=== block 1 ===
Fig. 1: block 1, cell placement
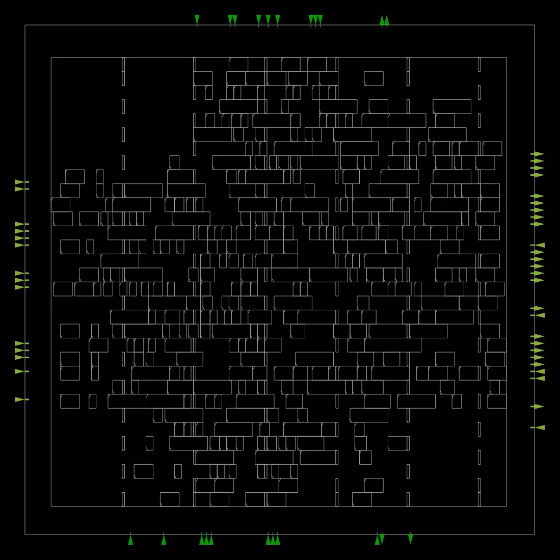

===== src/rtl/chunked_ripple_adder.sv =====
// chunked_ripple_adder
//   Multi-cycle ripple-carry adder. Computes a + b + cin (modulo 2^WIDTH),
//   CHUNK bits per clock. Each chunk is a chain of CHUNK full-adder cells,
//   and the chunk's carry-out is registered into the next chunk. The longest
//   combinational path is therefore CHUNK cells, not WIDTH cells.
//
// Parameters
//   WIDTH  operand/sum width; must be a multiple of CHUNK
//   CHUNK  bits added per cycle (1..WIDTH)
//
// Ports
//   clk        in   rising-edge clock
//   rst        in   synchronous, active-high reset
//   in_valid   in   operands a/b/cin valid
//   in_ready   out  operands accepted (high only in IDLE, forced low in reset)
//   a, b       in   WIDTH-bit operands
//   cin        in   carry into bit 0
//   out_valid  out  sum/cout/carries (and overflow) valid (high in DONE)
//   out_ready  in   consumer accepts the result
//   sum        out  a + b + cin, modulo 2^WIDTH
//   cout       out  carry out of bit WIDTH-1
//   carries    out  carries[k] = carry out of chunk k
//   dbg_state  out  current FSM state (IDLE=0, RUN=1, DONE=2)
//   overflow   out  signed overflow; only present with RIPPLE_ADDER_OVERFLOW_EN
//
// Build option
//   RIPPLE_ADDER_OVERFLOW_EN  adds the overflow port and its register.
//
// Handshake: a transfer happens on a rising edge where valid && ready are both
// high (and rst is low). The producer holds its data while valid is high and
// ready is low; the consumer side sees out_valid held with stable data until
// out_ready is seen high.
module chunked_ripple_adder #(
  parameter int WIDTH = 16,
  parameter int CHUNK = 4
) (
  input  logic                     clk,
  input  logic                     rst,
  input  logic                     in_valid,
  output logic                     in_ready,
  input  logic [WIDTH-1:0]         a,
  input  logic [WIDTH-1:0]         b,
  input  logic                     cin,
  output logic                     out_valid,
  input  logic                     out_ready,
  output logic [WIDTH-1:0]         sum,
  output logic                     cout,
  output logic [WIDTH/CHUNK-1:0]   carries,
  output logic [1:0]               dbg_state
`ifdef RIPPLE_ADDER_OVERFLOW_EN
  ,
  output logic                     overflow
`endif
);

  localparam int NCHUNK = WIDTH / CHUNK;
  localparam int IDXW   = (NCHUNK > 1) ? $clog2(NCHUNK) : 1;

  typedef enum logic [1:0] {
    IDLE = 2'd0,
    RUN  = 2'd1,
    DONE = 2'd2
  } state_e;

  state_e            state_q, state_d;
  logic [WIDTH-1:0]  a_q, a_d;
  logic [WIDTH-1:0]  b_q, b_d;
  logic              carry_q, carry_d;
  logic [IDXW-1:0]   idx_q, idx_d;
  logic [WIDTH-1:0]  sum_q, sum_d;
  logic              cout_q, cout_d;
  logic [NCHUNK-1:0] carries_q, carries_d;
`ifdef RIPPLE_ADDER_OVERFLOW_EN
  logic              ovf_q, ovf_d;
`endif

  // Current chunk operands and the full-adder chain over them.
  logic [CHUNK-1:0]  ch_a, ch_b, ch_s;
  logic [CHUNK:0]    ch_c;
  logic              last_chunk;

  always_comb begin
    ch_a = '0;
    ch_b = '0;
    for (int k = 0; k < NCHUNK; k++) begin
      if (idx_q == IDXW'(k)) begin
        ch_a = a_q[k*CHUNK +: CHUNK];
        ch_b = b_q[k*CHUNK +: CHUNK];
      end
    end
  end

  always_comb begin
    ch_s    = '0;
    ch_c    = '0;
    ch_c[0] = carry_q;
    for (int i = 0; i < CHUNK; i++) begin
      ch_s[i]   = ch_a[i] ^ ch_b[i] ^ ch_c[i];
      ch_c[i+1] = (ch_a[i] & ch_b[i]) | (ch_a[i] & ch_c[i]) | (ch_b[i] & ch_c[i]);
    end
  end

  assign last_chunk = (idx_q == IDXW'(NCHUNK - 1));

  always_comb begin
    state_d   = state_q;
    a_d       = a_q;
    b_d       = b_q;
    carry_d   = carry_q;
    idx_d     = idx_q;
    sum_d     = sum_q;
    cout_d    = cout_q;
    carries_d = carries_q;
`ifdef RIPPLE_ADDER_OVERFLOW_EN
    ovf_d     = ovf_q;
`endif
    case (state_q)
      IDLE: begin
        if (in_valid) begin
          a_d       = a;
          b_d       = b;
          carry_d   = cin;
          idx_d     = '0;
          sum_d     = '0;
          cout_d    = 1'b0;
          carries_d = '0;
`ifdef RIPPLE_ADDER_OVERFLOW_EN
          ovf_d     = 1'b0;
`endif
          state_d   = RUN;
        end
      end
      RUN: begin
        for (int k = 0; k < NCHUNK; k++) begin
          if (idx_q == IDXW'(k)) begin
            sum_d[k*CHUNK +: CHUNK] = ch_s;
            carries_d[k]            = ch_c[CHUNK];
          end
        end
        carry_d = ch_c[CHUNK];
        idx_d   = idx_q + IDXW'(1);
        if (last_chunk) begin
          cout_d  = ch_c[CHUNK];
`ifdef RIPPLE_ADDER_OVERFLOW_EN
          // Carry into the MSB differs from carry out of it.
          ovf_d   = ch_c[CHUNK-1] ^ ch_c[CHUNK];
`endif
          idx_d   = '0;
          state_d = DONE;
        end
      end
      DONE: begin
        if (out_ready) begin
          state_d = IDLE;
        end
      end
      default: begin
        state_d = IDLE;
      end
    endcase
  end

  always_ff @(posedge clk) begin
    if (rst) begin
      state_q   <= IDLE;
      a_q       <= '0;
      b_q       <= '0;
      carry_q   <= 1'b0;
      idx_q     <= '0;
      sum_q     <= '0;
      cout_q    <= 1'b0;
      carries_q <= '0;
`ifdef RIPPLE_ADDER_OVERFLOW_EN
      ovf_q     <= 1'b0;
`endif
    end else begin
      state_q   <= state_d;
      a_q       <= a_d;
      b_q       <= b_d;
      carry_q   <= carry_d;
      idx_q     <= idx_d;
      sum_q     <= sum_d;
      cout_q    <= cout_d;
      carries_q <= carries_d;
`ifdef RIPPLE_ADDER_OVERFLOW_EN
      ovf_q     <= ovf_d;
`endif
    end
  end

  // in_ready is gated by rst directly so no accept can be advertised in reset.
  assign in_ready  = (state_q == IDLE) && !rst;
  assign out_valid = (state_q == DONE);
  assign sum       = sum_q;
  assign cout      = cout_q;
  assign carries   = carries_q;
  assign dbg_state = state_q;
`ifdef RIPPLE_ADDER_OVERFLOW_EN
  assign overflow  = ovf_q;
`endif

endmodule


===== config.mk =====
export PLATFORM = sky130hd
export DESIGN_NAME = chunked_ripple_adder
export DESIGN_NICKNAME = d
export VERILOG_FILES = /design/src/rtl/chunked_ripple_adder.sv
export SDC_FILE = /design/constraint.sdc
export NUM_CORES = 1
export LEC_CHECK = 0
export ABC_AREA = 0
export CORE_MARGIN = 5
export CORE_UTILIZATION = 33
export CTS_CLUSTER_DIAMETER = 120
export DETAILED_ROUTE_END_ITERATION = 16
export HOLD_SLACK_MARGIN = 0.08
export PLACE_DENSITY = 0.63
export SKIP_CTS_REPAIR_TIMING = 1
export SLEW_MARGIN = 30
export SYNTH_ARGS = -nofsm -noshare
export SYNTH_HDL_FRONTEND = slang
export SYNTH_SLANG_ARGS = --single-unit

===== constraint.sdc =====
create_clock -name clk -period 3.5 [get_ports clk]
set_clock_uncertainty 0.1 [all_clocks]
set_input_delay 0.875 -clock clk [delete_from_list [all_inputs] [get_ports clk]]
set_output_delay 0.875 -clock clk [all_outputs]
set_load 0.005 [all_outputs]

=== block 2 ===
<file path="src/rtl/mem_pkg.sv">
// Shared types for the CPU-to-32-bit-memory bridge: FSM states, memwrite codes, timer width.
package mem_pkg;

  typedef enum logic [2:0] {
    StIdle,
    StIssue0,
    StWait0,
    StIssue1,
    StWait1,
    StDone
  } state_e;

  // memwrite encodings; 2'b11 is treated as a dword write as well
  localparam logic [1:0] MwRead  = 2'b00;
  localparam logic [1:0] MwWord  = 2'b01;
  localparam logic [1:0] MwDword = 2'b10;

  // Wide enough for LAT-1 with LAT up to 7
  localparam int unsigned TimerW = 3;

endpackage

</file>
<file path="src/rtl/mem_bridge_if.sv">
// CPU request/response and 32-bit memory beat signals of the bridge, grouped in one bundle.
interface mem_bridge_if #(
  parameter int unsigned N  = 64,
  parameter int unsigned AW = 32
) ();

  logic          req;
  logic [1:0]    memwrite;
  logic          dword;
  logic [N-1:0]  dataadr;
  logic [N-1:0]  writedata;
  logic [N-1:0]  readdata;
  logic          ready;
  logic          err;
  logic          busy;

  logic          m_en;
  logic          m_we;
  logic [AW-1:0] m_adr;
  logic [31:0]   m_wdata;
  logic [31:0]   m_rdata;

  // slave: the bridge itself; master: the CPU plus memory environment around it
  modport slave (
    input  req, memwrite, dword, dataadr, writedata, m_rdata,
    output readdata, ready, err, busy, m_en, m_we, m_adr, m_wdata
  );

  modport master (
    output req, memwrite, dword, dataadr, writedata, m_rdata,
    input  readdata, ready, err, busy, m_en, m_we, m_adr, m_wdata
  );

endinterface

</file>
<file path="src/rtl/beat_timer.sv">
// Down-counter that measures the memory read latency; done is high while the count is zero.
module beat_timer
  import mem_pkg::*;
#(
  parameter int unsigned W = TimerW
) (
  input  logic         clk,
  input  logic         reset,
  input  logic         load,
  input  logic [W-1:0] load_val,
  input  logic         dec,
  output logic         done
);

  logic [W-1:0] cnt_q, cnt_d;

  always_comb begin
    cnt_d = cnt_q;
    if (load) begin
      cnt_d = load_val;
    end else if (dec && (cnt_q != '0)) begin
      cnt_d = cnt_q - W'(1);
    end
  end

  always_ff @(posedge clk or posedge reset) begin
    if (reset) begin
      cnt_q <= '0;
    end else begin
      cnt_q <= cnt_d;
    end
  end

  assign done = (cnt_q == '0);

endmodule

</file>
<file path="src/rtl/mem_bridge.sv">
// Splits N-bit CPU accesses into one or two big-endian 32-bit memory beats with fixed read latency.
module mem_bridge
  import mem_pkg::*;
#(
  parameter int unsigned N   = 64,
  parameter int unsigned AW  = 32,
  parameter int unsigned LAT = 2
) (
  input  logic         clk,
  input  logic         reset,
  mem_bridge_if.slave  bus,
  output logic [15:0]  acc_cnt
);

  state_e state_q, state_d;

  logic [AW-1:0] adr_q;
  logic [63:0]   wdata_q;
  logic          we_q, dw_q, err_q;
  logic [63:0]   rdata_q;
  logic [15:0]   acc_q;

  logic          acc_we, acc_dw, acc_err;
  logic [63:0]   wdata_ext;
  logic          tmr_load, tmr_dec, tmr_done;
  logic          unused_bits;

  // Decode of the request as seen in IDLE
  always_comb begin
    acc_we = 1'b0;
    acc_dw = bus.dword;
    case (bus.memwrite)
      MwRead: begin
        acc_we = 1'b0;
        acc_dw = bus.dword;
      end
      MwWord: begin
        acc_we = 1'b1;
        acc_dw = 1'b0;
      end
      default: begin
        acc_we = 1'b1;
        acc_dw = 1'b1;
      end
    endcase
    if (N == 32) begin
      acc_dw = 1'b0;
    end
    acc_err = (bus.dataadr[1:0] != 2'b00) || (acc_dw && bus.dataadr[2]);
  end

  assign wdata_ext = 64'(bus.writedata);

  beat_timer #(
    .W(TimerW)
  ) u_beat_timer (
    .clk      (clk),
    .reset    (reset),
    .load     (tmr_load),
    .load_val (TimerW'(LAT - 1)),
    .dec      (tmr_dec),
    .done     (tmr_done)
  );

  always_comb begin
    state_d  = state_q;
    tmr_load = 1'b0;
    tmr_dec  = 1'b0;
    unique case (state_q)
      StIdle: begin
        if (bus.req) begin
          state_d = acc_err ? StDone : StIssue0;
        end
      end
      StIssue0: begin
        if (we_q) begin
          state_d = dw_q ? StIssue1 : StDone;
        end else begin
          state_d  = StWait0;
          tmr_load = 1'b1;
        end
      end
      StWait0: begin
        tmr_dec = 1'b1;
        if (tmr_done) begin
          state_d = dw_q ? StIssue1 : StDone;
        end
      end
      StIssue1: begin
        if (we_q) begin
          state_d = StDone;
        end else begin
          state_d  = StWait1;
          tmr_load = 1'b1;
        end
      end
      StWait1: begin
        tmr_dec = 1'b1;
        if (tmr_done) begin
          state_d = StDone;
        end
      end
      StDone:  state_d = StIdle;
      default: state_d = StIdle;
    endcase
  end

  // Memory beat outputs; high word goes first for a dword write
  always_comb begin
    bus.m_en    = 1'b0;
    bus.m_we    = 1'b0;
    bus.m_adr   = '0;
    bus.m_wdata = '0;
    if (state_q == StIssue0) begin
      bus.m_en  = 1'b1;
      bus.m_we  = we_q;
      bus.m_adr = adr_q;
      if (we_q) begin
        bus.m_wdata = dw_q ? wdata_q[63:32] : wdata_q[31:0];
      end
    end else if (state_q == StIssue1) begin
      bus.m_en  = 1'b1;
      bus.m_we  = we_q;
      bus.m_adr = adr_q + AW'(4);
      if (we_q) begin
        bus.m_wdata = wdata_q[31:0];
      end
    end
  end

  always_ff @(posedge clk or posedge reset) begin
    if (reset) begin
      state_q <= StIdle;
      adr_q   <= '0;
      wdata_q <= '0;
      we_q    <= 1'b0;
      dw_q    <= 1'b0;
      err_q   <= 1'b0;
      rdata_q <= '0;
      acc_q   <= '0;
    end else begin
      state_q <= state_d;
      if ((state_q == StIdle) && bus.req) begin
        adr_q   <= bus.dataadr[AW-1:0];
        wdata_q <= wdata_ext;
        we_q    <= acc_we;
        dw_q    <= acc_dw;
        err_q   <= acc_err;
      end
      if ((state_q == StWait0) && tmr_done) begin
        if (dw_q) begin
          rdata_q[63:32] <= bus.m_rdata;
        end else begin
          rdata_q <= {32'h0, bus.m_rdata};
        end
      end
      if ((state_q == StWait1) && tmr_done) begin
        rdata_q[31:0] <= bus.m_rdata;
      end
      if ((state_q == StDone) && !err_q && (acc_q != 16'hFFFF)) begin
        acc_q <= acc_q + 16'd1;
      end
    end
  end

  assign bus.readdata = rdata_q[N-1:0];
  assign bus.ready    = (state_q == StDone);
  assign bus.err      = (state_q == StDone) && err_q;
  assign bus.busy     = (state_q != StIdle);
  assign acc_cnt      = acc_q;

  // Address bits above AW and readdata bits above N are not needed for every configuration
  assign unused_bits = ^{bus.dataadr, rdata_q};

endmodule
</file>
<file path="src/flat_wrapper.sv">
// flat-port wrapper written by rule: the top's interface ports become plain ports
module mem_bridge_flat import mem_pkg::*;
#(
  parameter int unsigned N   = 64,
  parameter int unsigned AW  = 32,
  parameter int unsigned LAT = 2
)
  (clk, reset, acc_cnt, bus_req, bus_memwrite, bus_dword, bus_dataadr, bus_writedata, bus_m_rdata, bus_readdata, bus_ready, bus_err, bus_busy, bus_m_en, bus_m_we, bus_m_adr, bus_m_wdata);
  mem_bridge_if #(.N(N), .AW(AW)) bus_i ();
  input  logic clk;
  input  logic reset;
  output logic [15:0] acc_cnt;
  input wire logic [$bits(bus_i.req)-1:0] bus_req;
  input wire logic [$bits(bus_i.memwrite)-1:0] bus_memwrite;
  input wire logic [$bits(bus_i.dword)-1:0] bus_dword;
  input wire logic [$bits(bus_i.dataadr)-1:0] bus_dataadr;
  input wire logic [$bits(bus_i.writedata)-1:0] bus_writedata;
  input wire logic [$bits(bus_i.m_rdata)-1:0] bus_m_rdata;
  output wire logic [$bits(bus_i.readdata)-1:0] bus_readdata;
  output wire logic [$bits(bus_i.ready)-1:0] bus_ready;
  output wire logic [$bits(bus_i.err)-1:0] bus_err;
  output wire logic [$bits(bus_i.busy)-1:0] bus_busy;
  output wire logic [$bits(bus_i.m_en)-1:0] bus_m_en;
  output wire logic [$bits(bus_i.m_we)-1:0] bus_m_we;
  output wire logic [$bits(bus_i.m_adr)-1:0] bus_m_adr;
  output wire logic [$bits(bus_i.m_wdata)-1:0] bus_m_wdata;
  assign bus_i.req = bus_req;
  assign bus_i.memwrite = bus_memwrite;
  assign bus_i.dword = bus_dword;
  assign bus_i.dataadr = bus_dataadr;
  assign bus_i.writedata = bus_writedata;
  assign bus_i.m_rdata = bus_m_rdata;
  assign bus_readdata = bus_i.readdata;
  assign bus_ready = bus_i.ready;
  assign bus_err = bus_i.err;
  assign bus_busy = bus_i.busy;
  assign bus_m_en = bus_i.m_en;
  assign bus_m_we = bus_i.m_we;
  assign bus_m_adr = bus_i.m_adr;
  assign bus_m_wdata = bus_i.m_wdata;
  mem_bridge #(.N(N), .AW(AW), .LAT(LAT)) u_core (.clk(clk), .reset(reset), .bus(bus_i), .acc_cnt(acc_cnt));
endmodule
</file>
<file path="config.mk">
export PLATFORM = sky130hd
export DESIGN_NAME = mem_bridge_flat
export DESIGN_NICKNAME = d
export VERILOG_FILES = /design/src/rtl/mem_pkg.sv /design/src/rtl/mem_bridge_if.sv /design/src/rtl/beat_timer.sv /design/src/rtl/mem_bridge.sv /design/src/flat_wrapper.sv
export SDC_FILE = /design/constraint.sdc
export NUM_CORES = 1
export LEC_CHECK = 0
export CAP_MARGIN = 20
export CORE_MARGIN = 3
export CORE_UTILIZATION = 25
export DETAILED_ROUTE_END_ITERATION = 10
export HOLD_SLACK_MARGIN = 0.06
export PLACE_DENSITY_LB_ADDON = 0.12
export SETUP_SLACK_MARGIN = 0.2
export SKIP_LAST_GASP = 1
export SLEW_MARGIN = 20
export SYNTH_ARGS = -nofsm -noshare
export SYNTH_HDL_FRONTEND = slang
export SYNTH_SLANG_ARGS = --single-unit
</file>
<file path="constraint.sdc">
create_clock -name clk -period 7.87 [get_ports clk]
set_input_delay 0.787 -clock clk [delete_from_list [all_inputs] [get_ports clk]]
set_output_delay 0.787 -clock clk [all_outputs]
set_load 0.01 [all_outputs]
</file>
=== block 3 ===
<file path="src/rtl/seg7_scan.sv">
// seg7_scan: time-multiplexed anode scan for common-anode 7-segment digits with
// per-frame input snapshot, leading-zero blanking and an anode guard interval.
module seg7_scan #(
    parameter int NDIG  = 8,
    parameter int DIV   = 50000,
    parameter int GUARD = 16
) (
    input  logic                 clk_i,
    input  logic                 rst_i,
    input  logic [4*NDIG-1:0]    data_i,
    input  logic [NDIG-1:0]      dots_i,
    input  logic [NDIG-1:0]      ens_i,
    input  logic                 lzb_i,
    output logic [3:0]           din_o,
    output logic                 en_o,
    output logic                 dot_o,
    output logic [NDIG-1:0]      ndigsel_o,
    output logic                 frame_o
);
    localparam int CW = $clog2(DIV);
    localparam int IW = $clog2(NDIG);

    logic [CW-1:0]     cnt_q, cnt_d;
    logic [IW-1:0]     idx_q, idx_d;
    logic [4*NDIG-1:0] sd_q, sd_d;
    logic [NDIG-1:0]   sp_q, sp_d, se_q, se_d;
    logic [NDIG-1:0]   nz, nsel_d, nsel_q;
    logic [3:0]        din_d, din_q;
    logic              wrap, snap, acc, vis_d, en_q, dot_q, frame_q;

    always_comb begin
        wrap = cnt_q == CW'(DIV - 1);
        snap = wrap && idx_q == IW'(NDIG - 1);
        cnt_d = wrap ? '0 : cnt_q + 1'b1;
        idx_d = !wrap ? idx_q : snap ? '0 : idx_q + 1'b1;
        sd_d = snap ? data_i : sd_q;
        sp_d = snap ? dots_i : sp_q;
        se_d = snap ? ens_i : se_q;
        // nz[i]: some digit from i up to the most significant one is non-zero
        acc = 1'b0;
        nz = '0;
        for (int i = NDIG - 1; i >= 0; i--) begin
            acc = acc | (|sd_d[4*i +: 4]);
            nz[i] = acc;
        end
        vis_d = se_d[idx_d] && (!lzb_i || idx_d == '0 || nz[idx_d]);
        din_d = sd_d[{idx_d, 2'b00} +: 4];
        nsel_d = (cnt_d >= CW'(GUARD)) ? ~(NDIG'(1) << idx_d) : '1;
    end

    always_ff @(posedge clk_i or posedge rst_i) begin
        if (rst_i) begin
            cnt_q   <= '0;
            idx_q   <= IW'(NDIG - 1);
            sd_q    <= '0;
            sp_q    <= '0;
            se_q    <= '0;
            din_q   <= '0;
            en_q    <= 1'b0;
            dot_q   <= 1'b0;
            nsel_q  <= '1;
            frame_q <= 1'b0;
        end else begin
            cnt_q   <= cnt_d;
            idx_q   <= idx_d;
            sd_q    <= sd_d;
            sp_q    <= sp_d;
            se_q    <= se_d;
            nsel_q  <= nsel_d;
            frame_q <= snap;
            // decoder inputs move only at slot boundaries, while anodes are off
            if (wrap) begin
                din_q <= din_d;
                en_q  <= vis_d;
                dot_q <= vis_d & sp_d[idx_d];
            end
        end
    end

    assign din_o     = din_q;
    assign en_o      = en_q;
    assign dot_o     = dot_q;
    assign ndigsel_o = nsel_q;
    assign frame_o   = frame_q;
endmodule

</file>
<file path="config.mk">
export PLATFORM = sky130hd
export DESIGN_NAME = seg7_scan
export DESIGN_NICKNAME = d
export VERILOG_FILES = /design/src/rtl/seg7_scan.sv
export SDC_FILE = /design/constraint.sdc
export NUM_CORES = 1
export LEC_CHECK = 0
export ABC_AREA = 1
export CAP_MARGIN = 20
export CORE_MARGIN = 4
export CORE_UTILIZATION = 49
export CTS_CLUSTER_SIZE = 10
export DETAILED_ROUTE_END_ITERATION = 12
export PLACE_DENSITY = 0.77
export REMOVE_ABC_BUFFERS = 1
export SLEW_MARGIN = 30
export SYNTH_ARGS = -nofsm -noshare
export SYNTH_HDL_FRONTEND = slang
export SYNTH_SLANG_ARGS = --single-unit
export TNS_END_PERCENT = 100
</file>
<file path="constraint.sdc">
create_clock -name clk_i -period 2.7 [get_ports clk_i]
set_input_delay 0.54 -clock clk_i [delete_from_list [all_inputs] [get_ports clk_i]]
set_output_delay 0.54 -clock clk_i [all_outputs]
set_load 0.02 [all_outputs]
</file>
Fig. 2: block 3, wire density map
20 x 20 tiles, from dark blue (low) to red (high), scaled to the fullest tile. Values are wire area over tile area, all layers added.
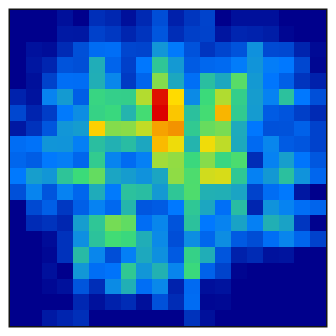
nearly empty tiles: 19%
mean over tiles: 0.18
emptiest ninth of the die: south-east
fullest tile: 0.78
Routed WL: 10.9 mm
all-layer global routing usage: 0.224

Fig. 3: block 3, PDN straps and rails
Scale bar: 20 um. Pins as bars on the die edge. Tap cells in gray.
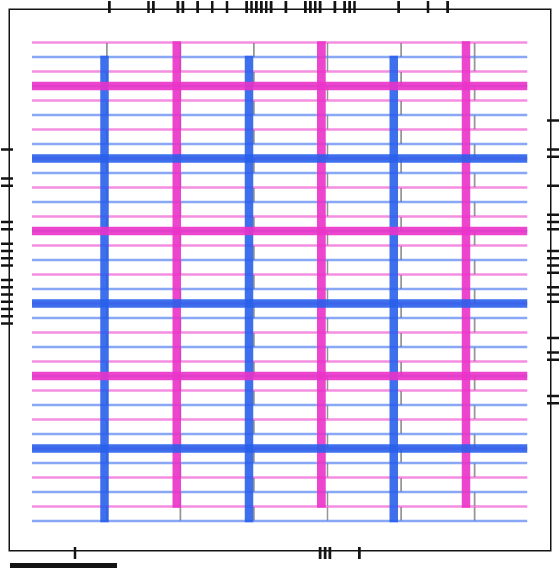
| color | net |
|---|---|
| blue | VSS |
| magenta | VDD |
rows: 33
tap cells: 105
Placeable Area: 0.00834 sq mm
Die X: 101 um

==> results.toml, block 3 <==
# generated from flow reports
[run_status]
status = "finished clean"

[clocking]
cts-hold-fix-buffers = 0
clk_pin_slew_ps = 80
clock-root-buffer = "clkbuf_8"
htreeDepth = 3

[critical_path]
cp-startpoint = "cnt_q[0]$_DFF_PP0_"
endpoint = "din_o[2]$_DFFE_PP0N_"
cp_slowest_stage_delay_ps = 370
critPathArrivalTime_ps = 2740
cp_top_family = "simple AND/OR/NAND/NOR gates"

[power_and_ir_drop]
combinationalPowerShare = 0.047
powerComb_mw = 0.109
powerSeq_mw = 1.23
peakVddDrop_mv = 0.348

[layout]
top_area_cell_class = "registers"
diodes = 0
buf_share = 0.147

[logic_synthesis]
synthCells = 551
synthArstFlopShare = 1.00

[global_route]
grt_pass1_wl_mm = 18.0

[min_path]
hold_path_class = "flop to flop"
whs_endpoint = "cnt_q[0]$_DFF_PP0_"

[place]
place_area_sq_mm = 0.00504
hpwl_mm = 8.19
post-place-ws_ps = 239
place.gp.congestion = 0.954

[sta]
max_freq_ghz = 0.399
worst_slack_ps = 196
worst_slew_margin_rel = 0.564

[flow_run]
maxCapViolations = 0

[floorplan]
ios = 66
tap-cell-count = 105
Fig. 4: block 2, PDN straps and rails
Scale bar: 50 um. Pins as bars on the die edge. Tap cells in gray.
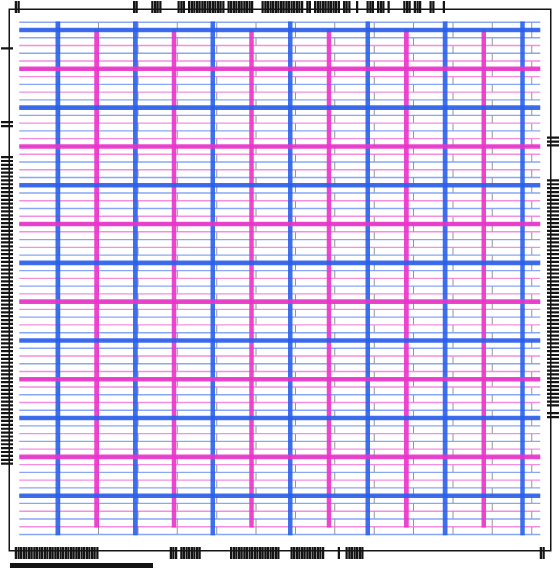
| color | net |
|---|---|
| magenta | VDD |
| blue | VSS |
tap cells: 442
met1 rails: 67
Die X: 189 um
Placeable Area: 0.0328 sq mm

==> results.toml, block 2 <==
# generated from flow reports
[layout]
nonClockBufferCount = 291
comb_area_sq_mm = 0.00354
diodes = 0

[global_route]
use_met3 = 0.0554

[run_status]
status = "finished clean"

[critical_path]
endpoint = "bus_m_wdata[10]"
critPathArrivalTime_ps = 3320
path_class = "flop to output port"

[sta]
final-setup-viol-count = 0
fin_crit_ps = 4100

[clocking]
clk_pin_slew_ps = 70
htreeDepth = 4
numCtsBuffers = 17

[logic_synthesis]
netlist_area_sq_mm = 0.00840

[floorplan]
ios = 315
Fig. 5: block 1, wire density map
20 x 20 tiles, from dark blue (low) to red (high), scaled to the fullest tile. Values are wire area over tile area, all layers added.
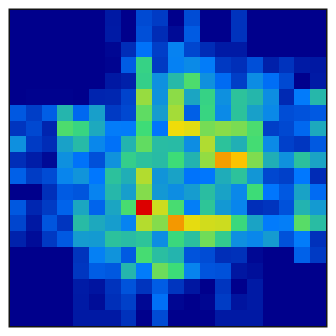
fullest tile: 0.52
nearly empty tiles: 28%
densest ninth of the die: center
mean over tiles: 0.11
emptiest ninth of the die: north-west
wire per inst: 13.3 um
DR vias: 2255
all-layer global routing usage: 0.133
Routed WL: 6.30 mm

Fig. 6: block 1, PDN straps and rails
Scale bar: 20 um. Pins as bars on the die edge. Tap cells in gray.
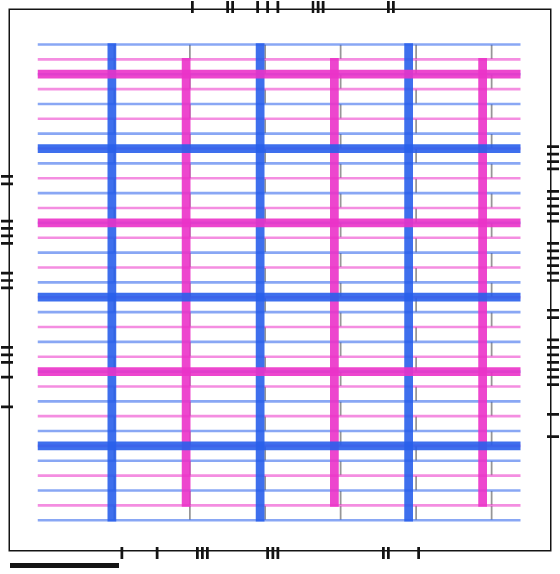
| color | net |
|---|---|
| blue | VSS |
| magenta | VDD |
met1 rails: 33
rows: 32

About Fig. 1:
n_taps: 102
Rows: 32

==> results.toml, block 1 <==
# generated from flow reports
[run_status]
status = "finished clean"

[min_path]
hold_path_class = "flop to flop"
hold_depth = 2

[layout]
fin_area_sq_mm = 0.00340
inverters_excl_clock = 29
comb_share = 0.346
fill_cells = 816

[routing]
ant_nets = 0
firstDrtPassIters = 4
drcViolationCount = 0

[logic_synthesis]
xor_share = 0
synthTopCellsByArea = "dfxtp_1, nand2_1, a21oi_1, o32ai_1, inv_1"
yosys_area_sq_mm = 0.00260

[flow_run]
warnings = 29

[critical_path]
r2r_cells = 12
cpMaxStageDelayCell = "ha_1"
crit_buf_inv = 2

[sta]
tns_ps = 0
rsz0062_at_grt = "no"
whs_ps = 354

[clocking]
numCtsBuffers = 9

[power_and_ir_drop]
clock_power_share = 0.396
cell_internal_pwr_mw = 1.12
total_power_mw = 1.51

[global_route]
busiest_layer = "met2"

[place]
portBuffers = 61

==> layout pictures side by side <==
Cells colored by class.
Fill, decap, tap and diode cells in gray.
picture 1
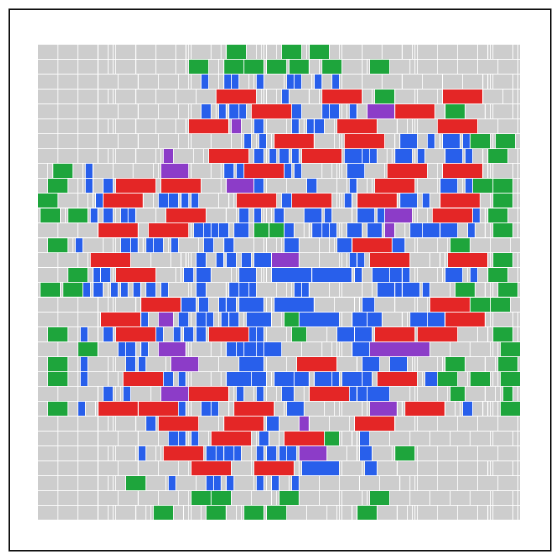
picture 2
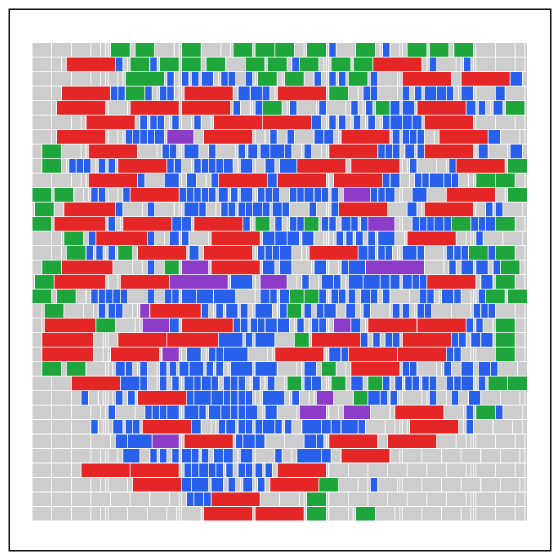
picture 3
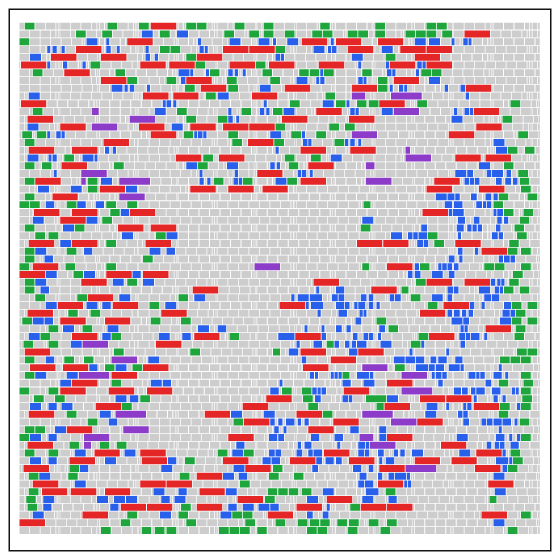
Of these, most cells: picture 3
block 2 -> picture 3
block 3 -> picture 2
block 1 -> picture 1

Key to picture 1:
| color | class | cells | share of their area |
|---|---|---|---|
| blue | all other logic | 231 | 39% |
| purple | clock drivers and dummy loads | 16 | 6.0% |
| green | other buffers and delay cells | 67 | 20% |
| red | flip-flops | 57 | 35% |


=== block 4 ===
Fig. 7: block 4, nets reached from selected ports
Scale bar: 50 um.
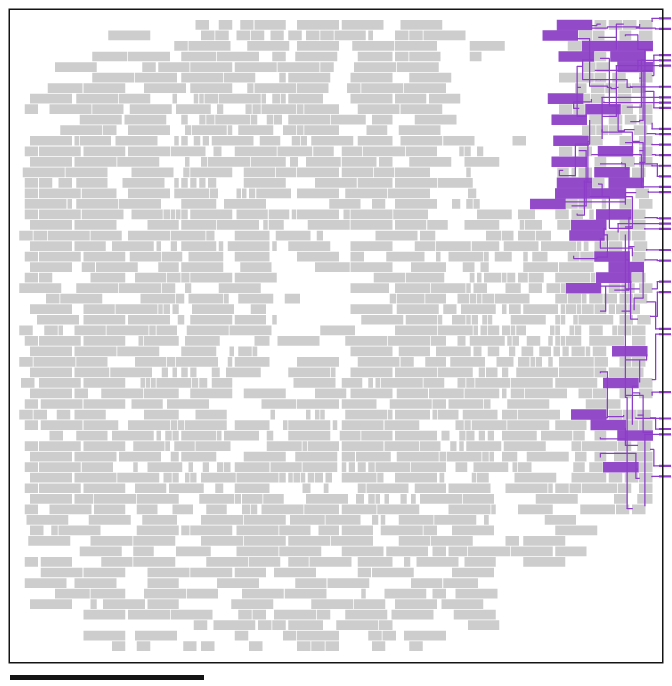

`src/rtl/calc1_port_driver.sv`:
```
// Buffers upstream calculator requests in a small FIFO and issues them one at a time to a
// calculator port, returning either the calculator's response or a timeout result.
module calc1_port_driver #(
   parameter int FIFO_DEPTH = 4,
   parameter int TIMEOUT    = 16
) (
   input  logic        c_clk,
   input  logic        reset,
   input  logic        req_valid,
   output logic        req_ready,
   input  logic [3:0]  req_cmd,
   input  logic [31:0] req_op1,
   input  logic [31:0] req_op2,
   output logic [3:0]  calc_cmd,
   output logic [31:0] calc_data,
   input  logic [1:0]  calc_resp,
   input  logic [31:0] calc_rdata,
   output logic        rsp_valid,
   input  logic        rsp_ready,
   output logic [1:0]  rsp_resp,
   output logic [31:0] rsp_data,
   output logic        rsp_timeout,
   output logic        spurious
);
   localparam int PW = (FIFO_DEPTH > 1) ? $clog2(FIFO_DEPTH) : 1;
   localparam int CW = $clog2(FIFO_DEPTH + 1);
   localparam int TW = (TIMEOUT > 1) ? $clog2(TIMEOUT) : 1;

   typedef enum logic [2:0] {IDLE, ISSUE_CMD, ISSUE_DATA, WAIT, RESULT} state_t;

   state_t        r_state;
   logic [3:0]    r_fifoCmd [FIFO_DEPTH];
   logic [31:0]   r_fifoOp1 [FIFO_DEPTH];
   logic [31:0]   r_fifoOp2 [FIFO_DEPTH];
   logic [PW-1:0] r_wrPtr;
   logic [PW-1:0] r_rdPtr;
   logic [CW-1:0] r_count;
   logic          r_readyEn;
   logic [TW-1:0] r_timer;
   logic [31:0]   r_op2;
   logic [3:0]    r_calcCmd;
   logic [31:0]   r_calcData;
   logic          r_rspValid;
   logic [1:0]    r_rspResp;
   logic [31:0]   r_rspData;
   logic          r_rspTimeout;
   logic          r_spurious;

   logic          w_push;
   logic          w_pop;
   logic [3:0]    w_headCmd;

   // r_readyEn holds req_ready low through reset and the first edge after release.
   assign req_ready = r_readyEn && (r_count != CW'(FIFO_DEPTH));
   assign w_push    = req_valid && req_ready;
   assign w_pop     = (r_state == IDLE) && (r_count != '0);
   assign w_headCmd = r_fifoCmd[r_rdPtr];

   always_ff @(posedge c_clk) begin
      if (w_push) begin
         r_fifoCmd[r_wrPtr] <= req_cmd;
         r_fifoOp1[r_wrPtr] <= req_op1;
         r_fifoOp2[r_wrPtr] <= req_op2;
      end
   end

   always_ff @(posedge c_clk or negedge reset) begin
      if (!reset) begin
         r_wrPtr   <= '0;
         r_rdPtr   <= '0;
         r_count   <= '0;
         r_readyEn <= 1'b0;
      end else begin
         r_readyEn <= 1'b1;
         if (w_push) r_wrPtr <= r_wrPtr + PW'(1);
         if (w_pop)  r_rdPtr <= r_rdPtr + PW'(1);
         case ({w_push, w_pop})
            2'b10:   r_count <= r_count + CW'(1);
            2'b01:   r_count <= r_count - CW'(1);
            default: r_count <= r_count;
         endcase
      end
   end

   always_ff @(posedge c_clk or negedge reset) begin
      if (!reset) begin
         r_state      <= IDLE;
         r_timer      <= '0;
         r_op2        <= '0;
         r_calcCmd    <= '0;
         r_calcData   <= '0;
         r_rspValid   <= 1'b0;
         r_rspResp    <= '0;
         r_rspData    <= '0;
         r_rspTimeout <= 1'b0;
         r_spurious   <= 1'b0;
      end else begin
         if ((calc_resp != 2'd0) && (r_state != WAIT)) r_spurious <= 1'b1;
         case (r_state)
            IDLE: begin
               r_calcCmd  <= '0;
               r_calcData <= '0;
               // A popped zero command is simply dropped.
               if (w_pop && (w_headCmd != 4'd0)) begin
                  r_calcCmd  <= w_headCmd;
                  r_calcData <= r_fifoOp1[r_rdPtr];
                  r_op2      <= r_fifoOp2[r_rdPtr];
                  r_state    <= ISSUE_CMD;
               end
            end
            ISSUE_CMD: begin
               r_calcCmd  <= '0;
               r_calcData <= r_op2;
               r_state    <= ISSUE_DATA;
            end
            ISSUE_DATA: begin
               r_calcCmd  <= '0;
               r_calcData <= '0;
               r_timer    <= '0;
               r_state    <= WAIT;
            end
            WAIT: begin
               if (calc_resp != 2'd0) begin
                  r_rspResp    <= calc_resp;
                  r_rspData    <= calc_rdata;
                  r_rspTimeout <= 1'b0;
                  r_rspValid   <= 1'b1;
                  r_state      <= RESULT;
               end else if (r_timer == TW'(TIMEOUT - 1)) begin
                  r_rspResp    <= '0;
                  r_rspData    <= '0;
                  r_rspTimeout <= 1'b1;
                  r_rspValid   <= 1'b1;
                  r_state      <= RESULT;
               end else begin
                  r_timer <= r_timer + TW'(1);
               end
            end
            RESULT: begin
               if (rsp_ready) begin
                  r_rspValid <= 1'b0;
                  r_state    <= IDLE;
               end
            end
            default: r_state <= IDLE;
         endcase
      end
   end

   assign calc_cmd    = r_calcCmd;
   assign calc_data   = r_calcData;
   assign rsp_valid   = r_rspValid;
   assign rsp_resp    = r_rspResp;
   assign rsp_data    = r_rspData;
   assign rsp_timeout = r_rspTimeout;
   assign spurious    = r_spurious;

endmodule

```
`config.mk`:
```
export PLATFORM = sky130hd
export DESIGN_NAME = calc1_port_driver
export DESIGN_NICKNAME = d
export VERILOG_FILES = /design/src/rtl/calc1_port_driver.sv
export SDC_FILE = /design/constraint.sdc
export NUM_CORES = 1
export LEC_CHECK = 0
export ABC_CLOCK_PERIOD_IN_PS = 3500
export CAP_MARGIN = 20
export CORE_MARGIN = 2
export CORE_UTILIZATION = 55
export DETAILED_ROUTE_END_ITERATION = 10
export GPL_TIMING_DRIVEN = 0
export MAX_ROUTING_LAYER = met4
export PLACE_DENSITY = 0.89
export SKIP_CTS_REPAIR_TIMING = 1
export SLEW_MARGIN = 20
export SYNTH_ARGS = -nofsm -noshare
export SYNTH_HDL_FRONTEND = slang
export SYNTH_SLANG_ARGS = --single-unit
```
`constraint.sdc`:
```
create_clock -name c_clk -period 3.5 [get_ports c_clk]
set_clock_uncertainty 0.05 [all_clocks]
set_input_delay 0.525 -clock c_clk [delete_from_list [all_inputs] [get_ports c_clk]]
set_output_delay 0.525 -clock c_clk [all_outputs]
set_load 0.02 [all_outputs]
```
=== block 5 ===
`config.mk`:
```
export PLATFORM = sky130hd
export DESIGN_NAME = alu_serial_ctrl
export DESIGN_NICKNAME = d
export VERILOG_FILES = /design/src/rtl/alu_pkg.sv /design/src/rtl/alu_bit_slice.sv /design/src/rtl/alu_serial_ctrl.sv
export SDC_FILE = /design/constraint.sdc
export NUM_CORES = 1
export LEC_CHECK = 0
export CAP_MARGIN = 10
export CORE_AREA = 5 5 130 132
export DETAILED_ROUTE_END_ITERATION = 8
export DIE_AREA = 0 0 135 137
export GPL_ROUTABILITY_DRIVEN = 0
export GPL_TIMING_DRIVEN = 0
export SETUP_SLACK_MARGIN = 0.05
export SLEW_MARGIN = 30
export SYNTH_ARGS = -nofsm -noshare
export SYNTH_HDL_FRONTEND = slang
export SYNTH_SLANG_ARGS = --single-unit
```
`constraint.sdc`:
```
create_clock -name clk -period 2.3 [get_ports clk]
set_clock_uncertainty 0.1 [all_clocks]
set_input_delay 0.575 -clock clk [delete_from_list [all_inputs] [get_ports clk]]
set_output_delay 0.575 -clock clk [all_outputs]
set_load 0.05 [all_outputs]
```
`src/rtl/alu_pkg.sv`:
```
// Shared opcode and FSM state encodings for the bit-serial ALU controller.
package alu_pkg;

   localparam logic [2:0] OP_ADD  = 3'b000;
   localparam logic [2:0] OP_SUB  = 3'b001;
   localparam logic [2:0] OP_SLT  = 3'b010;
   localparam logic [2:0] OP_XOR  = 3'b011;
   localparam logic [2:0] OP_AND  = 3'b100;
   localparam logic [2:0] OP_NAND = 3'b101;
   localparam logic [2:0] OP_NOR  = 3'b110;
   localparam logic [2:0] OP_OR   = 3'b111;

   localparam logic [1:0] ST_IDLE = 2'd0;
   localparam logic [1:0] ST_RUN  = 2'd1;
   localparam logic [1:0] ST_DONE = 2'd2;

   function automatic logic is_arith(input logic [2:0] op);
      return (op == OP_ADD) || (op == OP_SUB) || (op == OP_SLT);
   endfunction

   // SUB and SLT compute a + ~b + 1
   function automatic logic is_sub(input logic [2:0] op);
      return (op == OP_SUB) || (op == OP_SLT);
   endfunction

endpackage

```
`src/rtl/alu_bit_slice.sv`:
```
// One-bit combinational ALU slice; the serial controller feeds it one operand bit per cycle.
module alu_bit_slice
   import alu_pkg::*;
(
   input  logic       a_bit,
   input  logic       b_bit,
   input  logic       carry_in,
   input  logic [2:0] op,
   output logic       res_bit,
   output logic       carry_out
);

   logic w_b;

   assign w_b = b_bit ^ is_sub(op);

   always_comb begin
      res_bit   = 1'b0;
      carry_out = 1'b0;
      case (op)
         OP_ADD, OP_SUB, OP_SLT: begin
            res_bit   = a_bit ^ w_b ^ carry_in;
            carry_out = (a_bit & w_b) | (a_bit & carry_in) | (w_b & carry_in);
         end
         OP_XOR:  res_bit = a_bit ^ b_bit;
         OP_AND:  res_bit = a_bit & b_bit;
         OP_NAND: res_bit = ~(a_bit & b_bit);
         OP_NOR:  res_bit = ~(a_bit | b_bit);
         OP_OR:   res_bit = a_bit | b_bit;
         default: res_bit = 1'b0;
      endcase
   end

endmodule

```
`src/rtl/alu_serial_ctrl.sv`:
```
// Bit-serial ALU controller: one operand bit per cycle, LSB first.
// Define ALU_SERIAL_CTRL_OVF_EN to drive the overflow output; otherwise it is tied to 0.
//
// state   | meaning
// IDLE    | waiting for start, last results held
// RUN     | processing bit r_cnt of the latched operands
// DONE    | one-cycle completion pulse; start here begins a new run
module alu_serial_ctrl
   import alu_pkg::*;
#(
   parameter int WIDTH = 32
) (
   input  logic             clk,
   input  logic             reset,
   input  logic             start,
   input  logic [2:0]       op,
   input  logic [WIDTH-1:0] a,
   input  logic [WIDTH-1:0] b,
   output logic             busy,
   output logic             done,
   output logic [WIDTH-1:0] result,
   output logic             carry,
   output logic             zero,
   output logic             overflow
);

   localparam int            CW   = (WIDTH > 1) ? $clog2(WIDTH) : 1;
   localparam logic [CW-1:0] LAST = CW'(WIDTH - 1);

   logic [1:0]       r_state;
   logic [2:0]       r_op;
   logic [WIDTH-1:0] r_a;
   logic [WIDTH-1:0] r_b;
   logic [WIDTH-1:0] r_sh;
   logic             r_c;
   logic             r_zacc;
   logic [CW-1:0]    r_cnt;
   logic [WIDTH-1:0] r_result;
   logic             r_carry;
   logic             r_zero;

   logic             w_accept;
   logic             w_last;
   logic             w_res_bit;
   logic             w_cout;
   logic             w_ovf;
   logic             w_slt;
   logic             w_arith;
   logic [WIDTH-1:0] w_sum;
   logic [WIDTH-1:0] w_final;

   alu_bit_slice u_slice (
      .a_bit     (r_a[0]),
      .b_bit     (r_b[0]),
      .carry_in  (r_c),
      .op        (r_op),
      .res_bit   (w_res_bit),
      .carry_out (w_cout)
   );

   assign w_accept = start && (r_state != ST_RUN);
   assign w_last   = (r_cnt == LAST);
   assign w_arith  = is_arith(r_op);
   assign w_sum    = {w_res_bit, r_sh[WIDTH-1:1]};
   // On the MSB cycle r_c is the carry into the sign bit
   assign w_ovf    = r_c ^ w_cout;
   assign w_slt    = w_res_bit ^ w_ovf;
   assign w_final  = (r_op == OP_SLT) ? {{(WIDTH-1){1'b0}}, w_slt} : w_sum;

   always_ff @(posedge clk) begin
      if (reset) begin
         r_state  <= ST_IDLE;
         r_op     <= OP_ADD;
         r_a      <= '0;
         r_b      <= '0;
         r_sh     <= '0;
         r_c      <= 1'b0;
         r_zacc   <= 1'b0;
         r_cnt    <= '0;
         r_result <= '0;
         r_carry  <= 1'b0;
         r_zero   <= 1'b0;
      end else begin
         case (r_state)
            ST_IDLE, ST_DONE: begin
               if (w_accept) begin
                  r_state <= ST_RUN;
                  r_op    <= op;
                  r_a     <= a;
                  r_b     <= b;
                  r_sh    <= '0;
                  r_c     <= is_sub(op);
                  r_zacc  <= 1'b0;
                  r_cnt   <= '0;
               end else begin
                  r_state <= ST_IDLE;
               end
            end
            ST_RUN: begin
               r_a    <= {1'b0, r_a[WIDTH-1:1]};
               r_b    <= {1'b0, r_b[WIDTH-1:1]};
               r_sh   <= w_sum;
               r_c    <= w_cout;
               r_zacc <= r_zacc | w_res_bit;
               if (w_last) begin
                  r_state  <= ST_DONE;
                  r_result <= w_final;
                  r_carry  <= w_arith & w_cout;
                  r_zero   <= (r_op == OP_SLT) ? ~w_slt : ~(r_zacc | w_res_bit);
               end else begin
                  r_cnt <= r_cnt + 1'b1;
               end
            end
            default: r_state <= ST_IDLE;
         endcase
      end
   end

`ifdef ALU_SERIAL_CTRL_OVF_EN
   logic r_ovf;

   always_ff @(posedge clk) begin
      if (reset)
         r_ovf <= 1'b0;
      else if ((r_state == ST_RUN) && w_last)
         r_ovf <= w_arith & w_ovf;
   end

   assign overflow = r_ovf;
`else
   assign overflow = 1'b0;
`endif

   assign busy   = (r_state == ST_RUN);
   assign done   = (r_state == ST_DONE);
   assign result = r_result;
   assign carry  = r_carry;
   assign zero   = r_zero;

endmodule

```
=== block 6 ===
## src/rtl/ieee1500_param_wrapper.sv

```systemverilog
// ---------------------------------------------------------------------------
// ieee1500_param_wrapper
//
// Parameterised IEEE 1500 style core test wrapper: a wrapper instruction
// register (WIR), a wrapper boundary register (WBR) with update stage and a
// one-bit wrapper bypass register (WBY). Shift-length checking is provided
// through shift_cnt / len_err.
//
// Optional feature: define WRAPPER_SAFE_EN to decode opcode 5 as SAFE
// (core_in forced to 0, pin_out forced to SAFE_VALUE). Without the macro,
// opcode 5 behaves as BYPASS and SAFE_VALUE has no effect.
//
// Ports:
//   wrck                    wrapper clock (only clock)
//   wrst                    synchronous active-high reset
//   wsi / wso               wrapper serial in / out (wso is combinational)
//   selectwir               1 = WIR scan, 0 = WDR scan
//   capturewir/shiftwir/updatewir   WIR scan controls
//   capturewdr/shiftwdr/updatewdr   WDR scan controls
//   pin_in  [NUM_IN]        SoC-side functional inputs
//   core_in [NUM_IN]        inputs driven to the core
//   core_out[NUM_OUT]       core functional outputs
//   pin_out [NUM_OUT]       SoC-side functional outputs
//   wir_q   [WIR_WIDTH]     active instruction
//   shift_cnt[16]           WDR shift cycles since last capturewdr (saturating)
//   len_err                 WDR scan-length mismatch, loaded on updatewdr
// ---------------------------------------------------------------------------
module ieee1500_param_wrapper #(
    parameter int                 NUM_IN     = 8,
    parameter int                 NUM_OUT    = 8,
    parameter int                 WIR_WIDTH  = 3,
    parameter logic [NUM_OUT-1:0] SAFE_VALUE = '0
) (
    input  logic                 wrck,
    input  logic                 wrst,
    input  logic                 wsi,
    output logic                 wso,
    input  logic                 selectwir,
    input  logic                 capturewir,
    input  logic                 shiftwir,
    input  logic                 updatewir,
    input  logic                 capturewdr,
    input  logic                 shiftwdr,
    input  logic                 updatewdr,
    input  logic [NUM_IN-1:0]    pin_in,
    output logic [NUM_IN-1:0]    core_in,
    input  logic [NUM_OUT-1:0]   core_out,
    output logic [NUM_OUT-1:0]   pin_out,
    output logic [WIR_WIDTH-1:0] wir_q,
    output logic [15:0]          shift_cnt,
    output logic                 len_err
);

    localparam int WBR_LEN = NUM_IN + NUM_OUT;

    localparam logic [WIR_WIDTH-1:0] OP_EXTEST = WIR_WIDTH'(1);
    localparam logic [WIR_WIDTH-1:0] OP_INTEST = WIR_WIDTH'(2);
    localparam logic [WIR_WIDTH-1:0] OP_SAMPLE = WIR_WIDTH'(3);
    localparam logic [WIR_WIDTH-1:0] OP_CLAMP  = WIR_WIDTH'(4);
`ifdef WRAPPER_SAFE_EN
    localparam logic [WIR_WIDTH-1:0] OP_SAFE   = WIR_WIDTH'(5);
`endif
    // Value parked in the WIR shift stage on capturewir.
    localparam logic [WIR_WIDTH-1:0] WIR_CAPTURE = WIR_WIDTH'(2'b01);
    localparam logic [15:0]          WBR_LEN16   = 16'(WBR_LEN);

    typedef enum logic [2:0] {
        INS_BYPASS = 3'd0,
        INS_EXTEST = 3'd1,
        INS_INTEST = 3'd2,
        INS_SAMPLE = 3'd3,
        INS_CLAMP  = 3'd4,
        INS_SAFE   = 3'd5
    } instr_e;

    instr_e               instr;
    logic                 wbr_sel;   // WBR is the selected WDR (else WBY)
    logic                 cap_in;    // in_cells capture pin_in
    logic                 cap_out;   // out_cells capture core_out
    logic                 safe_sel;

    logic [WIR_WIDTH-1:0] wir_shift_q, wir_shift_d;
    logic [WIR_WIDTH-1:0] wir_d;
    // Chain layout: [WBR_LEN-1:NUM_OUT] = in_cells, [NUM_OUT-1:0] = out_cells.
    logic [WBR_LEN-1:0]   wbr_q, wbr_d;
    logic [NUM_IN-1:0]    upd_in_q, upd_in_d;
    logic [NUM_OUT-1:0]   upd_out_q, upd_out_d;
    logic                 wby_q, wby_d;
    logic [15:0]          shift_cnt_q, shift_cnt_d;
    logic                 len_err_q, len_err_d;

    // ---------------- instruction decode ----------------
    always_comb begin
        instr = INS_BYPASS;
        case (wir_q)
            OP_EXTEST: instr = INS_EXTEST;
            OP_INTEST: instr = INS_INTEST;
            OP_SAMPLE: instr = INS_SAMPLE;
            OP_CLAMP:  instr = INS_CLAMP;
`ifdef WRAPPER_SAFE_EN
            OP_SAFE:   instr = INS_SAFE;
`endif
            default:   instr = INS_BYPASS;
        endcase
    end

    assign wbr_sel = (instr == INS_EXTEST) || (instr == INS_INTEST) || (instr == INS_SAMPLE);
    assign cap_in  = (instr == INS_EXTEST) || (instr == INS_SAMPLE);
    assign cap_out = (instr == INS_INTEST) || (instr == INS_SAMPLE);
    assign safe_sel = (instr == INS_SAFE);

    // ---------------- next-state logic ----------------
    always_comb begin
        wir_shift_d = wir_shift_q;
        wir_d       = wir_q;
        wbr_d       = wbr_q;
        upd_in_d    = upd_in_q;
        upd_out_d   = upd_out_q;
        wby_d       = wby_q;
        shift_cnt_d = shift_cnt_q;
        len_err_d   = len_err_q;

        if (selectwir) begin
            if (capturewir) begin
                wir_shift_d = WIR_CAPTURE;
            end else if (shiftwir) begin
                wir_shift_d = {wsi, wir_shift_q[WIR_WIDTH-1:1]};
            end
            // Update sees the pre-edge shift stage, independent of capture/shift.
            if (updatewir) begin
                wir_d = wir_shift_q;
            end
        end else begin
            if (capturewdr) begin
                shift_cnt_d = '0;
                if (wbr_sel) begin
                    if (cap_in)  wbr_d[WBR_LEN-1:NUM_OUT] = pin_in;
                    if (cap_out) wbr_d[NUM_OUT-1:0]       = core_out;
                end else begin
                    wby_d = 1'b0;
                end
            end else if (shiftwdr) begin
                if (shift_cnt_q != 16'hFFFF) begin
                    shift_cnt_d = shift_cnt_q + 16'd1;
                end
                if (wbr_sel) begin
                    wbr_d = {wsi, wbr_q[WBR_LEN-1:1]};
                end else begin
                    wby_d = wsi;
                end
            end
            if (updatewdr) begin
                len_err_d = wbr_sel ? (shift_cnt_q != WBR_LEN16) : (shift_cnt_q != 16'd1);
                // CLAMP/SAFE/BYPASS keep the update stage frozen.
                if (wbr_sel) begin
                    upd_in_d  = wbr_q[WBR_LEN-1:NUM_OUT];
                    upd_out_d = wbr_q[NUM_OUT-1:0];
                end
            end
        end
    end

    // ---------------- state registers ----------------
    always_ff @(posedge wrck) begin
        if (wrst) begin
            wir_shift_q <= '0;
            wir_q       <= '0;
            wbr_q       <= '0;
            upd_in_q    <= '0;
            upd_out_q   <= '0;
            wby_q       <= 1'b0;
            shift_cnt_q <= '0;
            len_err_q   <= 1'b0;
        end else begin
            wir_shift_q <= wir_shift_d;
            wir_q       <= wir_d;
            wbr_q       <= wbr_d;
            upd_in_q    <= upd_in_d;
            upd_out_q   <= upd_out_d;
            wby_q       <= wby_d;
            shift_cnt_q <= shift_cnt_d;
            len_err_q   <= len_err_d;
        end
    end

    // ---------------- outputs ----------------
    always_comb begin
        wso = 1'b0;
        if (selectwir && shiftwir) begin
            wso = wir_shift_q[0];
        end else if (!selectwir && shiftwdr) begin
            wso = wbr_sel ? wbr_q[0] : wby_q;
        end
    end

    always_comb begin
        core_in = pin_in;
        pin_out = core_out;
        case (instr)
            INS_EXTEST: pin_out = upd_out_q;
            INS_INTEST: begin
                core_in = upd_in_q;
                pin_out = upd_out_q;
            end
            INS_CLAMP:  pin_out = upd_out_q;
            default:    ;
        endcase
        if (safe_sel) begin
            core_in = '0;
            pin_out = SAFE_VALUE;
        end
    end

    assign shift_cnt = shift_cnt_q;
    assign len_err   = len_err_q;

endmodule

```

## config.mk

```make
export PLATFORM = sky130hd
export DESIGN_NAME = ieee1500_param_wrapper
export DESIGN_NICKNAME = d
export VERILOG_FILES = /design/src/rtl/ieee1500_param_wrapper.sv
export SDC_FILE = /design/constraint.sdc
export NUM_CORES = 1
export LEC_CHECK = 0
export CORE_MARGIN = 1
export CORE_UTILIZATION = 46
export CTS_CLUSTER_DIAMETER = 200
export CTS_CLUSTER_SIZE = 24
export DETAILED_ROUTE_END_ITERATION = 7
export MAX_ROUTING_LAYER = met4
export PLACE_DENSITY = 0.77
export SYNTH_ARGS = -nofsm -noshare
export SYNTH_HDL_FRONTEND = slang
export SYNTH_SLANG_ARGS = --single-unit
```

## constraint.sdc

```tcl
create_clock -name wrck -period 1.7 [get_ports wrck]
set_input_delay 0.34 -clock wrck [delete_from_list [all_inputs] [get_ports wrck]]
set_output_delay 0.34 -clock wrck [all_outputs]
set_load 0.005 [all_outputs]
```

=== block 7 ===
**config.mk**
```make
export PLATFORM = sky130hd
export DESIGN_NAME = main_buf_ctrl
export DESIGN_NICKNAME = d
export VERILOG_FILES = /design/src/rtl/main_buf_pkg.sv /design/src/rtl/main_buf_wr_stage.sv /design/src/rtl/main_buf_ctrl.sv
export SDC_FILE = /design/constraint.sdc
export NUM_CORES = 1
export LEC_CHECK = 0
export CORE_AREA = 2 2 103 95
export DETAILED_ROUTE_END_ITERATION = 8
export DIE_AREA = 0 0 105 97
export PLACE_DENSITY = 0.75
export SLEW_MARGIN = 20
export SYNTH_ARGS = -nofsm -noshare
export SYNTH_HDL_FRONTEND = slang
export SYNTH_SLANG_ARGS = --single-unit
```
**constraint.sdc**
```tcl
create_clock -name clk -period 2.9 [get_ports clk]
set_clock_uncertainty 0.1 [all_clocks]
set_input_delay 0.58 -clock clk [delete_from_list [all_inputs] [get_ports clk]]
set_output_delay 0.58 -clock clk [all_outputs]
set_load 0.01 [all_outputs]
```
**src/rtl/main_buf_pkg.sv**
```systemverilog
// Shared types and constants for the main input buffer controller.
package main_buf_pkg;

  localparam int NUM_ELEMS_DEF = 9;
  localparam int BIAS_ELEMS    = 1;

  // Buffer lane selected by buf_sel; encoding 3 is never driven.
  typedef enum logic [1:0] {
    LANE_IFM  = 2'd0,
    LANE_WGT  = 2'd1,
    LANE_BIAS = 2'd2
  } lane_e;

  typedef enum logic [2:0] {
    ST_IDLE     = 3'd0,
    ST_LD_IFM   = 3'd1,
    ST_LD_WGT   = 3'd2,
    ST_LD_BIAS  = 3'd3,
    ST_WAIT_RSP = 3'd4
  } state_e;

  // Lane that a beat accepted in the given load state is written to.
  function automatic lane_e lane_of(input state_e st);
    case (st)
      ST_LD_WGT:  return LANE_WGT;
      ST_LD_BIAS: return LANE_BIAS;
      default:    return LANE_IFM;
    endcase
  endfunction

endpackage

```
**src/rtl/main_buf_wr_stage.sv**
```systemverilog
// Registered write stage: captures an accepted beat and presents it to the
// buffer one cycle later with its lane, element index and a write strobe.
module main_buf_wr_stage
  import main_buf_pkg::*;
#(
  parameter int DATA_WIDTH = 32
) (
  input  logic                  clk,
  input  logic                  rst,
  input  logic                  accept_i,
  input  logic [DATA_WIDTH-1:0] data_i,
  input  lane_e                 lane_i,
  input  logic [3:0]            idx_i,
  output logic [DATA_WIDTH-1:0] data_o,
  output logic [1:0]            sel_o,
  output logic [3:0]            idx_o,
  output logic                  wr_en_o
);

  logic [DATA_WIDTH-1:0] data_q, data_d;
  lane_e                 sel_q,  sel_d;
  logic [3:0]            idx_q,  idx_d;
  logic                  wr_en_q, wr_en_d;

  // Next-state: load the address/data fields only on an accepted beat so they hold otherwise.
  always_comb begin
    // NOTE: every signal assigned here gets a default first so no latch is inferred.
    data_d  = data_q;
    sel_d   = sel_q;
    idx_d   = idx_q;
    wr_en_d = accept_i;
    if (accept_i) begin
      data_d = data_i;
      sel_d  = lane_i;
      idx_d  = idx_i;
    end
  end

  // Stage registers; a reset drops any strobe that is still pending.
  always_ff @(posedge clk or posedge rst) begin
    // NOTE: the data register is reset as well, because the buffer-facing outputs must read 0 in reset.
    if (rst) begin
      data_q  <= '0;
      sel_q   <= LANE_IFM;
      idx_q   <= '0;
      wr_en_q <= 1'b0;
    end else begin
      // NOTE: non-blocking assignments, so every register samples pre-edge values.
      data_q  <= data_d;
      sel_q   <= sel_d;
      idx_q   <= idx_d;
      wr_en_q <= wr_en_d;
    end
  end

  assign data_o  = data_q;
  assign sel_o   = sel_q;
  assign idx_o   = idx_q;
  assign wr_en_o = wr_en_q;

endmodule

```
**src/rtl/main_buf_ctrl.sv**
```systemverilog
// Main input buffer sequencer: loads ifm/wgt/bias beats for each tile,
// hands the resident tile to the PE array via valid_read/respond and
// repeats for the programmed number of tiles.
module main_buf_ctrl
  import main_buf_pkg::*;
#(
  parameter int DATA_WIDTH     = 32,
  parameter int NUM_ELEMS      = NUM_ELEMS_DEF,
  parameter int TILE_CNT_WIDTH = 16
) (
  input  logic                      clk,
  input  logic                      rst,
  input  logic                      start,
  input  logic [TILE_CNT_WIDTH-1:0] cfg_tiles,
  input  logic                      cfg_reuse_wgt,
  input  logic [DATA_WIDTH-1:0]     in_data,
  input  logic                      in_valid,
  output logic                      in_ready,
  output logic [DATA_WIDTH-1:0]     buf_data,
  output logic [1:0]                buf_sel,
  output logic                      buf_wr_en,
  output logic [3:0]                buf_idx,
  output logic                      valid_read,
  input  logic                      respond,
  output logic                      busy,
  output logic                      done
);

  localparam logic [3:0] LAST_ELEM = 4'(NUM_ELEMS - 1);
  localparam logic [3:0] LAST_BIAS = 4'(BIAS_ELEMS - 1);

  state_e                    state_q, state_d;
  logic [3:0]                elem_cnt_q, elem_cnt_d;
  logic [TILE_CNT_WIDTH-1:0] tile_cnt_q, tile_cnt_d;
  logic [TILE_CNT_WIDTH-1:0] cfg_tiles_q, cfg_tiles_d;
  logic                      cfg_reuse_q, cfg_reuse_d;
  logic                      valid_read_q, valid_read_d;
  logic                      done_q, done_d;

  logic  loading;
  logic  accept;
  logic  elem_last;
  logic  tile_last;
  logic  skip_wgt;
  lane_e lane_cur;

  assign loading   = (state_q == ST_LD_IFM) || (state_q == ST_LD_WGT) ||
                     (state_q == ST_LD_BIAS);
  assign accept    = in_valid && loading;
  assign elem_last = (elem_cnt_q == LAST_ELEM);
  assign tile_last = ((tile_cnt_q + TILE_CNT_WIDTH'(1)) == cfg_tiles_q);
  // Weights and bias stay resident after the first tile when reuse is set.
  assign skip_wgt  = cfg_reuse_q && (tile_cnt_q != '0);
  assign lane_cur  = lane_of(state_q);

  // Next-state and counter logic for the load/handoff sequence.
  always_comb begin
    state_d      = state_q;
    elem_cnt_d   = elem_cnt_q;
    tile_cnt_d   = tile_cnt_q;
    cfg_tiles_d  = cfg_tiles_q;
    cfg_reuse_d  = cfg_reuse_q;
    valid_read_d = 1'b0;
    done_d       = 1'b0;

    case (state_q)
      ST_IDLE: begin
        if (start) begin
          cfg_tiles_d = cfg_tiles;
          cfg_reuse_d = cfg_reuse_wgt;
          tile_cnt_d  = '0;
          elem_cnt_d  = '0;
          if (cfg_tiles == '0) begin
            done_d = 1'b1;
          end else begin
            state_d = ST_LD_IFM;
          end
        end
      end

      ST_LD_IFM: begin
        if (accept) begin
          if (elem_last) begin
            elem_cnt_d = '0;
            state_d    = skip_wgt ? ST_WAIT_RSP : ST_LD_WGT;
          end else begin
            elem_cnt_d = elem_cnt_q + 4'd1;
          end
        end
      end

      ST_LD_WGT: begin
        if (accept) begin
          if (elem_last) begin
            elem_cnt_d = '0;
            state_d    = ST_LD_BIAS;
          end else begin
            elem_cnt_d = elem_cnt_q + 4'd1;
          end
        end
      end

      ST_LD_BIAS: begin
        if (accept && (elem_cnt_q == LAST_BIAS)) begin
          elem_cnt_d = '0;
          state_d    = ST_WAIT_RSP;
        end
      end

      ST_WAIT_RSP: begin
        // respond only counts once valid_read is actually visible.
        if (valid_read_q && respond) begin
          tile_cnt_d = tile_cnt_q + TILE_CNT_WIDTH'(1);
          if (tile_last) begin
            done_d  = 1'b1;
            state_d = ST_IDLE;
          end else begin
            state_d = ST_LD_IFM;
          end
        end else begin
          valid_read_d = 1'b1;
        end
      end

      default: state_d = ST_IDLE;
    endcase
  end

  // State, counters and latched configuration.
  always_ff @(posedge clk or posedge rst) begin
    if (rst) begin
      state_q      <= ST_IDLE;
      elem_cnt_q   <= '0;
      tile_cnt_q   <= '0;
      cfg_tiles_q  <= '0;
      cfg_reuse_q  <= 1'b0;
      valid_read_q <= 1'b0;
      done_q       <= 1'b0;
    end else begin
      state_q      <= state_d;
      elem_cnt_q   <= elem_cnt_d;
      tile_cnt_q   <= tile_cnt_d;
      cfg_tiles_q  <= cfg_tiles_d;
      cfg_reuse_q  <= cfg_reuse_d;
      valid_read_q <= valid_read_d;
      done_q       <= done_d;
    end
  end

  main_buf_wr_stage #(
    .DATA_WIDTH (DATA_WIDTH)
  ) u_wr_stage (
    .clk      (clk),
    .rst      (rst),
    .accept_i (accept),
    .data_i   (in_data),
    .lane_i   (lane_cur),
    .idx_i    (elem_cnt_q),
    .data_o   (buf_data),
    .sel_o    (buf_sel),
    .idx_o    (buf_idx),
    .wr_en_o  (buf_wr_en)
  );

  assign in_ready   = loading;
  assign busy       = (state_q != ST_IDLE);
  assign valid_read = valid_read_q;
  assign done       = done_q;

endmodule

```

## Gallery

Wire density map.
Plate I
21 x 19 tiles, from dark blue (low) to red (high), scaled to the fullest tile. Values are wire area over tile area, all layers added.
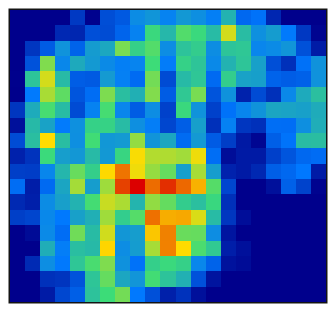
Plate II
16 x 16 tiles, from dark blue (low) to red (high), scaled to the fullest tile. Values are wire area over tile area, all layers added.
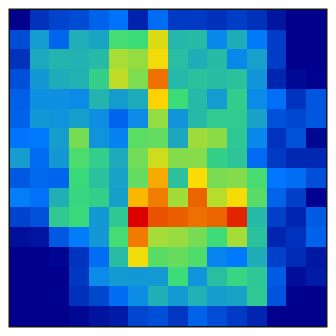
Plate III
34 x 34 tiles, from dark blue (low) to red (high), scaled to the fullest tile. Values are wire area over tile area, all layers added.
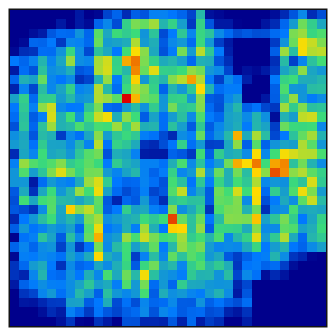
Plate IV
27 x 27 tiles, from dark blue (low) to red (high), scaled to the fullest tile. Values are wire area over tile area, all layers added.
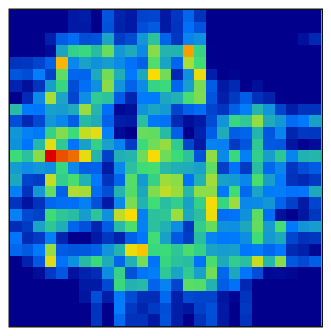
| picture | from |
|---|---|
| Plate III | block 4 |
| Plate II | block 6 |
| Plate I | block 7 |
| Plate IV | block 5 |

Key to Plate III:
tiles over half the peak: 19%
nearly empty tiles: 9.9%
emptiest ninth of the die: south-east
mean over tiles: 0.18
fullest tile: 0.55
densest ninth of the die: east

Fig. 8: block 7, PDN straps and rails
Scale bar: 20 um. Pins as bars on the die edge. Tap cells in gray.
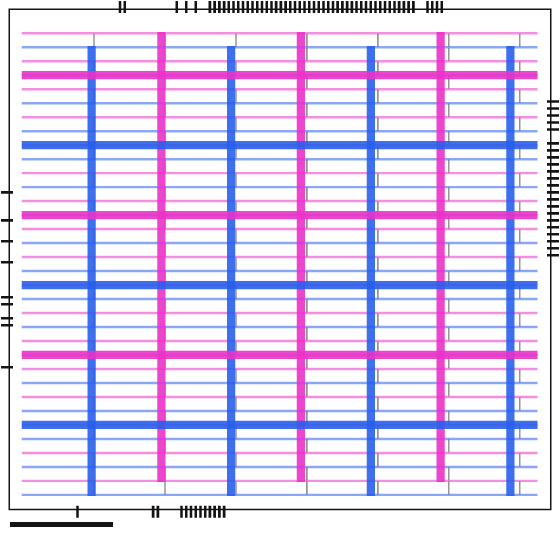
| color | net |
|---|---|
| magenta | VDD |
| blue | VSS |
signal pins: 97
met5 straps: 6
VDD IR max: 0.499 mV
chip height: 97 um
Die X: 105 um
Placeable Area: 0.00900 sq mm

Fig. 9: block 7, cells colored by class
Fill, decap, tap and diode cells in gray.
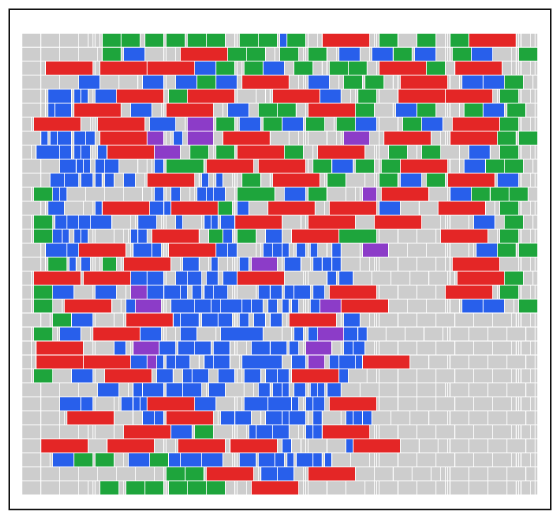
| color | class | cells | share of their area |
|---|---|---|---|
| blue | all other logic | 254 | 37% |
| green | other buffers and delay cells | 102 | 20% |
| purple | clock drivers and dummy loads | 16 | 3.7% |
| red | flip-flops | 81 | 39% |
post-route cell area: 0.00529 sq mm
sequential share of cell area: 0.383
Rows: 33

==> results.toml, block 7 <==
# generated from flow reports
[sta]
period_used_share = 0.914
worst_slack_ps = 248
tns_ps = 0
max_freq_ghz = 0.377
whs_ps = 409
rsz0062_at_grt = "no"

[critical_path]
endpoint_kind = "flop"
reg2reg_setup_slack_ps = 250
cp_top_family = "AND-OR/OR-AND gates"
cpMaxStageDelayCell = "o41ai_1"
crit_path_cell_trace = "ha_1 -> nand3_2 -> o41ai_1 -> and4b_1 -> o31ai_1 -> nor4_1 -> a2bb2o_1"
path_class = "flop to flop"
endpoint = "done$_DFF_PP0_"
cp_slowest_stage_delay_ps = 530
cp-start-kind = "flop"
cp.required_ps = 3040
critPathArrivalTime_ps = 2790
path_max_fanout = 8

[clocking]
clk_latency_ps = 360
clk_pin_slew_ps = 80
cts-resized-gates = 0
clk_path_buf_depth = 2

[layout]
final_util = 0.588
lay_top_cells = "clkdlybuf4s50_1, dfrtp_1, mux2_2"
inverters_excl_clock = 14
comb_area_sq_mm = 0.00183
buf_share = 0.197
area_delta_synth_final_pct = 32.2
ff_count = 81
logic_gate_count = 240
nonClockBufferCount = 102

[logic_synthesis]
synth_top_cell_by_count = "dfrtp_1"
yosys_area_sq_mm = 0.00400
synth_stat.cells = 358
netlist-cell-type-count = 48
ys_seq_frac = 0.507
synthMuxAreaShare = 0.149
syn_nets = 416
logic_family = "multiplexers"
synthCells = 358
xor_share = 0.0625
synth-simple-area-share = 0.131

[power_and_ir_drop]
powerComb_mw = 1.88
seqPwrFrac = 0.404
power_density_mw_per_mm2 = 849
power.switching_mw = 1.49
powerSeq_mw = 1.82

[routing]
wl_met1_mm = 4.19
vias = 3098
wl_met3_um = 403
drcViolationCount = 0

[place]
hpwl_mm = 6.95
portBuffers = 96
post-place-ws_ps = 200

[global_route]
grt_usage = 0.191
antenna_found_initial = 0
grt_max_degree = 39
grt_pass1_vias = 3126
busiest_layer = "met2"
met1_usage = 0.255

[flow_run]
maxCapViolations = 0

[floorplan]
fp_util = 0.445
tap-cell-count = 122
ios = 97

[run_status]
status = "finished clean"
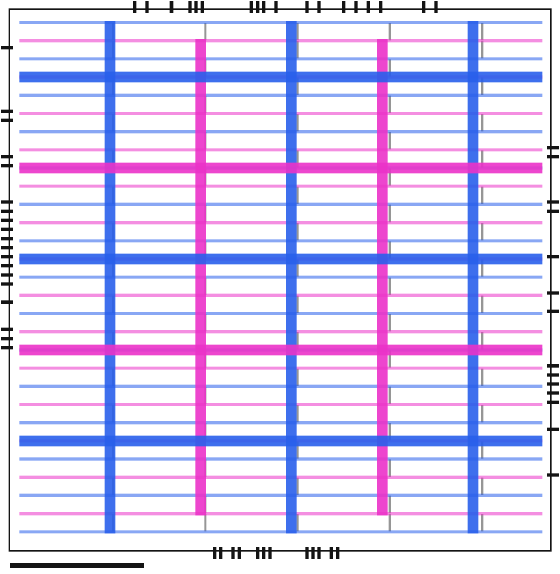
Fig. 10. PDN straps and rails (block 6).
Scale bar: 20 um. Pins as bars on the die edge. Tap cells in gray.
| color | net |
|---|---|
| magenta | VDD |
| blue | VSS |
tap cells: 75
met1 rails: 29
rows: 28
met4 straps: 5
Die X: 80.8 um
Placeable Area: 0.00596 sq mm

==> results.toml, block 6 <==
# generated from flow reports
[layout]
comb_area_sq_mm = 0.00179
fill_cells = 412
seq_area_sq_mm = 0.00114
comb_share = 0.402
nonClockBufferCount = 144
diodes = 0
seq-cell-share = 0.256

[place]
post-place-ws_ps = -466
hpwl_mm = 5.43

[global_route]
antenna_found_initial = 0
grt_usage = 0.266
grt_pass1_wl_mm = 13.0

[sta]
max_slew.worst_pin.slew_ps = 346
worst_slack_ps = -366
period_used_share = 1.22
final-setup-viol-count = 18
worst_slew_margin_rel = 0.768
whs_ps = 462

[power_and_ir_drop]
seqPwrFrac = 0.535
powerComb_mw = 0.405
powerSeq_mw = 1.33
clock_power_share = 0.302
pg_clk_mw = 0.752
p_sw_frac = 0.257

[run_status]
violations = "negative setup slack"
status = "complete, but fails checks"

[critical_path]
endpoint_kind = "output port"
regToRegStartpoint = "wir_q[2]$_SDFFE_PP0P_"
crit_path_frequent_cell = "buf_6"
cp_slowest_stage_delay_ps = 370
cpMaxStageDelayCell = "dfxtp_4"
r2r_cells = 7

[routing]
firstDrtPassIters = 4
routedWlPerCell_um = 16.8
initialDrtViolationCount = 233
wl_met2_mm = 4.35

[logic_synthesis]
edf_count = 0
synthTopCellsByArea = "dfxtp_1, mux2i_1, nand2_1, mux2_2, a211oi_1"
netlist-cell-type-count = 44
ys_seq_elements = 56

[clocking]
cts-hold-fix-buffers = 0
clk_path_buf_depth = 2
post-cts-setup-buffers = 12

[flow_run]
warnings = 28
Fig. 11: block 5, cell placement
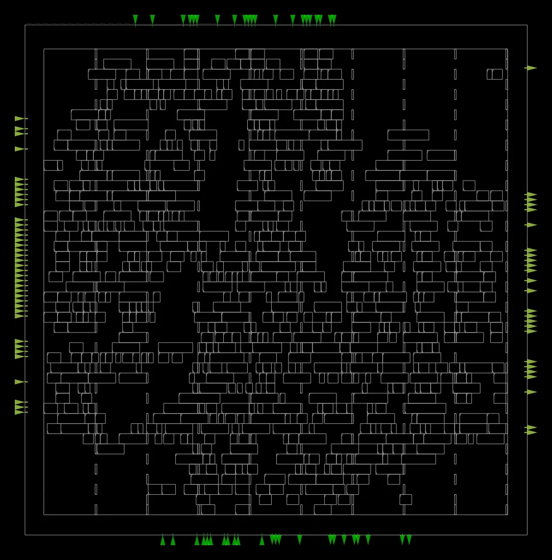
utilization after layout: 0.469
Flops: 141
n_taps: 216

==> results.toml, block 5 <==
# generated from flow reports
[run_status]
status = "finished clean"

[logic_synthesis]
synthMuxAreaShare = 0.00187
synth_top_cell_by_count = "dfxtp_1"
top_area_cell = "dfxtp_1"
adder_share = 0.0131

[global_route]
overflow = 0
use_met3 = 0.0467
grt_pass1_wl_mm = 22.4

[power_and_ir_drop]
powerSeq_mw = 2.59
p_leak_nw = 2.79
cell_internal_pwr_mw = 4.54
clock_power_share = 0.466

[critical_path]
cp-startpoint = "r_op[0]$_SDFFE_PP0P_"
cpMaxStageDelayCell = "or4b_4"
path_max_fanout = 2

[layout]
buf_share = 0.176
fin_area_sq_mm = 0.00732
nClkBuffers = 19

[routing]
vias_per_cell = 5.09

[clocking]
clock-root-buffer = "clkbuf_16"
clk_latency_ps = 420

[sta]
rsz0062_at_grt = "yes"
Fig. 12: block 4, cells colored by class
Fill, decap, tap and diode cells in gray.
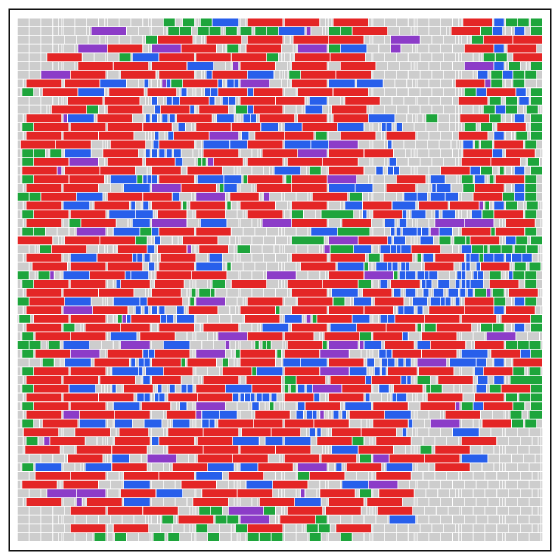
| color | class | cells | share of their area |
|---|---|---|---|
| purple | clock drivers and dummy loads | 71 | 6.9% |
| red | flip-flops | 392 | 62% |
| blue | all other logic | 342 | 19% |
| green | other buffers and delay cells | 230 | 12% |
Rows: 60
utilization after layout: 0.693
sequential share of cell area: 0.604

About Fig. 7:
| color | port | bits | direction | edge | end cells | buffers | wire |
|---|---|---|---|---|---|---|---|
| purple | rsp_data | 32 | output | east | 32 | 32 | 930 um |

==> results.toml, block 4 <==
# generated from flow reports
[run_status]
status = "finished clean"

[min_path]
hold_depth = 2
hp-start = "calc_data[1]$_DFFE_PN0P_"

[logic_synthesis]
synthCells = 779
synthArstFlopShare = 0.306
netlist-cell-type-count = 34
syn_avg_cell_area_sq_um = 19.1
synth-compound-area-share = 0.0517
syn_nets = 892
logic_family = "multiplexers"
synthMuxAreaShare = 0.138
edf_count = 272
ys_seq_frac = 0.751
synth_top_cell_by_count = "edfxtp_1"
ys_top_cells_by_count = "edfxtp_1, dfrtp_1, mux4_2"
synthTopCellsByArea = "edfxtp_1, dfrtp_1, mux4_2, mux2_4, a22o_1"
yosys_area_sq_mm = 0.0149
synth.top_cell.area_share = 0.549

[global_route]
grt_usage = 0.235
antenna_found_initial = 2
met1_usage = 0.303
overflow = 0
grt_max_degree = 64

[critical_path]
r2r-end = "calc_data[26]$_DFFE_PN0P_"
path_class = "flop to flop"
endpoint_kind = "flop"
critPathArrivalTime_ps = 3420
r2r_cells = 6
cp-start-kind = "flop"
cp.required_ps = 3860
cp-startpoint = "r_state[0]$_DFFE_PN0P_"
cp_top_family = "buffers and inverters"
cp_slowest_stage_delay_ps = 960
cpMaxStageDelayCell = "a21oi_1"
reg2reg_setup_slack_ps = 440

[routing]
highest_layer = "met4"
initialDrtViolationCount = 790
drt_wl_total_mm = 31.6
vias = 8096
routedWlPerCell_um = 22.9

[clocking]
cts_tree = "built"
clk_latency_ps = 510

[layout]
fill_cells = 1697
seq_area_sq_mm = 0.0112
finalNetCount = 1118
ff_count = 392
area_delta_synth_final_pct = 24.5
clk_share = 0.0679

[sta]
max_freq_ghz = 0.327
final-setup-viol-count = 0
fin_crit_ps = 3060
hold_violations = 0
whs_ps = 445
worst_slew_margin_rel = 0.207

[place]
hpwl_mm = 20.6
dp_cells = 1304

[floorplan]
ios = 180
die_w_um = 168
fp_util = 0.556

[power_and_ir_drop]
powerSeq_mw = 6.52
powerComb_mw = 5.87
total_power_mw = 16.5
p_sw_frac = 0.317
power_density_mw_per_mm2 = 889
cell_internal_pwr_mw = 11.2
clock_power_share = 0.247

[flow_run]
maxCapViolations = 0

=== block 8 ===
Fig. 13: block 8, wire density map
18 x 25 tiles, from dark blue (low) to red (high), scaled to the fullest tile. Values are wire area over tile area, all layers added.
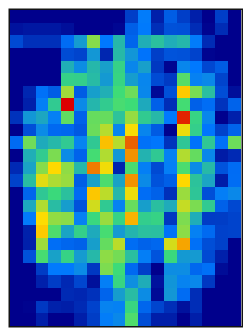

### config.mk
export PLATFORM = sky130hd
export DESIGN_NAME = sfif_cpl_credit
export DESIGN_NICKNAME = d
export VERILOG_FILES = /design/src/rtl/sfif_cpl_credit.sv
export SDC_FILE = /design/constraint.sdc
export NUM_CORES = 1
export LEC_CHECK = 0
export CAP_MARGIN = 40
export CORE_ASPECT_RATIO = 1.4
export CORE_MARGIN = 4
export CORE_UTILIZATION = 30
export DETAILED_ROUTE_END_ITERATION = 16
export PLACE_DENSITY_LB_ADDON = 0.05
export RECOVER_POWER = 100
export SYNTH_ARGS = -nofsm -noshare
export SYNTH_HDL_FRONTEND = slang
export SYNTH_SLANG_ARGS = --single-unit
### constraint.sdc
create_clock -name clk_125 -period 4.5 [get_ports clk_125]
set_clock_uncertainty 0.15 [all_clocks]
set_input_delay 0.675 -clock clk_125 [delete_from_list [all_inputs] [get_ports clk_125]]
set_output_delay 0.675 -clock clk_125 [all_outputs]
set_load 0.005 [all_outputs]
### src/rtl/sfif_cpl_credit.sv
// Completion credit return engine: decodes received completion headers into
// header/data credits and returns them to the core over a valid/ready port.
module sfif_cpl_credit #(
    parameter int DATA_W       = 64,
    parameter int RELEASE_MODE = 0,
    parameter int DEPTH        = 16,
    parameter int HCR_W        = 8,
    parameter int DCR_W        = 12,
    parameter int MAX_H_RET    = 8,
    parameter int MAX_D_RET    = 255
) (
    input  logic              clk_125,
    input  logic              rst,
    input  logic              rx_st,
    input  logic [DATA_W-1:0] rx_data,
    input  logic              tlp_done,
    input  logic              cr_ready,
    output logic              cr_valid,
    output logic [HCR_W-1:0]  cplh_cr,
    output logic [7:0]        cpld_cr,
    output logic [HCR_W-1:0]  pend_cplh,
    output logic [DCR_W-1:0]  pend_cpld,
    output logic              fifo_full,
    output logic              err_ovf,
    output logic              err_unf
);

    localparam int HW = HCR_W + 2;
    localparam int DW = DCR_W + 2;
    localparam logic [HCR_W-1:0] H_MAX = '1;
    localparam logic [DCR_W-1:0] D_MAX = '1;

    function automatic logic [HCR_W-1:0] sat_h(input logic [HW-1:0] v);
        return (v > HW'(H_MAX)) ? H_MAX : v[HCR_W-1:0];
    endfunction

    function automatic logic [DCR_W-1:0] sat_d(input logic [DW-1:0] v);
        return (v > DW'(D_MAX)) ? D_MAX : v[DCR_W-1:0];
    endfunction

    function automatic logic [HCR_W-1:0] min_h(input logic [HCR_W-1:0] v);
        return (v > HCR_W'(MAX_H_RET)) ? HCR_W'(MAX_H_RET) : v;
    endfunction

    function automatic logic [7:0] min_d(input logic [DCR_W-1:0] v);
        return (v > DCR_W'(MAX_D_RET)) ? 8'(MAX_D_RET) : v[7:0];
    endfunction

    logic [7:0] fmt_type;
    logic [9:0] len;
    logic       has_data;
    logic       dec_vld;
    logic [8:0] dec_dcr;
    logic       unused_rx;

    assign unused_rx = ^{rx_data[DATA_W-9 -: 14], rx_data[DATA_W-33:0]};

    always_comb begin
        fmt_type = rx_data[DATA_W-1 -: 8];
        len      = rx_data[DATA_W-23 -: 10];
        has_data = (fmt_type == 8'h4A) || (fmt_type == 8'h4B);
        dec_vld  = rx_st && (has_data || fmt_type == 8'h0A || fmt_type == 8'h0B);
        dec_dcr  = 9'd0;
        if (has_data)
            dec_dcr = (len == 10'd0) ? 9'd256 : 9'((11'(len) + 11'd3) >> 2);
    end

    logic       add_h;
    logic [8:0] add_d;
    logic       fifo_ovf;
    logic       fifo_unf;

    generate
        if (RELEASE_MODE == 0) begin : g_direct
            logic unused_done;
            assign unused_done = tlp_done;
            assign add_h     = dec_vld;
            assign add_d     = dec_vld ? dec_dcr : 9'd0;
            assign fifo_ovf  = 1'b0;
            assign fifo_unf  = 1'b0;
            assign fifo_full = 1'b0;
        end else begin : g_fifo
            localparam int AW = $clog2(DEPTH);
            logic [8:0]    mem [DEPTH];
            logic [AW-1:0] wr_ptr, rd_ptr;
            logic [AW:0]   count, count_nxt;
            logic          full_q, do_push, do_pop;

            // Header credit is always 1 per completion, so only data credits are stored.
            always_comb begin
                do_pop    = tlp_done && (count != '0);
                do_push   = dec_vld && ((count != (AW+1)'(DEPTH)) || do_pop);
                count_nxt = count + (AW+1)'(do_push) - (AW+1)'(do_pop);
            end

            assign fifo_ovf  = dec_vld && !do_push;
            assign fifo_unf  = tlp_done && (count == '0);
            assign add_h     = do_pop;
            assign add_d     = do_pop ? mem[rd_ptr] : 9'd0;
            assign fifo_full = full_q;

            always_ff @(posedge clk_125 or posedge rst) begin
                if (rst) begin
                    wr_ptr <= '0;
                    rd_ptr <= '0;
                    count  <= '0;
                    full_q <= 1'b0;
                end else begin
                    if (do_push) wr_ptr <= wr_ptr + AW'(1);
                    if (do_pop)  rd_ptr <= rd_ptr + AW'(1);
                    count  <= count_nxt;
                    full_q <= (count_nxt == (AW+1)'(DEPTH));
                end
            end

            always_ff @(posedge clk_125) begin
                if (do_push) mem[wr_ptr] <= dec_dcr;
            end
        end
    endgenerate

    logic             load;
    logic [HCR_W-1:0] load_h;
    logic [7:0]       load_d;
    logic [HW-1:0]    sum_h;
    logic [DW-1:0]    sum_d;
    logic             ovf_acc;

    // Loaded amounts never exceed pend, so the subtraction cannot wrap.
    always_comb begin
        load    = ((pend_cplh != '0) || (pend_cpld != '0)) && (!cr_valid || cr_ready);
        load_h  = load ? min_h(pend_cplh) : '0;
        load_d  = load ? min_d(pend_cpld) : '0;
        sum_h   = HW'(pend_cplh) + HW'(add_h) - HW'(load_h);
        sum_d   = DW'(pend_cpld) + DW'(add_d) - DW'(load_d);
        ovf_acc = (sum_h > HW'(H_MAX)) || (sum_d > DW'(D_MAX));
    end

    always_ff @(posedge clk_125 or posedge rst) begin
        if (rst) begin
            pend_cplh <= '0;
            pend_cpld <= '0;
            cr_valid  <= 1'b0;
            cplh_cr   <= '0;
            cpld_cr   <= '0;
            err_ovf   <= 1'b0;
            err_unf   <= 1'b0;
        end else begin
            pend_cplh <= sat_h(sum_h);
            pend_cpld <= sat_d(sum_d);
            if (load) begin
                cr_valid <= 1'b1;
                cplh_cr  <= load_h;
                cpld_cr  <= load_d;
            end else if (!cr_valid || cr_ready) begin
                cr_valid <= 1'b0;
                cplh_cr  <= '0;
                cpld_cr  <= '0;
            end
            err_ovf <= err_ovf | fifo_ovf | ovf_acc;
            err_unf <= err_unf | fifo_unf;
        end
    end

endmodule

=== block 9 ===
### src/rtl/uart_rx.sv
// uart_rx: 8N1 serial receiver with 2-flop input synchronizer, mid-bit sampling, frame error and break handling.
module uart_rx #(
  parameter int CLK_FREQ_HZ = 50000000,
  parameter int BAUD = 115200
) (
  input  logic       clk,
  input  logic       rst,
  input  logic       rx,
  output logic [7:0] data,
  output logic       valid,
  output logic       frame_err,
  output logic       busy
);
  localparam int CLKS_PER_BIT = CLK_FREQ_HZ / BAUD;
  localparam int CW = $clog2(CLKS_PER_BIT) + 1;
  localparam logic [CW-1:0] LAST = CW'(CLKS_PER_BIT - 1);
  localparam logic [CW-1:0] MID = CW'(CLKS_PER_BIT / 2 - 1);
  localparam logic [2:0] IDLE = 3'd0, START = 3'd1, DATA = 3'd2, STOP = 3'd3, BREAK = 3'd4;
  logic [2:0] state;
  logic [CW-1:0] cnt;
  logic [3:0] idx;
  logic [7:0] shift;
  logic rx_m, rx_s;
  assign busy = state != IDLE;
  always_ff @(posedge clk or posedge rst) begin
    if (rst) begin
      rx_m <= 1'b1;
      rx_s <= 1'b1;
    end else begin
      rx_m <= rx;
      rx_s <= rx_m;
    end
  end
  // Outputs pulse for one cycle: cleared every cycle unless set by the STOP decision.
  always_ff @(posedge clk or posedge rst) begin
    if (rst) begin
      state <= IDLE;
      cnt <= '0;
      idx <= '0;
      shift <= '0;
      data <= '0;
      valid <= 1'b0;
      frame_err <= 1'b0;
    end else begin
      valid <= 1'b0;
      frame_err <= 1'b0;
      case (state)
        IDLE: begin
          cnt <= '0;
          if (!rx_s) state <= START;
        end
        START: begin
          cnt <= cnt == MID ? '0 : cnt + 1'b1;
          if (cnt == MID) begin
            idx <= '0;
            state <= rx_s ? IDLE : DATA;
          end
        end
        DATA: begin
          cnt <= cnt == LAST ? '0 : cnt + 1'b1;
          if (cnt == LAST) begin
            shift[idx[2:0]] <= rx_s;
            idx <= idx + 1'b1;
            if (idx == 4'd7) state <= STOP;
          end
        end
        STOP: begin
          cnt <= cnt == LAST ? '0 : cnt + 1'b1;
          if (cnt == LAST) begin
            if (rx_s) data <= shift;
            valid <= rx_s;
            frame_err <= !rx_s;
            state <= rx_s ? IDLE : BREAK;
          end
        end
        BREAK: if (rx_s) state <= IDLE;
        default: state <= IDLE;
      endcase
    end
  end
endmodule

### config.mk
export PLATFORM = sky130hd
export DESIGN_NAME = uart_rx
export DESIGN_NICKNAME = d
export VERILOG_FILES = /design/src/rtl/uart_rx.sv
export SDC_FILE = /design/constraint.sdc
export NUM_CORES = 1
export LEC_CHECK = 0
export CELL_PAD_IN_SITES_DETAIL_PLACEMENT = 1
export CELL_PAD_IN_SITES_GLOBAL_PLACEMENT = 2
export CORE_MARGIN = 2
export CORE_UTILIZATION = 38
export CTS_CLUSTER_DIAMETER = 150
export DETAILED_ROUTE_END_ITERATION = 16
export PLACE_DENSITY = 0.77
export SYNTH_ARGS = -nofsm -noshare
export SYNTH_HDL_FRONTEND = slang
export SYNTH_SLANG_ARGS = --single-unit
### constraint.sdc
create_clock -name clk -period 2.55 [get_ports clk]
set_input_delay 0.51 -clock clk [delete_from_list [all_inputs] [get_ports clk]]
set_output_delay 0.51 -clock clk [all_outputs]
set_load 0.05 [all_outputs]
=== block 10 ===
[src/rtl/bist_pkg.sv]
// Shared BIST definitions: FSM states, LFSR width default, polynomial taps and next-state function.
package bist_pkg;

   typedef enum logic [1:0] {
      IDLE = 2'd0,
      SEED = 2'd1,
      RUN  = 2'd2,
      DONE = 2'd3
   } bist_state_t;

   localparam int unsigned LFSR_W_DEF = 16;

   // x^16 + x^14 + x^13 + x^11 + 1 -> feedback from bits 15, 13, 12, 10
   localparam logic [LFSR_W_DEF-1:0] TAP_MASK = 16'hB400;

   function automatic logic [LFSR_W_DEF-1:0] lfsr_next(input logic [LFSR_W_DEF-1:0] v);
      return {v[LFSR_W_DEF-2:0], ^(v & TAP_MASK)};
   endfunction

endpackage

[src/rtl/bist_lfsr.sv]
// Fibonacci shift register with load and step enable; din is folded into bit 0 so the
// same block serves as a pattern LFSR (din tied low) and as a MISR.
module bist_lfsr
   import bist_pkg::*;
#(
   parameter int unsigned W       = LFSR_W_DEF,
   parameter logic [W-1:0] RST_VAL = '0
) (
   input  logic         clk,
   input  logic         rst,
   input  logic         step,
   input  logic         load,
   input  logic [W-1:0] load_val,
   input  logic         din,
   output logic [W-1:0] q
);

   logic [W-1:0] nxt;

   generate
      if (W == LFSR_W_DEF) begin : g_pkg_fn
         always_comb nxt = lfsr_next(q);
      end else begin : g_generic
         always_comb nxt = {q[W-2:0], ^(q & W'(TAP_MASK))};
      end
   endgenerate

   always_ff @(posedge clk or posedge rst) begin
      if (rst)
         q <= RST_VAL;
      else if (load)
         q <= load_val;
      else if (step)
         q <= nxt ^ {{(W-1){1'b0}}, din};
   end

endmodule

[src/rtl/bist_pattern_gen.sv]
// BIST stimulus generator with valid/ready pattern handshake.
// Optional response MISR is built when the macro BIST_MISR_EN is defined.
module bist_pattern_gen
   import bist_pkg::*;
#(
   parameter int unsigned LFSR_W = LFSR_W_DEF,
   parameter int unsigned PAT_W  = 5
) (
   input  logic              I1470_clk,
   input  logic              I1477_rst,
   input  logic              start,
   input  logic [LFSR_W-1:0] seed,
   input  logic [15:0]       num_patterns,
   output logic [PAT_W-1:0]  pat_data,
   output logic              pat_valid,
   input  logic              pat_ready,
   output logic              busy,
`ifdef BIST_MISR_EN
   input  logic              resp_in,
   input  logic              resp_valid,
   output logic [LFSR_W-1:0] signature,
`endif
   output logic              done
);

   bist_state_t       state, state_nxt;
   logic [15:0]       count;
   logic [LFSR_W-1:0] lfsr;
   logic [LFSR_W-1:0] seed_safe;
   logic              xfer;

   always_ff @(posedge I1470_clk or posedge I1477_rst) begin
      if (I1477_rst)
         state <= IDLE;
      else
         state <= state_nxt;
   end

   always_comb begin
      state_nxt = state;
      pat_valid = 1'b0;
      busy      = 1'b0;
      done      = 1'b0;
      xfer      = 1'b0;
      case (state)
         IDLE: if (start) state_nxt = SEED;
         SEED: begin
            busy      = 1'b1;
            state_nxt = (num_patterns == 16'd0) ? DONE : RUN;
         end
         RUN: begin
            busy      = 1'b1;
            pat_valid = 1'b1;
            xfer      = pat_ready;
            if (pat_ready && count == 16'd1) state_nxt = DONE;
         end
         DONE: begin
            done      = 1'b1;
            state_nxt = IDLE;
         end
         default: state_nxt = IDLE;
      endcase
   end

   always_ff @(posedge I1470_clk or posedge I1477_rst) begin
      if (I1477_rst)
         count <= '0;
      else if (state == SEED)
         count <= num_patterns;
      else if (xfer)
         count <= count - 16'd1;
   end

   // An all-zero seed would lock the LFSR, so it is remapped to 1
   always_comb seed_safe = (seed == '0) ? LFSR_W'(1) : seed;

   bist_lfsr #(
      .W       (LFSR_W),
      .RST_VAL (LFSR_W'(1))
   ) u_pat_lfsr (
      .clk      (I1470_clk),
      .rst      (I1477_rst),
      .step     (xfer),
      .load     (state == SEED),
      .load_val (seed_safe),
      .din      (1'b0),
      .q        (lfsr)
   );

   always_comb pat_data = lfsr[PAT_W-1:0];

`ifdef BIST_MISR_EN
   // Cleared on the IDLE->SEED edge; holds its value while idle so it can be read out
   bist_lfsr #(
      .W       (LFSR_W),
      .RST_VAL ('0)
   ) u_misr (
      .clk      (I1470_clk),
      .rst      (I1477_rst),
      .step     (resp_valid && (state != IDLE)),
      .load     ((state == IDLE) && start),
      .load_val ('0),
      .din      (resp_in),
      .q        (signature)
   );
`endif

endmodule

[config.mk]
export PLATFORM = sky130hd
export DESIGN_NAME = bist_pattern_gen
export DESIGN_NICKNAME = d
export VERILOG_FILES = /design/src/rtl/bist_pkg.sv /design/src/rtl/bist_lfsr.sv /design/src/rtl/bist_pattern_gen.sv
export SDC_FILE = /design/constraint.sdc
export NUM_CORES = 1
export LEC_CHECK = 0
export CORE_MARGIN = 4
export CORE_UTILIZATION = 50
export CTS_BUF_LIST = sky130_fd_sc_hd__clkbuf_16
export CTS_CLUSTER_SIZE = 8
export DETAILED_ROUTE_END_ITERATION = 6
export GPL_TIMING_DRIVEN = 0
export PLACE_DENSITY = 0.86
export RECOVER_POWER = 100
export SLEW_MARGIN = 30
export SYNTH_ARGS = -nofsm -noshare
export SYNTH_HDL_FRONTEND = slang
export SYNTH_SLANG_ARGS = --single-unit
export TNS_END_PERCENT = 1
[constraint.sdc]
create_clock -name I1470_clk -period 2.5 [get_ports I1470_clk]
set_clock_uncertainty 0.15 [all_clocks]
set_input_delay 0.375 -clock I1470_clk [delete_from_list [all_inputs] [get_ports I1470_clk]]
set_output_delay 0.375 -clock I1470_clk [all_outputs]
set_load 0.01 [all_outputs]
=== block 11 ===
`config.mk`:
```
export PLATFORM = sky130hd
export DESIGN_NAME = button_debounce_flat
export DESIGN_NICKNAME = d
export VERILOG_FILES = /design/src/rtl/button_debounce_if.sv /design/src/rtl/button_debounce.sv /design/src/flat_wrapper.sv
export SDC_FILE = /design/constraint.sdc
export NUM_CORES = 1
export LEC_CHECK = 0
export ABC_AREA = 1
export CAP_MARGIN = 20
export CORE_MARGIN = 4
export CORE_UTILIZATION = 65
export DETAILED_ROUTE_END_ITERATION = 8
export PLACE_DENSITY = 0.83
export SLEW_MARGIN = 20
export SYNTH_ARGS = -nofsm -noshare
export SYNTH_HDL_FRONTEND = slang
export SYNTH_SLANG_ARGS = --single-unit
```
`constraint.sdc`:
```
create_clock -name clk -period 2.6 [get_ports clk]
set_input_delay 0.52 -clock clk [delete_from_list [all_inputs] [get_ports clk]]
set_output_delay 0.52 -clock clk [all_outputs]
set_load 0.05 [all_outputs]
```
`src/rtl/button_debounce_if.sv`:
```
// Button conditioner signal bundle: raw pin in, clean level and event strobes out.
// The release strobe is carried as release_evt because "release" is a reserved word.
interface button_debounce_if;
   logic btn_raw;
   logic level;
   logic press;
   logic release_evt;
   logic long_press;
   logic repeat_pulse;

   modport slave (
      input  btn_raw,
      output level, press, release_evt, long_press, repeat_pulse
   );

   modport master (
      output btn_raw,
      input  level, press, release_evt, long_press, repeat_pulse
   );
endinterface

```
`src/rtl/button_debounce.sv`:
```
// Synchronise, debounce and decode the push-button into level/press/release/long-press.
// Define BUTTON_DEBOUNCE_REPEAT_EN to add an auto-repeat strobe after long_press.
module button_debounce #(
   parameter int unsigned DEBOUNCE_CYCLES = 480000,
   parameter int unsigned LONG_CYCLES     = 48000000,
   parameter int unsigned REPEAT_CYCLES   = 12000000,
   parameter bit          ACTIVE_LOW      = 1'b1
) (
   input  logic             clk,
   input  logic             reset_n,
   button_debounce_if.slave bif
);

   localparam int DW = $clog2(DEBOUNCE_CYCLES);
   localparam int HW = $clog2(LONG_CYCLES + 1);
   localparam logic [DW-1:0] D_LAST = DW'(DEBOUNCE_CYCLES - 1);
   localparam logic [DW-1:0] D_ONE  = DW'(1);
   localparam logic [HW-1:0] L_FIRE = HW'(LONG_CYCLES - 1);
   localparam logic [HW-1:0] L_SAT  = HW'(LONG_CYCLES);

   typedef enum logic [1:0] {IDLE, PRESS_WAIT, HELD, RELEASE_WAIT} state_t;

   state_t        state, state_n;
   logic [DW-1:0] dcnt, dcnt_n;
   logic [HW-1:0] hcnt, hcnt_n;
   logic          sync1, sync2, p;
   logic          press_q, press_n;
   logic          rel_q, rel_n;
   logic          long_q, long_n;
   logic          holding;

   // Synchroniser idles at the released pin value so reset exit is quiet.
   always_ff @(posedge clk or negedge reset_n) begin
      if (!reset_n) begin
         sync1 <= ACTIVE_LOW;
         sync2 <= ACTIVE_LOW;
      end else begin
         sync1 <= bif.btn_raw;
         sync2 <= sync1;
      end
   end

   assign p       = sync2 ^ ACTIVE_LOW;
   assign holding = (state == HELD) || (state == RELEASE_WAIT);

   always_ff @(posedge clk or negedge reset_n) begin
      if (!reset_n) begin
         state   <= IDLE;
         dcnt    <= '0;
         hcnt    <= '0;
         press_q <= 1'b0;
         rel_q   <= 1'b0;
         long_q  <= 1'b0;
      end else begin
         state   <= state_n;
         dcnt    <= dcnt_n;
         hcnt    <= hcnt_n;
         press_q <= press_n;
         rel_q   <= rel_n;
         long_q  <= long_n;
      end
   end

   always_comb begin
      state_n = state;
      dcnt_n  = dcnt;
      hcnt_n  = hcnt;
      press_n = 1'b0;
      rel_n   = 1'b0;
      long_n  = 1'b0;

      // Hold time keeps running through release bounce; it saturates so long_press fires once.
      if (holding) begin
         if (hcnt == L_FIRE) long_n = 1'b1;
         if (hcnt != L_SAT)  hcnt_n = hcnt + 1'b1;
      end

      unique case (state)
         IDLE: begin
            if (p) begin
               state_n = PRESS_WAIT;
               dcnt_n  = D_ONE;
            end
         end
         PRESS_WAIT: begin
            if (!p) begin
               state_n = IDLE;
               dcnt_n  = '0;
            end else if (dcnt == D_LAST) begin
               state_n = HELD;
               press_n = 1'b1;
               dcnt_n  = '0;
               hcnt_n  = '0;
            end else begin
               dcnt_n = dcnt + 1'b1;
            end
         end
         HELD: begin
            if (!p) begin
               state_n = RELEASE_WAIT;
               dcnt_n  = D_ONE;
            end
         end
         RELEASE_WAIT: begin
            if (p) begin
               state_n = HELD;
               dcnt_n  = '0;
            end else if (dcnt == D_LAST) begin
               state_n = IDLE;
               rel_n   = 1'b1;
               dcnt_n  = '0;
               hcnt_n  = '0;
            end else begin
               dcnt_n = dcnt + 1'b1;
            end
         end
         default: begin
            state_n = IDLE;
            dcnt_n  = '0;
            hcnt_n  = '0;
         end
      endcase
   end

   assign bif.level       = holding;
   assign bif.press       = press_q;
   assign bif.release_evt = rel_q;
   assign bif.long_press  = long_q;

`ifdef BUTTON_DEBOUNCE_REPEAT_EN
   localparam int RW = (REPEAT_CYCLES > 1) ? $clog2(REPEAT_CYCLES) : 1;
   localparam logic [RW-1:0] R_LAST = RW'(REPEAT_CYCLES - 1);

   logic [RW-1:0] rcnt, rcnt_n;
   logic          rep_q, rep_n;

   // A saturated hold counter means long_press has already fired in this hold.
   always_comb begin
      rcnt_n = rcnt;
      rep_n  = 1'b0;
      if (state_n == IDLE) begin
         rcnt_n = '0;
      end else if (holding && (hcnt == L_SAT)) begin
         if (rcnt == R_LAST) begin
            rcnt_n = '0;
            rep_n  = 1'b1;
         end else begin
            rcnt_n = rcnt + 1'b1;
         end
      end
   end

   always_ff @(posedge clk or negedge reset_n) begin
      if (!reset_n) begin
         rcnt  <= '0;
         rep_q <= 1'b0;
      end else begin
         rcnt  <= rcnt_n;
         rep_q <= rep_n;
      end
   end

   assign bif.repeat_pulse = rep_q;
`else
   // Kept so the parameter list is identical in both builds.
   localparam int unsigned unused_repeat_cycles = REPEAT_CYCLES;
   assign bif.repeat_pulse = 1'b0;
`endif

endmodule
```
`src/flat_wrapper.sv`:
```
// flat-port wrapper written by rule: the top's interface ports become plain ports
module button_debounce_flat 
#(
   parameter int unsigned DEBOUNCE_CYCLES = 480000,
   parameter int unsigned LONG_CYCLES     = 48000000,
   parameter int unsigned REPEAT_CYCLES   = 12000000,
   parameter bit          ACTIVE_LOW      = 1'b1
)
  (clk, reset_n, bif_btn_raw, bif_level, bif_press, bif_release_evt, bif_long_press, bif_repeat_pulse);
  button_debounce_if bif_i ();
  input  logic clk;
  input  logic reset_n;
  input wire logic [$bits(bif_i.btn_raw)-1:0] bif_btn_raw;
  output wire logic [$bits(bif_i.level)-1:0] bif_level;
  output wire logic [$bits(bif_i.press)-1:0] bif_press;
  output wire logic [$bits(bif_i.release_evt)-1:0] bif_release_evt;
  output wire logic [$bits(bif_i.long_press)-1:0] bif_long_press;
  output wire logic [$bits(bif_i.repeat_pulse)-1:0] bif_repeat_pulse;
  assign bif_i.btn_raw = bif_btn_raw;
  assign bif_level = bif_i.level;
  assign bif_press = bif_i.press;
  assign bif_release_evt = bif_i.release_evt;
  assign bif_long_press = bif_i.long_press;
  assign bif_repeat_pulse = bif_i.repeat_pulse;
  button_debounce #(.DEBOUNCE_CYCLES(DEBOUNCE_CYCLES), .LONG_CYCLES(LONG_CYCLES), .REPEAT_CYCLES(REPEAT_CYCLES), .ACTIVE_LOW(ACTIVE_LOW)) u_core (.clk(clk), .reset_n(reset_n), .bif(bif_i));
endmodule
```
=== block 12 ===
===== config.mk =====
export PLATFORM = sky130hd
export DESIGN_NAME = serial_adder
export DESIGN_NICKNAME = d
export VERILOG_FILES = /design/src/rtl/serial_adder_pkg.sv /design/src/rtl/full_adder.sv /design/src/rtl/serial_adder.sv
export SDC_FILE = /design/constraint.sdc
export NUM_CORES = 1
export LEC_CHECK = 0
export CAP_MARGIN = 20
export CORE_AREA = 3 3 68 95
export CTS_BUF_LIST = sky130_fd_sc_hd__clkbuf_4
export DETAILED_ROUTE_END_ITERATION = 16
export DIE_AREA = 0 0 71 98
export SETUP_SLACK_MARGIN = 0.1
export SLEW_MARGIN = 15
export SYNTH_ARGS = -nofsm -noshare
export SYNTH_HDL_FRONTEND = slang
export SYNTH_SLANG_ARGS = --single-unit

===== constraint.sdc =====
create_clock -name clk -period 2.1 [get_ports clk]
set_clock_uncertainty 0.2 [all_clocks]
set_input_delay 0.42 -clock clk [delete_from_list [all_inputs] [get_ports clk]]
set_output_delay 0.42 -clock clk [all_outputs]
set_load 0.005 [all_outputs]

===== src/rtl/serial_adder_pkg.sv =====
// Shared types and constants for the bit-serial adder.
// Latency: n/a (declarations only).
// Backpressure: n/a.
package serial_adder_pkg;

  localparam int DEFAULT_WIDTH = 8;

  typedef enum logic [1:0] {
    ST_IDLE = 2'd0,
    ST_RUN  = 2'd1,
    ST_DONE = 2'd2
  } state_t;

endpackage


===== src/rtl/full_adder.sv =====
// One-bit full adder cell; the bit-slice of the serial adder.
// Latency: combinational, zero cycles.
// Backpressure: none, pure logic.
module full_adder (
  input  logic a,
  input  logic b,
  input  logic cin,
  output logic sum,
  output logic cout
);

  assign sum  = a ^ b ^ cin;
  assign cout = (a & b) | (cin & (a ^ b));

endmodule


===== src/rtl/serial_adder.sv =====
// Bit-serial WIDTH-bit adder: {cout, sum} = a + b + cin, one bit per clock, LSB first.
// Latency: out_valid rises WIDTH edges after the accept edge; one op per WIDTH+2 cycles.
// Backpressure: holds sum/cout/out_valid in DONE until out_ready; in_ready only in IDLE.
module serial_adder
  import serial_adder_pkg::*;
#(
  parameter int WIDTH = DEFAULT_WIDTH
) (
  input  logic             clk,
  input  logic             rst_n,
  input  logic             in_valid,
  output logic             in_ready,
  input  logic [WIDTH-1:0] a,
  input  logic [WIDTH-1:0] b,
  input  logic             cin,
  output logic             out_valid,
  input  logic             out_ready,
  output logic [WIDTH-1:0] sum,
  output logic             cout,
  output logic             busy
);

  localparam int CNT_W = $clog2(WIDTH + 1);

  state_t           state;
  state_t           state_nxt;
  logic             accept;
  logic             last;

  logic [WIDTH-1:0] a_sh;
  logic [WIDTH-1:0] b_sh;
  // Holds only the WIDTH-1 already-computed sum bits; the final bit comes
  // straight from the adder on the RUN -> DONE edge.
  logic [WIDTH-2:0] s_sh;
  logic [WIDTH-2:0] s_shift;
  logic             carry;
  logic [CNT_W-1:0] count;

  logic             fa_sum;
  logic             fa_cout;

  full_adder u_bit_slice (
    .a    (a_sh[0]),
    .b    (b_sh[0]),
    .cin  (carry),
    .sum  (fa_sum),
    .cout (fa_cout)
  );

  // Next partial-sum register: shift right, new bit enters at the top.
  always_comb begin
    s_shift           = s_sh >> 1;
    s_shift[WIDTH-2]  = fa_sum;
  end

  // State register.
  always_ff @(posedge clk or negedge rst_n) begin
    if (!rst_n) begin
      state <= ST_IDLE;
    end else begin
      state <= state_nxt;
    end
  end

  // Next-state decode plus handshake outputs derived from state.
  always_comb begin
    state_nxt = state;
    in_ready  = 1'b0;
    accept    = 1'b0;
    last      = 1'b0;
    case (state)
      ST_IDLE: begin
        in_ready = 1'b1;
        if (in_valid) begin
          accept    = 1'b1;
          state_nxt = ST_RUN;
        end
      end
      ST_RUN: begin
        if (count == CNT_W'(WIDTH - 1)) begin
          last      = 1'b1;
          state_nxt = ST_DONE;
        end
      end
      ST_DONE: begin
        if (out_ready) begin
          state_nxt = ST_IDLE;
        end
      end
      default: state_nxt = ST_IDLE;
    endcase
    busy = !in_ready;
  end

  // Operand load, bit-serial shift/add, and result capture.
  always_ff @(posedge clk or negedge rst_n) begin
    if (!rst_n) begin
      a_sh      <= '0;
      b_sh      <= '0;
      s_sh      <= '0;
      carry     <= 1'b0;
      count     <= '0;
      sum       <= '0;
      cout      <= 1'b0;
      out_valid <= 1'b0;
    end else begin
      if (accept) begin
        a_sh  <= a;
        b_sh  <= b;
        carry <= cin;
        count <= '0;
      end
      if (state == ST_RUN) begin
        a_sh  <= a_sh >> 1;
        b_sh  <= b_sh >> 1;
        s_sh  <= s_shift;
        carry <= fa_cout;
        count <= count + CNT_W'(1);
        if (last) begin
          sum       <= {fa_sum, s_sh};
          cout      <= fa_cout;
          out_valid <= 1'b1;
        end
      end
      if (state == ST_DONE && out_ready) begin
        out_valid <= 1'b0;
      end
    end
  end

endmodule

Fig. 14: block 8, cell placement
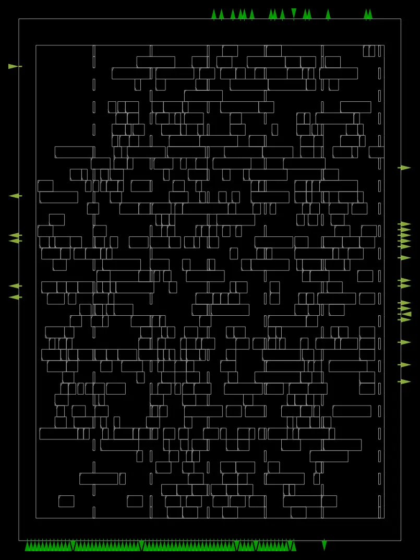
sequential share of cell area: 0.231
Flops: 38
n_taps: 132
Layout Cells excl Fill: 560

## Picture notes: Fig. 13
densest ninth of the die: center
nearly empty tiles: 18%
fullest tile: 0.41
tiles over half the peak: 16%
emptiest ninth of the die: north-west
mean over tiles: 0.11
wire per inst: 14.9 um
Routed WL: 8.33 mm
DR vias: 2665

==> results.toml, block 8 <==
# generated from flow reports
[power_and_ir_drop]
total_power_mw = 2.21
peakVddDrop_mv = 0.325
powerComb_mw = 1.23
p_leak_nw = 1.78

[critical_path]
cp.required_ps = 4550
crit_buf_inv = 4
cp_num_cells = 17

[logic_synthesis]
ys_seq_elements = 38
yosys_warnings = 0
logic_family = "simple AND/OR/NAND/NOR gates"
adder_share = 0.179
ys.flop_type = "dfrtp_1"
synthArstFlopShare = 1.00
synth.top_cell.area_share = 0.318

[min_path]
whs_endpoint = "err_ovf$_DFF_PP0_"
hold_depth = 1
hp-start = "err_ovf$_DFF_PP0_"

[floorplan]
die_y_um = 126
rows = 42
die_area_sq_mm = 0.0116

[clocking]
numCtsBuffers = 5

[flow_run]
maxCapViolations = 1

[sta]
drv_slew = 39
max_freq_ghz = 0.237
tns_ps = 0

[global_route]
grt_usage = 0.152
antenna_found_initial = 0

[layout]
fill_cells = 998
area_delta_synth_final_pct = 37.9
largest_reg_flops = 12
nonClockBufferCount = 86
inverters_excl_clock = 21
largest-register = "pend_cpld"

[run_status]
status = "complete, but fails checks"
violations = "max-capacitance violations, max-slew violations"
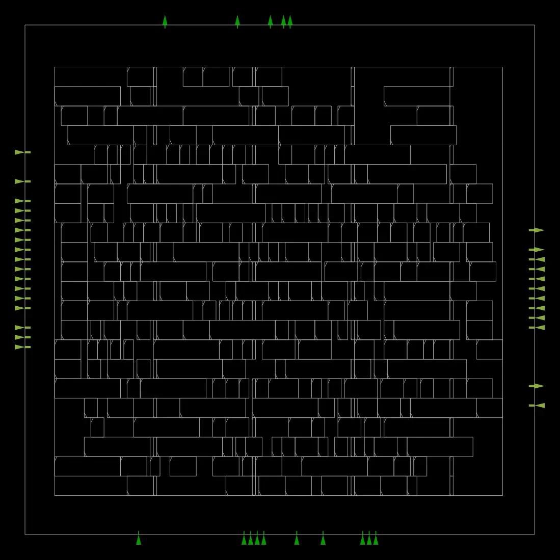
Fig. 15. Cell placement (block 10).
sequential share of cell area: 0.319
layout filler cell count: 295
Layout Cells excl Fill: 323
Placeable Area: 0.00374 sq mm
utilization after layout: 0.714

==> results.toml, block 10 <==
# generated from flow reports
[place]
place_area_sq_mm = 0.00248
hpwl_mm = 3.69
dp_cells = 315
portBuffers = 43

[flow_run]
maxCapViolations = 0

[layout]
fin_area_sq_mm = 0.00267
inverters_excl_clock = 10
nonClockBufferCount = 58
finalNetCount = 316
clk_share = 0.0707
top_area_cell_class = "multi-input combinational cells"
lay_top_cells = "dfrtp_1, clkdlybuf4s50_1, nand2_1"
final_layout_size_suffix_gt1_frac = 0.0691
comb_area_sq_mm = 0.00103
nClkBuffers = 5

[global_route]
grt_pass1_vias = 1842
busiest_layer = "met2"
grt_max_degree = 35
grt_usage = 0.209
overflow = 0
antenna_found_initial = 0
grt_pass1_wl_mm = 8.29

[power_and_ir_drop]
power_density_mw_per_mm2 = 884
powerComb_mw = 0.659
clock_power_share = 0.336
total_power_mw = 2.36
powerSeq_mw = 0.907
cell_internal_pwr_mw = 1.66
p_leak_nw = 1.04

[critical_path]
path_max_fanout = 6
r2r_cells = 6
critPathArrivalTime_ps = 2400
cpMaxStageDelayCell = "dlygate4sd3_1"
cp_top_family = "simple AND/OR/NAND/NOR gates"
crit_path_cell_trace = "dlygate4sd3_1 -> or3b_1 -> buf_2 -> nor4_2 -> a211oi_1 -> nor3_1"

[clocking]
cts-hold-fix-buffers = 0
clk_path_buf_depth = 2
htreeDepth = 2
clk_latency_ps = 280
clk_pin_slew_ps = 50

[logic_synthesis]
top_area_cell = "dfrtp_1"
ys_seq_elements = 34
synth.top_cell.area_share = 0.414
synth-simple-area-share = 0.233
xor_share = 0.0571
yosys_warnings = 0
syn_nets = 266
edf_count = 0
synth_stat.cells = 224
synthCells = 224
ys_top_cells_by_count = "dfrtp_1, nand2_1, o21ai_0"
netlist_area_sq_mm = 0.00199
ys.flop_type = "dfrtp_1"

[sta]
drv_slew = 0
hold_violations = 0
period_used_share = 0.948
tns_ps = 0
final-setup-viol-count = 0
max_freq_ghz = 0.422

[routing]
initialDrtViolationCount = 158
vias = 1868
firstDrtPassIters = 5
wl_met3_um = 340
wl_met1_mm = 2.08

[floorplan]
fp_util = 0.533
die_w_um = 71.2

[min_path]
whs_endpoint = "u_pat_lfsr.q[14]$_DFFE_PP0P_"
hold_depth = 2
hold_path_class = "flop to flop"

[run_status]
status = "finished clean"
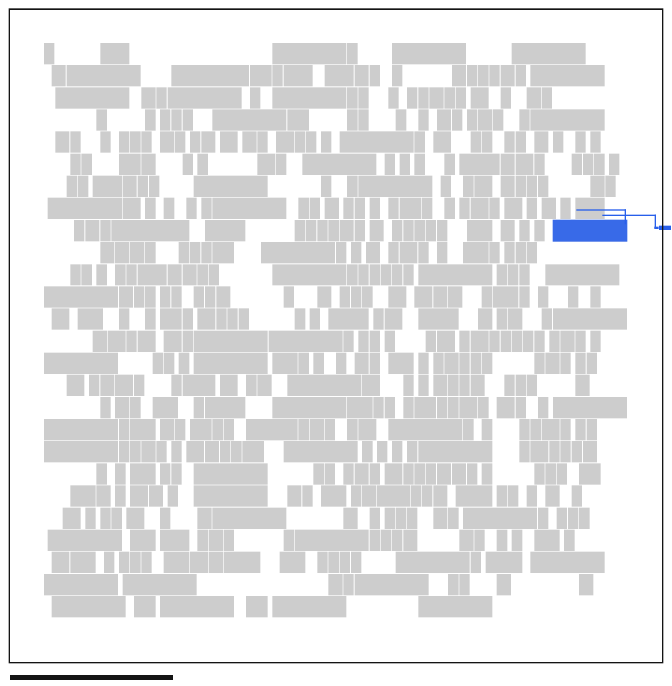
Fig. 16. Nets reached from selected ports (block 11).
Scale bar: 20 um.
| color | port | bits | direction | edge | end cells | buffers | wire |
|---|---|---|---|---|---|---|---|
| blue | bif_long_press | 1 | output | east | 1 | 1 | 15.9 um |
PortBufs: 6
I/O Pins: 8

==> results.toml, block 11 <==
# generated from flow reports
[flow_run]
warnings = 27
maxCapViolations = 0

[layout]
final_layout_size_suffix_gt1_frac = 0.0854
final_common_cell = "nand2_1"
finalNonFillerCells = 585
comb_share = 0.490
seq-cell-share = 0.363
lay_top_cells = "nand2_1, nor2_1, inv_1"
finalNetCount = 520
inverters_excl_clock = 68
clk_share = 0.0247
area_delta_synth_final_pct = 6.14

[logic_synthesis]
synth-compound-area-share = 0.0669
ys_seq_frac = 0.385
synth-simple-area-share = 0.405
syn_nets = 511
synth_stat.cells = 505
ys_top_cells_by_count = "nand2_1, nor2_1, inv_1"
yosys_warnings = 0
synthMuxAreaShare = 0
netlist_area_sq_mm = 0.00338

[global_route]
met2_usage = 0.490
grt_pass1_wl_mm = 14.1
grt_max_degree = 28
antenna_found_initial = 0
busiest_layer = "met2"

[floorplan]
core_sq_mm = 0.00507
die_y_um = 80.2
die_area_sq_mm = 0.00643
rows = 26
tap-cell-count = 70
fp_util = 0.667

[power_and_ir_drop]
total_power_mw = 1.52
powerComb_mw = 0.169
p_leak_nw = 1.65
power_density_mw_per_mm2 = 423
cell_internal_pwr_mw = 1.09
seqPwrFrac = 0.578

[run_status]
status = "finished clean"

[sta]
whs_ps = 205
worst_slack_ps = 639
rsz0062_at_grt = "no"
tns_ps = 0

[critical_path]
crit_buf_inv = 1
cp_num_cells = 1
path_max_fanout = 1
r2r-end = "u_core.dcnt[7]$_DFFE_PN0P_"
crit_path_cell_trace = "clkdlybuf4s50_1"
cp-start-kind = "flop"
critPathArrivalTime_ps = 1440
regToRegStartpoint = "u_core.dcnt[0]$_DFFE_PN0P_"
reg2reg_setup_slack_ps = 780

[clocking]
cts_tree = "built"
htreeDepth = 2
cts-resized-gates = 0
numCtsBuffers = 5
cts-hold-fix-buffers = 0
clock-root-buffer = "clkbuf_8"
cts.sinks = 52

[routing]
vias = 3232
firstDrtPassIters = 5
wl_met3_um = 350
routedWlPerCell_um = 13.9
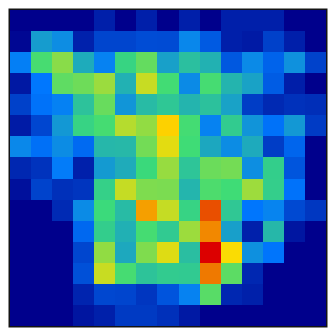
Fig. 17. Wire density map (block 9).
15 x 15 tiles, from dark blue (low) to red (high), scaled to the fullest tile. Values are wire area over tile area, all layers added.
mean over tiles: 0.11
nearly empty tiles: 21%
densest ninth of the die: center
tiles over half the peak: 19%
fullest tile: 0.42

Fig. 18: block 9, nets reached from selected ports
Scale bar: 20 um.
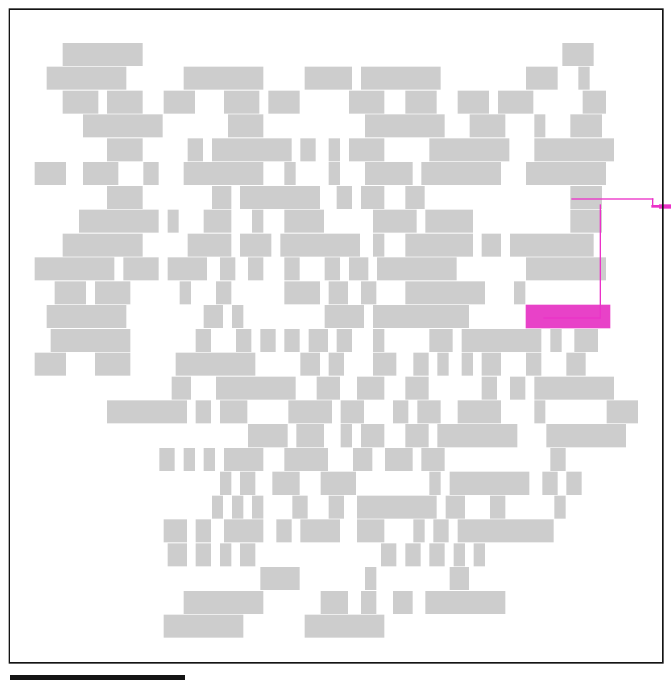
| color | port | bits | direction | edge | end cells | buffers | wire |
|---|---|---|---|---|---|---|---|
| magenta | rx | 1 | input | east | 1 | 1 | 30.1 um |

==> results.toml, block 9 <==
# generated from flow reports
[floorplan]
tap-cell-count = 67
die_y_um = 74.4
die_area_sq_mm = 0.00554
die_w_um = 74.4

[power_and_ir_drop]
powerComb_mw = 0.0172
power-top-group = "clock"
p_leak_nw = 0.931
total_power_mw = 1.23
power_density_mw_per_mm2 = 557
combinationalPowerShare = 0.014
p_sw_frac = 0.195
clock_power_share = 0.503
powerSeq_mw = 0.593
cell_internal_pwr_mw = 0.988

[logic_synthesis]
top_area_cell = "dfrtp_1"
ys_seq_frac = 0.492
ys_top_cells_by_count = "dfrtp_1, inv_1, a21oi_1"
syn_nets = 184
synthTopCellsByArea = "dfrtp_1, mux2_2, a21oi_1, nand3_1, dfstp_2"
yosys_area_sq_mm = 0.00189
synth-simple-area-share = 0.188
synthMuxAreaShare = 0.107
logic_family = "simple AND/OR/NAND/NOR gates"
synthArstFlopShare = 1.00
yosys_warnings = 0

[flow_run]
maxCapViolations = 0

[routing]
vias_per_cell = 5.38
drt_wl_total_mm = 4.04
ant_nets = 0
initialDrtViolationCount = 59
wl_met3_um = 129

[layout]
final_util = 0.463
nonClockBufferCount = 17
top_area_cell_class = "registers"
seq_area_sq_um = 928
area_delta_synth_final_pct = 16.9
fill_cells = 531
ff_count = 37
largest-register = "cnt"
nClkBuffers = 5

[global_route]
overflow = 0
grt_max_degree = 38
met2_usage = 0.265

[sta]
max_slew.worst_pin.slew_ps = 499
rsz0062_at_grt = "no"
finClkSkew_ps = 6.34
whs_ps = 364
fin_crit_ps = 2410
period_used_share = 0.947

[critical_path]
cp-startpoint = "state[0]$_DFFE_PP0P_"
cp_num_cells = 2
endpoint = "busy"
critPathArrivalTime_ps = 1900
path_max_fanout = 9
cpMaxStageDelayCell = "clkdlybuf4s50_1"
regToRegStartpoint = "cnt[1]$_DFFE_PP0P_"
r2r-end = "shift[3]$_DFFE_PP0P_"

[place]
hpwl_mm = 2.93
post-place-ws_ps = 453

[clocking]
post-cts-setup-buffers = 0
cts-hold-fix-buffers = 0

[min_path]
hold_path_class = "flop to flop"
hp-start = "rx_m$_DFF_PP1_"

[run_status]
status = "finished clean"
Fig. 19: block 12, PDN straps and rails
Scale bar: 20 um. Pins as bars on the die edge. Tap cells in gray.
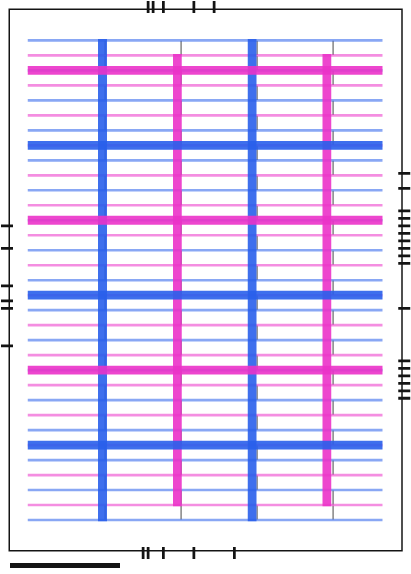
| color | net |
|---|---|
| magenta | VDD |
| blue | VSS |
tap cells: 68
met4 straps: 4

Fig. 20: block 12, nets reached from selected ports
Scale bar: 20 um.
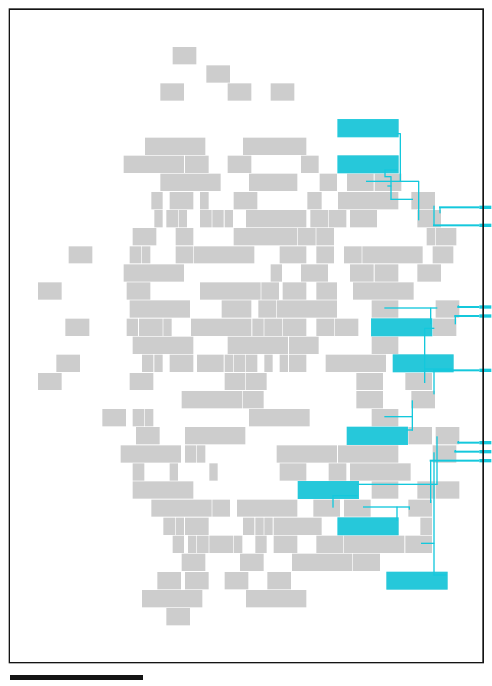
| color | port | bits | direction | edge | end cells | buffers | wire |
|---|---|---|---|---|---|---|---|
| cyan | sum | 8 | output | east | 8 | 8 | 176 um |
PortBufs: 32
I/O Pins: 33

==> results.toml, block 12 <==
# generated from flow reports
[logic_synthesis]
synthTopCellsByArea = "dfrtp_1, mux2_2, mux2i_1, o21ai_0, nand2_1"
ys_seq_elements = 40
ys_top_cells_by_count = "dfrtp_1, mux2_2, nand2_1, o21ai_0, mux2i_1"

[sta]
tns_ps = 0
whs_ps = 293
max_freq_ghz = 0.544
worst_slew_margin_rel = 0.666

[layout]
seq_area_sq_mm = 0.00100
lay_top_cells = "dfrtp_1, clkdlybuf4s50_1, nand2_1, mux2_2, o21ai_0"

[power_and_ir_drop]
power_density_mw_per_mm2 = 1310
power.switching_mw = 0.910
combinationalPowerShare = 0.401
total_power_mw = 2.88
powerSeq_mw = 1.34

[run_status]
status = "finished clean"

[place]
place.gp.congestion = 0.770

[min_path]
hp-start = "a_sh[2]$_DFFE_PN0P_"
whs_endpoint = "a_sh[2]$_DFFE_PN0P_"

[global_route]
grt_usage = 0.102
overflow = 0
met2_usage = 0.172

[floorplan]
fp_util = 0.303

[routing]
firstDrtPassIters = 4

[critical_path]
critPathArrivalTime_ps = 1220

[clocking]
cts-resized-gates = 6

=== block 13 ===
Fig. 21: block 13, PDN straps and rails
Scale bar: 20 um. Pins as bars on the die edge. Tap cells in gray.
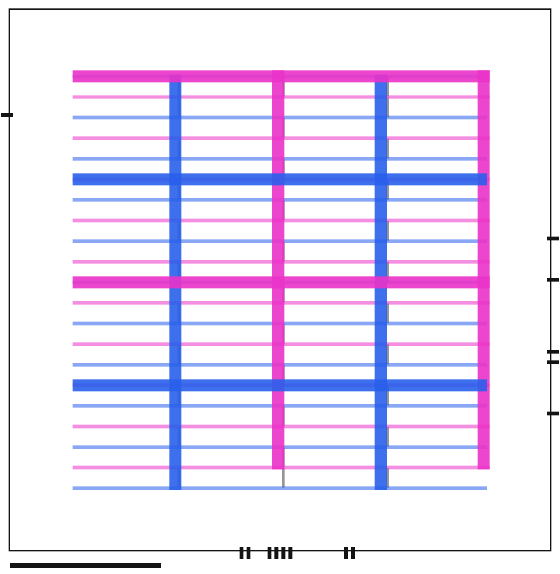

## src/rtl/uart_pkg.sv

```systemverilog
// Shared UART definitions: FSM state encoding
// and parity mode constants.
package uart_pkg;

  typedef enum logic [2:0] {
    IDLE,
    START,
    DATA,
    PARITY,
    STOP
  } state_t;

  localparam int PARITY_NONE = 0;
  localparam int PARITY_ODD  = 1;
  localparam int PARITY_EVEN = 2;

endpackage

```

## src/rtl/uart_baud_gen.sv

```systemverilog
// Baud counter: counts 0..CLKS_PER_BIT-1 while enabled
// and pulses bit_done on the final cycle of each bit.
module uart_baud_gen #(
  parameter int CLKS_PER_BIT = 868
) (
  input  logic clk,
  input  logic rst,
  input  logic enable,
  output logic bit_done
);

  localparam int W =
    (CLKS_PER_BIT > 1) ? $clog2(CLKS_PER_BIT) : 1;
  localparam logic [W-1:0] LAST = W'(CLKS_PER_BIT - 1);

  logic [W-1:0] cnt;

  // counter held at zero while idle so each frame starts aligned
  always_ff @(posedge clk) begin
    if (rst || !enable)
      cnt <= '0;
    else if (cnt == LAST)
      cnt <= '0;
    else
      cnt <= cnt + W'(1);
  end

  assign bit_done = enable && (cnt == LAST);

endmodule

```

## src/rtl/uart_tx_cfg.sv

```systemverilog
// Configurable UART transmitter: valid/ready input,
// start/data/parity/stop framing on a registered tx line.
module uart_tx_cfg
  import uart_pkg::*;
#(
  parameter int CLKS_PER_BIT = 868,
  parameter int DATA_BITS    = 8,
  parameter int PARITY_MODE  = 0,
  parameter int STOP_BITS    = 1
) (
  input  logic                 clk,
  input  logic                 rst,
  input  logic                 tx_valid,
  input  logic [DATA_BITS-1:0] tx_data,
  output logic                 tx_ready,
  output logic                 tx,
  output logic                 busy
);

  localparam int IW = $clog2(DATA_BITS) + 1;
  localparam logic [IW-1:0] LAST_DATA = IW'(DATA_BITS - 1);
  localparam logic [IW-1:0] LAST_STOP = IW'(STOP_BITS - 1);

  if (CLKS_PER_BIT < 2) begin : g_bad_cpb
    $error("uart_tx_cfg: CLKS_PER_BIT must be >= 2");
  end
  if (DATA_BITS < 5 || DATA_BITS > 9) begin : g_bad_db
    $error("uart_tx_cfg: DATA_BITS must be 5..9");
  end
  if (PARITY_MODE < 0 || PARITY_MODE > 2) begin : g_bad_pm
    $error("uart_tx_cfg: PARITY_MODE must be 0, 1 or 2");
  end
  if (STOP_BITS < 1 || STOP_BITS > 2) begin : g_bad_sb
    $error("uart_tx_cfg: STOP_BITS must be 1 or 2");
  end

  state_t               state, state_d;
  logic [DATA_BITS-1:0] shreg, shreg_d;
  logic [IW-1:0]        idx, idx_d;
  logic                 par, par_d;
  logic                 tx_d;
  logic                 bit_done;
  logic                 accept;
  logic                 par_in;

  uart_baud_gen #(
    .CLKS_PER_BIT(CLKS_PER_BIT)
  ) u_baud (
    .clk     (clk),
    .rst     (rst),
    .enable  (state != IDLE),
    .bit_done(bit_done)
  );

  assign busy     = (state != IDLE);
  assign tx_ready = (state == IDLE) ||
                    (state == STOP && idx == LAST_STOP && bit_done);
  assign accept   = tx_valid && tx_ready;
  assign par_in   = (^tx_data) ^ (PARITY_MODE == PARITY_ODD);

  // next-state, shift register and next tx level
  always_comb begin
    state_d = state;
    shreg_d = shreg;
    idx_d   = idx;
    par_d   = par;
    unique case (state)
      IDLE: begin
        if (accept) begin
          state_d = START;
          shreg_d = tx_data;
          par_d   = par_in;
          idx_d   = '0;
        end
      end
      START: begin
        if (bit_done) state_d = DATA;
      end
      DATA: begin
        if (bit_done) begin
          shreg_d = shreg >> 1;
          if (idx == LAST_DATA) begin
            idx_d   = '0;
            state_d = (PARITY_MODE == PARITY_NONE) ? STOP : PARITY;
          end else begin
            idx_d = idx + IW'(1);
          end
        end
      end
      PARITY: begin
        if (bit_done) state_d = STOP;
      end
      STOP: begin
        if (bit_done) begin
          if (idx == LAST_STOP) begin
            idx_d = '0;
            if (accept) begin
              state_d = START;
              shreg_d = tx_data;
              par_d   = par_in;
            end else begin
              state_d = IDLE;
            end
          end else begin
            idx_d = idx + IW'(1);
          end
        end
      end
      default: state_d = IDLE;
    endcase

    tx_d = 1'b1;
    unique case (1'b1)
      (state_d == START):  tx_d = 1'b0;
      (state_d == DATA):   tx_d = shreg_d[0];
      (state_d == PARITY): tx_d = par_d;
      default:             tx_d = 1'b1;
    endcase
  end

  // state register; reset aborts any frame and drops handshakes
  always_ff @(posedge clk) begin
    if (rst) begin
      state <= IDLE;
      shreg <= '0;
      idx   <= '0;
      par   <= 1'b0;
      tx    <= 1'b1;
    end else begin
      state <= state_d;
      shreg <= shreg_d;
      idx   <= idx_d;
      par   <= par_d;
      tx    <= tx_d;
    end
  end

endmodule

```

## config.mk

```make
export PLATFORM = sky130hd
export DESIGN_NAME = uart_tx_cfg
export DESIGN_NICKNAME = d
export VERILOG_FILES = /design/src/rtl/uart_pkg.sv /design/src/rtl/uart_baud_gen.sv /design/src/rtl/uart_tx_cfg.sv
export SDC_FILE = /design/constraint.sdc
export NUM_CORES = 1
export LEC_CHECK = 0
export ABC_CLOCK_PERIOD_IN_PS = 2100
export CORE_MARGIN = 8
export CORE_UTILIZATION = 51
export CTS_CLUSTER_SIZE = 20
export DETAILED_ROUTE_END_ITERATION = 8
export PLACE_DENSITY = 0.75
export SYNTH_ARGS = -nofsm -noshare
export SYNTH_HDL_FRONTEND = slang
export SYNTH_SLANG_ARGS = --single-unit
export TNS_END_PERCENT = 10
```

## constraint.sdc

```tcl
create_clock -name clk -period 2.1 [get_ports clk]
set_input_delay 0.21 -clock clk [delete_from_list [all_inputs] [get_ports clk]]
set_output_delay 0.21 -clock clk [all_outputs]
set_load 0.03 [all_outputs]
```

=== block 14 ===
[src/rtl/pulse_seq_cmd_loader.sv]
// Purpose: assembles host bytes into sequencer register writes and run-control commands.
// Latency: strobe and new value appear 2 cycles after the last payload byte is accepted.
// Backpressure: byte_ready is low only in COMMIT and in the cycle an inter-byte timeout fires.
module pulse_seq_cmd_loader #(
  parameter int N_SEQ   = 4,
  parameter int TIMEOUT = 65535
) (
  input  logic             clk,
  input  logic             reset,
  input  logic [7:0]       byte_in,
  input  logic             byte_valid,
  output logic             byte_ready,
  output logic [31:0]      value,
  output logic [N_SEQ-1:0] set_initial_state,
  output logic [N_SEQ-1:0] set_initial_count,
  output logic [N_SEQ-1:0] set_hi_count,
  output logic [N_SEQ-1:0] set_lo_count,
  output logic             operate,
  output logic             busy,
  output logic             err_bad_op,
  output logic             err_bad_index,
  output logic             err_timeout
);

  // Idle counter only needs to reach TIMEOUT; it is cleared when it gets there.
  localparam int             CW  = $clog2(TIMEOUT + 1);
  localparam logic [CW-1:0]  TMO = CW'(TIMEOUT);

  typedef enum logic [2:0] {
    IDLE   = 3'd0,
    PAY0   = 3'd1,
    PAY1   = 3'd2,
    PAY2   = 3'd3,
    PAY3   = 3'd4,
    COMMIT = 3'd5
  } state_t;

  // Opcode command field encodings.
  localparam logic [1:0] CMD_WRITE = 2'b00;
  localparam logic [1:0] CMD_RUN   = 2'b01;
  localparam logic [1:0] CMD_NOP   = 2'b10;
  localparam logic [1:0] CMD_RSVD  = 2'b11;

  state_t          state;
  logic [CW-1:0]   idle_cnt;
  logic [1:0]      reg_sel;
  logic [3:0]      seq_idx;
  logic [31:0]     shadow;

  logic            in_payload;
  logic            timeout_hit;
  logic            accept;
  logic            idx_ok;
  logic [N_SEQ-1:0] idx_onehot;

  assign in_payload  = (state == PAY0) || (state == PAY1) ||
                       (state == PAY2) || (state == PAY3);
  // The abort cycle refuses any byte so a late byte cannot start a new command.
  assign timeout_hit = in_payload && (idle_cnt == TMO);
  assign byte_ready  = (state == IDLE) || (in_payload && !timeout_hit);
  assign busy        = (state != IDLE);
  assign accept      = byte_valid && byte_ready;

  // Full 4-bit index compared, so indices aliasing onto a small bank are still rejected.
  assign idx_ok = ({1'b0, seq_idx} < 5'(N_SEQ));

  // Decode the latched sequencer index into a one-hot strobe pattern.
  always_comb begin
    idx_onehot = '0;
    for (int i = 0; i < N_SEQ; i++) begin
      idx_onehot[i] = (seq_idx == 4'(i));
    end
  end

  // Command FSM: byte collection, commit of value and strobes, error pulses, operate.
  always_ff @(posedge clk or posedge reset) begin
    if (reset) begin
      state             <= IDLE;
      idle_cnt          <= '0;
      reg_sel           <= '0;
      seq_idx           <= '0;
      shadow            <= '0;
      value             <= '0;
      set_initial_state <= '0;
      set_initial_count <= '0;
      set_hi_count      <= '0;
      set_lo_count      <= '0;
      operate           <= 1'b0;
      err_bad_op        <= 1'b0;
      err_bad_index     <= 1'b0;
      err_timeout       <= 1'b0;
    end else begin
      // Strobes and error flags are single-cycle pulses unless re-set below.
      set_initial_state <= '0;
      set_initial_count <= '0;
      set_hi_count      <= '0;
      set_lo_count      <= '0;
      err_bad_op        <= 1'b0;
      err_bad_index     <= 1'b0;
      err_timeout       <= 1'b0;

      case (state)
        IDLE: begin
          idle_cnt <= '0;
          if (accept) begin
            case (byte_in[7:6])
              CMD_WRITE: begin
                reg_sel <= byte_in[5:4];
                seq_idx <= byte_in[3:0];
                shadow  <= '0;
                state   <= PAY0;
              end
              CMD_RUN:  operate    <= byte_in[0];
              CMD_NOP:  ;
              CMD_RSVD: err_bad_op <= 1'b1;
              default:  ;
            endcase
          end
        end

        PAY0, PAY1, PAY2, PAY3: begin
          if (timeout_hit) begin
            // Abandon the partial word; value and strobes stay untouched.
            state       <= IDLE;
            idle_cnt    <= '0;
            shadow      <= '0;
            err_timeout <= 1'b1;
          end else if (accept) begin
            idle_cnt <= '0;
            case (state)
              PAY0: begin
                shadow[7:0]   <= byte_in;
                state         <= PAY1;
              end
              PAY1: begin
                shadow[15:8]  <= byte_in;
                state         <= PAY2;
              end
              PAY2: begin
                shadow[23:16] <= byte_in;
                state         <= PAY3;
              end
              PAY3: begin
                shadow[31:24] <= byte_in;
                state         <= COMMIT;
              end
              default: state  <= IDLE;
            endcase
          end else begin
            idle_cnt <= idle_cnt + 1'b1;
          end
        end

        COMMIT: begin
          // value and strobe land in the same cycle so sequencers see a stable word.
          value    <= shadow;
          state    <= IDLE;
          idle_cnt <= '0;
          if (idx_ok) begin
            case (reg_sel)
              2'd0:    set_initial_state <= idx_onehot;
              2'd1:    set_initial_count <= idx_onehot;
              2'd2:    set_hi_count      <= idx_onehot;
              default: set_lo_count      <= idx_onehot;
            endcase
          end else begin
            err_bad_index <= 1'b1;
          end
        end

        default: begin
          state    <= IDLE;
          idle_cnt <= '0;
        end
      endcase
    end
  end

endmodule
[config.mk]
export PLATFORM = sky130hd
export DESIGN_NAME = pulse_seq_cmd_loader
export DESIGN_NICKNAME = d
export VERILOG_FILES = /design/src/rtl/pulse_seq_cmd_loader.sv
export SDC_FILE = /design/constraint.sdc
export NUM_CORES = 1
export LEC_CHECK = 0
export CORE_AREA = 2 2 96 98
export CTS_BUF_LIST = sky130_fd_sc_hd__clkbuf_4
export DETAILED_ROUTE_END_ITERATION = 7
export DIE_AREA = 0 0 98 100
export PLACE_DENSITY_LB_ADDON = 0.15
export SLEW_MARGIN = 30
export SYNTH_ARGS = -nofsm -noshare
export SYNTH_HDL_FRONTEND = slang
export SYNTH_SLANG_ARGS = --single-unit
[constraint.sdc]
create_clock -name clk -period 5.1 [get_ports clk]
set_input_delay 1.53 -clock clk [delete_from_list [all_inputs] [get_ports clk]]
set_output_delay 1.53 -clock clk [all_outputs]
set_load 0.01 [all_outputs]
Fig. 22: block 14, PDN straps and rails
Scale bar: 20 um. Pins as bars on the die edge. Tap cells in gray.
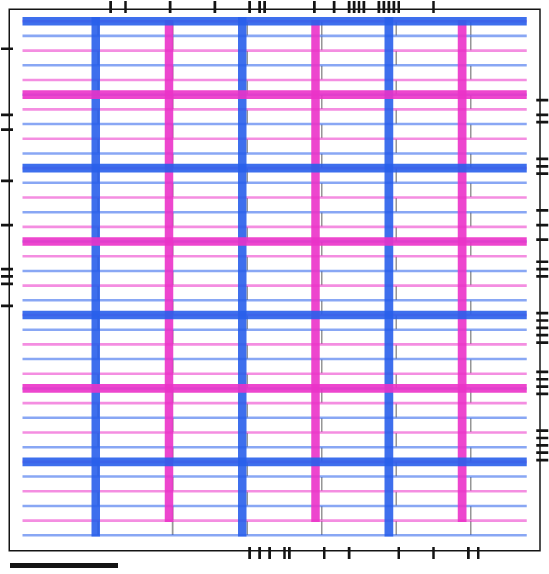
| color | net |
|---|---|
| blue | VSS |
| magenta | VDD |
signal pins: 65
met5 straps: 7
rows: 35
Placeable Area: 0.00889 sq mm
Die X: 98 um
chip height: 100 um

==> results.toml, block 14 <==
# generated from flow reports
[run_status]
status = "finished clean"

[routing]
wl_met1_mm = 4.22
drt_wl_total_mm = 8.86
vias = 3050
wl_met3_um = 324
initialDrtViolationCount = 113
vias_per_cell = 5.35
wl_met2_mm = 4.15
routedWlPerCell_um = 15.5
firstDrtPassIters = 4

[layout]
logic_gate_count = 258
nonClockBufferCount = 67
fill_cells = 780
lay_top_cells = "dfrtp_1, nand2_1, clkdlybuf4s50_1"
area_delta_synth_final_pct = 21.3
finalNonFillerCells = 570

[critical_path]
endpoint = "byte_ready"
crit_path_cell_trace = "ha_1 -> nand3_2 -> or4_1 -> maj3_1 -> clkdlybuf4s50_1"
critPathArrivalTime_ps = 2840

[power_and_ir_drop]
pg_clk_mw = 0.465
peakVddDrop_mv = 0.266
total_power_mw = 2.49
power.switching_mw = 0.828
clock_power_share = 0.187
powerSeq_mw = 1.29

[sta]
final-setup-viol-count = 0

[logic_synthesis]
synthCells = 388
synthArstFlopShare = 1.00
netlist-cell-type-count = 41
edf_count = 0
synth.top_cell.area_share = 0.636

[clocking]
clk_latency_ps = 460
cts.sinks = 109
clk_path_buf_depth = 2

[place]
place_area_sq_mm = 0.00504

[global_route]
met1_usage = 0.273
grt_pass1_wl_mm = 15.0
grt_pass1_vias = 3044

[floorplan]
rows = 35
Fig. 23: block 13, nets reached from selected ports
Scale bar: 20 um.
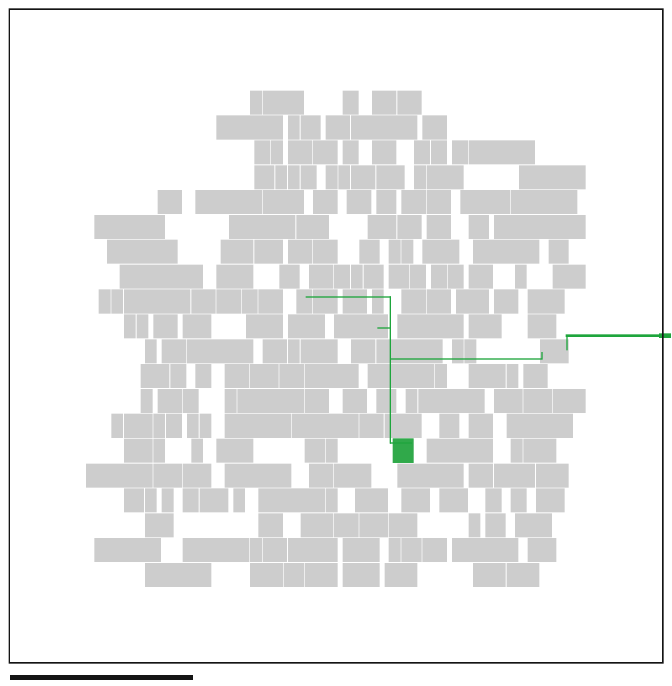
| color | port | bits | direction | edge | end cells | buffers | wire |
|---|---|---|---|---|---|---|---|
| green | busy | 1 | output | east | 1 | 1 | 57.6 um |

Fig. 24: block 13, cells colored by class
Fill, decap, tap and diode cells in gray.
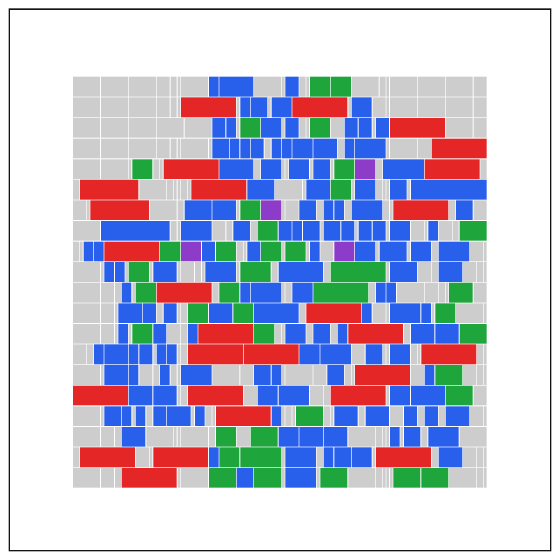
| color | class | cells | share of their area |
|---|---|---|---|
| red | flip-flops | 27 | 28% |
| blue | all other logic | 142 | 52% |
| purple | clock drivers and dummy loads | 4 | 1.6% |
| green | other buffers and delay cells | 39 | 18% |

## Picture notes: Fig. 21
| color | net |
|---|---|
| magenta | VDD |
| blue | VSS |
rows: 20
met4 straps: 4
signal pins: 14
met1 rails: 21
met5 straps: 4

==> results.toml, block 13 <==
# generated from flow reports
[critical_path]
crit_path_frequent_cell = "or3_4"
path_max_fanout = 7
cp_top_family = "simple AND/OR/NAND/NOR gates"
crit_path_cell_trace = "ha_4 -> or3b_4 -> or3_4 -> buf_6 -> or3_4 -> a21oi_4 -> o22ai_1"
reg2reg_setup_slack_ps = -90
cp_slowest_stage_delay_ps = 380

[layout]
buf_share = 0.181
lay_top_cells = "dfxtp_1, buf_4, nor2_1"
top_area_cell_class = "multi-input combinational cells"
seq_area_sq_um = 543
final_layout_size_suffix_gt1_frac = 0.255

[min_path]
hp-start = "shreg[1]$_SDFFE_PP0P_"

[global_route]
overflow = 0
grt_usage = 0.148
met1_usage = 0.178
grt_max_degree = 17
busiest_layer = "met2"

[sta]
worst_slack_ps = -88.0
worst_slew_margin_rel = 0.700
period_used_share = 1.04
final-setup-viol-count = 10

[clocking]
numCtsBuffers = 3
clock-root-buffer = "clkbuf_4"
clk_pin_slew_ps = 150
cts_tree = "built"

[power_and_ir_drop]
power.switching_mw = 0.271
cell_internal_pwr_mw = 0.716
power-top-group = "sequential cells"
clock_power_share = 0.231

[place]
post-place-ws_ps = -124

[logic_synthesis]
netlist_area_sq_mm = 0.00156
syn_avg_cell_area_sq_um = 8.87
ys.flop_type = "dfxtp_1"
ys_seq_elements = 27
synthArstFlopShare = 0

[run_status]
status = "complete, but fails checks"
violations = "negative setup slack"

[floorplan]
rows = 20
tap-cell-count = 33
die_area_sq_mm = 0.00509
fp_util = 0.524

[routing]
vias = 1407
wl_met2_mm = 1.84
routedWlPerCell_um = 14.6

[flow_run]
maxCapViolations = 0

=== block 15 ===
Fig. 25: block 15, cell placement
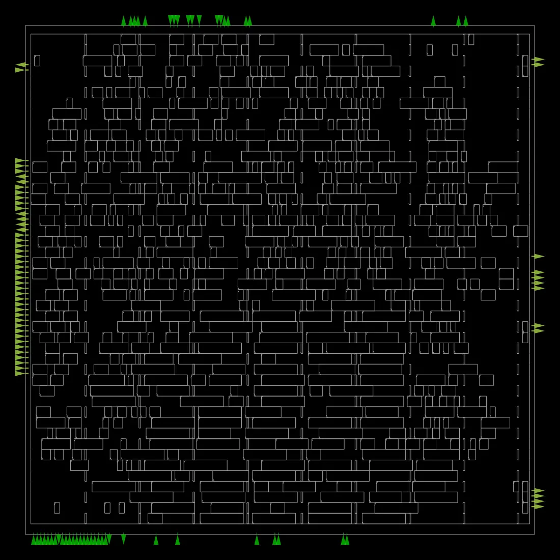

### src/rtl/mmio_uart_tx.sv
// Memory-mapped 8N1 UART transmitter that sits beside DMEM on the core data bus.
// Stored bytes queue in a small FIFO and are shifted out LSB first at DIV+1 clocks per bit.
module mmio_uart_tx #(
    parameter logic [31:0] BASE_ADDR   = 32'h0000_FF00,
    parameter int          FIFO_DEPTH  = 8,
    parameter logic [15:0] DEFAULT_DIV = 16'd433
) (
    input  logic        clk,
    input  logic        resetn,
    input  logic [31:0] i_addr,
    input  logic [31:0] i_wdata,
    input  logic        i_we,
    input  logic [3:0]  i_sel,
    output logic        o_hit,
    output logic [31:0] o_rdata,
    output logic        o_txd,
    output logic        o_irq
);
    localparam int AW = $clog2(FIFO_DEPTH);
    localparam int CW = AW + 1;

    typedef enum logic [1:0] {
        ST_IDLE  = 2'd0,
        ST_START = 2'd1,
        ST_DATA  = 2'd2,
        ST_STOP  = 2'd3
    } state_t;

    state_t          state_r;
    logic [7:0]      shift_r;
    logic [2:0]      bit_cnt_r;
    logic [15:0]     timer_r;
    logic            txd_r;
    logic            irq_r;
    logic            tx_en_r;
    logic            irq_en_r;
    logic [15:0]     div_r;
    logic            ovf_r;
    logic [7:0]      mem_r [FIFO_DEPTH];
    logic [AW-1:0]   wr_ptr_r;
    logic [AW-1:0]   rd_ptr_r;
    logic [CW-1:0]   count_r;

    logic            hit_s;
    logic [1:0]      reg_sel_s;
    logic            wr_s;
    logic            push_s;
    logic            pop_s;
    logic            push_ok_s;
    logic            full_s;
    logic            empty_s;
    logic            ovf_set_s;
    logic            ovf_clr_s;
    logic            expire_s;
    logic [31:0]     rdata_s;
    logic            unused_s;

    assign hit_s     = (i_addr[31:4] == BASE_ADDR[31:4]);
    assign reg_sel_s = i_addr[3:2];
    assign wr_s      = i_we & hit_s;
    assign full_s    = (count_r == CW'(FIFO_DEPTH));
    assign empty_s   = (count_r == CW'(0));
    assign push_s    = wr_s & (reg_sel_s == 2'd0) & i_sel[0];
    assign pop_s     = (state_r == ST_IDLE) & tx_en_r & ~empty_s;
    // A full FIFO still takes a byte when the head leaves on the same edge.
    assign push_ok_s = push_s & (~full_s | pop_s);
    assign ovf_set_s = push_s & full_s & ~pop_s;
    assign ovf_clr_s = wr_s & (reg_sel_s == 2'd1) & i_sel[0] & i_wdata[3];
    assign expire_s  = (timer_r == 16'd0);
    assign unused_s  = ^{i_addr[1:0], i_wdata[31:16], i_sel[3:2]};

    // Register read mux; only the decoded window drives data.
    always_comb begin
        rdata_s = 32'd0;
        if (hit_s) begin
            case (reg_sel_s)
                2'd1: begin
                    rdata_s[0]    = (state_r != ST_IDLE);
                    rdata_s[1]    = full_s;
                    rdata_s[2]    = empty_s;
                    rdata_s[3]    = ovf_r;
                    rdata_s[12:8] = 5'(count_r);
                end
                2'd2: begin
                    rdata_s[0] = tx_en_r;
                    rdata_s[1] = irq_en_r;
                end
                2'd3:    rdata_s[15:0] = div_r;
                default: rdata_s = 32'd0;
            endcase
        end else begin
            rdata_s = 32'd0;
        end
    end

    assign o_hit   = hit_s;
    assign o_rdata = rdata_s;
    assign o_txd   = txd_r;
    assign o_irq   = irq_r;

    // CTRL and DIV byte-enabled register writes.
    always_ff @(posedge clk) begin
        if (!resetn) begin
            tx_en_r  <= 1'b0;
            irq_en_r <= 1'b0;
            div_r    <= DEFAULT_DIV;
        end else begin
            if (wr_s && (reg_sel_s == 2'd2) && i_sel[0]) begin
                tx_en_r  <= i_wdata[0];
                irq_en_r <= i_wdata[1];
            end
            if (wr_s && (reg_sel_s == 2'd3) && i_sel[0]) begin
                div_r[7:0] <= i_wdata[7:0];
            end
            if (wr_s && (reg_sel_s == 2'd3) && i_sel[1]) begin
                div_r[15:8] <= i_wdata[15:8];
            end
        end
    end

    // FIFO storage; contents need no reset since count gates every read.
    always_ff @(posedge clk) begin
        if (push_ok_s) begin
            mem_r[wr_ptr_r] <= i_wdata[7:0];
        end
    end

    // FIFO pointers, occupancy and sticky overflow flag.
    always_ff @(posedge clk) begin
        if (!resetn) begin
            wr_ptr_r <= AW'(0);
            rd_ptr_r <= AW'(0);
            count_r  <= CW'(0);
            ovf_r    <= 1'b0;
        end else begin
            if (push_ok_s) begin
                wr_ptr_r <= wr_ptr_r + AW'(1);
            end
            if (pop_s) begin
                rd_ptr_r <= rd_ptr_r + AW'(1);
            end
            case ({push_ok_s, pop_s})
                2'b10:   count_r <= count_r + CW'(1);
                2'b01:   count_r <= count_r - CW'(1);
                default: count_r <= count_r;
            endcase
            if (ovf_set_s) begin
                ovf_r <= 1'b1;
            end else if (ovf_clr_s) begin
                ovf_r <= 1'b0;
            end
        end
    end

    // Transmit FSM with bit timer, shift register, serial line and interrupt.
    always_ff @(posedge clk) begin
        if (!resetn) begin
            state_r   <= ST_IDLE;
            shift_r   <= 8'd0;
            bit_cnt_r <= 3'd0;
            timer_r   <= 16'd0;
            txd_r     <= 1'b1;
            irq_r     <= 1'b0;
        end else begin
            irq_r <= irq_en_r & empty_s & (state_r == ST_IDLE);
            case (state_r)
                ST_IDLE: begin
                    if (pop_s) begin
                        state_r <= ST_START;
                        shift_r <= mem_r[rd_ptr_r];
                        txd_r   <= 1'b0;
                        timer_r <= div_r;
                    end
                end
                ST_START: begin
                    if (expire_s) begin
                        state_r   <= ST_DATA;
                        txd_r     <= shift_r[0];
                        shift_r   <= shift_r >> 1;
                        bit_cnt_r <= 3'd0;
                        timer_r   <= div_r;
                    end else begin
                        timer_r <= timer_r - 16'd1;
                    end
                end
                ST_DATA: begin
                    if (expire_s) begin
                        timer_r <= div_r;
                        if (bit_cnt_r == 3'd7) begin
                            state_r <= ST_STOP;
                            txd_r   <= 1'b1;
                        end else begin
                            txd_r     <= shift_r[0];
                            shift_r   <= shift_r >> 1;
                            bit_cnt_r <= bit_cnt_r + 3'd1;
                        end
                    end else begin
                        timer_r <= timer_r - 16'd1;
                    end
                end
                ST_STOP: begin
                    if (expire_s) begin
                        state_r <= ST_IDLE;
                    end else begin
                        timer_r <= timer_r - 16'd1;
                    end
                end
                default: begin
                    state_r <= ST_IDLE;
                    txd_r   <= 1'b1;
                end
            endcase
        end
    end
endmodule

### config.mk
export PLATFORM = sky130hd
export DESIGN_NAME = mmio_uart_tx
export DESIGN_NICKNAME = d
export VERILOG_FILES = /design/src/rtl/mmio_uart_tx.sv
export SDC_FILE = /design/constraint.sdc
export NUM_CORES = 1
export LEC_CHECK = 0
export ABC_AREA = 0
export CELL_PAD_IN_SITES_DETAIL_PLACEMENT = 1
export CELL_PAD_IN_SITES_GLOBAL_PLACEMENT = 2
export CORE_UTILIZATION = 37
export DETAILED_ROUTE_END_ITERATION = 10
export MAX_ROUTING_LAYER = met4
export PLACE_DENSITY_LB_ADDON = 0.25
export SETUP_SLACK_MARGIN = 0.3
export SYNTH_ARGS = -nofsm -noshare
export SYNTH_HDL_FRONTEND = slang
export SYNTH_SLANG_ARGS = --single-unit
### constraint.sdc
create_clock -name clk -period 5.4 [get_ports clk]
set_input_delay 0.81 -clock clk [delete_from_list [all_inputs] [get_ports clk]]
set_output_delay 0.81 -clock clk [all_outputs]
set_load 0.005 [all_outputs]
=== block 16 ===
File: src/rtl/sprite_anim_mapper_if.sv
// Sprite ROM / palette bus between sprite_anim_mapper (master) and the ROM + palette (slave).
// rom_q must be valid in the cycle the registered rom_address is presented; pal_* are combinational from pal_index.
interface sprite_anim_mapper_if #(
  parameter int ADDR_W = 14,
  parameter int IDX_W  = 4
);
  logic [ADDR_W-1:0] rom_address;
  logic [IDX_W-1:0]  rom_q;
  logic [IDX_W-1:0]  pal_index;
  logic [3:0]        pal_r;
  logic [3:0]        pal_g;
  logic [3:0]        pal_b;

  modport master (output rom_address, output pal_index,
                  input rom_q, input pal_r, input pal_g, input pal_b);
  modport slave  (input rom_address, input pal_index,
                  output rom_q, output pal_r, output pal_g, output pal_b);
endinterface

File: src/rtl/sprite_anim_mapper.sv
// Positioned, scaled, animated sprite renderer: DrawX/DrawY -> ROM texel -> palette RGB + opaque.
// Optional macro SPRITE_FLIP_EN adds a flip_h port that mirrors the sprite horizontally.
module sprite_anim_mapper #(
  parameter int SPR_W      = 40,
  parameter int SPR_H      = 66,
  parameter int N_FRAMES   = 4,
  parameter int SCALE_LOG2 = 0,
  parameter int IDX_W      = 4,
  parameter int TRANSP_IDX = 0,
  parameter int FRAME_HOLD = 6,
  parameter int ADDR_W     = $clog2(SPR_W*SPR_H*N_FRAMES)
) (
  input  logic       vga_clk,
  input  logic       Reset,
  input  logic [9:0] DrawX,
  input  logic [9:0] DrawY,
  input  logic       blank,
  input  logic [9:0] sprite_x,
  input  logic [9:0] sprite_y,
  input  logic       frame_tick,
  input  logic       anim_start,
  input  logic       anim_loop,
`ifdef SPRITE_FLIP_EN
  input  logic       flip_h,
`endif
  output logic [3:0] red,
  output logic [3:0] green,
  output logic [3:0] blue,
  output logic       opaque,
  output logic       anim_done,
  sprite_anim_mapper_if.master mem
);

  localparam int FRAME_W = (N_FRAMES > 1) ? $clog2(N_FRAMES) : 1;
  localparam int HOLD_W  = (FRAME_HOLD > 1) ? $clog2(FRAME_HOLD) : 1;
  localparam logic [FRAME_W-1:0] LAST_FRAME = FRAME_W'(N_FRAMES - 1);
  localparam logic [HOLD_W-1:0]  HOLD_LAST  = HOLD_W'(FRAME_HOLD - 1);
  localparam logic signed [10:0] BOX_W_S = 11'(SPR_W << SCALE_LOG2);
  localparam logic signed [10:0] BOX_H_S = 11'(SPR_H << SCALE_LOG2);

  function automatic logic [ADDR_W-1:0] texel_addr(input logic [FRAME_W-1:0] f,
                                                   input logic [ADDR_W-1:0]  row,
                                                   input logic [ADDR_W-1:0]  col);
    return ADDR_W'(f) * ADDR_W'(SPR_W * SPR_H) + row * ADDR_W'(SPR_W) + col;
  endfunction

  typedef enum logic [1:0] {IDLE, PLAY, DONE} anim_state_t;

  anim_state_t        state_q, state_n;
  logic [FRAME_W-1:0] frame_q, frame_n;
  logic [HOLD_W-1:0]  hold_q, hold_n;

  always_ff @(posedge vga_clk) begin
    if (Reset) begin
      state_q <= IDLE;
      frame_q <= '0;
      hold_q  <= '0;
    end else begin
      state_q <= state_n;
      frame_q <= frame_n;
      hold_q  <= hold_n;
    end
  end

  // A start pulse outranks a coincident tick; anim_loop is only looked at on a frame advance.
  always_comb begin
    state_n = state_q;
    frame_n = frame_q;
    hold_n  = hold_q;
    if (anim_start) begin
      state_n = PLAY;
      frame_n = '0;
      hold_n  = '0;
    end else if (state_q == PLAY && frame_tick) begin
      if (hold_q == HOLD_LAST) begin
        hold_n = '0;
        if (frame_q == LAST_FRAME) begin
          if (anim_loop) frame_n = '0;
          else           state_n = DONE;
        end else begin
          frame_n = frame_q + 1'b1;
          if (frame_n == LAST_FRAME && !anim_loop) state_n = DONE;
        end
      end else begin
        hold_n = hold_q + 1'b1;
      end
    end
  end

  assign anim_done = (state_q == DONE);

  // Position and displayed frame change only at pixel (0,0); that pixel already uses the new values.
  logic               at_origin, armed_q, armed_eff;
  logic [9:0]         pos_x_q, pos_y_q, pos_x_eff, pos_y_eff;
  logic [FRAME_W-1:0] frame_disp_q, frame_eff;
  logic               flip_q, flip_eff;

  assign at_origin = (DrawX == 10'd0) && (DrawY == 10'd0);
  assign armed_eff = armed_q | at_origin;
  assign pos_x_eff = at_origin ? sprite_x : pos_x_q;
  assign pos_y_eff = at_origin ? sprite_y : pos_y_q;
  assign frame_eff = at_origin ? frame_q  : frame_disp_q;
`ifdef SPRITE_FLIP_EN
  assign flip_eff  = at_origin ? flip_h   : flip_q;
`else
  assign flip_eff  = 1'b0;
`endif

  always_ff @(posedge vga_clk) begin
    if (at_origin) begin
      pos_x_q      <= sprite_x;
      pos_y_q      <= sprite_y;
      frame_disp_q <= frame_q;
      flip_q       <= flip_eff;
    end
  end

  always_ff @(posedge vga_clk) begin
    if (Reset)          armed_q <= 1'b0;
    else if (at_origin) armed_q <= 1'b1;
  end

  // S0: box test and texel address
  logic signed [10:0] dx_p0, dy_p0;
  logic               hit_p0;
  logic [ADDR_W-1:0]  col_p0, row_p0;

  assign dx_p0  = $signed({1'b0, DrawX}) - $signed({1'b0, pos_x_eff});
  assign dy_p0  = $signed({1'b0, DrawY}) - $signed({1'b0, pos_y_eff});
  assign hit_p0 = armed_eff && (dx_p0 >= 11'sd0) && (dx_p0 < BOX_W_S) &&
                  (dy_p0 >= 11'sd0) && (dy_p0 < BOX_H_S);
  assign row_p0 = ADDR_W'(dy_p0[9:0] >> SCALE_LOG2);
  assign col_p0 = flip_eff ? ADDR_W'(SPR_W - 1) - ADDR_W'(dx_p0[9:0] >> SCALE_LOG2)
                           : ADDR_W'(dx_p0[9:0] >> SCALE_LOG2);

  logic [ADDR_W-1:0] addr_p1;
  logic              hit_p1, vld_p1;

  always_ff @(posedge vga_clk) begin
    if (Reset) begin
      addr_p1 <= '0;
      hit_p1  <= 1'b0;
      vld_p1  <= 1'b0;
    end else begin
      addr_p1 <= hit_p0 ? texel_addr(frame_eff, row_p0, col_p0) : '0;
      hit_p1  <= hit_p0;
      vld_p1  <= blank;
    end
  end

  assign mem.rom_address = addr_p1;

  // S1: ROM data -> palette -> output register
  logic opq_p1;

  assign mem.pal_index = mem.rom_q;
  assign opq_p1 = hit_p1 && vld_p1 && (mem.rom_q != IDX_W'(TRANSP_IDX));

  always_ff @(posedge vga_clk) begin
    if (Reset) begin
      opaque <= 1'b0;
      red    <= 4'h0;
      green  <= 4'h0;
      blue   <= 4'h0;
    end else begin
      opaque <= opq_p1;
      red    <= opq_p1 ? mem.pal_r : 4'h0;
      green  <= opq_p1 ? mem.pal_g : 4'h0;
      blue   <= opq_p1 ? mem.pal_b : 4'h0;
    end
  end

endmodule

File: src/flat_wrapper.sv
// flat-port wrapper written by rule: the top's interface ports become plain ports
module sprite_anim_mapper_flat 
#(
  parameter int SPR_W      = 40,
  parameter int SPR_H      = 66,
  parameter int N_FRAMES   = 4,
  parameter int SCALE_LOG2 = 0,
  parameter int IDX_W      = 4,
  parameter int TRANSP_IDX = 0,
  parameter int FRAME_HOLD = 6,
  parameter int ADDR_W     = $clog2(SPR_W*SPR_H*N_FRAMES)
)
  (vga_clk, Reset, DrawX, DrawY, blank, sprite_x, sprite_y, frame_tick, anim_start, anim_loop, red, green, blue, opaque, anim_done, mem_rom_address, mem_pal_index, mem_rom_q, mem_pal_r, mem_pal_g, mem_pal_b);
  sprite_anim_mapper_if #(.ADDR_W(ADDR_W), .IDX_W(IDX_W)) mem_i ();
  input  logic vga_clk;
  input  logic Reset;
  input  logic [9:0] DrawX;
  input  logic [9:0] DrawY;
  input  logic blank;
  input  logic [9:0] sprite_x;
  input  logic [9:0] sprite_y;
  input  logic frame_tick;
  input  logic anim_start;
  input  logic anim_loop;
  output logic [3:0] red;
  output logic [3:0] green;
  output logic [3:0] blue;
  output logic opaque;
  output logic anim_done;
  output wire logic [$bits(mem_i.rom_address)-1:0] mem_rom_address;
  output wire logic [$bits(mem_i.pal_index)-1:0] mem_pal_index;
  input wire logic [$bits(mem_i.rom_q)-1:0] mem_rom_q;
  input wire logic [$bits(mem_i.pal_r)-1:0] mem_pal_r;
  input wire logic [$bits(mem_i.pal_g)-1:0] mem_pal_g;
  input wire logic [$bits(mem_i.pal_b)-1:0] mem_pal_b;
  assign mem_rom_address = mem_i.rom_address;
  assign mem_pal_index = mem_i.pal_index;
  assign mem_i.rom_q = mem_rom_q;
  assign mem_i.pal_r = mem_pal_r;
  assign mem_i.pal_g = mem_pal_g;
  assign mem_i.pal_b = mem_pal_b;
  sprite_anim_mapper #(.SPR_W(SPR_W), .SPR_H(SPR_H), .N_FRAMES(N_FRAMES), .SCALE_LOG2(SCALE_LOG2), .IDX_W(IDX_W), .TRANSP_IDX(TRANSP_IDX), .FRAME_HOLD(FRAME_HOLD), .ADDR_W(ADDR_W)) u_core (.vga_clk(vga_clk), .Reset(Reset), .DrawX(DrawX), .DrawY(DrawY), .blank(blank), .sprite_x(sprite_x), .sprite_y(sprite_y), .frame_tick(frame_tick), .anim_start(anim_start), .anim_loop(anim_loop), .red(red), .green(green), .blue(blue), .opaque(opaque), .anim_done(anim_done), .mem(mem_i));
endmodule
File: config.mk
export PLATFORM = sky130hd
export DESIGN_NAME = sprite_anim_mapper_flat
export DESIGN_NICKNAME = d
export VERILOG_FILES = /design/src/rtl/sprite_anim_mapper_if.sv /design/src/rtl/sprite_anim_mapper.sv /design/src/flat_wrapper.sv
export SDC_FILE = /design/constraint.sdc
export NUM_CORES = 1
export LEC_CHECK = 0
export CAP_MARGIN = 20
export CORE_MARGIN = 2
export CORE_UTILIZATION = 50
export DETAILED_ROUTE_END_ITERATION = 16
export HOLD_SLACK_MARGIN = 0.03
export PLACE_DENSITY_LB_ADDON = 0.12
export SYNTH_ARGS = -nofsm -noshare
export SYNTH_HDL_FRONTEND = slang
export SYNTH_SLANG_ARGS = --single-unit
File: constraint.sdc
create_clock -name vga_clk -period 7.3 [get_ports vga_clk]
set_input_delay 0.73 -clock vga_clk [delete_from_list [all_inputs] [get_ports vga_clk]]
set_output_delay 0.73 -clock vga_clk [all_outputs]
set_load 0.05 [all_outputs]
=== block 17 ===
<file path="src/rtl/regfile_seq_pkg.sv">
// regfile_seq_pkg: opcodes, FSM state encoding and instruction field positions
package regfile_seq_pkg;
    localparam int INSTR_W = 13;
    localparam int OP_LSB  = 10;
    localparam int DST_LSB = 8;
    localparam int A_LSB   = 6;
    localparam int B_LSB   = 4;
    localparam int IMM_LSB = 0;
    localparam logic [2:0] OP_NOP = 3'd0;
    localparam logic [2:0] OP_LDI = 3'd1;
    localparam logic [2:0] OP_MOV = 3'd2;
    localparam logic [2:0] OP_ADD = 3'd3;
    localparam logic [2:0] OP_SUB = 3'd4;
    localparam logic [2:0] OP_AND = 3'd5;
    localparam logic [2:0] OP_XOR = 3'd6;
    localparam logic [2:0] OP_OUT = 3'd7;
    typedef enum logic [1:0] {S_IDLE, S_READ, S_WRITE, S_OUT} state_e;
endpackage

</file>
<file path="src/rtl/seq_alu.sv">
// seq_alu: combinational ALU producing the write-back value and carry/borrow
module seq_alu import regfile_seq_pkg::*; #(
    parameter int DATA_W = 4
) (
    input  logic [2:0]        op,
    input  logic [DATA_W-1:0] a,
    input  logic [DATA_W-1:0] b,
    input  logic [DATA_W-1:0] imm,
    output logic [DATA_W-1:0] y,
    output logic              c
);
    logic [DATA_W:0] sum;
    logic [DATA_W:0] diff;
    always_comb begin
        sum  = {1'b0, a} + {1'b0, b};
        diff = {1'b0, a} - {1'b0, b};
        y = op == OP_LDI ? imm :
            op == OP_ADD ? sum[DATA_W-1:0] :
            op == OP_SUB ? diff[DATA_W-1:0] :
            op == OP_AND ? a & b :
            op == OP_XOR ? a ^ b : a;
        c = op == OP_ADD ? sum[DATA_W] : op == OP_SUB ? diff[DATA_W] : 1'b0;
    end
endmodule

</file>
<file path="src/rtl/regfile_sequencer.sv">
// regfile_sequencer: fetches one instruction per handshake, reads operands from the
// register file, writes back the ALU result or returns a value on the result port
module regfile_sequencer import regfile_seq_pkg::*; #(
    parameter int DATA_W = 4,
    parameter int SEL_W  = 2
) (
    input  logic               clk,
    input  logic               rst_n,
    input  logic               instr_valid,
    output logic               instr_ready,
    input  logic [INSTR_W-1:0] instr,
    output logic               rf_load_en,
    output logic [DATA_W-1:0]  rf_d,
    output logic [SEL_W-1:0]   rf_dest_sel,
    output logic [SEL_W-1:0]   rf_a_sel,
    output logic [SEL_W-1:0]   rf_b_sel,
    input  logic [DATA_W-1:0]  rf_a,
    input  logic [DATA_W-1:0]  rf_b,
    output logic               result_valid,
    input  logic               result_ready,
    output logic [DATA_W-1:0]  result,
    output logic               flag_z,
    output logic               flag_c,
    output logic               busy
);
    state_e               state_q, state_d;
    logic [INSTR_W-1:0]   instr_q, instr_d;
    logic [DATA_W-1:0]    opa_q, opa_d, opb_q, opb_d;
    logic                 flag_z_q, flag_z_d, flag_c_q, flag_c_d;
    logic [2:0]           op;
    logic [DATA_W-1:0]    alu_y;
    logic                 alu_c;

    assign op           = instr_q[OP_LSB +: 3];
    assign rf_a_sel     = instr_q[A_LSB +: SEL_W];
    assign rf_b_sel     = instr_q[B_LSB +: SEL_W];
    assign rf_dest_sel  = instr_q[DST_LSB +: SEL_W];
    assign rf_d         = alu_y;
    assign rf_load_en   = state_q == S_WRITE;
    assign instr_ready  = state_q == S_IDLE;
    assign busy         = state_q != S_IDLE;
    assign result_valid = state_q == S_OUT;
    assign result       = opa_q;
    assign flag_z       = flag_z_q;
    assign flag_c       = flag_c_q;

    seq_alu #(.DATA_W(DATA_W)) u_alu (
        .op  (op),
        .a   (opa_q),
        .b   (opb_q),
        .imm (instr_q[IMM_LSB +: DATA_W]),
        .y   (alu_y),
        .c   (alu_c)
    );

    always_comb begin
        state_d  = state_q;
        instr_d  = instr_q;
        opa_d    = opa_q;
        opb_d    = opb_q;
        flag_z_d = flag_z_q;
        flag_c_d = flag_c_q;
        case (state_q)
            S_IDLE: if (instr_valid) begin
                instr_d = instr;
                state_d = instr[OP_LSB +: 3] == OP_NOP ? S_IDLE : S_READ;
            end
            S_READ: begin
                opa_d   = rf_a;
                opb_d   = rf_b;
                state_d = op == OP_OUT ? S_OUT : S_WRITE;
            end
            S_WRITE: begin
                flag_z_d = alu_y == '0;
                flag_c_d = (op == OP_ADD || op == OP_SUB) ? alu_c : flag_c_q;
                state_d  = S_IDLE;
            end
            default: state_d = result_ready ? S_IDLE : S_OUT;
        endcase
    end

    always_ff @(posedge clk or negedge rst_n) begin
        if (!rst_n) begin
            state_q  <= S_IDLE;
            instr_q  <= '0;
            opa_q    <= '0;
            opb_q    <= '0;
            flag_z_q <= 1'b0;
            flag_c_q <= 1'b0;
        end else begin
            state_q  <= state_d;
            instr_q  <= instr_d;
            opa_q    <= opa_d;
            opb_q    <= opb_d;
            flag_z_q <= flag_z_d;
            flag_c_q <= flag_c_d;
        end
    end
endmodule

</file>
<file path="config.mk">
export PLATFORM = sky130hd
export DESIGN_NAME = regfile_sequencer
export DESIGN_NICKNAME = d
export VERILOG_FILES = /design/src/rtl/regfile_seq_pkg.sv /design/src/rtl/seq_alu.sv /design/src/rtl/regfile_sequencer.sv
export SDC_FILE = /design/constraint.sdc
export NUM_CORES = 1
export LEC_CHECK = 0
export ABC_AREA = 1
export CORE_ASPECT_RATIO = 1.5
export CORE_UTILIZATION = 40
export CTS_BUF_LIST = sky130_fd_sc_hd__clkbuf_4
export DETAILED_ROUTE_END_ITERATION = 7
export GPL_ROUTABILITY_DRIVEN = 0
export GPL_TIMING_DRIVEN = 1
export PLACE_DENSITY_LB_ADDON = 0.2
export SLEW_MARGIN = 20
export SYNTH_ARGS = -nofsm -noshare
export SYNTH_HDL_FRONTEND = slang
export SYNTH_SLANG_ARGS = --single-unit
</file>
<file path="constraint.sdc">
create_clock -name clk -period 1.7 [get_ports clk]
set_clock_uncertainty 0.1 [all_clocks]
set_input_delay 0.255 -clock clk [delete_from_list [all_inputs] [get_ports clk]]
set_output_delay 0.255 -clock clk [all_outputs]
set_load 0.03 [all_outputs]
</file>
Fig. 26: block 16, PDN straps and rails
Scale bar: 20 um. Pins as bars on the die edge. Tap cells in gray.
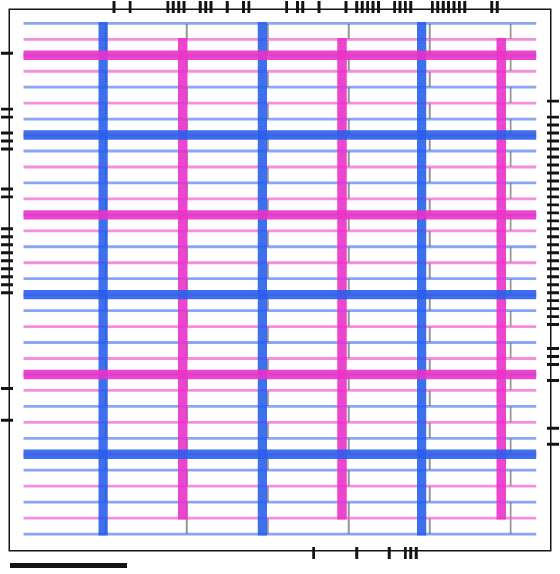
| color | net |
|---|---|
| magenta | VDD |
| blue | VSS |
signal pins: 94
rows: 32
met5 straps: 6
met1 rails: 33
Placeable Area: 0.00761 sq mm
chip height: 92.0 um

==> results.toml, block 16 <==
# generated from flow reports
[run_status]
status = "finished clean"

[place]
portBuffers = 93
hpwl_mm = 6.79
place.gp.congestion = 0.892

[floorplan]
die_w_um = 92.0
ios = 94
rows = 32

[sta]
drv_slew = 0
final-setup-viol-count = 0
finClkSkew_ps = 10.9
worst_slack_ps = 649
hold_violations = 0
tns_ps = 0

[min_path]
hold_depth = 2
hp-start = "u_core.pos_y_q[9]$_DFF_P_"
whs_endpoint = "u_core.pos_y_q[9]$_DFF_P_"
hold_path_class = "flop to flop"

[clocking]
clk_latency_ps = 340
clk_pin_slew_ps = 70
cts.sinks = 59
htreeDepth = 3
cts_tree = "built"
post-cts-setup-buffers = 0

[power_and_ir_drop]
power_density_mw_per_mm2 = 187
peakVddDrop_mv = 0.111
total_power_mw = 0.951
p_leak_nw = 2.19
power-top-group = "combinational logic"

[layout]
diodes = 0
seq-cell-share = 0.232
clk_share = 0.0394
logic_gate_count = 287
comb_area_sq_mm = 0.00243
final_common_cell = "clkdlybuf4s50_1"
buf_share = 0.187
ff_count = 59
inverters_excl_clock = 52
final_layout_size_suffix_gt1_frac = 0.0922

[routing]
wl_met1_mm = 3.56
routedWlPerCell_um = 13.4
drcViolationCount = 0

[flow_run]
maxCapViolations = 0
warnings = 28

[global_route]
grt_usage = 0.200
use_met3 = 0.0468
met1_usage = 0.243
grt_max_degree = 19

[logic_synthesis]
ys_seq_elements = 59
adder_share = 0.201
ys_seq_frac = 0.305
synthArstFlopShare = 0
ys_top_cells_by_count = "dfxtp_1, inv_1, ha_1"
yosys_area_sq_mm = 0.00387
logic_family = "adder cells"

[critical_path]
endpoint = "u_core.mem.rom_address[13]$_SDFF_PP0_"
cp-startpoint = "DrawX[1]"
r2r-end = "u_core.mem.rom_address[13]$_SDFF_PP0_"
endpoint_kind = "flop"
Fig. 27: block 17, wire density map
11 x 16 tiles, from dark blue (low) to red (high), scaled to the fullest tile. Values are wire area over tile area, all layers added.
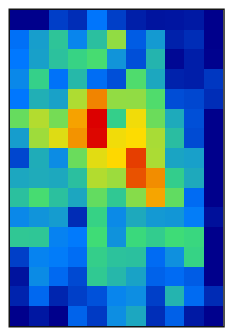
densest ninth of the die: center
emptiest ninth of the die: north-east
tiles over half the peak: 22%
mean over tiles: 0.15
nearly empty tiles: 9.7%
fullest tile: 0.45
all-layer global routing usage: 0.227
wire per inst: 12.7 um
Routed WL: 4.30 mm
DR vias: 1641

Fig. 28: block 17, PDN straps and rails
Scale bar: 20 um. Pins as bars on the die edge. Tap cells in gray.
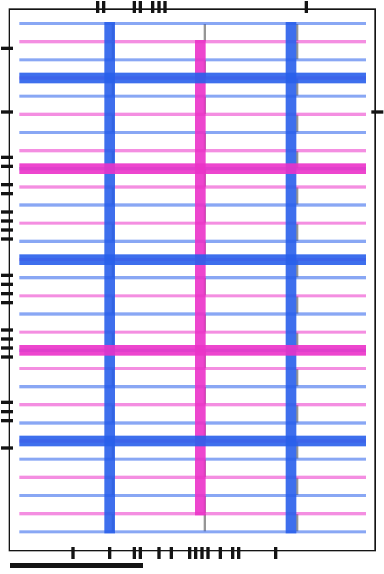
| color | net |
|---|---|
| blue | VSS |
| magenta | VDD |
met4 straps: 3
rows: 28
tap cells: 45
chip height: 80.9 um
Die X: 54.6 um
VDD IR max: 1.69 mV
Placeable Area: 0.00396 sq mm

==> results.toml, block 17 <==
# generated from flow reports
[run_status]
status = "complete, but fails checks"
violations = "negative setup slack"

[logic_synthesis]
adder_share = 0.0844
xor_share = 0.00528
synthCells = 207
synth_stat.cells = 207
netlist-cell-type-count = 32
synthTopCellsByArea = "dfrtp_1, nand2_1, ha_1, inv_1, nor2_1"
netlist_area_sq_mm = 0.00166
edf_count = 0
ys.flop_type = "dfrtp_1"
syn_nets = 242
synthMuxAreaShare = 0.0543

[layout]
inverters_excl_clock = 30
top_area_cell_class = "multi-input combinational cells"
lay_top_cells = "buf_4, nand2_1, clkdlybuf4s50_1"
largest-register = "instr_q"
largest_reg_flops = 13
seq_area_sq_um = 636
logic_gate_count = 140
area_delta_synth_final_pct = 53.5
fin_area_sq_mm = 0.00255
final_util = 0.644
comb_area_sq_um = 907
nClkBuffers = 3
ff_count = 25

[critical_path]
r2r-end = "flag_z$_DFFE_PN0P_"
endpoint_kind = "output port"
reg2reg_setup_slack_ps = -320
critPathArrivalTime_ps = 2050
cp.required_ps = 1340
endpoint = "rf_d[1]"
cp-startpoint = "opb_q[0]$_DFFE_PN0P_"

[sta]
final-setup-viol-count = 6
worst_slack_ps = -702
period_used_share = 1.41
hold_violations = 0
max_freq_ghz = 0.416
tns_ps = -2900

[flow_run]
warnings = 33

[power_and_ir_drop]
combinationalPowerShare = 0.758
pg_clk_mw = 0.291
cell_internal_pwr_mw = 3.10
power.switching_mw = 2.92
seqPwrFrac = 0.194
power_density_mw_per_mm2 = 2360

[routing]
highest_layer = "met4"
firstDrtPassIters = 4
wl_met2_mm = 2.37
ant_nets = 0
drcViolationCount = 0

[floorplan]
ios = 45
die_area_sq_mm = 0.00442
tap-cell-count = 45
fp_util = 0.419

[clocking]
clock-root-buffer = "clkbuf_4"
clk_path_buf_depth = 2

[place]
dp_cells = 326
post-place-ws_ps = -356

[global_route]
met1_usage = 0.264
overflow = 0
Fig. 29: block 15, nets reached from selected ports
Scale bar: 50 um.
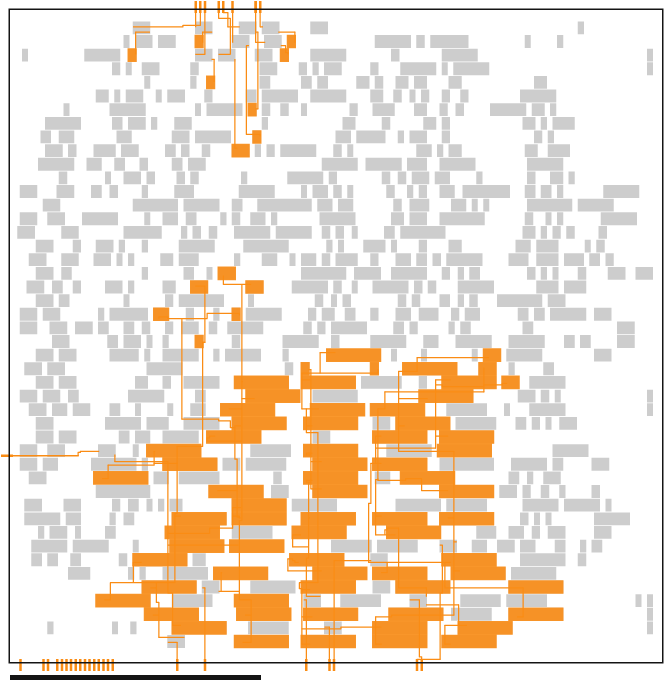
| color | port | bits | direction | edge | end cells | buffers | wire |
|---|---|---|---|---|---|---|---|
| orange | i_wdata | 32 | input | 23 south, 8 north, 1 west | 83 | 16 | 1220 um |
I/O Pins: 106
PortBufs: 69

About Fig. 25:
Layout Cells excl Fill: 832
Placeable Area: 0.0159 sq mm
layout filler cell count: 1716

==> results.toml, block 15 <==
# generated from flow reports
[critical_path]
cp-startpoint = "i_addr[3]"
cp_num_cells = 5
cp.required_ps = 4590
r2r-end = "mem_r[1][7]$_DFFE_PP_"
endpoint_kind = "output port"
crit_buf_inv = 3
path_class = "primary input to output port"
crit_path_cell_trace = "clkdlybuf4s50_1 -> inv_1 -> nor4_4 -> and2_1 -> clkdlybuf4s50_1"

[global_route]
antenna_found_initial = 0
grt_usage = 0.196
grt_pass1_wl_mm = 23.9
busiest_layer = "met2"

[layout]
buf_share = 0.0968
largest_reg_flops = 64
final_layout_size_suffix_gt1_frac = 0.117
nonClockBufferCount = 74
top_area_cell_class = "registers"
reg.largest.list = "mem_r x64, div_r x16, timer_r x16"
final_util = 0.469
nClkBuffers = 17
final_common_cell = "clkdlybuf4s50_1"
comb_area_sq_mm = 0.00263

[power_and_ir_drop]
total_power_mw = 2.30
cell_internal_pwr_mw = 1.79
combinationalPowerShare = 0.029
power-top-group = "clock"
p_sw_frac = 0.221
pg_clk_mw = 1.22
seqPwrFrac = 0.440
peakVddDrop_mv = 0.207

[logic_synthesis]
synthArstFlopShare = 0
synthTopCellsByArea = "edfxtp_1, dfxtp_1, mux4_2, mux2i_1, o21ai_0"
synth-simple-area-share = 0.176
adder_share = 0.0227
ys_seq_elements = 127
netlist-cell-type-count = 59
synth.top_cell.area_share = 0.317
synth_top_cell_by_count = "edfxtp_1"
ys_seq_frac = 0.525

[floorplan]
die_area_sq_mm = 0.0169
die_y_um = 130
fp_util = 0.380

[min_path]
whs_endpoint = "shift_r[7]$_SDFFE_PN0P_"

[sta]
finClkSkew_ps = 8.29
whs_ps = 457
max_slew.worst_pin.slew_ps = 1090
period_used_share = 0.773
drv_slew = 0

[place]
post-place-ws_ps = 1190
place.gp.congestion = 0.782
hpwl_mm = 10.5

[routing]
vias = 4374
ant_nets = 0
wl_met1_mm = 6.93
drt_wl_total_mm = 14.9
routedWlPerCell_um = 17.9
vias_per_cell = 5.26
wl_met3_um = 653

[clocking]
cts-hold-fix-buffers = 0
post-cts-setup-buffers = 0
cts.sinks = 127

[run_status]
status = "finished clean"

=== block 18 ===
Fig. 30: block 18, cells colored by class
Fill, decap, tap and diode cells in gray.
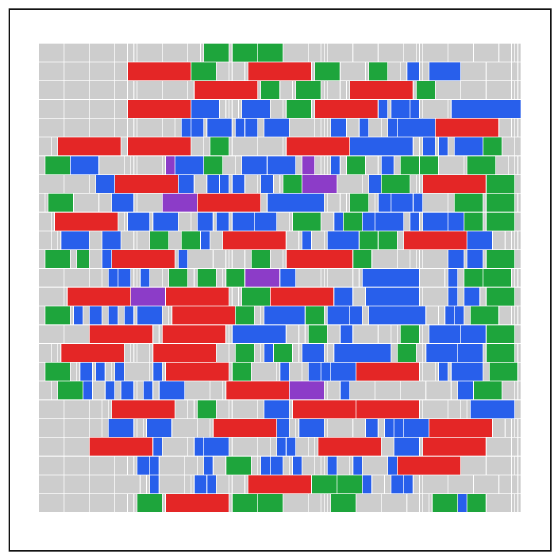

==> src/rtl/seg_scan_ctrl.sv <==
// seg_scan_ctrl
// Time-multiplexed scan controller for a multi-digit 7-segment display that
// shares a single BCD-to-7-segment decoder. Display data is double-buffered:
// a shadow register collects loads, and the active register only changes at a
// frame boundary, so a frame never shows a mix of old and new digits.
// Outputs are decoded from registered state (plus the blank_lz input) only.

module seg_scan_ctrl #(
   parameter int NUM_DIGITS = 4,
   parameter int SCAN_DIV   = 16,
   parameter int GUARD      = 1
) (
   input  logic                    clk,
   input  logic                    rst,
   input  logic                    en,
   input  logic                    load,
   input  logic [4*NUM_DIGITS-1:0] data,
   input  logic                    blank_lz,
   output logic [3:0]              dec_i,
   output logic [NUM_DIGITS-1:0]   an_n,
   output logic                    frame_tick,
   output logic                    pending
);

   localparam int DIV_W = $clog2(SCAN_DIV);
   localparam int IDX_W = $clog2(NUM_DIGITS);

   localparam logic [DIV_W-1:0] DIV_LAST = DIV_W'(SCAN_DIV - 1);
   localparam logic [IDX_W-1:0] IDX_LAST = IDX_W'(NUM_DIGITS - 1);
   localparam logic [DIV_W-1:0] GUARD_V  = DIV_W'(GUARD);

   typedef enum logic [0:0] {
      ST_OFF  = 1'b0,
      ST_SCAN = 1'b1
   } state_t;

   state_t                  st;
   state_t                  next_st;
   logic [DIV_W-1:0]        div;
   logic [DIV_W-1:0]        next_div;
   logic [IDX_W-1:0]        idx;
   logic [IDX_W-1:0]        next_idx;
   logic [4*NUM_DIGITS-1:0] shadow;
   logic [4*NUM_DIGITS-1:0] active;
   logic                    at_boundary;
   logic [NUM_DIGITS-1:0]   blanked;
   logic                    all_zero;
   logic [3:0]              cur_digit;

   // Last cycle of the last digit slot of a frame.
   assign at_boundary = (st == ST_SCAN) && (idx == IDX_LAST) && (div == DIV_LAST);

   // Scan state register: state, slot divider and digit index.
   always_ff @(posedge clk or posedge rst) begin
      if (rst) begin
         st  <= ST_OFF;
         div <= {DIV_W{1'b0}};
         idx <= {IDX_W{1'b0}};
      end else begin
         st  <= next_st;
         div <= next_div;
         idx <= next_idx;
      end
   end

   // Next-state logic: step div every cycle, idx every slot, drop to OFF when disabled.
   always_comb begin
      next_st  = st;
      next_div = div;
      next_idx = idx;
      case (st)
         ST_OFF: begin
            next_div = {DIV_W{1'b0}};
            next_idx = {IDX_W{1'b0}};
            if (en) begin
               next_st = ST_SCAN;
            end else begin
               next_st = ST_OFF;
            end
         end
         ST_SCAN: begin
            if (!en) begin
               next_st  = ST_OFF;
               next_div = {DIV_W{1'b0}};
               next_idx = {IDX_W{1'b0}};
            end else begin
               next_st = ST_SCAN;
               if (div == DIV_LAST) begin
                  next_div = {DIV_W{1'b0}};
                  if (idx == IDX_LAST) begin
                     next_idx = {IDX_W{1'b0}};
                  end else begin
                     next_idx = idx + IDX_W'(1);
                  end
               end else begin
                  next_div = div + DIV_W'(1);
                  next_idx = idx;
               end
            end
         end
         default: begin
            next_st  = ST_OFF;
            next_div = {DIV_W{1'b0}};
            next_idx = {IDX_W{1'b0}};
         end
      endcase
   end

   // Double buffer: loads land in shadow; active changes only at a frame
   // boundary or while idle. A load in the boundary cycle goes straight to active.
   always_ff @(posedge clk or posedge rst) begin
      if (rst) begin
         shadow  <= {4*NUM_DIGITS{1'b0}};
         active  <= {4*NUM_DIGITS{1'b0}};
         pending <= 1'b0;
      end else if (at_boundary) begin
         if (load) begin
            active  <= data;
            shadow  <= data;
            pending <= 1'b0;
         end else if (pending) begin
            active  <= shadow;
            pending <= 1'b0;
         end
      end else if (st == ST_OFF) begin
         if (pending) begin
            active <= shadow;
         end
         if (load) begin
            shadow  <= data;
            pending <= 1'b1;
         end else begin
            pending <= 1'b0;
         end
      end else begin
         if (load) begin
            shadow  <= data;
            pending <= 1'b1;
         end
      end
   end

   // Leading-zero mask: digit k blanks when it and every digit above it are zero.
   always_comb begin
      blanked  = {NUM_DIGITS{1'b0}};
      all_zero = 1'b1;
      for (int k = NUM_DIGITS - 1; k >= 1; k--) begin
         all_zero   = all_zero & (active[4*k +: 4] == 4'h0);
         blanked[k] = blank_lz & all_zero;
      end
   end

   // BCD code of the digit currently being scanned.
   assign cur_digit = active[{idx, 2'b00} +: 4];

   // Output decode: one anode low outside the guard window unless blanked.
   always_comb begin
      an_n       = {NUM_DIGITS{1'b1}};
      dec_i      = 4'hF;
      frame_tick = 1'b0;
      if (st == ST_SCAN) begin
         frame_tick = at_boundary;
         if ((div >= GUARD_V) && !blanked[idx]) begin
            an_n[idx] = 1'b0;
            dec_i     = cur_digit;
         end else begin
            an_n  = {NUM_DIGITS{1'b1}};
            dec_i = 4'hF;
         end
      end else begin
         an_n       = {NUM_DIGITS{1'b1}};
         dec_i      = 4'hF;
         frame_tick = 1'b0;
      end
   end

endmodule

==> config.mk <==
export PLATFORM = sky130hd
export DESIGN_NAME = seg_scan_ctrl
export DESIGN_NICKNAME = d
export VERILOG_FILES = /design/src/rtl/seg_scan_ctrl.sv
export SDC_FILE = /design/constraint.sdc
export NUM_CORES = 1
export LEC_CHECK = 0
export CAP_MARGIN = 25
export CORE_MARGIN = 4
export CORE_UTILIZATION = 40
export CTS_CLUSTER_DIAMETER = 40
export DETAILED_ROUTE_END_ITERATION = 8
export PLACE_DENSITY = 0.61
export SLEW_MARGIN = 20
export SYNTH_ARGS = -nofsm -noshare
export SYNTH_HDL_FRONTEND = slang
export SYNTH_SLANG_ARGS = --single-unit
==> constraint.sdc <==
create_clock -name clk -period 1.9 [get_ports clk]
set_clock_uncertainty 0.05 [all_clocks]
set_input_delay 0.285 -clock clk [delete_from_list [all_inputs] [get_ports clk]]
set_output_delay 0.285 -clock clk [all_outputs]
set_load 0.01 [all_outputs]
=== block 19 ===
===== config.mk =====
export PLATFORM = sky130hd
export DESIGN_NAME = counter_sched
export DESIGN_NICKNAME = d
export VERILOG_FILES = /design/src/rtl/counter_sched_pkg.sv /design/src/rtl/rr_arbiter.sv /design/src/rtl/counter_sched.sv
export SDC_FILE = /design/constraint.sdc
export NUM_CORES = 1
export LEC_CHECK = 0
export ABC_AREA = 1
export CORE_MARGIN = 2
export CORE_UTILIZATION = 48
export DETAILED_ROUTE_END_ITERATION = 8
export PLACE_DENSITY = 0.85
export SLEW_MARGIN = 25
export SYNTH_ARGS = -nofsm -noshare
export SYNTH_HDL_FRONTEND = slang
export SYNTH_SLANG_ARGS = --single-unit

===== constraint.sdc =====
create_clock -name clk -period 4.6 [get_ports clk]
set_input_delay 0.69 -clock clk [delete_from_list [all_inputs] [get_ports clk]]
set_output_delay 0.69 -clock clk [all_outputs]
set_load 0.03 [all_outputs]

===== src/rtl/counter_sched_pkg.sv =====
// Shared types for the interval-counter scheduler: FSM state encoding and pointer sizing.
`timescale 1ns/1ps
package counter_sched_pkg;

    typedef enum logic [1:0] {
        IDLE = 2'd0,
        RUN  = 2'd1,
        DONE = 2'd2
    } state_t;

    // Width of a requester index / round-robin pointer for n requesters.
    function automatic int unsigned ptr_width(input int unsigned n);
        return (n > 1) ? $clog2(n) : 1;
    endfunction

endpackage


===== src/rtl/rr_arbiter.sv =====
// Combinational round-robin pick: first set request at or after ptr, wrapping N-1 -> 0.
`timescale 1ns/1ps
module rr_arbiter
    import counter_sched_pkg::*;
#(
    parameter  int unsigned N  = 4,
    localparam int unsigned PW = ptr_width(N)
) (
    input  logic [N-1:0]  req,
    input  logic [PW-1:0] ptr,
    output logic [N-1:0]  win_c,
    output logic [PW-1:0] idx_c,
    output logic          any_c
);

    always_comb begin
        logic [PW-1:0] cand;
        cand  = '0;
        win_c = '0;
        idx_c = '0;
        any_c = 1'b0;
        for (int unsigned i = 0; i < N; i++) begin
            cand = PW'((32'(ptr) + i) % N);
            if (!any_c && req[cand]) begin
                any_c       = 1'b1;
                idx_c       = cand;
                win_c[cand] = 1'b1;
            end
        end
    end

endmodule


===== src/rtl/counter_sched.sv =====
// Time-slice scheduler: round-robin grants one shared down-counter to N requesters.
`timescale 1ns/1ps
module counter_sched
    import counter_sched_pkg::*;
#(
    parameter int unsigned W = 32,
    parameter int unsigned N = 4
) (
    input  logic           clk,
    input  logic           reset,
    input  logic [N-1:0]   req,
    input  logic [N*W-1:0] len,
    input  logic           abort,
    output logic [N-1:0]   gnt,
    output logic           busy,
    output logic [N-1:0]   done,
    output logic [W-1:0]   value
);

    localparam int unsigned PW = ptr_width(N);

    state_t        state, state_nx;
    logic [PW-1:0] rr_ptr, rr_ptr_nx;
    logic [PW-1:0] owner, owner_nx;
    logic [N-1:0]  gnt_nx, done_nx;
    logic          busy_nx;
    logic [W-1:0]  value_nx;

    logic [N-1:0]  win_c;
    logic [PW-1:0] idx_c;
    logic          any_c;
    logic [PW-1:0] owner_inc_c;
    logic          last_c;
    logic [W-1:0]  len_a [N];

    for (genvar i = 0; i < N; i++) begin : g_len
        assign len_a[i] = len[i*W +: W];
    end

    assign owner_inc_c = (32'(owner) == N - 1) ? '0 : owner + PW'(1);
    assign last_c      = (value <= W'(1));

    rr_arbiter #(.N(N)) u_arb (
        .req   (req),
        .ptr   (rr_ptr),
        .win_c (win_c),
        .idx_c (idx_c),
        .any_c (any_c)
    );

    always_ff @(posedge clk or negedge reset) begin
        if (!reset) state <= IDLE;
        else        state <= state_nx;
    end

    always_comb begin
        state_nx = state;
        case (state)
            IDLE:    if (any_c) state_nx = RUN;
            RUN:     if (abort) state_nx = IDLE;
                     else if (last_c) state_nx = DONE;
            DONE:    state_nx = IDLE;
            default: state_nx = IDLE;
        endcase
    end

    // Next values of the registered outputs and the counter datapath.
    always_comb begin
        gnt_nx    = gnt;
        busy_nx   = busy;
        done_nx   = '0;
        value_nx  = value;
        rr_ptr_nx = rr_ptr;
        owner_nx  = owner;
        case (state)
            IDLE: begin
                gnt_nx   = '0;
                busy_nx  = 1'b0;
                value_nx = '0;
                if (any_c) begin
                    gnt_nx   = win_c;
                    busy_nx  = 1'b1;
                    value_nx = len_a[idx_c];
                    owner_nx = idx_c;
                end
            end
            RUN: begin
                if (abort) begin
                    gnt_nx    = '0;
                    busy_nx   = 1'b0;
                    value_nx  = '0;
                    rr_ptr_nx = owner_inc_c;
                end else if (last_c) begin
                    gnt_nx   = '0;
                    done_nx  = gnt;
                    value_nx = '0;
                end else begin
                    value_nx = value - W'(1);
                end
            end
            DONE: begin
                gnt_nx    = '0;
                busy_nx   = 1'b0;
                rr_ptr_nx = owner_inc_c;
            end
            default: begin
                gnt_nx   = '0;
                busy_nx  = 1'b0;
                value_nx = '0;
            end
        endcase
    end

    always_ff @(posedge clk or negedge reset) begin
        if (!reset) begin
            gnt    <= '0;
            busy   <= 1'b0;
            done   <= '0;
            value  <= '0;
            rr_ptr <= '0;
            owner  <= '0;
        end else begin
            gnt    <= gnt_nx;
            busy   <= busy_nx;
            done   <= done_nx;
            value  <= value_nx;
            rr_ptr <= rr_ptr_nx;
            owner  <= owner_nx;
        end
    end

endmodule


Fig. 31: block 18, wire density map
16 x 16 tiles, from dark blue (low) to red (high), scaled to the fullest tile. Values are wire area over tile area, all layers added.
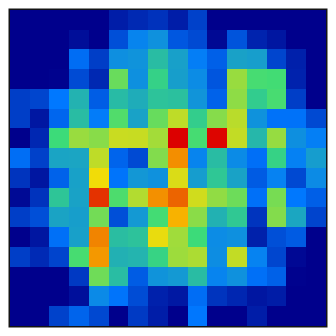
mean over tiles: 0.12
emptiest ninth of the die: north-west
densest ninth of the die: center
wire per inst: 14.9 um
all-layer global routing usage: 0.169
Routed WL: 4.86 mm
DR vias: 1633

About Fig. 30:
| color | class | cells | share of their area |
|---|---|---|---|
| blue | all other logic | 141 | 38% |
| red | flip-flops | 40 | 36% |
| green | other buffers and delay cells | 71 | 23% |
| purple | clock drivers and dummy loads | 7 | 2.8% |

==> results.toml, block 18 <==
# generated from flow reports
[logic_synthesis]
synth-simple-area-share = 0.134
synthCells = 189
logic_family = "AND-OR/OR-AND gates"

[place]
place_area_sq_mm = 0.00253
portBuffers = 30

[layout]
top_area_cell_class = "registers"
seq_area_sq_mm = 0.00100
final_layout_size_suffix_gt1_frac = 0.351
comb_share = 0.341
inverters_excl_clock = 19

[sta]
final-setup-viol-count = 8
worst_slack_ps = -149

[global_route]
busiest_layer = "met2"
grt_pass1_vias = 1661

[power_and_ir_drop]
cell_internal_pwr_mw = 1.42

[routing]
highest_layer = "met4"

[critical_path]
path_class = "flop to output port"

[run_status]
status = "complete, but fails checks"
violations = "negative setup slack"

[clocking]
clock-root-buffer = "clkbuf_8"
Fig. 32: block 19, cell placement
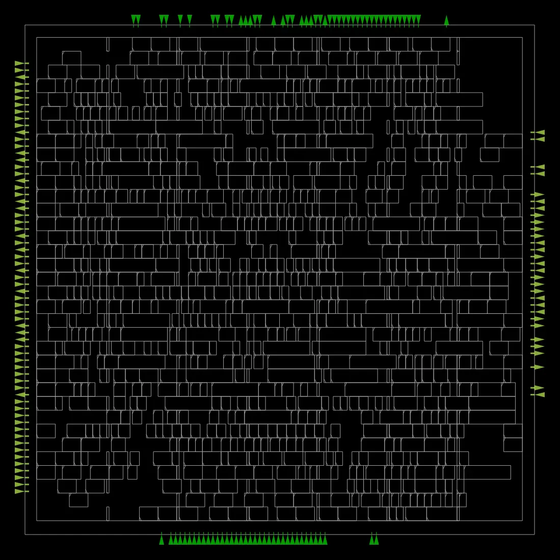
Placeable Area: 0.00911 sq mm
Flops: 47
Layout Cells excl Fill: 975

Fig. 33: block 19, wire density map
20 x 20 tiles, from dark blue (low) to red (high), scaled to the fullest tile. Values are wire area over tile area, all layers added.
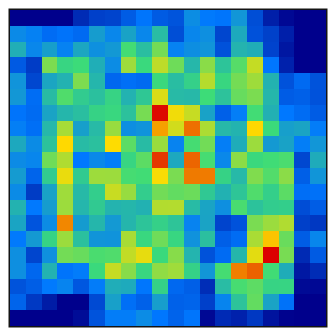
densest ninth of the die: center
mean over tiles: 0.24
emptiest ninth of the die: north-east
tiles over half the peak: 25%
fullest tile: 0.65
DR vias: 5341
Routed WL: 14.5 mm
all-layer global routing usage: 0.283
wire per inst: 14.9 um

==> results.toml, block 19 <==
# generated from flow reports
[run_status]
status = "finished clean"

[layout]
logic_gate_count = 536
comb_share = 0.435
largest_reg_flops = 32
lay_top_cells = "nand2_1, clkdlybuf4s50_1, nand3_1"
inverters_excl_clock = 98
seq_area_sq_mm = 0.00118

[power_and_ir_drop]
powerSeq_mw = 0.845
p_leak_nw = 2.99
p_sw_frac = 0.592
powerComb_mw = 3.35
power-top-group = "combinational logic"

[routing]
initialDrtViolationCount = 377

[clocking]
cts-resized-gates = 0
cts-hold-fix-buffers = 0
clk_path_buf_depth = 2

[critical_path]
cpMaxStageDelayCell = "dfrtp_1"
cp_num_cells = 14
cp-startpoint = "rr_ptr[0]$_DFFE_PN0P_"
crit_path_cell_trace = "inv_4 -> ha_1 -> inv_1 -> nand3_1 -> nand2_2 -> nor2_4 -> nor2_2 -> nand2_4 -> nand2_4 -> clkinv_2 -> nand2_1 -> nand2_1 -> nand2_1 -> nand4_1"
regToRegStartpoint = "rr_ptr[0]$_DFFE_PN0P_"
crit_path_frequent_cell = "nand2_1"
cp-start-kind = "flop"

[global_route]
grt_pass1_vias = 4990
met1_usage = 0.355
met2_usage = 0.498

[logic_synthesis]
netlist_area_sq_mm = 0.00446
synthTopCellsByArea = "dfrtp_1, nand2_1, nand3_1, inv_1, nand4_1"
ys_top_cells_by_count = "nand2_1, nand3_1, inv_1"
synthCells = 711
adder_share = 0.0309
ys_seq_elements = 47
synth_stat.cells = 711
xor_share = 0.0452
yosys_area_sq_mm = 0.00446

[sta]
period_used_share = 0.807
max_slew.worst_pin.slew_ps = 970
whs_ps = 376
finClkSkew_ps = 4.82
rsz0062_at_grt = "no"

[place]
portBuffers = 175
place_area_sq_mm = 0.00615

[min_path]
hold_path_class = "primary input to asynchronous set/reset pin"

[flow_run]
maxCapViolations = 0

=== block 20 ===
$ cat src/rtl/apb_master_arbiter.sv
// ---------------------------------------------------------------------------
// apb_master_arbiter
//
// Two-requester APB arbiter. Each requester is an APB master (m0_*, m1_*);
// the arbiter owns a single shared APB master port (apb_*) towards one slave.
// A requester holding psel is considered pending. In IDLE a winner is
// chosen, its address/direction/write data are captured, and a standard
// SETUP -> ACCESS transfer is run on the shared bus. The winner sees the
// slave's pready/prdata only while the bus is in ACCESS; the other requester
// is stalled (pready_o = 0, prdata_o = 0) until a later IDLE arbitration.
//
// Build option:
//   APB_ARB_ROUND_ROBIN_EN  defined   -> simultaneous requests go to the port
//                                        that did not win last time.
//                           undefined -> fixed priority, port 0 wins ties.
//
// Ports:
//   apb_pclk_i, apb_preset_i           clock, asynchronous active-high reset
//   mN_psel_i/penable_i/pwrite_i       requester N controls (penable ignored)
//   mN_paddr_i, mN_pwdata_i            requester N address / write data
//   mN_prdata_o, mN_pready_o           requester N read data / completion
//   apb_psel_o/penable_o/pwrite_o      shared bus controls
//   apb_paddr_o, apb_pwdata_o          shared bus address / write data
//   apb_prdata_i, apb_pready_i         shared bus slave response
// ---------------------------------------------------------------------------
module apb_master_arbiter #(
  parameter int APB_ADDR_WIDTH = 12,
  parameter int APB_DATA_WIDTH = 8
) (
  input  logic                      apb_pclk_i,
  input  logic                      apb_preset_i,

  input  logic                      m0_psel_i,
  input  logic                      m0_penable_i,
  input  logic                      m0_pwrite_i,
  input  logic [APB_ADDR_WIDTH-1:0] m0_paddr_i,
  input  logic [APB_DATA_WIDTH-1:0] m0_pwdata_i,
  output logic [APB_DATA_WIDTH-1:0] m0_prdata_o,
  output logic                      m0_pready_o,

  input  logic                      m1_psel_i,
  input  logic                      m1_penable_i,
  input  logic                      m1_pwrite_i,
  input  logic [APB_ADDR_WIDTH-1:0] m1_paddr_i,
  input  logic [APB_DATA_WIDTH-1:0] m1_pwdata_i,
  output logic [APB_DATA_WIDTH-1:0] m1_prdata_o,
  output logic                      m1_pready_o,

  output logic                      apb_psel_o,
  output logic                      apb_penable_o,
  output logic                      apb_pwrite_o,
  output logic [APB_ADDR_WIDTH-1:0] apb_paddr_o,
  output logic [APB_DATA_WIDTH-1:0] apb_pwdata_o,
  input  logic [APB_DATA_WIDTH-1:0] apb_prdata_i,
  input  logic                      apb_pready_i
);

  localparam logic [1:0] ST_IDLE   = 2'd0;
  localparam logic [1:0] ST_SETUP  = 2'd1;
  localparam logic [1:0] ST_ACCESS = 2'd2;

  logic [1:0]                state_q, state_d;
  logic                      grant_q, grant_d;
  logic                      last_grant_q, last_grant_d;
  logic [APB_ADDR_WIDTH-1:0] paddr_q, paddr_d;
  logic [APB_DATA_WIDTH-1:0] pwdata_q, pwdata_d;
  logic                      pwrite_q, pwrite_d;

  logic                      any_req;
  logic                      winner;
  logic                      in_access;

  // penable from the requesters plays no part in arbitration.
  logic unused_penable;
  assign unused_penable = m0_penable_i ^ m1_penable_i;

  assign any_req = m0_psel_i | m1_psel_i;

  // Winner selection. A sole requester always wins; only the tie case
  // differs between the two builds.
  always_comb begin
    winner = ~m0_psel_i;
`ifdef APB_ARB_ROUND_ROBIN_EN
    if (m0_psel_i && m1_psel_i) begin
      winner = ~last_grant_q;
    end
`endif
  end

  always_comb begin
    state_d      = state_q;
    grant_d      = grant_q;
    last_grant_d = last_grant_q;
    paddr_d      = paddr_q;
    pwdata_d     = pwdata_q;
    pwrite_d     = pwrite_q;
    case (state_q)
      ST_IDLE: begin
        if (any_req) begin
          state_d      = ST_SETUP;
          grant_d      = winner;
          last_grant_d = winner;
          paddr_d      = winner ? m1_paddr_i  : m0_paddr_i;
          pwdata_d     = winner ? m1_pwdata_i : m0_pwdata_i;
          pwrite_d     = winner ? m1_pwrite_i : m0_pwrite_i;
        end
      end
      ST_SETUP: begin
        state_d = ST_ACCESS;
      end
      ST_ACCESS: begin
        // The transfer runs to completion even if the granted requester
        // drops psel part way through; there is no abort path.
        if (apb_pready_i) begin
          state_d = ST_IDLE;
        end
      end
      default: begin
        state_d = ST_IDLE;
      end
    endcase
  end

  always_ff @(posedge apb_pclk_i or posedge apb_preset_i) begin
    if (apb_preset_i) begin
      state_q      <= ST_IDLE;
      grant_q      <= 1'b0;
      last_grant_q <= 1'b1;
      paddr_q      <= '0;
      pwdata_q     <= '0;
      pwrite_q     <= 1'b0;
    end else begin
      state_q      <= state_d;
      grant_q      <= grant_d;
      last_grant_q <= last_grant_d;
      paddr_q      <= paddr_d;
      pwdata_q     <= pwdata_d;
      pwrite_q     <= pwrite_d;
    end
  end

  // Bus controls decode straight from the registered state, so reset
  // clears them in the same cycle it is asserted.
  assign in_access     = (state_q == ST_ACCESS);
  assign apb_psel_o    = (state_q == ST_SETUP) | in_access;
  assign apb_penable_o = in_access;
  assign apb_paddr_o   = paddr_q;
  assign apb_pwdata_o  = pwdata_q;
  assign apb_pwrite_o  = pwrite_q;

  // Response routing is combinational from the slave so the winner sees
  // pready in the very cycle the slave completes.
  always_comb begin
    m0_pready_o = 1'b0;
    m1_pready_o = 1'b0;
    m0_prdata_o = '0;
    m1_prdata_o = '0;
    if (in_access) begin
      if (grant_q) begin
        m1_pready_o = apb_pready_i;
        m1_prdata_o = apb_prdata_i;
      end else begin
        m0_pready_o = apb_pready_i;
        m0_prdata_o = apb_prdata_i;
      end
    end
  end

endmodule

$ cat config.mk
export PLATFORM = sky130hd
export DESIGN_NAME = apb_master_arbiter
export DESIGN_NICKNAME = d
export VERILOG_FILES = /design/src/rtl/apb_master_arbiter.sv
export SDC_FILE = /design/constraint.sdc
export NUM_CORES = 1
export LEC_CHECK = 0
export ABC_AREA = 1
export ABC_CLOCK_PERIOD_IN_PS = 2400
export CELL_PAD_IN_SITES_DETAIL_PLACEMENT = 1
export CELL_PAD_IN_SITES_GLOBAL_PLACEMENT = 1
export CORE_UTILIZATION = 24
export DETAILED_ROUTE_END_ITERATION = 16
export PLACE_DENSITY = 0.95
export SLEW_MARGIN = 20
export SYNTH_ARGS = -nofsm -noshare
export SYNTH_HDL_FRONTEND = slang
export SYNTH_SLANG_ARGS = --single-unit
$ cat constraint.sdc
create_clock -name apb_pclk_i -period 2.4 [get_ports apb_pclk_i]
set_input_delay 0.24 -clock apb_pclk_i [delete_from_list [all_inputs] [get_ports apb_pclk_i]]
set_output_delay 0.24 -clock apb_pclk_i [all_outputs]
set_load 0.1 [all_outputs]
=== block 21 ===
**config.mk**
```make
export PLATFORM = sky130hd
export DESIGN_NAME = lis_bus_arbiter
export DESIGN_NICKNAME = d
export VERILOG_FILES = /design/src/rtl/lis_bus_arbiter.sv
export SDC_FILE = /design/constraint.sdc
export NUM_CORES = 1
export LEC_CHECK = 0
export ABC_CLOCK_PERIOD_IN_PS = 1770
export CAP_MARGIN = 20
export CORE_MARGIN = 4
export CORE_UTILIZATION = 27
export CTS_CLUSTER_SIZE = 10
export DETAILED_ROUTE_END_ITERATION = 12
export PLACE_DENSITY = 0.77
export SYNTH_ARGS = -nofsm -noshare
export SYNTH_HDL_FRONTEND = slang
export SYNTH_SLANG_ARGS = --single-unit
```
**constraint.sdc**
```tcl
create_clock -name clock -period 1.77 [get_ports clock]
set_input_delay 0.4425 -clock clock [delete_from_list [all_inputs] [get_ports clock]]
set_output_delay 0.4425 -clock clock [all_outputs]
set_load 0.005 [all_outputs]
```
**src/rtl/lis_bus_arbiter.sv**
```systemverilog
// rtl/lis_bus_arbiter.sv - cpu/DMA arbiter for the single byte-wide memory port; LIS_ARB_STATS_EN adds stall/burst counters
module lis_bus_arbiter #(
    parameter int MAX_BURST = 16,
    parameter int CPU_SLICE = 4
) (
    input  logic        clock,
    input  logic        reset_n,
    input  logic [31:0] cpu_address,
    input  logic [7:0]  cpu_out,
    input  logic        cpu_we,
    output logic        cpu_ce,
    output logic [7:0]  cpu_in,
    input  logic        dma_req,
    input  logic [31:0] dma_address,
    input  logic [7:0]  dma_out,
    input  logic        dma_we,
    output logic        dma_gnt,
    output logic        dma_rvalid,
    output logic [7:0]  dma_in,
    output logic [31:0] mem_address,
    output logic [7:0]  mem_out,
    output logic        mem_we,
    input  logic [7:0]  mem_in
`ifdef LIS_ARB_STATS_EN
    ,
    output logic [31:0] stall_cnt,
    output logic [15:0] burst_total
`endif
);

    typedef enum logic [1:0] {
        S_CPU  = 2'd0,
        S_HAND = 2'd1,
        S_DMA  = 2'd2,
        S_RET  = 2'd3
    } state_t;

    state_t     state;
    state_t     state_next;
    logic [7:0] burst_cnt;
    logic [7:0] slice_cnt;
    logic       burst_last;

    assign burst_last = (burst_cnt == 8'(MAX_BURST - 1));

    always_comb begin
        state_next = state;
        case (state)
            S_CPU:  if (dma_req && slice_cnt == 8'd0) state_next = S_HAND;
            S_HAND: state_next = S_DMA;
            S_DMA:  if (!dma_req || burst_last) state_next = S_RET;
            S_RET:  state_next = S_CPU;
            default: state_next = S_CPU;
        endcase
    end

    // cpu_ce is the registered image of "next state is S_CPU"
    always_ff @(posedge clock) begin
        if (!reset_n) begin
            state      <= S_CPU;
            cpu_ce     <= 1'b1;
            burst_cnt  <= 8'd0;
            slice_cnt  <= 8'(CPU_SLICE);
            dma_rvalid <= 1'b0;
        end else begin
            state      <= state_next;
            cpu_ce     <= (state_next == S_CPU);
            dma_rvalid <= (state == S_DMA) && dma_req && !dma_we;
            case (state)
                S_CPU:  if (slice_cnt != 8'd0) slice_cnt <= slice_cnt - 8'd1;
                S_HAND: burst_cnt <= 8'd0;
                S_DMA:  burst_cnt <= burst_cnt + 8'd1;
                S_RET:  slice_cnt <= 8'(CPU_SLICE);
                default: ;
            endcase
        end
    end

    // A DMA cycle with dma_req low performs no access, so its write strobe is dropped too
    always_comb begin
        dma_gnt = (state == S_DMA);
        if (dma_gnt) begin
            mem_address = dma_address;
            mem_out     = dma_out;
            mem_we      = dma_we && dma_req;
        end else begin
            mem_address = cpu_address;
            mem_out     = cpu_out;
            mem_we      = cpu_we;
        end
    end

    assign cpu_in = mem_in;
    assign dma_in = mem_in;

`ifdef LIS_ARB_STATS_EN
    always_ff @(posedge clock) begin
        if (!reset_n) begin
            stall_cnt   <= 32'd0;
            burst_total <= 16'd0;
        end else begin
            if (!cpu_ce) stall_cnt <= stall_cnt + 32'd1;
            if (state == S_HAND) burst_total <= burst_total + 16'd1;
        end
    end
`endif

endmodule

```
Fig. 34: block 21, nets reached from selected ports
Scale bar: 20 um.
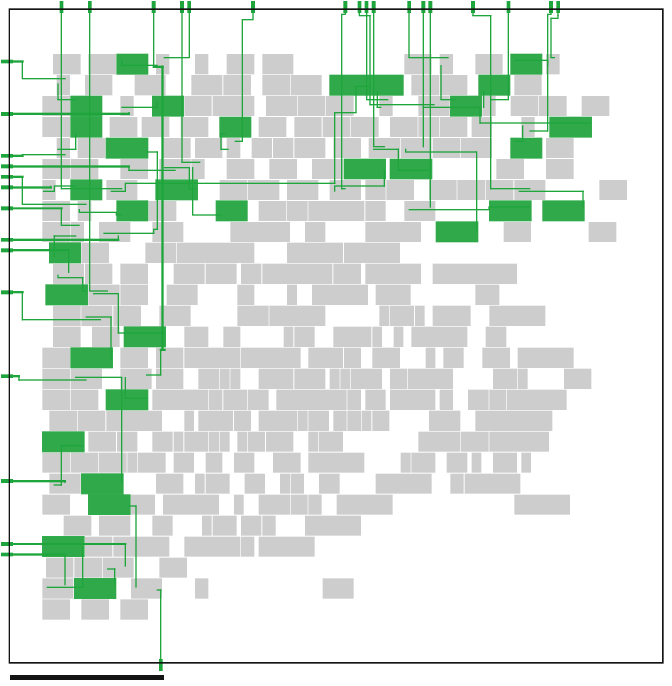
| color | port | bits | direction | edge | end cells | buffers | wire |
|---|---|---|---|---|---|---|---|
| green | mem_address | 32 | output | 17 north, 14 west, 1 south | 32 | 32 | 861 um |
I/O Pins: 153
PortBufs: 128

==> results.toml, block 21 <==
# generated from flow reports
[run_status]
status = "complete, but fails checks"
violations = "negative setup slack"

[logic_synthesis]
synth_stat.cells = 168
synth_top_cell_by_count = "mux2_2"
xor_share = 0.0498
edf_count = 0
ys_top_cells_by_count = "mux2_2, dfxtp_1, buf_4"

[sta]
final-setup-viol-count = 41
fin_crit_ps = 2080
hold_violations = 0
worst_slack_ps = -309
whs_ps = 495

[critical_path]
path_max_fanout = 7
r2r-end = "slice_cnt[1]$_SDFFE_PN0P_"
r2r_cells = 9
reg2reg_setup_slack_ps = 70

[power_and_ir_drop]
peakVddDrop_mv = 0.497
p_sw_frac = 0.333
pg_clk_mw = 0.464

[clocking]
cts.sinks = 20
clk_pin_slew_ps = 80
cts-hold-fix-buffers = 0
clk_latency_ps = 260

[global_route]
overflow = 0
antenna_found_initial = 0

[routing]
wl_met2_mm = 3.26

[min_path]
hold_depth = 2
hp-start = "burst_cnt[7]$_SDFFE_PN0P_"

[layout]
top_area_cell_class = "buffers"
buf_share = 0.473

[place]
hpwl_mm = 4.53

[floorplan]
die_y_um = 84.5
Fig. 35: block 20, cells colored by class
Fill, decap, tap and diode cells in gray.
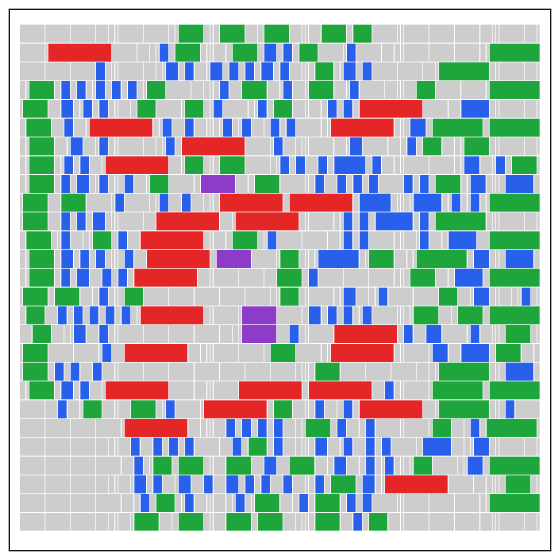
| color | class | cells | share of their area |
|---|---|---|---|
| red | flip-flops | 24 | 23% |
| blue | all other logic | 176 | 32% |
| green | other buffers and delay cells | 98 | 43% |
| purple | clock drivers and dummy loads | 4 | 2.1% |
utilization after layout: 0.481
Placeable Area: 0.00554 sq mm
post-route cell area: 0.00266 sq mm
Rows: 27
sequential share of cell area: 0.226

==> results.toml, block 20 <==
# generated from flow reports
[logic_synthesis]
ys_seq_elements = 24
synth-compound-area-share = 0.0906
edf_count = 0
syn_nets = 269
ys_top_cells_by_count = "nand2_1, inv_1, dfrtp_1"
synthMuxAreaShare = 0
netlist-cell-type-count = 13
ys_seq_frac = 0.430

[place]
dp_cells = 370
post-place-ws_ps = 483
place_area_sq_mm = 0.00261

[floorplan]
fp_util = 0.252

[routing]
wl_met3_um = 272
drcViolationCount = 0

[layout]
fill_cells = 685
top_area_cell_class = "buffers"
comb_share = 0.259
area_delta_synth_final_pct = 90.9

[power_and_ir_drop]
combinationalPowerShare = 0.746
peakVddDrop_mv = 0.847
powerComb_mw = 2.87
total_power_mw = 3.84
pg_clk_mw = 0.269

[clocking]
cts.sinks = 24
numCtsBuffers = 3
clock-root-buffer = "clkbuf_8"

[critical_path]
cp_num_cells = 5
endpoint_kind = "output port"
r2r-end = "apb_pwdata_o[3]$_DFFE_PP0P_"
crit_path_cell_trace = "inv_1 -> ha_2 -> nand2_1 -> nor2_4 -> buf_12"
path_class = "flop to output port"
endpoint = "m0_prdata_o[3]"

[global_route]
busiest_layer = "met2"
grt_max_degree = 45

[run_status]
status = "finished clean"

[sta]
period_used_share = 0.908

=== block 22 ===
[src/rtl/addsub_pkg.sv]
// addsub_pkg: op encodings and carry-in selection shared by the adder/subtractor pipeline.
package addsub_pkg;
    localparam logic [1:0] OP_ADD = 2'b00;
    localparam logic [1:0] OP_SUB = 2'b01;
    localparam logic [1:0] OP_ADC = 2'b10;
    localparam logic [1:0] OP_SBC = 2'b11;

    function automatic logic eff_carry(input logic [1:0] op, input logic cin);
        return (op == OP_ADC || op == OP_SBC) ? cin : (op == OP_SUB);
    endfunction

    function automatic logic is_sub(input logic [1:0] op);
        return op == OP_SUB || op == OP_SBC;
    endfunction
endpackage

[src/rtl/addsub_pipe_rca.sv]
// rca_slice: combinational ripple-carry adder for one SLICE-bit segment.
module rca_slice
    import addsub_pkg::*;
#(
    parameter int SLICE = 4
) (
    input  logic [SLICE-1:0] a,
    input  logic [SLICE-1:0] b,
    input  logic             cin,
    output logic [SLICE-1:0] s,
    output logic             cout,
    output logic             c_msb_in
);
    logic [SLICE:0] c;

    always_comb begin
        c[0] = cin;
        for (int i = 0; i < SLICE; i++) c[i+1] = (a[i] & b[i]) | (c[i] & (a[i] ^ b[i]));
    end

    assign s        = a ^ b ^ c[SLICE-1:0];
    assign cout     = c[SLICE];
    assign c_msb_in = c[SLICE-1];
endmodule

[src/rtl/addsub_pipe.sv]
// addsub_pipe: pipelined two's-complement adder/subtractor, one SLICE-bit carry segment per stage,
// valid/ready on both sides with a single global stall.
module addsub_pipe
    import addsub_pkg::*;
#(
    parameter int WIDTH = 16,
    parameter int SLICE = 4
) (
    input  logic             clk,
    input  logic             rst_n,
    input  logic             in_valid,
    output logic             in_ready,
    input  logic [WIDTH-1:0] A,
    input  logic [WIDTH-1:0] B,
    input  logic [1:0]       op,
    input  logic             Cin,
    output logic             out_valid,
    input  logic             out_ready,
    output logic [WIDTH-1:0] Result,
    output logic             Cout,
    output logic             Overflow,
    output logic             Zero
);
    localparam int STAGES = WIDTH / SLICE;

    logic                              adv;
    logic [STAGES-1:0][WIDTH-1:0]      a_q, b_q, r_q, a_d, b_d, r_d;
    logic [STAGES-1:0]                 c_q, z_q, v_q, z_d, v_d, c_in;
    logic [STAGES-1:0][SLICE-1:0]      s;
    logic [STAGES-1:0]                 co, cm;
    logic                              ov_q;
    logic                              unused;

    assign adv      = !out_valid || out_ready;
    assign in_ready = adv;

    // Operand/carry routing into each stage; kept apart from the sum merge to avoid a comb loop through the slices.
    always_comb begin
        a_d[0]  = A;
        b_d[0]  = is_sub(op) ? ~B : B;
        c_in[0] = eff_carry(op, Cin);
        v_d[0]  = in_valid;
        for (int k = 1; k < STAGES; k++) begin
            a_d[k]  = a_q[k-1];
            b_d[k]  = b_q[k-1];
            c_in[k] = c_q[k-1];
            v_d[k]  = v_q[k-1];
        end
    end

    always_comb begin
        r_d[0] = WIDTH'(s[0]);
        z_d[0] = ~|s[0];
        for (int k = 1; k < STAGES; k++) begin
            r_d[k] = r_q[k-1] | (WIDTH'(s[k]) << (k * SLICE));
            z_d[k] = z_q[k-1] & ~|s[k];
        end
    end

    for (genvar k = 0; k < STAGES; k++) begin : g_st
        rca_slice #(.SLICE(SLICE)) u_rca (
            .a        (a_d[k][k*SLICE +: SLICE]),
            .b        (b_d[k][k*SLICE +: SLICE]),
            .cin      (c_in[k]),
            .s        (s[k]),
            .cout     (co[k]),
            .c_msb_in (cm[k])
        );
    end

    always_ff @(posedge clk) begin
        if (!rst_n) begin
            a_q  <= '0;
            b_q  <= '0;
            r_q  <= '0;
            c_q  <= '0;
            z_q  <= '0;
            v_q  <= '0;
            ov_q <= 1'b0;
        end else if (adv) begin
            a_q  <= a_d;
            b_q  <= b_d;
            r_q  <= r_d;
            c_q  <= co;
            z_q  <= z_d;
            v_q  <= v_d;
            ov_q <= co[STAGES-1] ^ cm[STAGES-1];
        end
    end

    // Already-consumed operand bits and non-top carry-into-MSB taps have no reader.
    assign unused = ^{a_q, b_q, cm};

    assign out_valid = v_q[STAGES-1];
    assign Result    = r_q[STAGES-1];
    assign Cout      = c_q[STAGES-1];
    assign Zero      = z_q[STAGES-1];
    assign Overflow  = ov_q;
endmodule

[config.mk]
export PLATFORM = sky130hd
export DESIGN_NAME = addsub_pipe
export DESIGN_NICKNAME = d
export VERILOG_FILES = /design/src/rtl/addsub_pkg.sv /design/src/rtl/addsub_pipe_rca.sv /design/src/rtl/addsub_pipe.sv
export SDC_FILE = /design/constraint.sdc
export NUM_CORES = 1
export LEC_CHECK = 0
export CORE_ASPECT_RATIO = 1.25
export CORE_MARGIN = 8
export CORE_UTILIZATION = 49
export CTS_BUF_LIST = sky130_fd_sc_hd__clkbuf_8 sky130_fd_sc_hd__clkbuf_16
export DETAILED_ROUTE_END_ITERATION = 8
export GPL_TIMING_DRIVEN = 0
export HOLD_SLACK_MARGIN = 0.06
export PLACE_DENSITY = 0.75
export SLEW_MARGIN = 25
export SYNTH_ARGS = -nofsm -noshare
export SYNTH_HDL_FRONTEND = slang
export SYNTH_HIERARCHICAL = 1
export SYNTH_SLANG_ARGS = --single-unit
[constraint.sdc]
create_clock -name clk -period 3.2 [get_ports clk]
set_clock_uncertainty 0.1 [all_clocks]
set_input_delay 0.64 -clock clk [delete_from_list [all_inputs] [get_ports clk]]
set_output_delay 0.64 -clock clk [all_outputs]
set_load 0.005 [all_outputs]
=== block 23 ===
==> config.mk <==
export PLATFORM = sky130hd
export DESIGN_NAME = stream_to_axi_ax
export DESIGN_NICKNAME = d
export VERILOG_FILES = /design/src/rtl/stream_to_axi_ax.sv
export SDC_FILE = /design/constraint.sdc
export NUM_CORES = 1
export LEC_CHECK = 0
export ABC_AREA = 1
export CORE_ASPECT_RATIO = 0.9
export CORE_MARGIN = 8
export CORE_UTILIZATION = 45
export CTS_CLUSTER_DIAMETER = 40
export CTS_CLUSTER_SIZE = 16
export DETAILED_ROUTE_END_ITERATION = 12
export HOLD_SLACK_MARGIN = 0.08
export PLACE_DENSITY_LB_ADDON = 0.15
export SLEW_MARGIN = 20
export SYNTH_ARGS = -nofsm -noshare
export SYNTH_HDL_FRONTEND = slang
export SYNTH_SLANG_ARGS = --single-unit
==> constraint.sdc <==
create_clock -name clk -period 9.45 [get_ports clk]
set_input_delay 1.89 -clock clk [delete_from_list [all_inputs] [get_ports clk]]
set_output_delay 1.89 -clock clk [all_outputs]
set_load 0.02 [all_outputs]
==> src/rtl/stream_to_axi_ax.sv <==
// Replays snooped {type, id, len, pad, addr} stream beats as AXI4 AR/AW address transactions
// through a 2-entry FIFO. Optional discard counter enabled by `define STREAM_TO_AX_DROP_CNT_EN.
module stream_to_axi_ax #(
   parameter int                           DATA_WIDTH        = 128,
   parameter int                           ADDR_WIDTH        = 64,
   parameter int                           ID_WIDTH          = 32,
   parameter int                           BURST_LEN         = 8,
   parameter int                           LOCK_WIDTH        = 2,
   parameter int                           USER_WIDTH        = 64,
   parameter int                           STREAM_TYPE_WIDTH = 3,
   parameter logic [STREAM_TYPE_WIDTH-1:0] STREAM_TYPE       = '0,
   parameter logic [2:0]                   AXSIZE            = 3'b100,
   parameter logic [1:0]                   AXBURST           = 2'b01
) (
   input  logic                  clk,
   input  logic                  reset,
   input  logic [DATA_WIDTH-1:0] S_tdata,
   input  logic                  S_tvalid,
   input  logic                  S_tlast,
   output logic                  S_tready,
   output logic [ID_WIDTH-1:0]   AXIM_axid,
   output logic [ADDR_WIDTH-1:0] AXIM_axaddr,
   output logic [BURST_LEN-1:0]  AXIM_axlen,
   output logic [2:0]            AXIM_axsize,
   output logic [1:0]            AXIM_axburst,
   output logic [LOCK_WIDTH-1:0] AXIM_axlock,
   output logic [3:0]            AXIM_axcache,
   output logic [2:0]            AXIM_axprot,
   output logic [3:0]            AXIM_axregion,
   output logic [3:0]            AXIM_axqos,
   output logic [USER_WIDTH-1:0] AXIM_axuser,
   output logic                  AXIM_axvalid,
   input  logic                  AXIM_axready,
   output logic [15:0]           drop_count,
   output logic [1:0]            fifo_level
);

   localparam int TYPE_LSB = DATA_WIDTH - STREAM_TYPE_WIDTH;
   localparam int ID_LSB   = TYPE_LSB - ID_WIDTH;
   localparam int LEN_LSB  = ID_LSB - BURST_LEN;

   // The FIFO level is the FSM state; it is exposed directly on fifo_level.
   typedef enum logic [1:0] {
      EMPTY = 2'd0,
      ONE   = 2'd1,
      FULL  = 2'd2
   } fifo_state_t;

   fifo_state_t state_q, state_d;

   logic                          rd_ptr, wr_ptr;
   logic [ID_WIDTH-1:0]           id_mem   [2];
   logic [BURST_LEN-1:0]          len_mem  [2];
   logic [ADDR_WIDTH-1:0]         addr_mem [2];

   logic [STREAM_TYPE_WIDTH-1:0]  beat_type;
   logic [ID_WIDTH-1:0]           beat_id;
   logic [BURST_LEN-1:0]          beat_len;
   logic [ADDR_WIDTH-1:0]         beat_addr;
   logic                          accept, match, push, pop;
   logic                          tdata_unused;

   assign beat_type    = S_tdata[DATA_WIDTH-1 -: STREAM_TYPE_WIDTH];
   assign beat_id      = S_tdata[TYPE_LSB-1 -: ID_WIDTH];
   assign beat_len     = S_tdata[ID_LSB-1 -: BURST_LEN];
   assign beat_addr    = S_tdata[ADDR_WIDTH-1:0];
   assign tdata_unused = ^S_tdata;

   // Handshakes: a transfer happens on a rising edge where valid && ready are both high.
   // S_tready depends only on registered level (never on AXIM_axready); AXIM_axvalid and
   // the head entry hold steady until AXIM_axready is seen.
   assign S_tready     = !reset && (state_q != FULL);
   assign AXIM_axvalid = (state_q != EMPTY);
   assign accept       = S_tvalid && S_tready;
   assign match        = (beat_type == STREAM_TYPE) && S_tlast;
   assign push         = accept && match;
   assign pop          = AXIM_axvalid && AXIM_axready;

   always_ff @(posedge clk or posedge reset) begin
      if (reset) begin
         state_q <= EMPTY;
      end else begin
         state_q <= state_d;
      end
   end

   // FULL never pushes because S_tready is low there.
   always_comb begin
      state_d = state_q;
      case (state_q)
         EMPTY: if (push) state_d = ONE;
         ONE: begin
            if (push && !pop)      state_d = FULL;
            else if (pop && !push) state_d = EMPTY;
         end
         FULL:  if (pop) state_d = ONE;
         default: state_d = EMPTY;
      endcase
   end

   always_ff @(posedge clk or posedge reset) begin
      if (reset) begin
         rd_ptr <= 1'b0;
         wr_ptr <= 1'b0;
         for (int i = 0; i < 2; i++) begin
            id_mem[i]   <= '0;
            len_mem[i]  <= '0;
            addr_mem[i] <= '0;
         end
      end else begin
         if (push) begin
            id_mem[wr_ptr]   <= beat_id;
            len_mem[wr_ptr]  <= beat_len;
            addr_mem[wr_ptr] <= beat_addr;
            wr_ptr           <= ~wr_ptr;
         end
         if (pop) begin
            rd_ptr <= ~rd_ptr;
         end
      end
   end

   assign AXIM_axid     = id_mem[rd_ptr];
   assign AXIM_axlen    = len_mem[rd_ptr];
   assign AXIM_axaddr   = addr_mem[rd_ptr];
   assign AXIM_axsize   = AXSIZE;
   assign AXIM_axburst  = AXBURST;
   assign AXIM_axlock   = '0;
   assign AXIM_axcache  = '0;
   assign AXIM_axprot   = '0;
   assign AXIM_axregion = '0;
   assign AXIM_axqos    = '0;
   assign AXIM_axuser   = '0;
   assign fifo_level    = state_q;

`ifdef STREAM_TO_AX_DROP_CNT_EN
   logic [15:0] drop_q;
   logic        drop;

   assign drop = accept && !match;

   // Saturates so a long burst of junk never makes the count look small again.
   always_ff @(posedge clk or posedge reset) begin
      if (reset) begin
         drop_q <= '0;
      end else if (drop && (drop_q != 16'hFFFF)) begin
         drop_q <= drop_q + 16'd1;
      end
   end

   assign drop_count = drop_q;
`else
   assign drop_count = '0;
`endif

endmodule

=== block 24 ===
**src/rtl/signed_vector_addsub_pipe.sv**
```systemverilog
// signed_vector_addsub_pipe
//   Two-stage pipelined add/subtract of two packed signed vectors. Each vector
//   holds N_COMP two's-complement components of COMP_W bits; component k sits at
//   [k*COMP_W +: COMP_W], with component 0 in the LSBs. Every component also
//   reports whether its exact result falls outside the COMP_W signed range.
//
//   Optional build macro: SIGNED_VEC_SAT_EN
//     defined   -> an overflowing component clamps to the signed max or min
//     undefined -> an overflowing component wraps (low COMP_W bits kept)
//   Latency and handshake are the same in both builds.
//
// Ports
//   clk           rising-edge clock
//   rst_n         synchronous active-low reset
//   in_valid      upstream offers a transaction
//   in_ready      block accepts a transaction this cycle
//   in_sub        0: v1 + v2, 1: v1 - v2 (captured with the transaction)
//   in_vector_1   packed operand 1
//   in_vector_2   packed operand 2
//   out_valid     result is valid
//   out_ready     downstream accepts the result
//   out_vector    packed result
//   out_overflow  bit k set when component k overflowed
//
// Handshake: a transfer happens on a rising edge where valid and ready are
// both high. A producer holding valid keeps its data stable until the
// transfer; ready never depends on valid in the same cycle.
module signed_vector_addsub_pipe #(
   parameter int N_COMP = 3,
   parameter int COMP_W = 19
) (
   input  logic                       clk,
   input  logic                       rst_n,
   input  logic                       in_valid,
   output logic                       in_ready,
   input  logic                       in_sub,
   input  logic [N_COMP*COMP_W-1:0]   in_vector_1,
   input  logic [N_COMP*COMP_W-1:0]   in_vector_2,
   output logic                       out_valid,
   input  logic                       out_ready,
   output logic [N_COMP*COMP_W-1:0]   out_vector,
   output logic [N_COMP-1:0]          out_overflow
);

   localparam int VEC_W = N_COMP * COMP_W;

   // Stage 1 holding registers
   logic              s1_valid;
   logic              s1_sub;
   logic [VEC_W-1:0]  s1_a;
   logic [VEC_W-1:0]  s1_b;

   logic              s2_adv;
   logic              s1_adv;
   logic              in_fire;

   logic [VEC_W-1:0]  res_vec;
   logic [N_COMP-1:0] res_ovf;

   // Output stage moves when empty or drained this cycle; stage 1 moves
   // when it holds data and the output stage can take it.
   assign s2_adv   = !out_valid || out_ready;
   assign s1_adv   = s1_valid && s2_adv;
   assign in_ready = !s1_valid || s2_adv;
   assign in_fire  = in_valid && in_ready;

   // Per-component arithmetic, one extra bit so the exact result is kept.
   // Independent slices: no carry crosses a component boundary.
   for (genvar k = 0; k < N_COMP; k++) begin : g_comp
      logic signed [COMP_W:0] a_ext;
      logic signed [COMP_W:0] b_ext;
      logic signed [COMP_W:0] r;

      assign a_ext = {s1_a[k*COMP_W+COMP_W-1], s1_a[k*COMP_W +: COMP_W]};
      assign b_ext = {s1_b[k*COMP_W+COMP_W-1], s1_b[k*COMP_W +: COMP_W]};
      // With the extra bit, 0 - min is representable, so subtract is exact.
      assign r     = s1_sub ? (a_ext - b_ext) : (a_ext + b_ext);
      // Top two bits disagree exactly when r is outside the COMP_W range.
      assign res_ovf[k] = r[COMP_W] ^ r[COMP_W-1];

`ifdef SIGNED_VEC_SAT_EN
      // r[COMP_W] is the true sign of the exact result.
      assign res_vec[k*COMP_W +: COMP_W] =
         !res_ovf[k] ? r[COMP_W-1:0] :
         (r[COMP_W] ? {1'b1, {(COMP_W-1){1'b0}}}
                    : {1'b0, {(COMP_W-1){1'b1}}});
`else
      assign res_vec[k*COMP_W +: COMP_W] = r[COMP_W-1:0];
`endif
   end

   always_ff @(posedge clk) begin
      if (!rst_n) begin
         s1_valid     <= 1'b0;
         s1_sub       <= 1'b0;
         s1_a         <= '0;
         s1_b         <= '0;
         out_valid    <= 1'b0;
         out_vector   <= '0;
         out_overflow <= '0;
      end else begin
         // Stage 1: a new load wins over emptying, which covers the
         // simultaneous move-and-refill case.
         if (in_fire) begin
            s1_valid <= 1'b1;
            s1_sub   <= in_sub;
            s1_a     <= in_vector_1;
            s1_b     <= in_vector_2;
         end else if (s1_adv) begin
            s1_valid <= 1'b0;
         end

         // Stage 2: result data only changes when a new result arrives, so
         // it holds its last value while out_valid is low.
         if (s2_adv) begin
            out_valid <= s1_valid;
            if (s1_valid) begin
               out_vector   <= res_vec;
               out_overflow <= res_ovf;
            end
         end
      end
   end

endmodule
```
**config.mk**
```make
export PLATFORM = sky130hd
export DESIGN_NAME = signed_vector_addsub_pipe
export DESIGN_NICKNAME = d
export VERILOG_FILES = /design/src/rtl/signed_vector_addsub_pipe.sv
export SDC_FILE = /design/constraint.sdc
export NUM_CORES = 1
export LEC_CHECK = 0
export CORE_MARGIN = 4
export CORE_UTILIZATION = 58
export DETAILED_ROUTE_END_ITERATION = 8
export PLACE_DENSITY = 0.84
export SKIP_LAST_GASP = 1
export SYNTH_ARGS = -nofsm -noshare
export SYNTH_HDL_FRONTEND = slang
export SYNTH_SLANG_ARGS = --single-unit
export TNS_END_PERCENT = 10
```
**constraint.sdc**
```tcl
create_clock -name clk -period 11.9 [get_ports clk]
set_clock_uncertainty 0.05 [all_clocks]
set_input_delay 2.38 -clock clk [delete_from_list [all_inputs] [get_ports clk]]
set_output_delay 2.38 -clock clk [all_outputs]
set_load 0.01 [all_outputs]
```
=== block 25 ===
### src/rtl/spi_regfile_pkg.sv
// Shared types and helpers for the SPI register-file peripheral.
//   state_t   : frame FSM states
//   RW_WRITE  : value of the R/W bit that selects a write frame
//   cnt_width : bit-counter width for the wider of the address and data fields
package spi_regfile_pkg;

  typedef enum logic [2:0] {
    IDLE,
    CMD,
    ADDR,
    DATA,
    DONE
  } state_t;

  localparam logic RW_WRITE = 1'b1;

  // The counter only needs to hold max(a,b)-1. The result is kept at least 1 bit wide.
  function automatic int cnt_width(input int a, input int b);
    int m;
    m = (a > b) ? a : b;
    return (m > 1) ? $clog2(m) : 1;
  endfunction

endpackage

### src/rtl/spi_sync_edge.sv
// Synchroniser for one asynchronous pad input, plus single-clk edge pulses.
//   clk, rst_n : system clock, synchronous active-low reset
//   din        : asynchronous input
//   level      : synchronised level (after SYNC_STAGES flops)
//   rise, fall : 1-clk pulses on synchronised level transitions
module spi_sync_edge #(
  parameter int SYNC_STAGES = 2
) (
  input  logic clk,
  input  logic rst_n,
  input  logic din,
  output logic level,
  output logic rise,
  output logic fall
);

  logic [SYNC_STAGES-1:0] sync_p0;
  logic                   hist_p1;

  // The chain resets to 0 so that a reset taken while nCS is low produces no
  // falling edge. The FSM then waits for the next real nCS assertion.
  always_ff @(posedge clk) begin
    if (!rst_n) begin
      sync_p0 <= '0;
      hist_p1 <= 1'b0;
    end else begin
      sync_p0 <= {sync_p0[SYNC_STAGES-2:0], din};
      hist_p1 <= sync_p0[SYNC_STAGES-1];
    end
  end

  assign level = sync_p0[SYNC_STAGES-1];
  assign rise  = level & ~hist_p1;
  assign fall  = ~level & hist_p1;

endmodule

### src/rtl/spi_regfile_slave.sv
// SPI mode-0 peripheral with a NUM_REGS x DATA_W register bank, with write and read-back.
// The frame is sent MSB first: R/W bit (1=write), ADDR_W address bits, then DATA_W data bits.
//   clk, rst_n        : system clock (>= 8x SCLK), synchronous active-low reset
//   SCLK, COPI, nCS   : asynchronous SPI pad inputs
//   CIPO, CIPO_oe     : SPI data out and its pad output enable
//   regs_q            : register bank, reg k at [k*DATA_W +: DATA_W]
//   wr_pulse, wr_addr : 1-clk commit strobe and the address that was committed
module spi_regfile_slave
  import spi_regfile_pkg::*;
#(
  parameter int NUM_REGS    = 5,
  parameter int DATA_W      = 8,
  parameter int ADDR_W      = 7,
  parameter int SYNC_STAGES = 2
) (
  input  logic                       clk,
  input  logic                       rst_n,
  input  logic                       SCLK,
  input  logic                       COPI,
  input  logic                       nCS,
  output logic                       CIPO,
  output logic                       CIPO_oe,
  output logic [NUM_REGS*DATA_W-1:0] regs_q,
  output logic                       wr_pulse,
  output logic [ADDR_W-1:0]          wr_addr
);

  localparam int              CNT_W      = cnt_width(ADDR_W, DATA_W);
  localparam logic [ADDR_W:0] NUM_REGS_V = (ADDR_W+1)'(NUM_REGS);

  logic sclk_lvl, sclk_rise, sclk_fall;
  logic copi_lvl, copi_rise, copi_fall;
  logic ncs_lvl, ncs_rise, ncs_fall;

  spi_sync_edge #(.SYNC_STAGES(SYNC_STAGES)) u_sync_sclk (
    .clk(clk), .rst_n(rst_n), .din(SCLK), .level(sclk_lvl), .rise(sclk_rise), .fall(sclk_fall)
  );
  spi_sync_edge #(.SYNC_STAGES(SYNC_STAGES)) u_sync_copi (
    .clk(clk), .rst_n(rst_n), .din(COPI), .level(copi_lvl), .rise(copi_rise), .fall(copi_fall)
  );
  spi_sync_edge #(.SYNC_STAGES(SYNC_STAGES)) u_sync_ncs (
    .clk(clk), .rst_n(rst_n), .din(nCS), .level(ncs_lvl), .rise(ncs_rise), .fall(ncs_fall)
  );

  // These synchroniser outputs are not needed by this block.
  logic unused_sync;
  assign unused_sync = &{1'b0, sclk_lvl, copi_rise, copi_fall, ncs_lvl};

  state_t             state;
  logic [CNT_W-1:0]   bitcnt;
  logic               rw_q;
  logic [ADDR_W-1:0]  addr_q;
  logic [DATA_W-1:0]  data_q;
  logic [DATA_W-1:0]  rd_sh;
  logic [DATA_W-1:0]  regs_arr [NUM_REGS];

  logic [ADDR_W-1:0]  addr_nx;
  logic [DATA_W-1:0]  data_nx;
  logic [DATA_W-1:0]  rd_word;
  logic               addr_ok;

  assign addr_nx = ADDR_W'({addr_q, copi_lvl});
  assign data_nx = DATA_W'({data_q, copi_lvl});
  assign addr_ok = ({1'b0, addr_q} < NUM_REGS_V);

  // The read word is looked up with the address that includes the bit being
  // sampled now, so that it is ready before the first data falling edge.
  // An unimplemented address reads back as 0.
  always_comb begin
    rd_word = '0;
    for (int k = 0; k < NUM_REGS; k++) begin
      if (addr_nx == ADDR_W'(k)) rd_word = regs_arr[k];
    end
  end

  for (genvar k = 0; k < NUM_REGS; k++) begin : g_regs_out
    assign regs_q[k*DATA_W +: DATA_W] = regs_arr[k];
  end

  // Address/data/read shift registers. These are fully reloaded by every
  // frame before they are used, so they take no reset.
  always_ff @(posedge clk) begin
    if (state == IDLE && ncs_fall) begin
      addr_q <= '0;
      data_q <= '0;
      rd_sh  <= '0;
    end else if (state == ADDR && sclk_rise) begin
      addr_q <= addr_nx;
      if (bitcnt == '0 && rw_q != RW_WRITE) rd_sh <= rd_word;
    end else if (state == DATA && sclk_rise) begin
      data_q <= data_nx;
    end else if (state == DATA && sclk_fall && rw_q != RW_WRITE) begin
      rd_sh <= rd_sh << 1;
    end
  end

  // Frame FSM, register bank and registered pad outputs.
  // ncs_rise has priority over any sclk edge in the same cycle.
  always_ff @(posedge clk) begin
    if (!rst_n) begin
      state    <= IDLE;
      bitcnt   <= '0;
      rw_q     <= 1'b0;
      CIPO     <= 1'b0;
      CIPO_oe  <= 1'b0;
      wr_pulse <= 1'b0;
      wr_addr  <= '0;
      for (int k = 0; k < NUM_REGS; k++) regs_arr[k] <= '0;
    end else begin
      wr_pulse <= 1'b0;
      if (ncs_rise) begin
        state   <= IDLE;
        CIPO    <= 1'b0;
        CIPO_oe <= 1'b0;
        // Commit only a complete write frame with an implemented address.
        if (state == DONE && rw_q == RW_WRITE && addr_ok) begin
          wr_pulse <= 1'b1;
          wr_addr  <= addr_q;
          for (int k = 0; k < NUM_REGS; k++) begin
            if (addr_q == ADDR_W'(k)) regs_arr[k] <= data_q;
          end
        end
      end else begin
        if (ncs_fall) CIPO_oe <= 1'b1;
        case (state)
          IDLE: begin
            CIPO <= 1'b0;
            if (ncs_fall) state <= CMD;
          end
          CMD: begin
            if (sclk_rise) begin
              rw_q   <= copi_lvl;
              bitcnt <= CNT_W'(ADDR_W - 1);
              state  <= ADDR;
            end
          end
          ADDR: begin
            if (sclk_rise) begin
              if (bitcnt == '0) begin
                bitcnt <= CNT_W'(DATA_W - 1);
                state  <= DATA;
              end else begin
                bitcnt <= bitcnt - 1'b1;
              end
            end
          end
          DATA: begin
            if (sclk_rise) begin
              if (bitcnt == '0) state <= DONE;
              else              bitcnt <= bitcnt - 1'b1;
            end
            // The first falling edge presents the MSB. Each later falling edge
            // presents the next bit.
            if (sclk_fall && rw_q != RW_WRITE) CIPO <= rd_sh[DATA_W-1];
          end
          DONE: ;
          default: state <= IDLE;
        endcase
      end
    end
  end

endmodule
### config.mk
export PLATFORM = sky130hd
export DESIGN_NAME = spi_regfile_slave
export DESIGN_NICKNAME = d
export VERILOG_FILES = /design/src/rtl/spi_regfile_pkg.sv /design/src/rtl/spi_sync_edge.sv /design/src/rtl/spi_regfile_slave.sv
export SDC_FILE = /design/constraint.sdc
export NUM_CORES = 1
export LEC_CHECK = 0
export CAP_MARGIN = 15
export CORE_ASPECT_RATIO = 1.75
export CORE_MARGIN = 2
export CORE_UTILIZATION = 48
export CTS_CLUSTER_DIAMETER = 120
export DETAILED_ROUTE_END_ITERATION = 8
export PLACE_DENSITY = 0.84
export SLEW_MARGIN = 10
export SYNTH_ARGS = -nofsm -noshare
export SYNTH_HDL_FRONTEND = slang
export SYNTH_SLANG_ARGS = --single-unit
### constraint.sdc
create_clock -name clk -period 2.3 [get_ports clk]
set_input_delay 0.575 -clock clk [delete_from_list [all_inputs] [get_ports clk]]
set_output_delay 0.575 -clock clk [all_outputs]
set_load 0.05 [all_outputs]

==> layout pictures side by side <==
PDN straps and rails.
image #1
Scale bar: 50 um. Pins as bars on the die edge. Tap cells in gray.
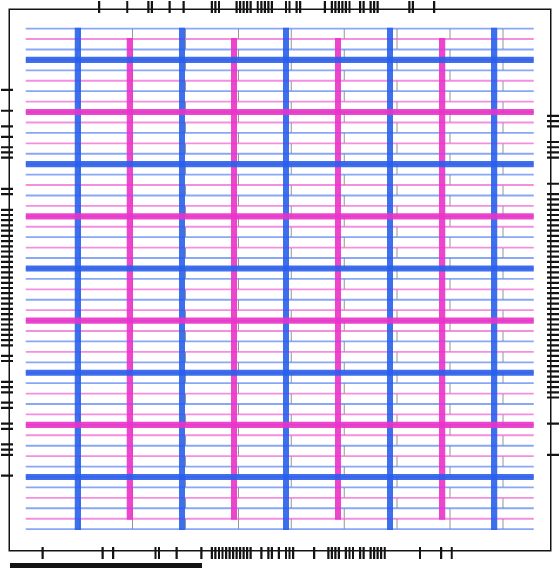
image #2
Scale bar: 20 um. Pins as bars on the die edge. Tap cells in gray.
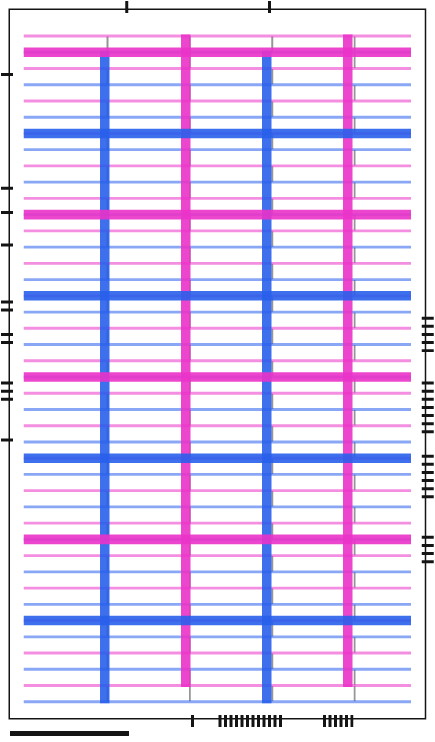
image #3
Scale bar: 50 um. Pins as bars on the die edge. Tap cells in gray.
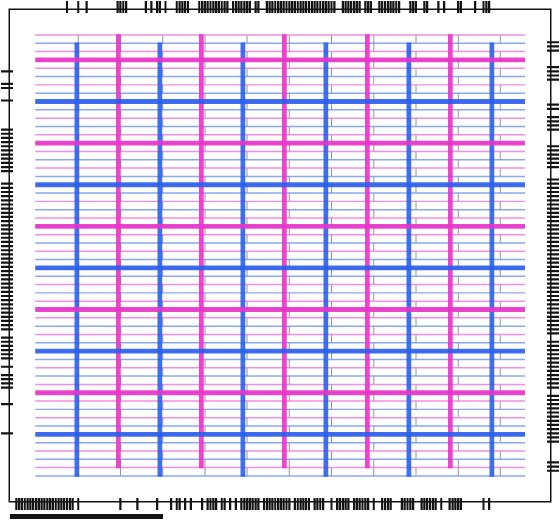
image #4
Scale bar: 20 um. Pins as bars on the die edge. Tap cells in gray.
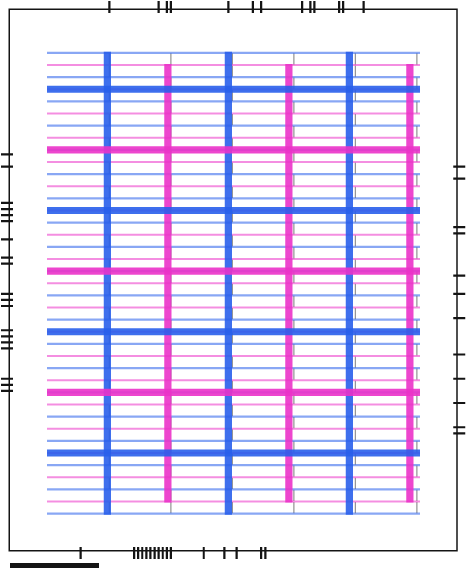
| from | picture |
|---|---|
| block 24 | image #1 |
| block 25 | image #2 |
| block 23 | image #3 |
| block 22 | image #4 |
- largest die: image #3

Key to image #2:
| color | net |
|---|---|
| magenta | VDD |
| blue | VSS |
signal pins: 55
met5 straps: 8
tap cells: 86
met1 rails: 42
met4 straps: 4

Fig. 36: block 23, cells colored by class
Fill, decap, tap and diode cells in gray.
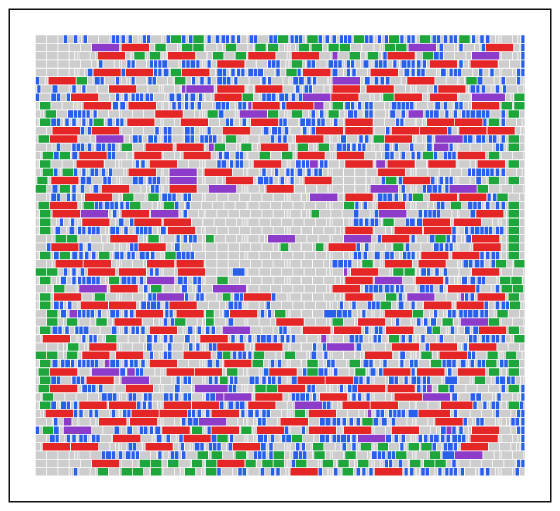
| color | class | cells | share of their area |
|---|---|---|---|
| red | flip-flops | 212 | 41% |
| green | other buffers and delay cells | 229 | 17% |
| purple | clock drivers and dummy loads | 60 | 8.8% |
| blue | all other logic | 1074 | 33% |

Fig. 37: block 23, nets reached from selected ports
Scale bar: 50 um.
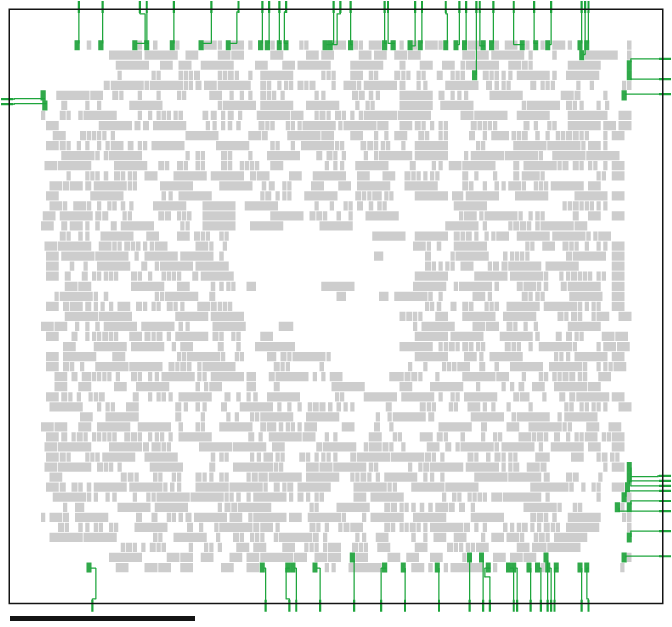
| color | port | bits | direction | edge | end cells | buffers | wire |
|---|---|---|---|---|---|---|---|
| green | AXIM_axuser | 64 | output | 30 north, 21 south, 11 east, 2 west | 64 | 0 | 640 um |
PortBufs: 219
I/O Pins: 343

==> results.toml, block 23 <==
# generated from flow reports
[run_status]
status = "finished clean"

[routing]
ant_nets = 0
vias_per_cell = 4.77
wl_met2_mm = 13.9

[power_and_ir_drop]
power.switching_mw = 1.18
p_leak_nw = 7.25
pg_clk_mw = 1.24
seqPwrFrac = 0.347

[critical_path]
critPathArrivalTime_ps = 3630
endpoint = "AXIM_axaddr[14]"
cp.required_ps = 7560
cp_num_cells = 5
r2r_cells = 5
cp-start-kind = "flop"
crit_path_cell_trace = "clkinv_2 -> buf_4 -> nand2_1 -> nand2_1 -> clkdlybuf4s50_1"
crit_buf_inv = 3
crit_path_frequent_cell = "nand2_1"
r2r-end = "addr_mem[120]$_DFFE_PP0P_"
cp-startpoint = "rd_ptr$_DFFE_PP0P_"
endpoint_kind = "output port"

[layout]
finalNonFillerCells = 1877
lay_top_cells = "nand2_1, clkdlybuf4s50_1, nand3_1"
fill_cells = 2180
top_area_cell_class = "registers"
final_layout_size_suffix_gt1_frac = 0.0463
ff_count = 212
diodes = 0
nonClockBufferCount = 229
comb_share = 0.319

[sta]
fin_crit_ps = 5520
whs_ps = 465
final-setup-viol-count = 0
tns_ps = 0
max_slew.worst_pin.slew_ps = 1050

[clocking]
clock-root-buffer = "clkbuf_16"
clk_latency_ps = 490
clk_path_buf_depth = 3
numCtsBuffers = 36

[logic_synthesis]
yosys_warnings = 0
ys_top_cells_by_count = "nand2_1, dfrtp_1, nand3_1"
logic_family = "simple AND/OR/NAND/NOR gates"
ys_seq_elements = 212
netlist-cell-type-count = 17
adder_share = 0

[place]
dp_cells = 1817
hpwl_mm = 17.9

[flow_run]
warnings = 49
maxCapViolations = 0

[global_route]
antenna_found_initial = 2
grt_pass1_vias = 8816
grt_pass1_wl_mm = 48.1
met1_usage = 0.270
grt_usage = 0.207

[min_path]
hold_depth = 2
hold_path_class = "flop to flop"

[floorplan]
fp_util = 0.452
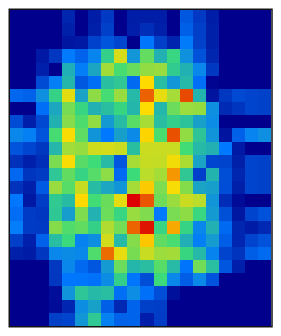
Fig. 38. Wire density map (block 22).
20 x 24 tiles, from dark blue (low) to red (high), scaled to the fullest tile. Values are wire area over tile area, all layers added.
nearly empty tiles: 22%
fullest tile: 0.43
densest ninth of the die: center
tiles over half the peak: 22%
mean over tiles: 0.12
DR vias: 3279
Routed WL: 9.05 mm
all-layer global routing usage: 0.162
wire per inst: 13.2 um

Fig. 39: block 22, cells colored by class
Fill, decap, tap and diode cells in gray.
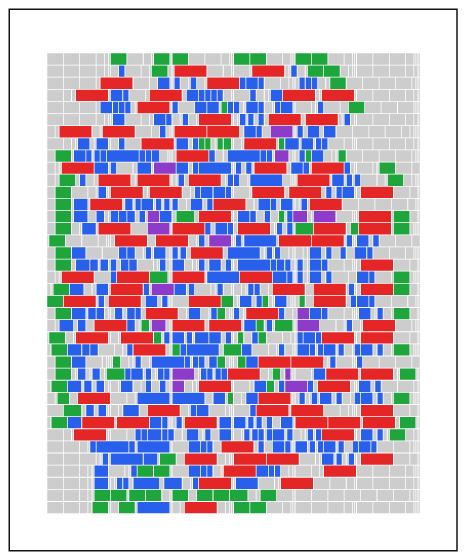
| color | class | cells | share of their area |
|---|---|---|---|
| green | other buffers and delay cells | 92 | 15% |
| blue | all other logic | 358 | 41% |
| purple | clock drivers and dummy loads | 16 | 3.5% |
| red | flip-flops | 101 | 40% |

==> results.toml, block 22 <==
# generated from flow reports
[logic_synthesis]
yosys_area_sq_mm = 0.00433
synthTopCellsByArea = "dfxtp_1, nand2_1, a21boi_0, fa_1, a21boi_1"
ys_seq_frac = 0.467

[floorplan]
die_y_um = 121

[run_status]
status = "finished clean"

[layout]
final_common_cell = "nand2_1"
seq-cell-share = 0.386

[flow_run]
warnings = 26

[min_path]
hold_path_class = "flop to flop"

[power_and_ir_drop]
total_power_mw = 2.40
p_sw_frac = 0.260
pg_clk_mw = 0.727

[clocking]
clk_path_buf_depth = 2
clk_pin_slew_ps = 90

[critical_path]
cp_top_family = "buffers and inverters"

[routing]
firstDrtPassIters = 4
ant_nets = 0
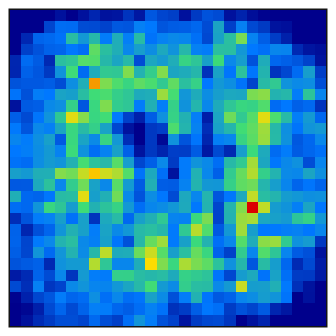
Fig. 40. Wire density map (block 24).
28 x 28 tiles, from dark blue (low) to red (high), scaled to the fullest tile. Values are wire area over tile area, all layers added.
fullest tile: 0.71
tiles over half the peak: 11%
mean over tiles: 0.21
nearly empty tiles: 5.2%
wire per inst: 15.5 um
Routed WL: 25.9 mm

==> results.toml, block 24 <==
# generated from flow reports
[run_status]
status = "finished clean"

[global_route]
overflow = 0
met2_usage = 0.441

[critical_path]
crit_buf_inv = 2
cp_num_cells = 4

[logic_synthesis]
top_area_cell = "dfxtp_1"
synth_top_cell_by_count = "nand2_1"
edf_count = 0
ys.flop_type = "dfxtp_1"
synthTopCellsByArea = "dfxtp_1, nand2_1, a21boi_0, ha_1, xnor2_1"
yosys_area_sq_mm = 0.0102

[routing]
wl_met2_mm = 12.4

[sta]
worst_slew_margin_rel = 0.231

[layout]
comb_area_sq_mm = 0.00636

[power_and_ir_drop]
powerComb_mw = 0.505
Fig. 41: block 25, cell placement
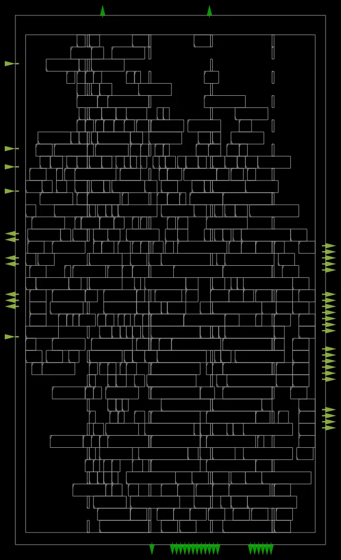
Flops: 88
utilization after layout: 0.636

Fig. 42: block 25, wire density map
14 x 24 tiles, from dark blue (low) to red (high), scaled to the fullest tile. Values are wire area over tile area, all layers added.
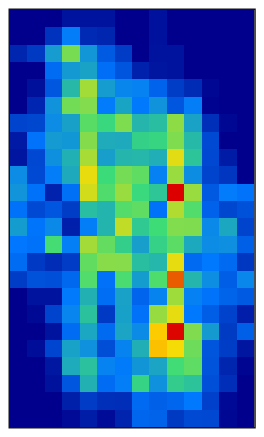
tiles over half the peak: 15%
mean over tiles: 0.18
fullest tile: 0.73
densest ninth of the die: center
emptiest ninth of the die: north-east
Routed WL: 9.10 mm
DR vias: 2862

==> results.toml, block 25 <==
# generated from flow reports
[run_status]
status = "finished clean"

[layout]
largest-register = "regs_arr"
lay_top_cells = "clkdlybuf4s50_1, dfxtp_1, edfxtp_1"
reg.largest.list = "regs_arr x40, data_q x8, rd_sh x8"
comb_area_sq_mm = 0.00135
final_layout_size_suffix_gt1_frac = 0.0945
comb_share = 0.293
logic_gate_count = 218
clk_share = 0.0588
diodes = 0
final_common_cell = "clkdlybuf4s50_1"
seq-cell-share = 0.470

[power_and_ir_drop]
p_sw_frac = 0.237
power.switching_mw = 0.789
power-top-group = "sequential cells"
peakVddDrop_mv = 0.464
cell_internal_pwr_mw = 2.54
seqPwrFrac = 0.512

[critical_path]
cp-startpoint = "state[0]$_SDFFE_PP0P_"
r2r_cells = 4
path_max_fanout = 8
cp_top_family = "simple AND/OR/NAND/NOR gates"
endpoint_kind = "flop"
crit_path_cell_trace = "or3b_1 -> nand4b_4 -> or4b_1 -> nand2_1"

[logic_synthesis]
ys.flop_type = "dfxtp_1"
ys_seq_elements = 88
adder_share = 0.00695
synth-compound-area-share = 0.140
synthTopCellsByArea = "edfxtp_1, dfxtp_1, a21oi_1, and2_1, nand2_1"
top_area_cell = "edfxtp_1"
synth_stat.cells = 333
synth.top_cell.area_share = 0.333
synthCells = 333
ys_top_cells_by_count = "dfxtp_1, edfxtp_1, nand2_1"
syn_nets = 340

[global_route]
overflow = 0
met2_usage = 0.406
grt_pass1_wl_mm = 14.5
grt_max_degree = 19
busiest_layer = "met2"

[sta]
max_slew.worst_pin.slew_ps = 897
worst_slack_ps = 131
rsz0062_at_grt = "no"
drv_slew = 0
tns_ps = 0

[clocking]
clk_path_buf_depth = 2
post-cts-setup-buffers = 0
clk_latency_ps = 340
cts-resized-gates = 0

[place]
hpwl_mm = 6.49
place_area_sq_mm = 0.00433
portBuffers = 54
place.gp.congestion = 0.835

[min_path]
whs_endpoint = "u_sync_copi.sync_p0[1]$_SDFF_PN0_"
hp-start = "u_sync_copi.sync_p0[0]$_SDFF_PN0_"

[floorplan]
die_area_sq_mm = 0.00824
ios = 55
tap-cell-count = 86
die_y_um = 119
die_w_um = 69.5

[routing]
drcViolationCount = 0
wl_met2_mm = 4.98
highest_layer = "met4"
routedWlPerCell_um = 18.7


==> screenshots <==
Wire density map.
panel A
17 x 17 tiles, from dark blue (low) to red (high), scaled to the fullest tile. Values are wire area over tile area, all layers added.
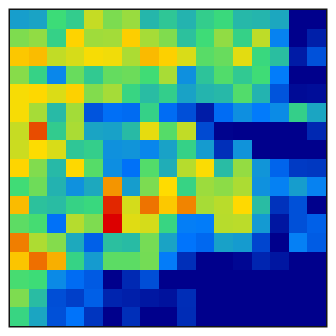
panel B
14 x 20 tiles, from dark blue (low) to red (high), scaled to the fullest tile. Values are wire area over tile area, all layers added.
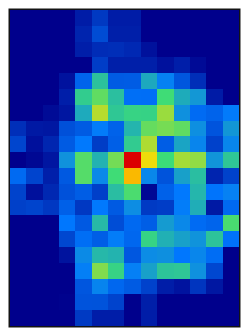
panel C
20 x 20 tiles, from dark blue (low) to red (high), scaled to the fullest tile. Values are wire area over tile area, all layers added.
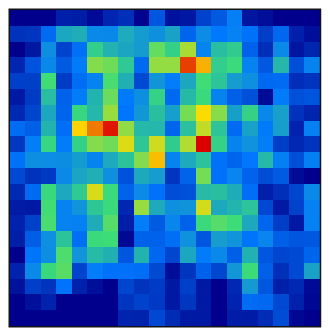
panel D
35 x 32 tiles, from dark blue (low) to red (high), scaled to the fullest tile. Values are wire area over tile area, all layers added.
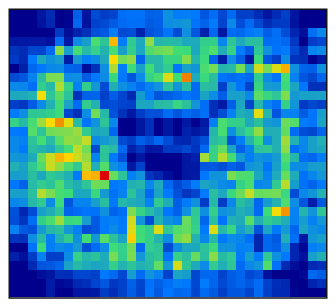
panel E
16 x 16 tiles, from dark blue (low) to red (high), scaled to the fullest tile. Values are wire area over tile area, all layers added.
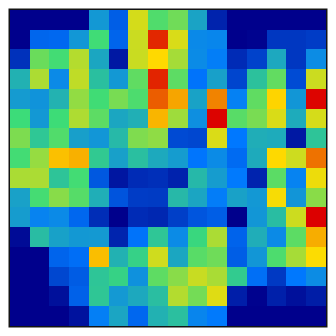
panel F
14 x 14 tiles, from dark blue (low) to red (high), scaled to the fullest tile. Values are wire area over tile area, all layers added.
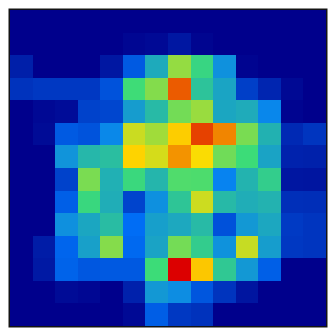
block 12: panel B
block 21: panel A
block 13: panel F
block 20: panel E
block 23: panel D
block 14: panel C


## Gallery

Wire density map.
shot_01.png
14 x 14 tiles, from dark blue (low) to red (high), scaled to the fullest tile. Values are wire area over tile area, all layers added.
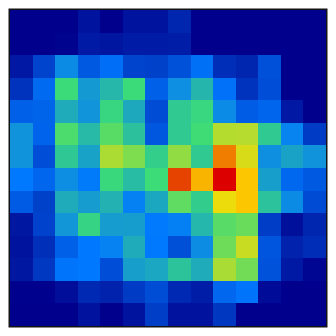
shot_02.png
38 x 38 tiles, from dark blue (low) to red (high), scaled to the fullest tile. Values are wire area over tile area, all layers added.
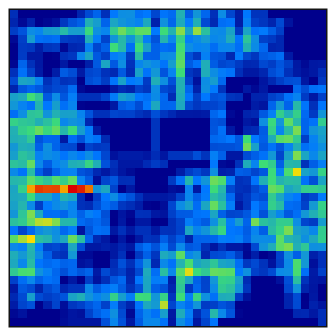
shot_03.png
18 x 18 tiles, from dark blue (low) to red (high), scaled to the fullest tile. Values are wire area over tile area, all layers added.
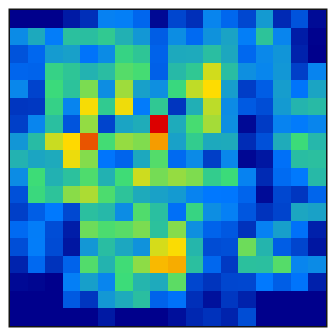
shot_04.png
16 x 16 tiles, from dark blue (low) to red (high), scaled to the fullest tile. Values are wire area over tile area, all layers added.
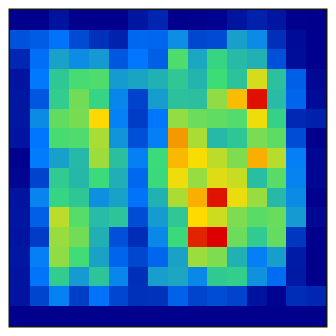
shot_05.png
26 x 26 tiles, from dark blue (low) to red (high), scaled to the fullest tile. Values are wire area over tile area, all layers added.
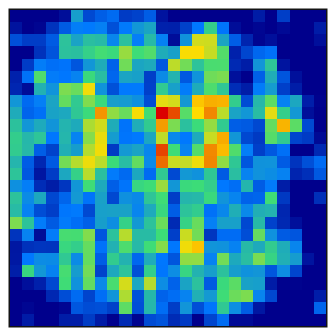
shot_04.png: block 11
shot_03.png: block 16
shot_01.png: block 10
shot_05.png: block 15
shot_02.png: block 2

Key to shot_04.png:
fullest tile: 0.68
mean over tiles: 0.21
tiles over half the peak: 23%
nearly empty tiles: 16%
emptiest ninth of the die: south-east
densest ninth of the die: center

Power and IR drop assume default switching activity.
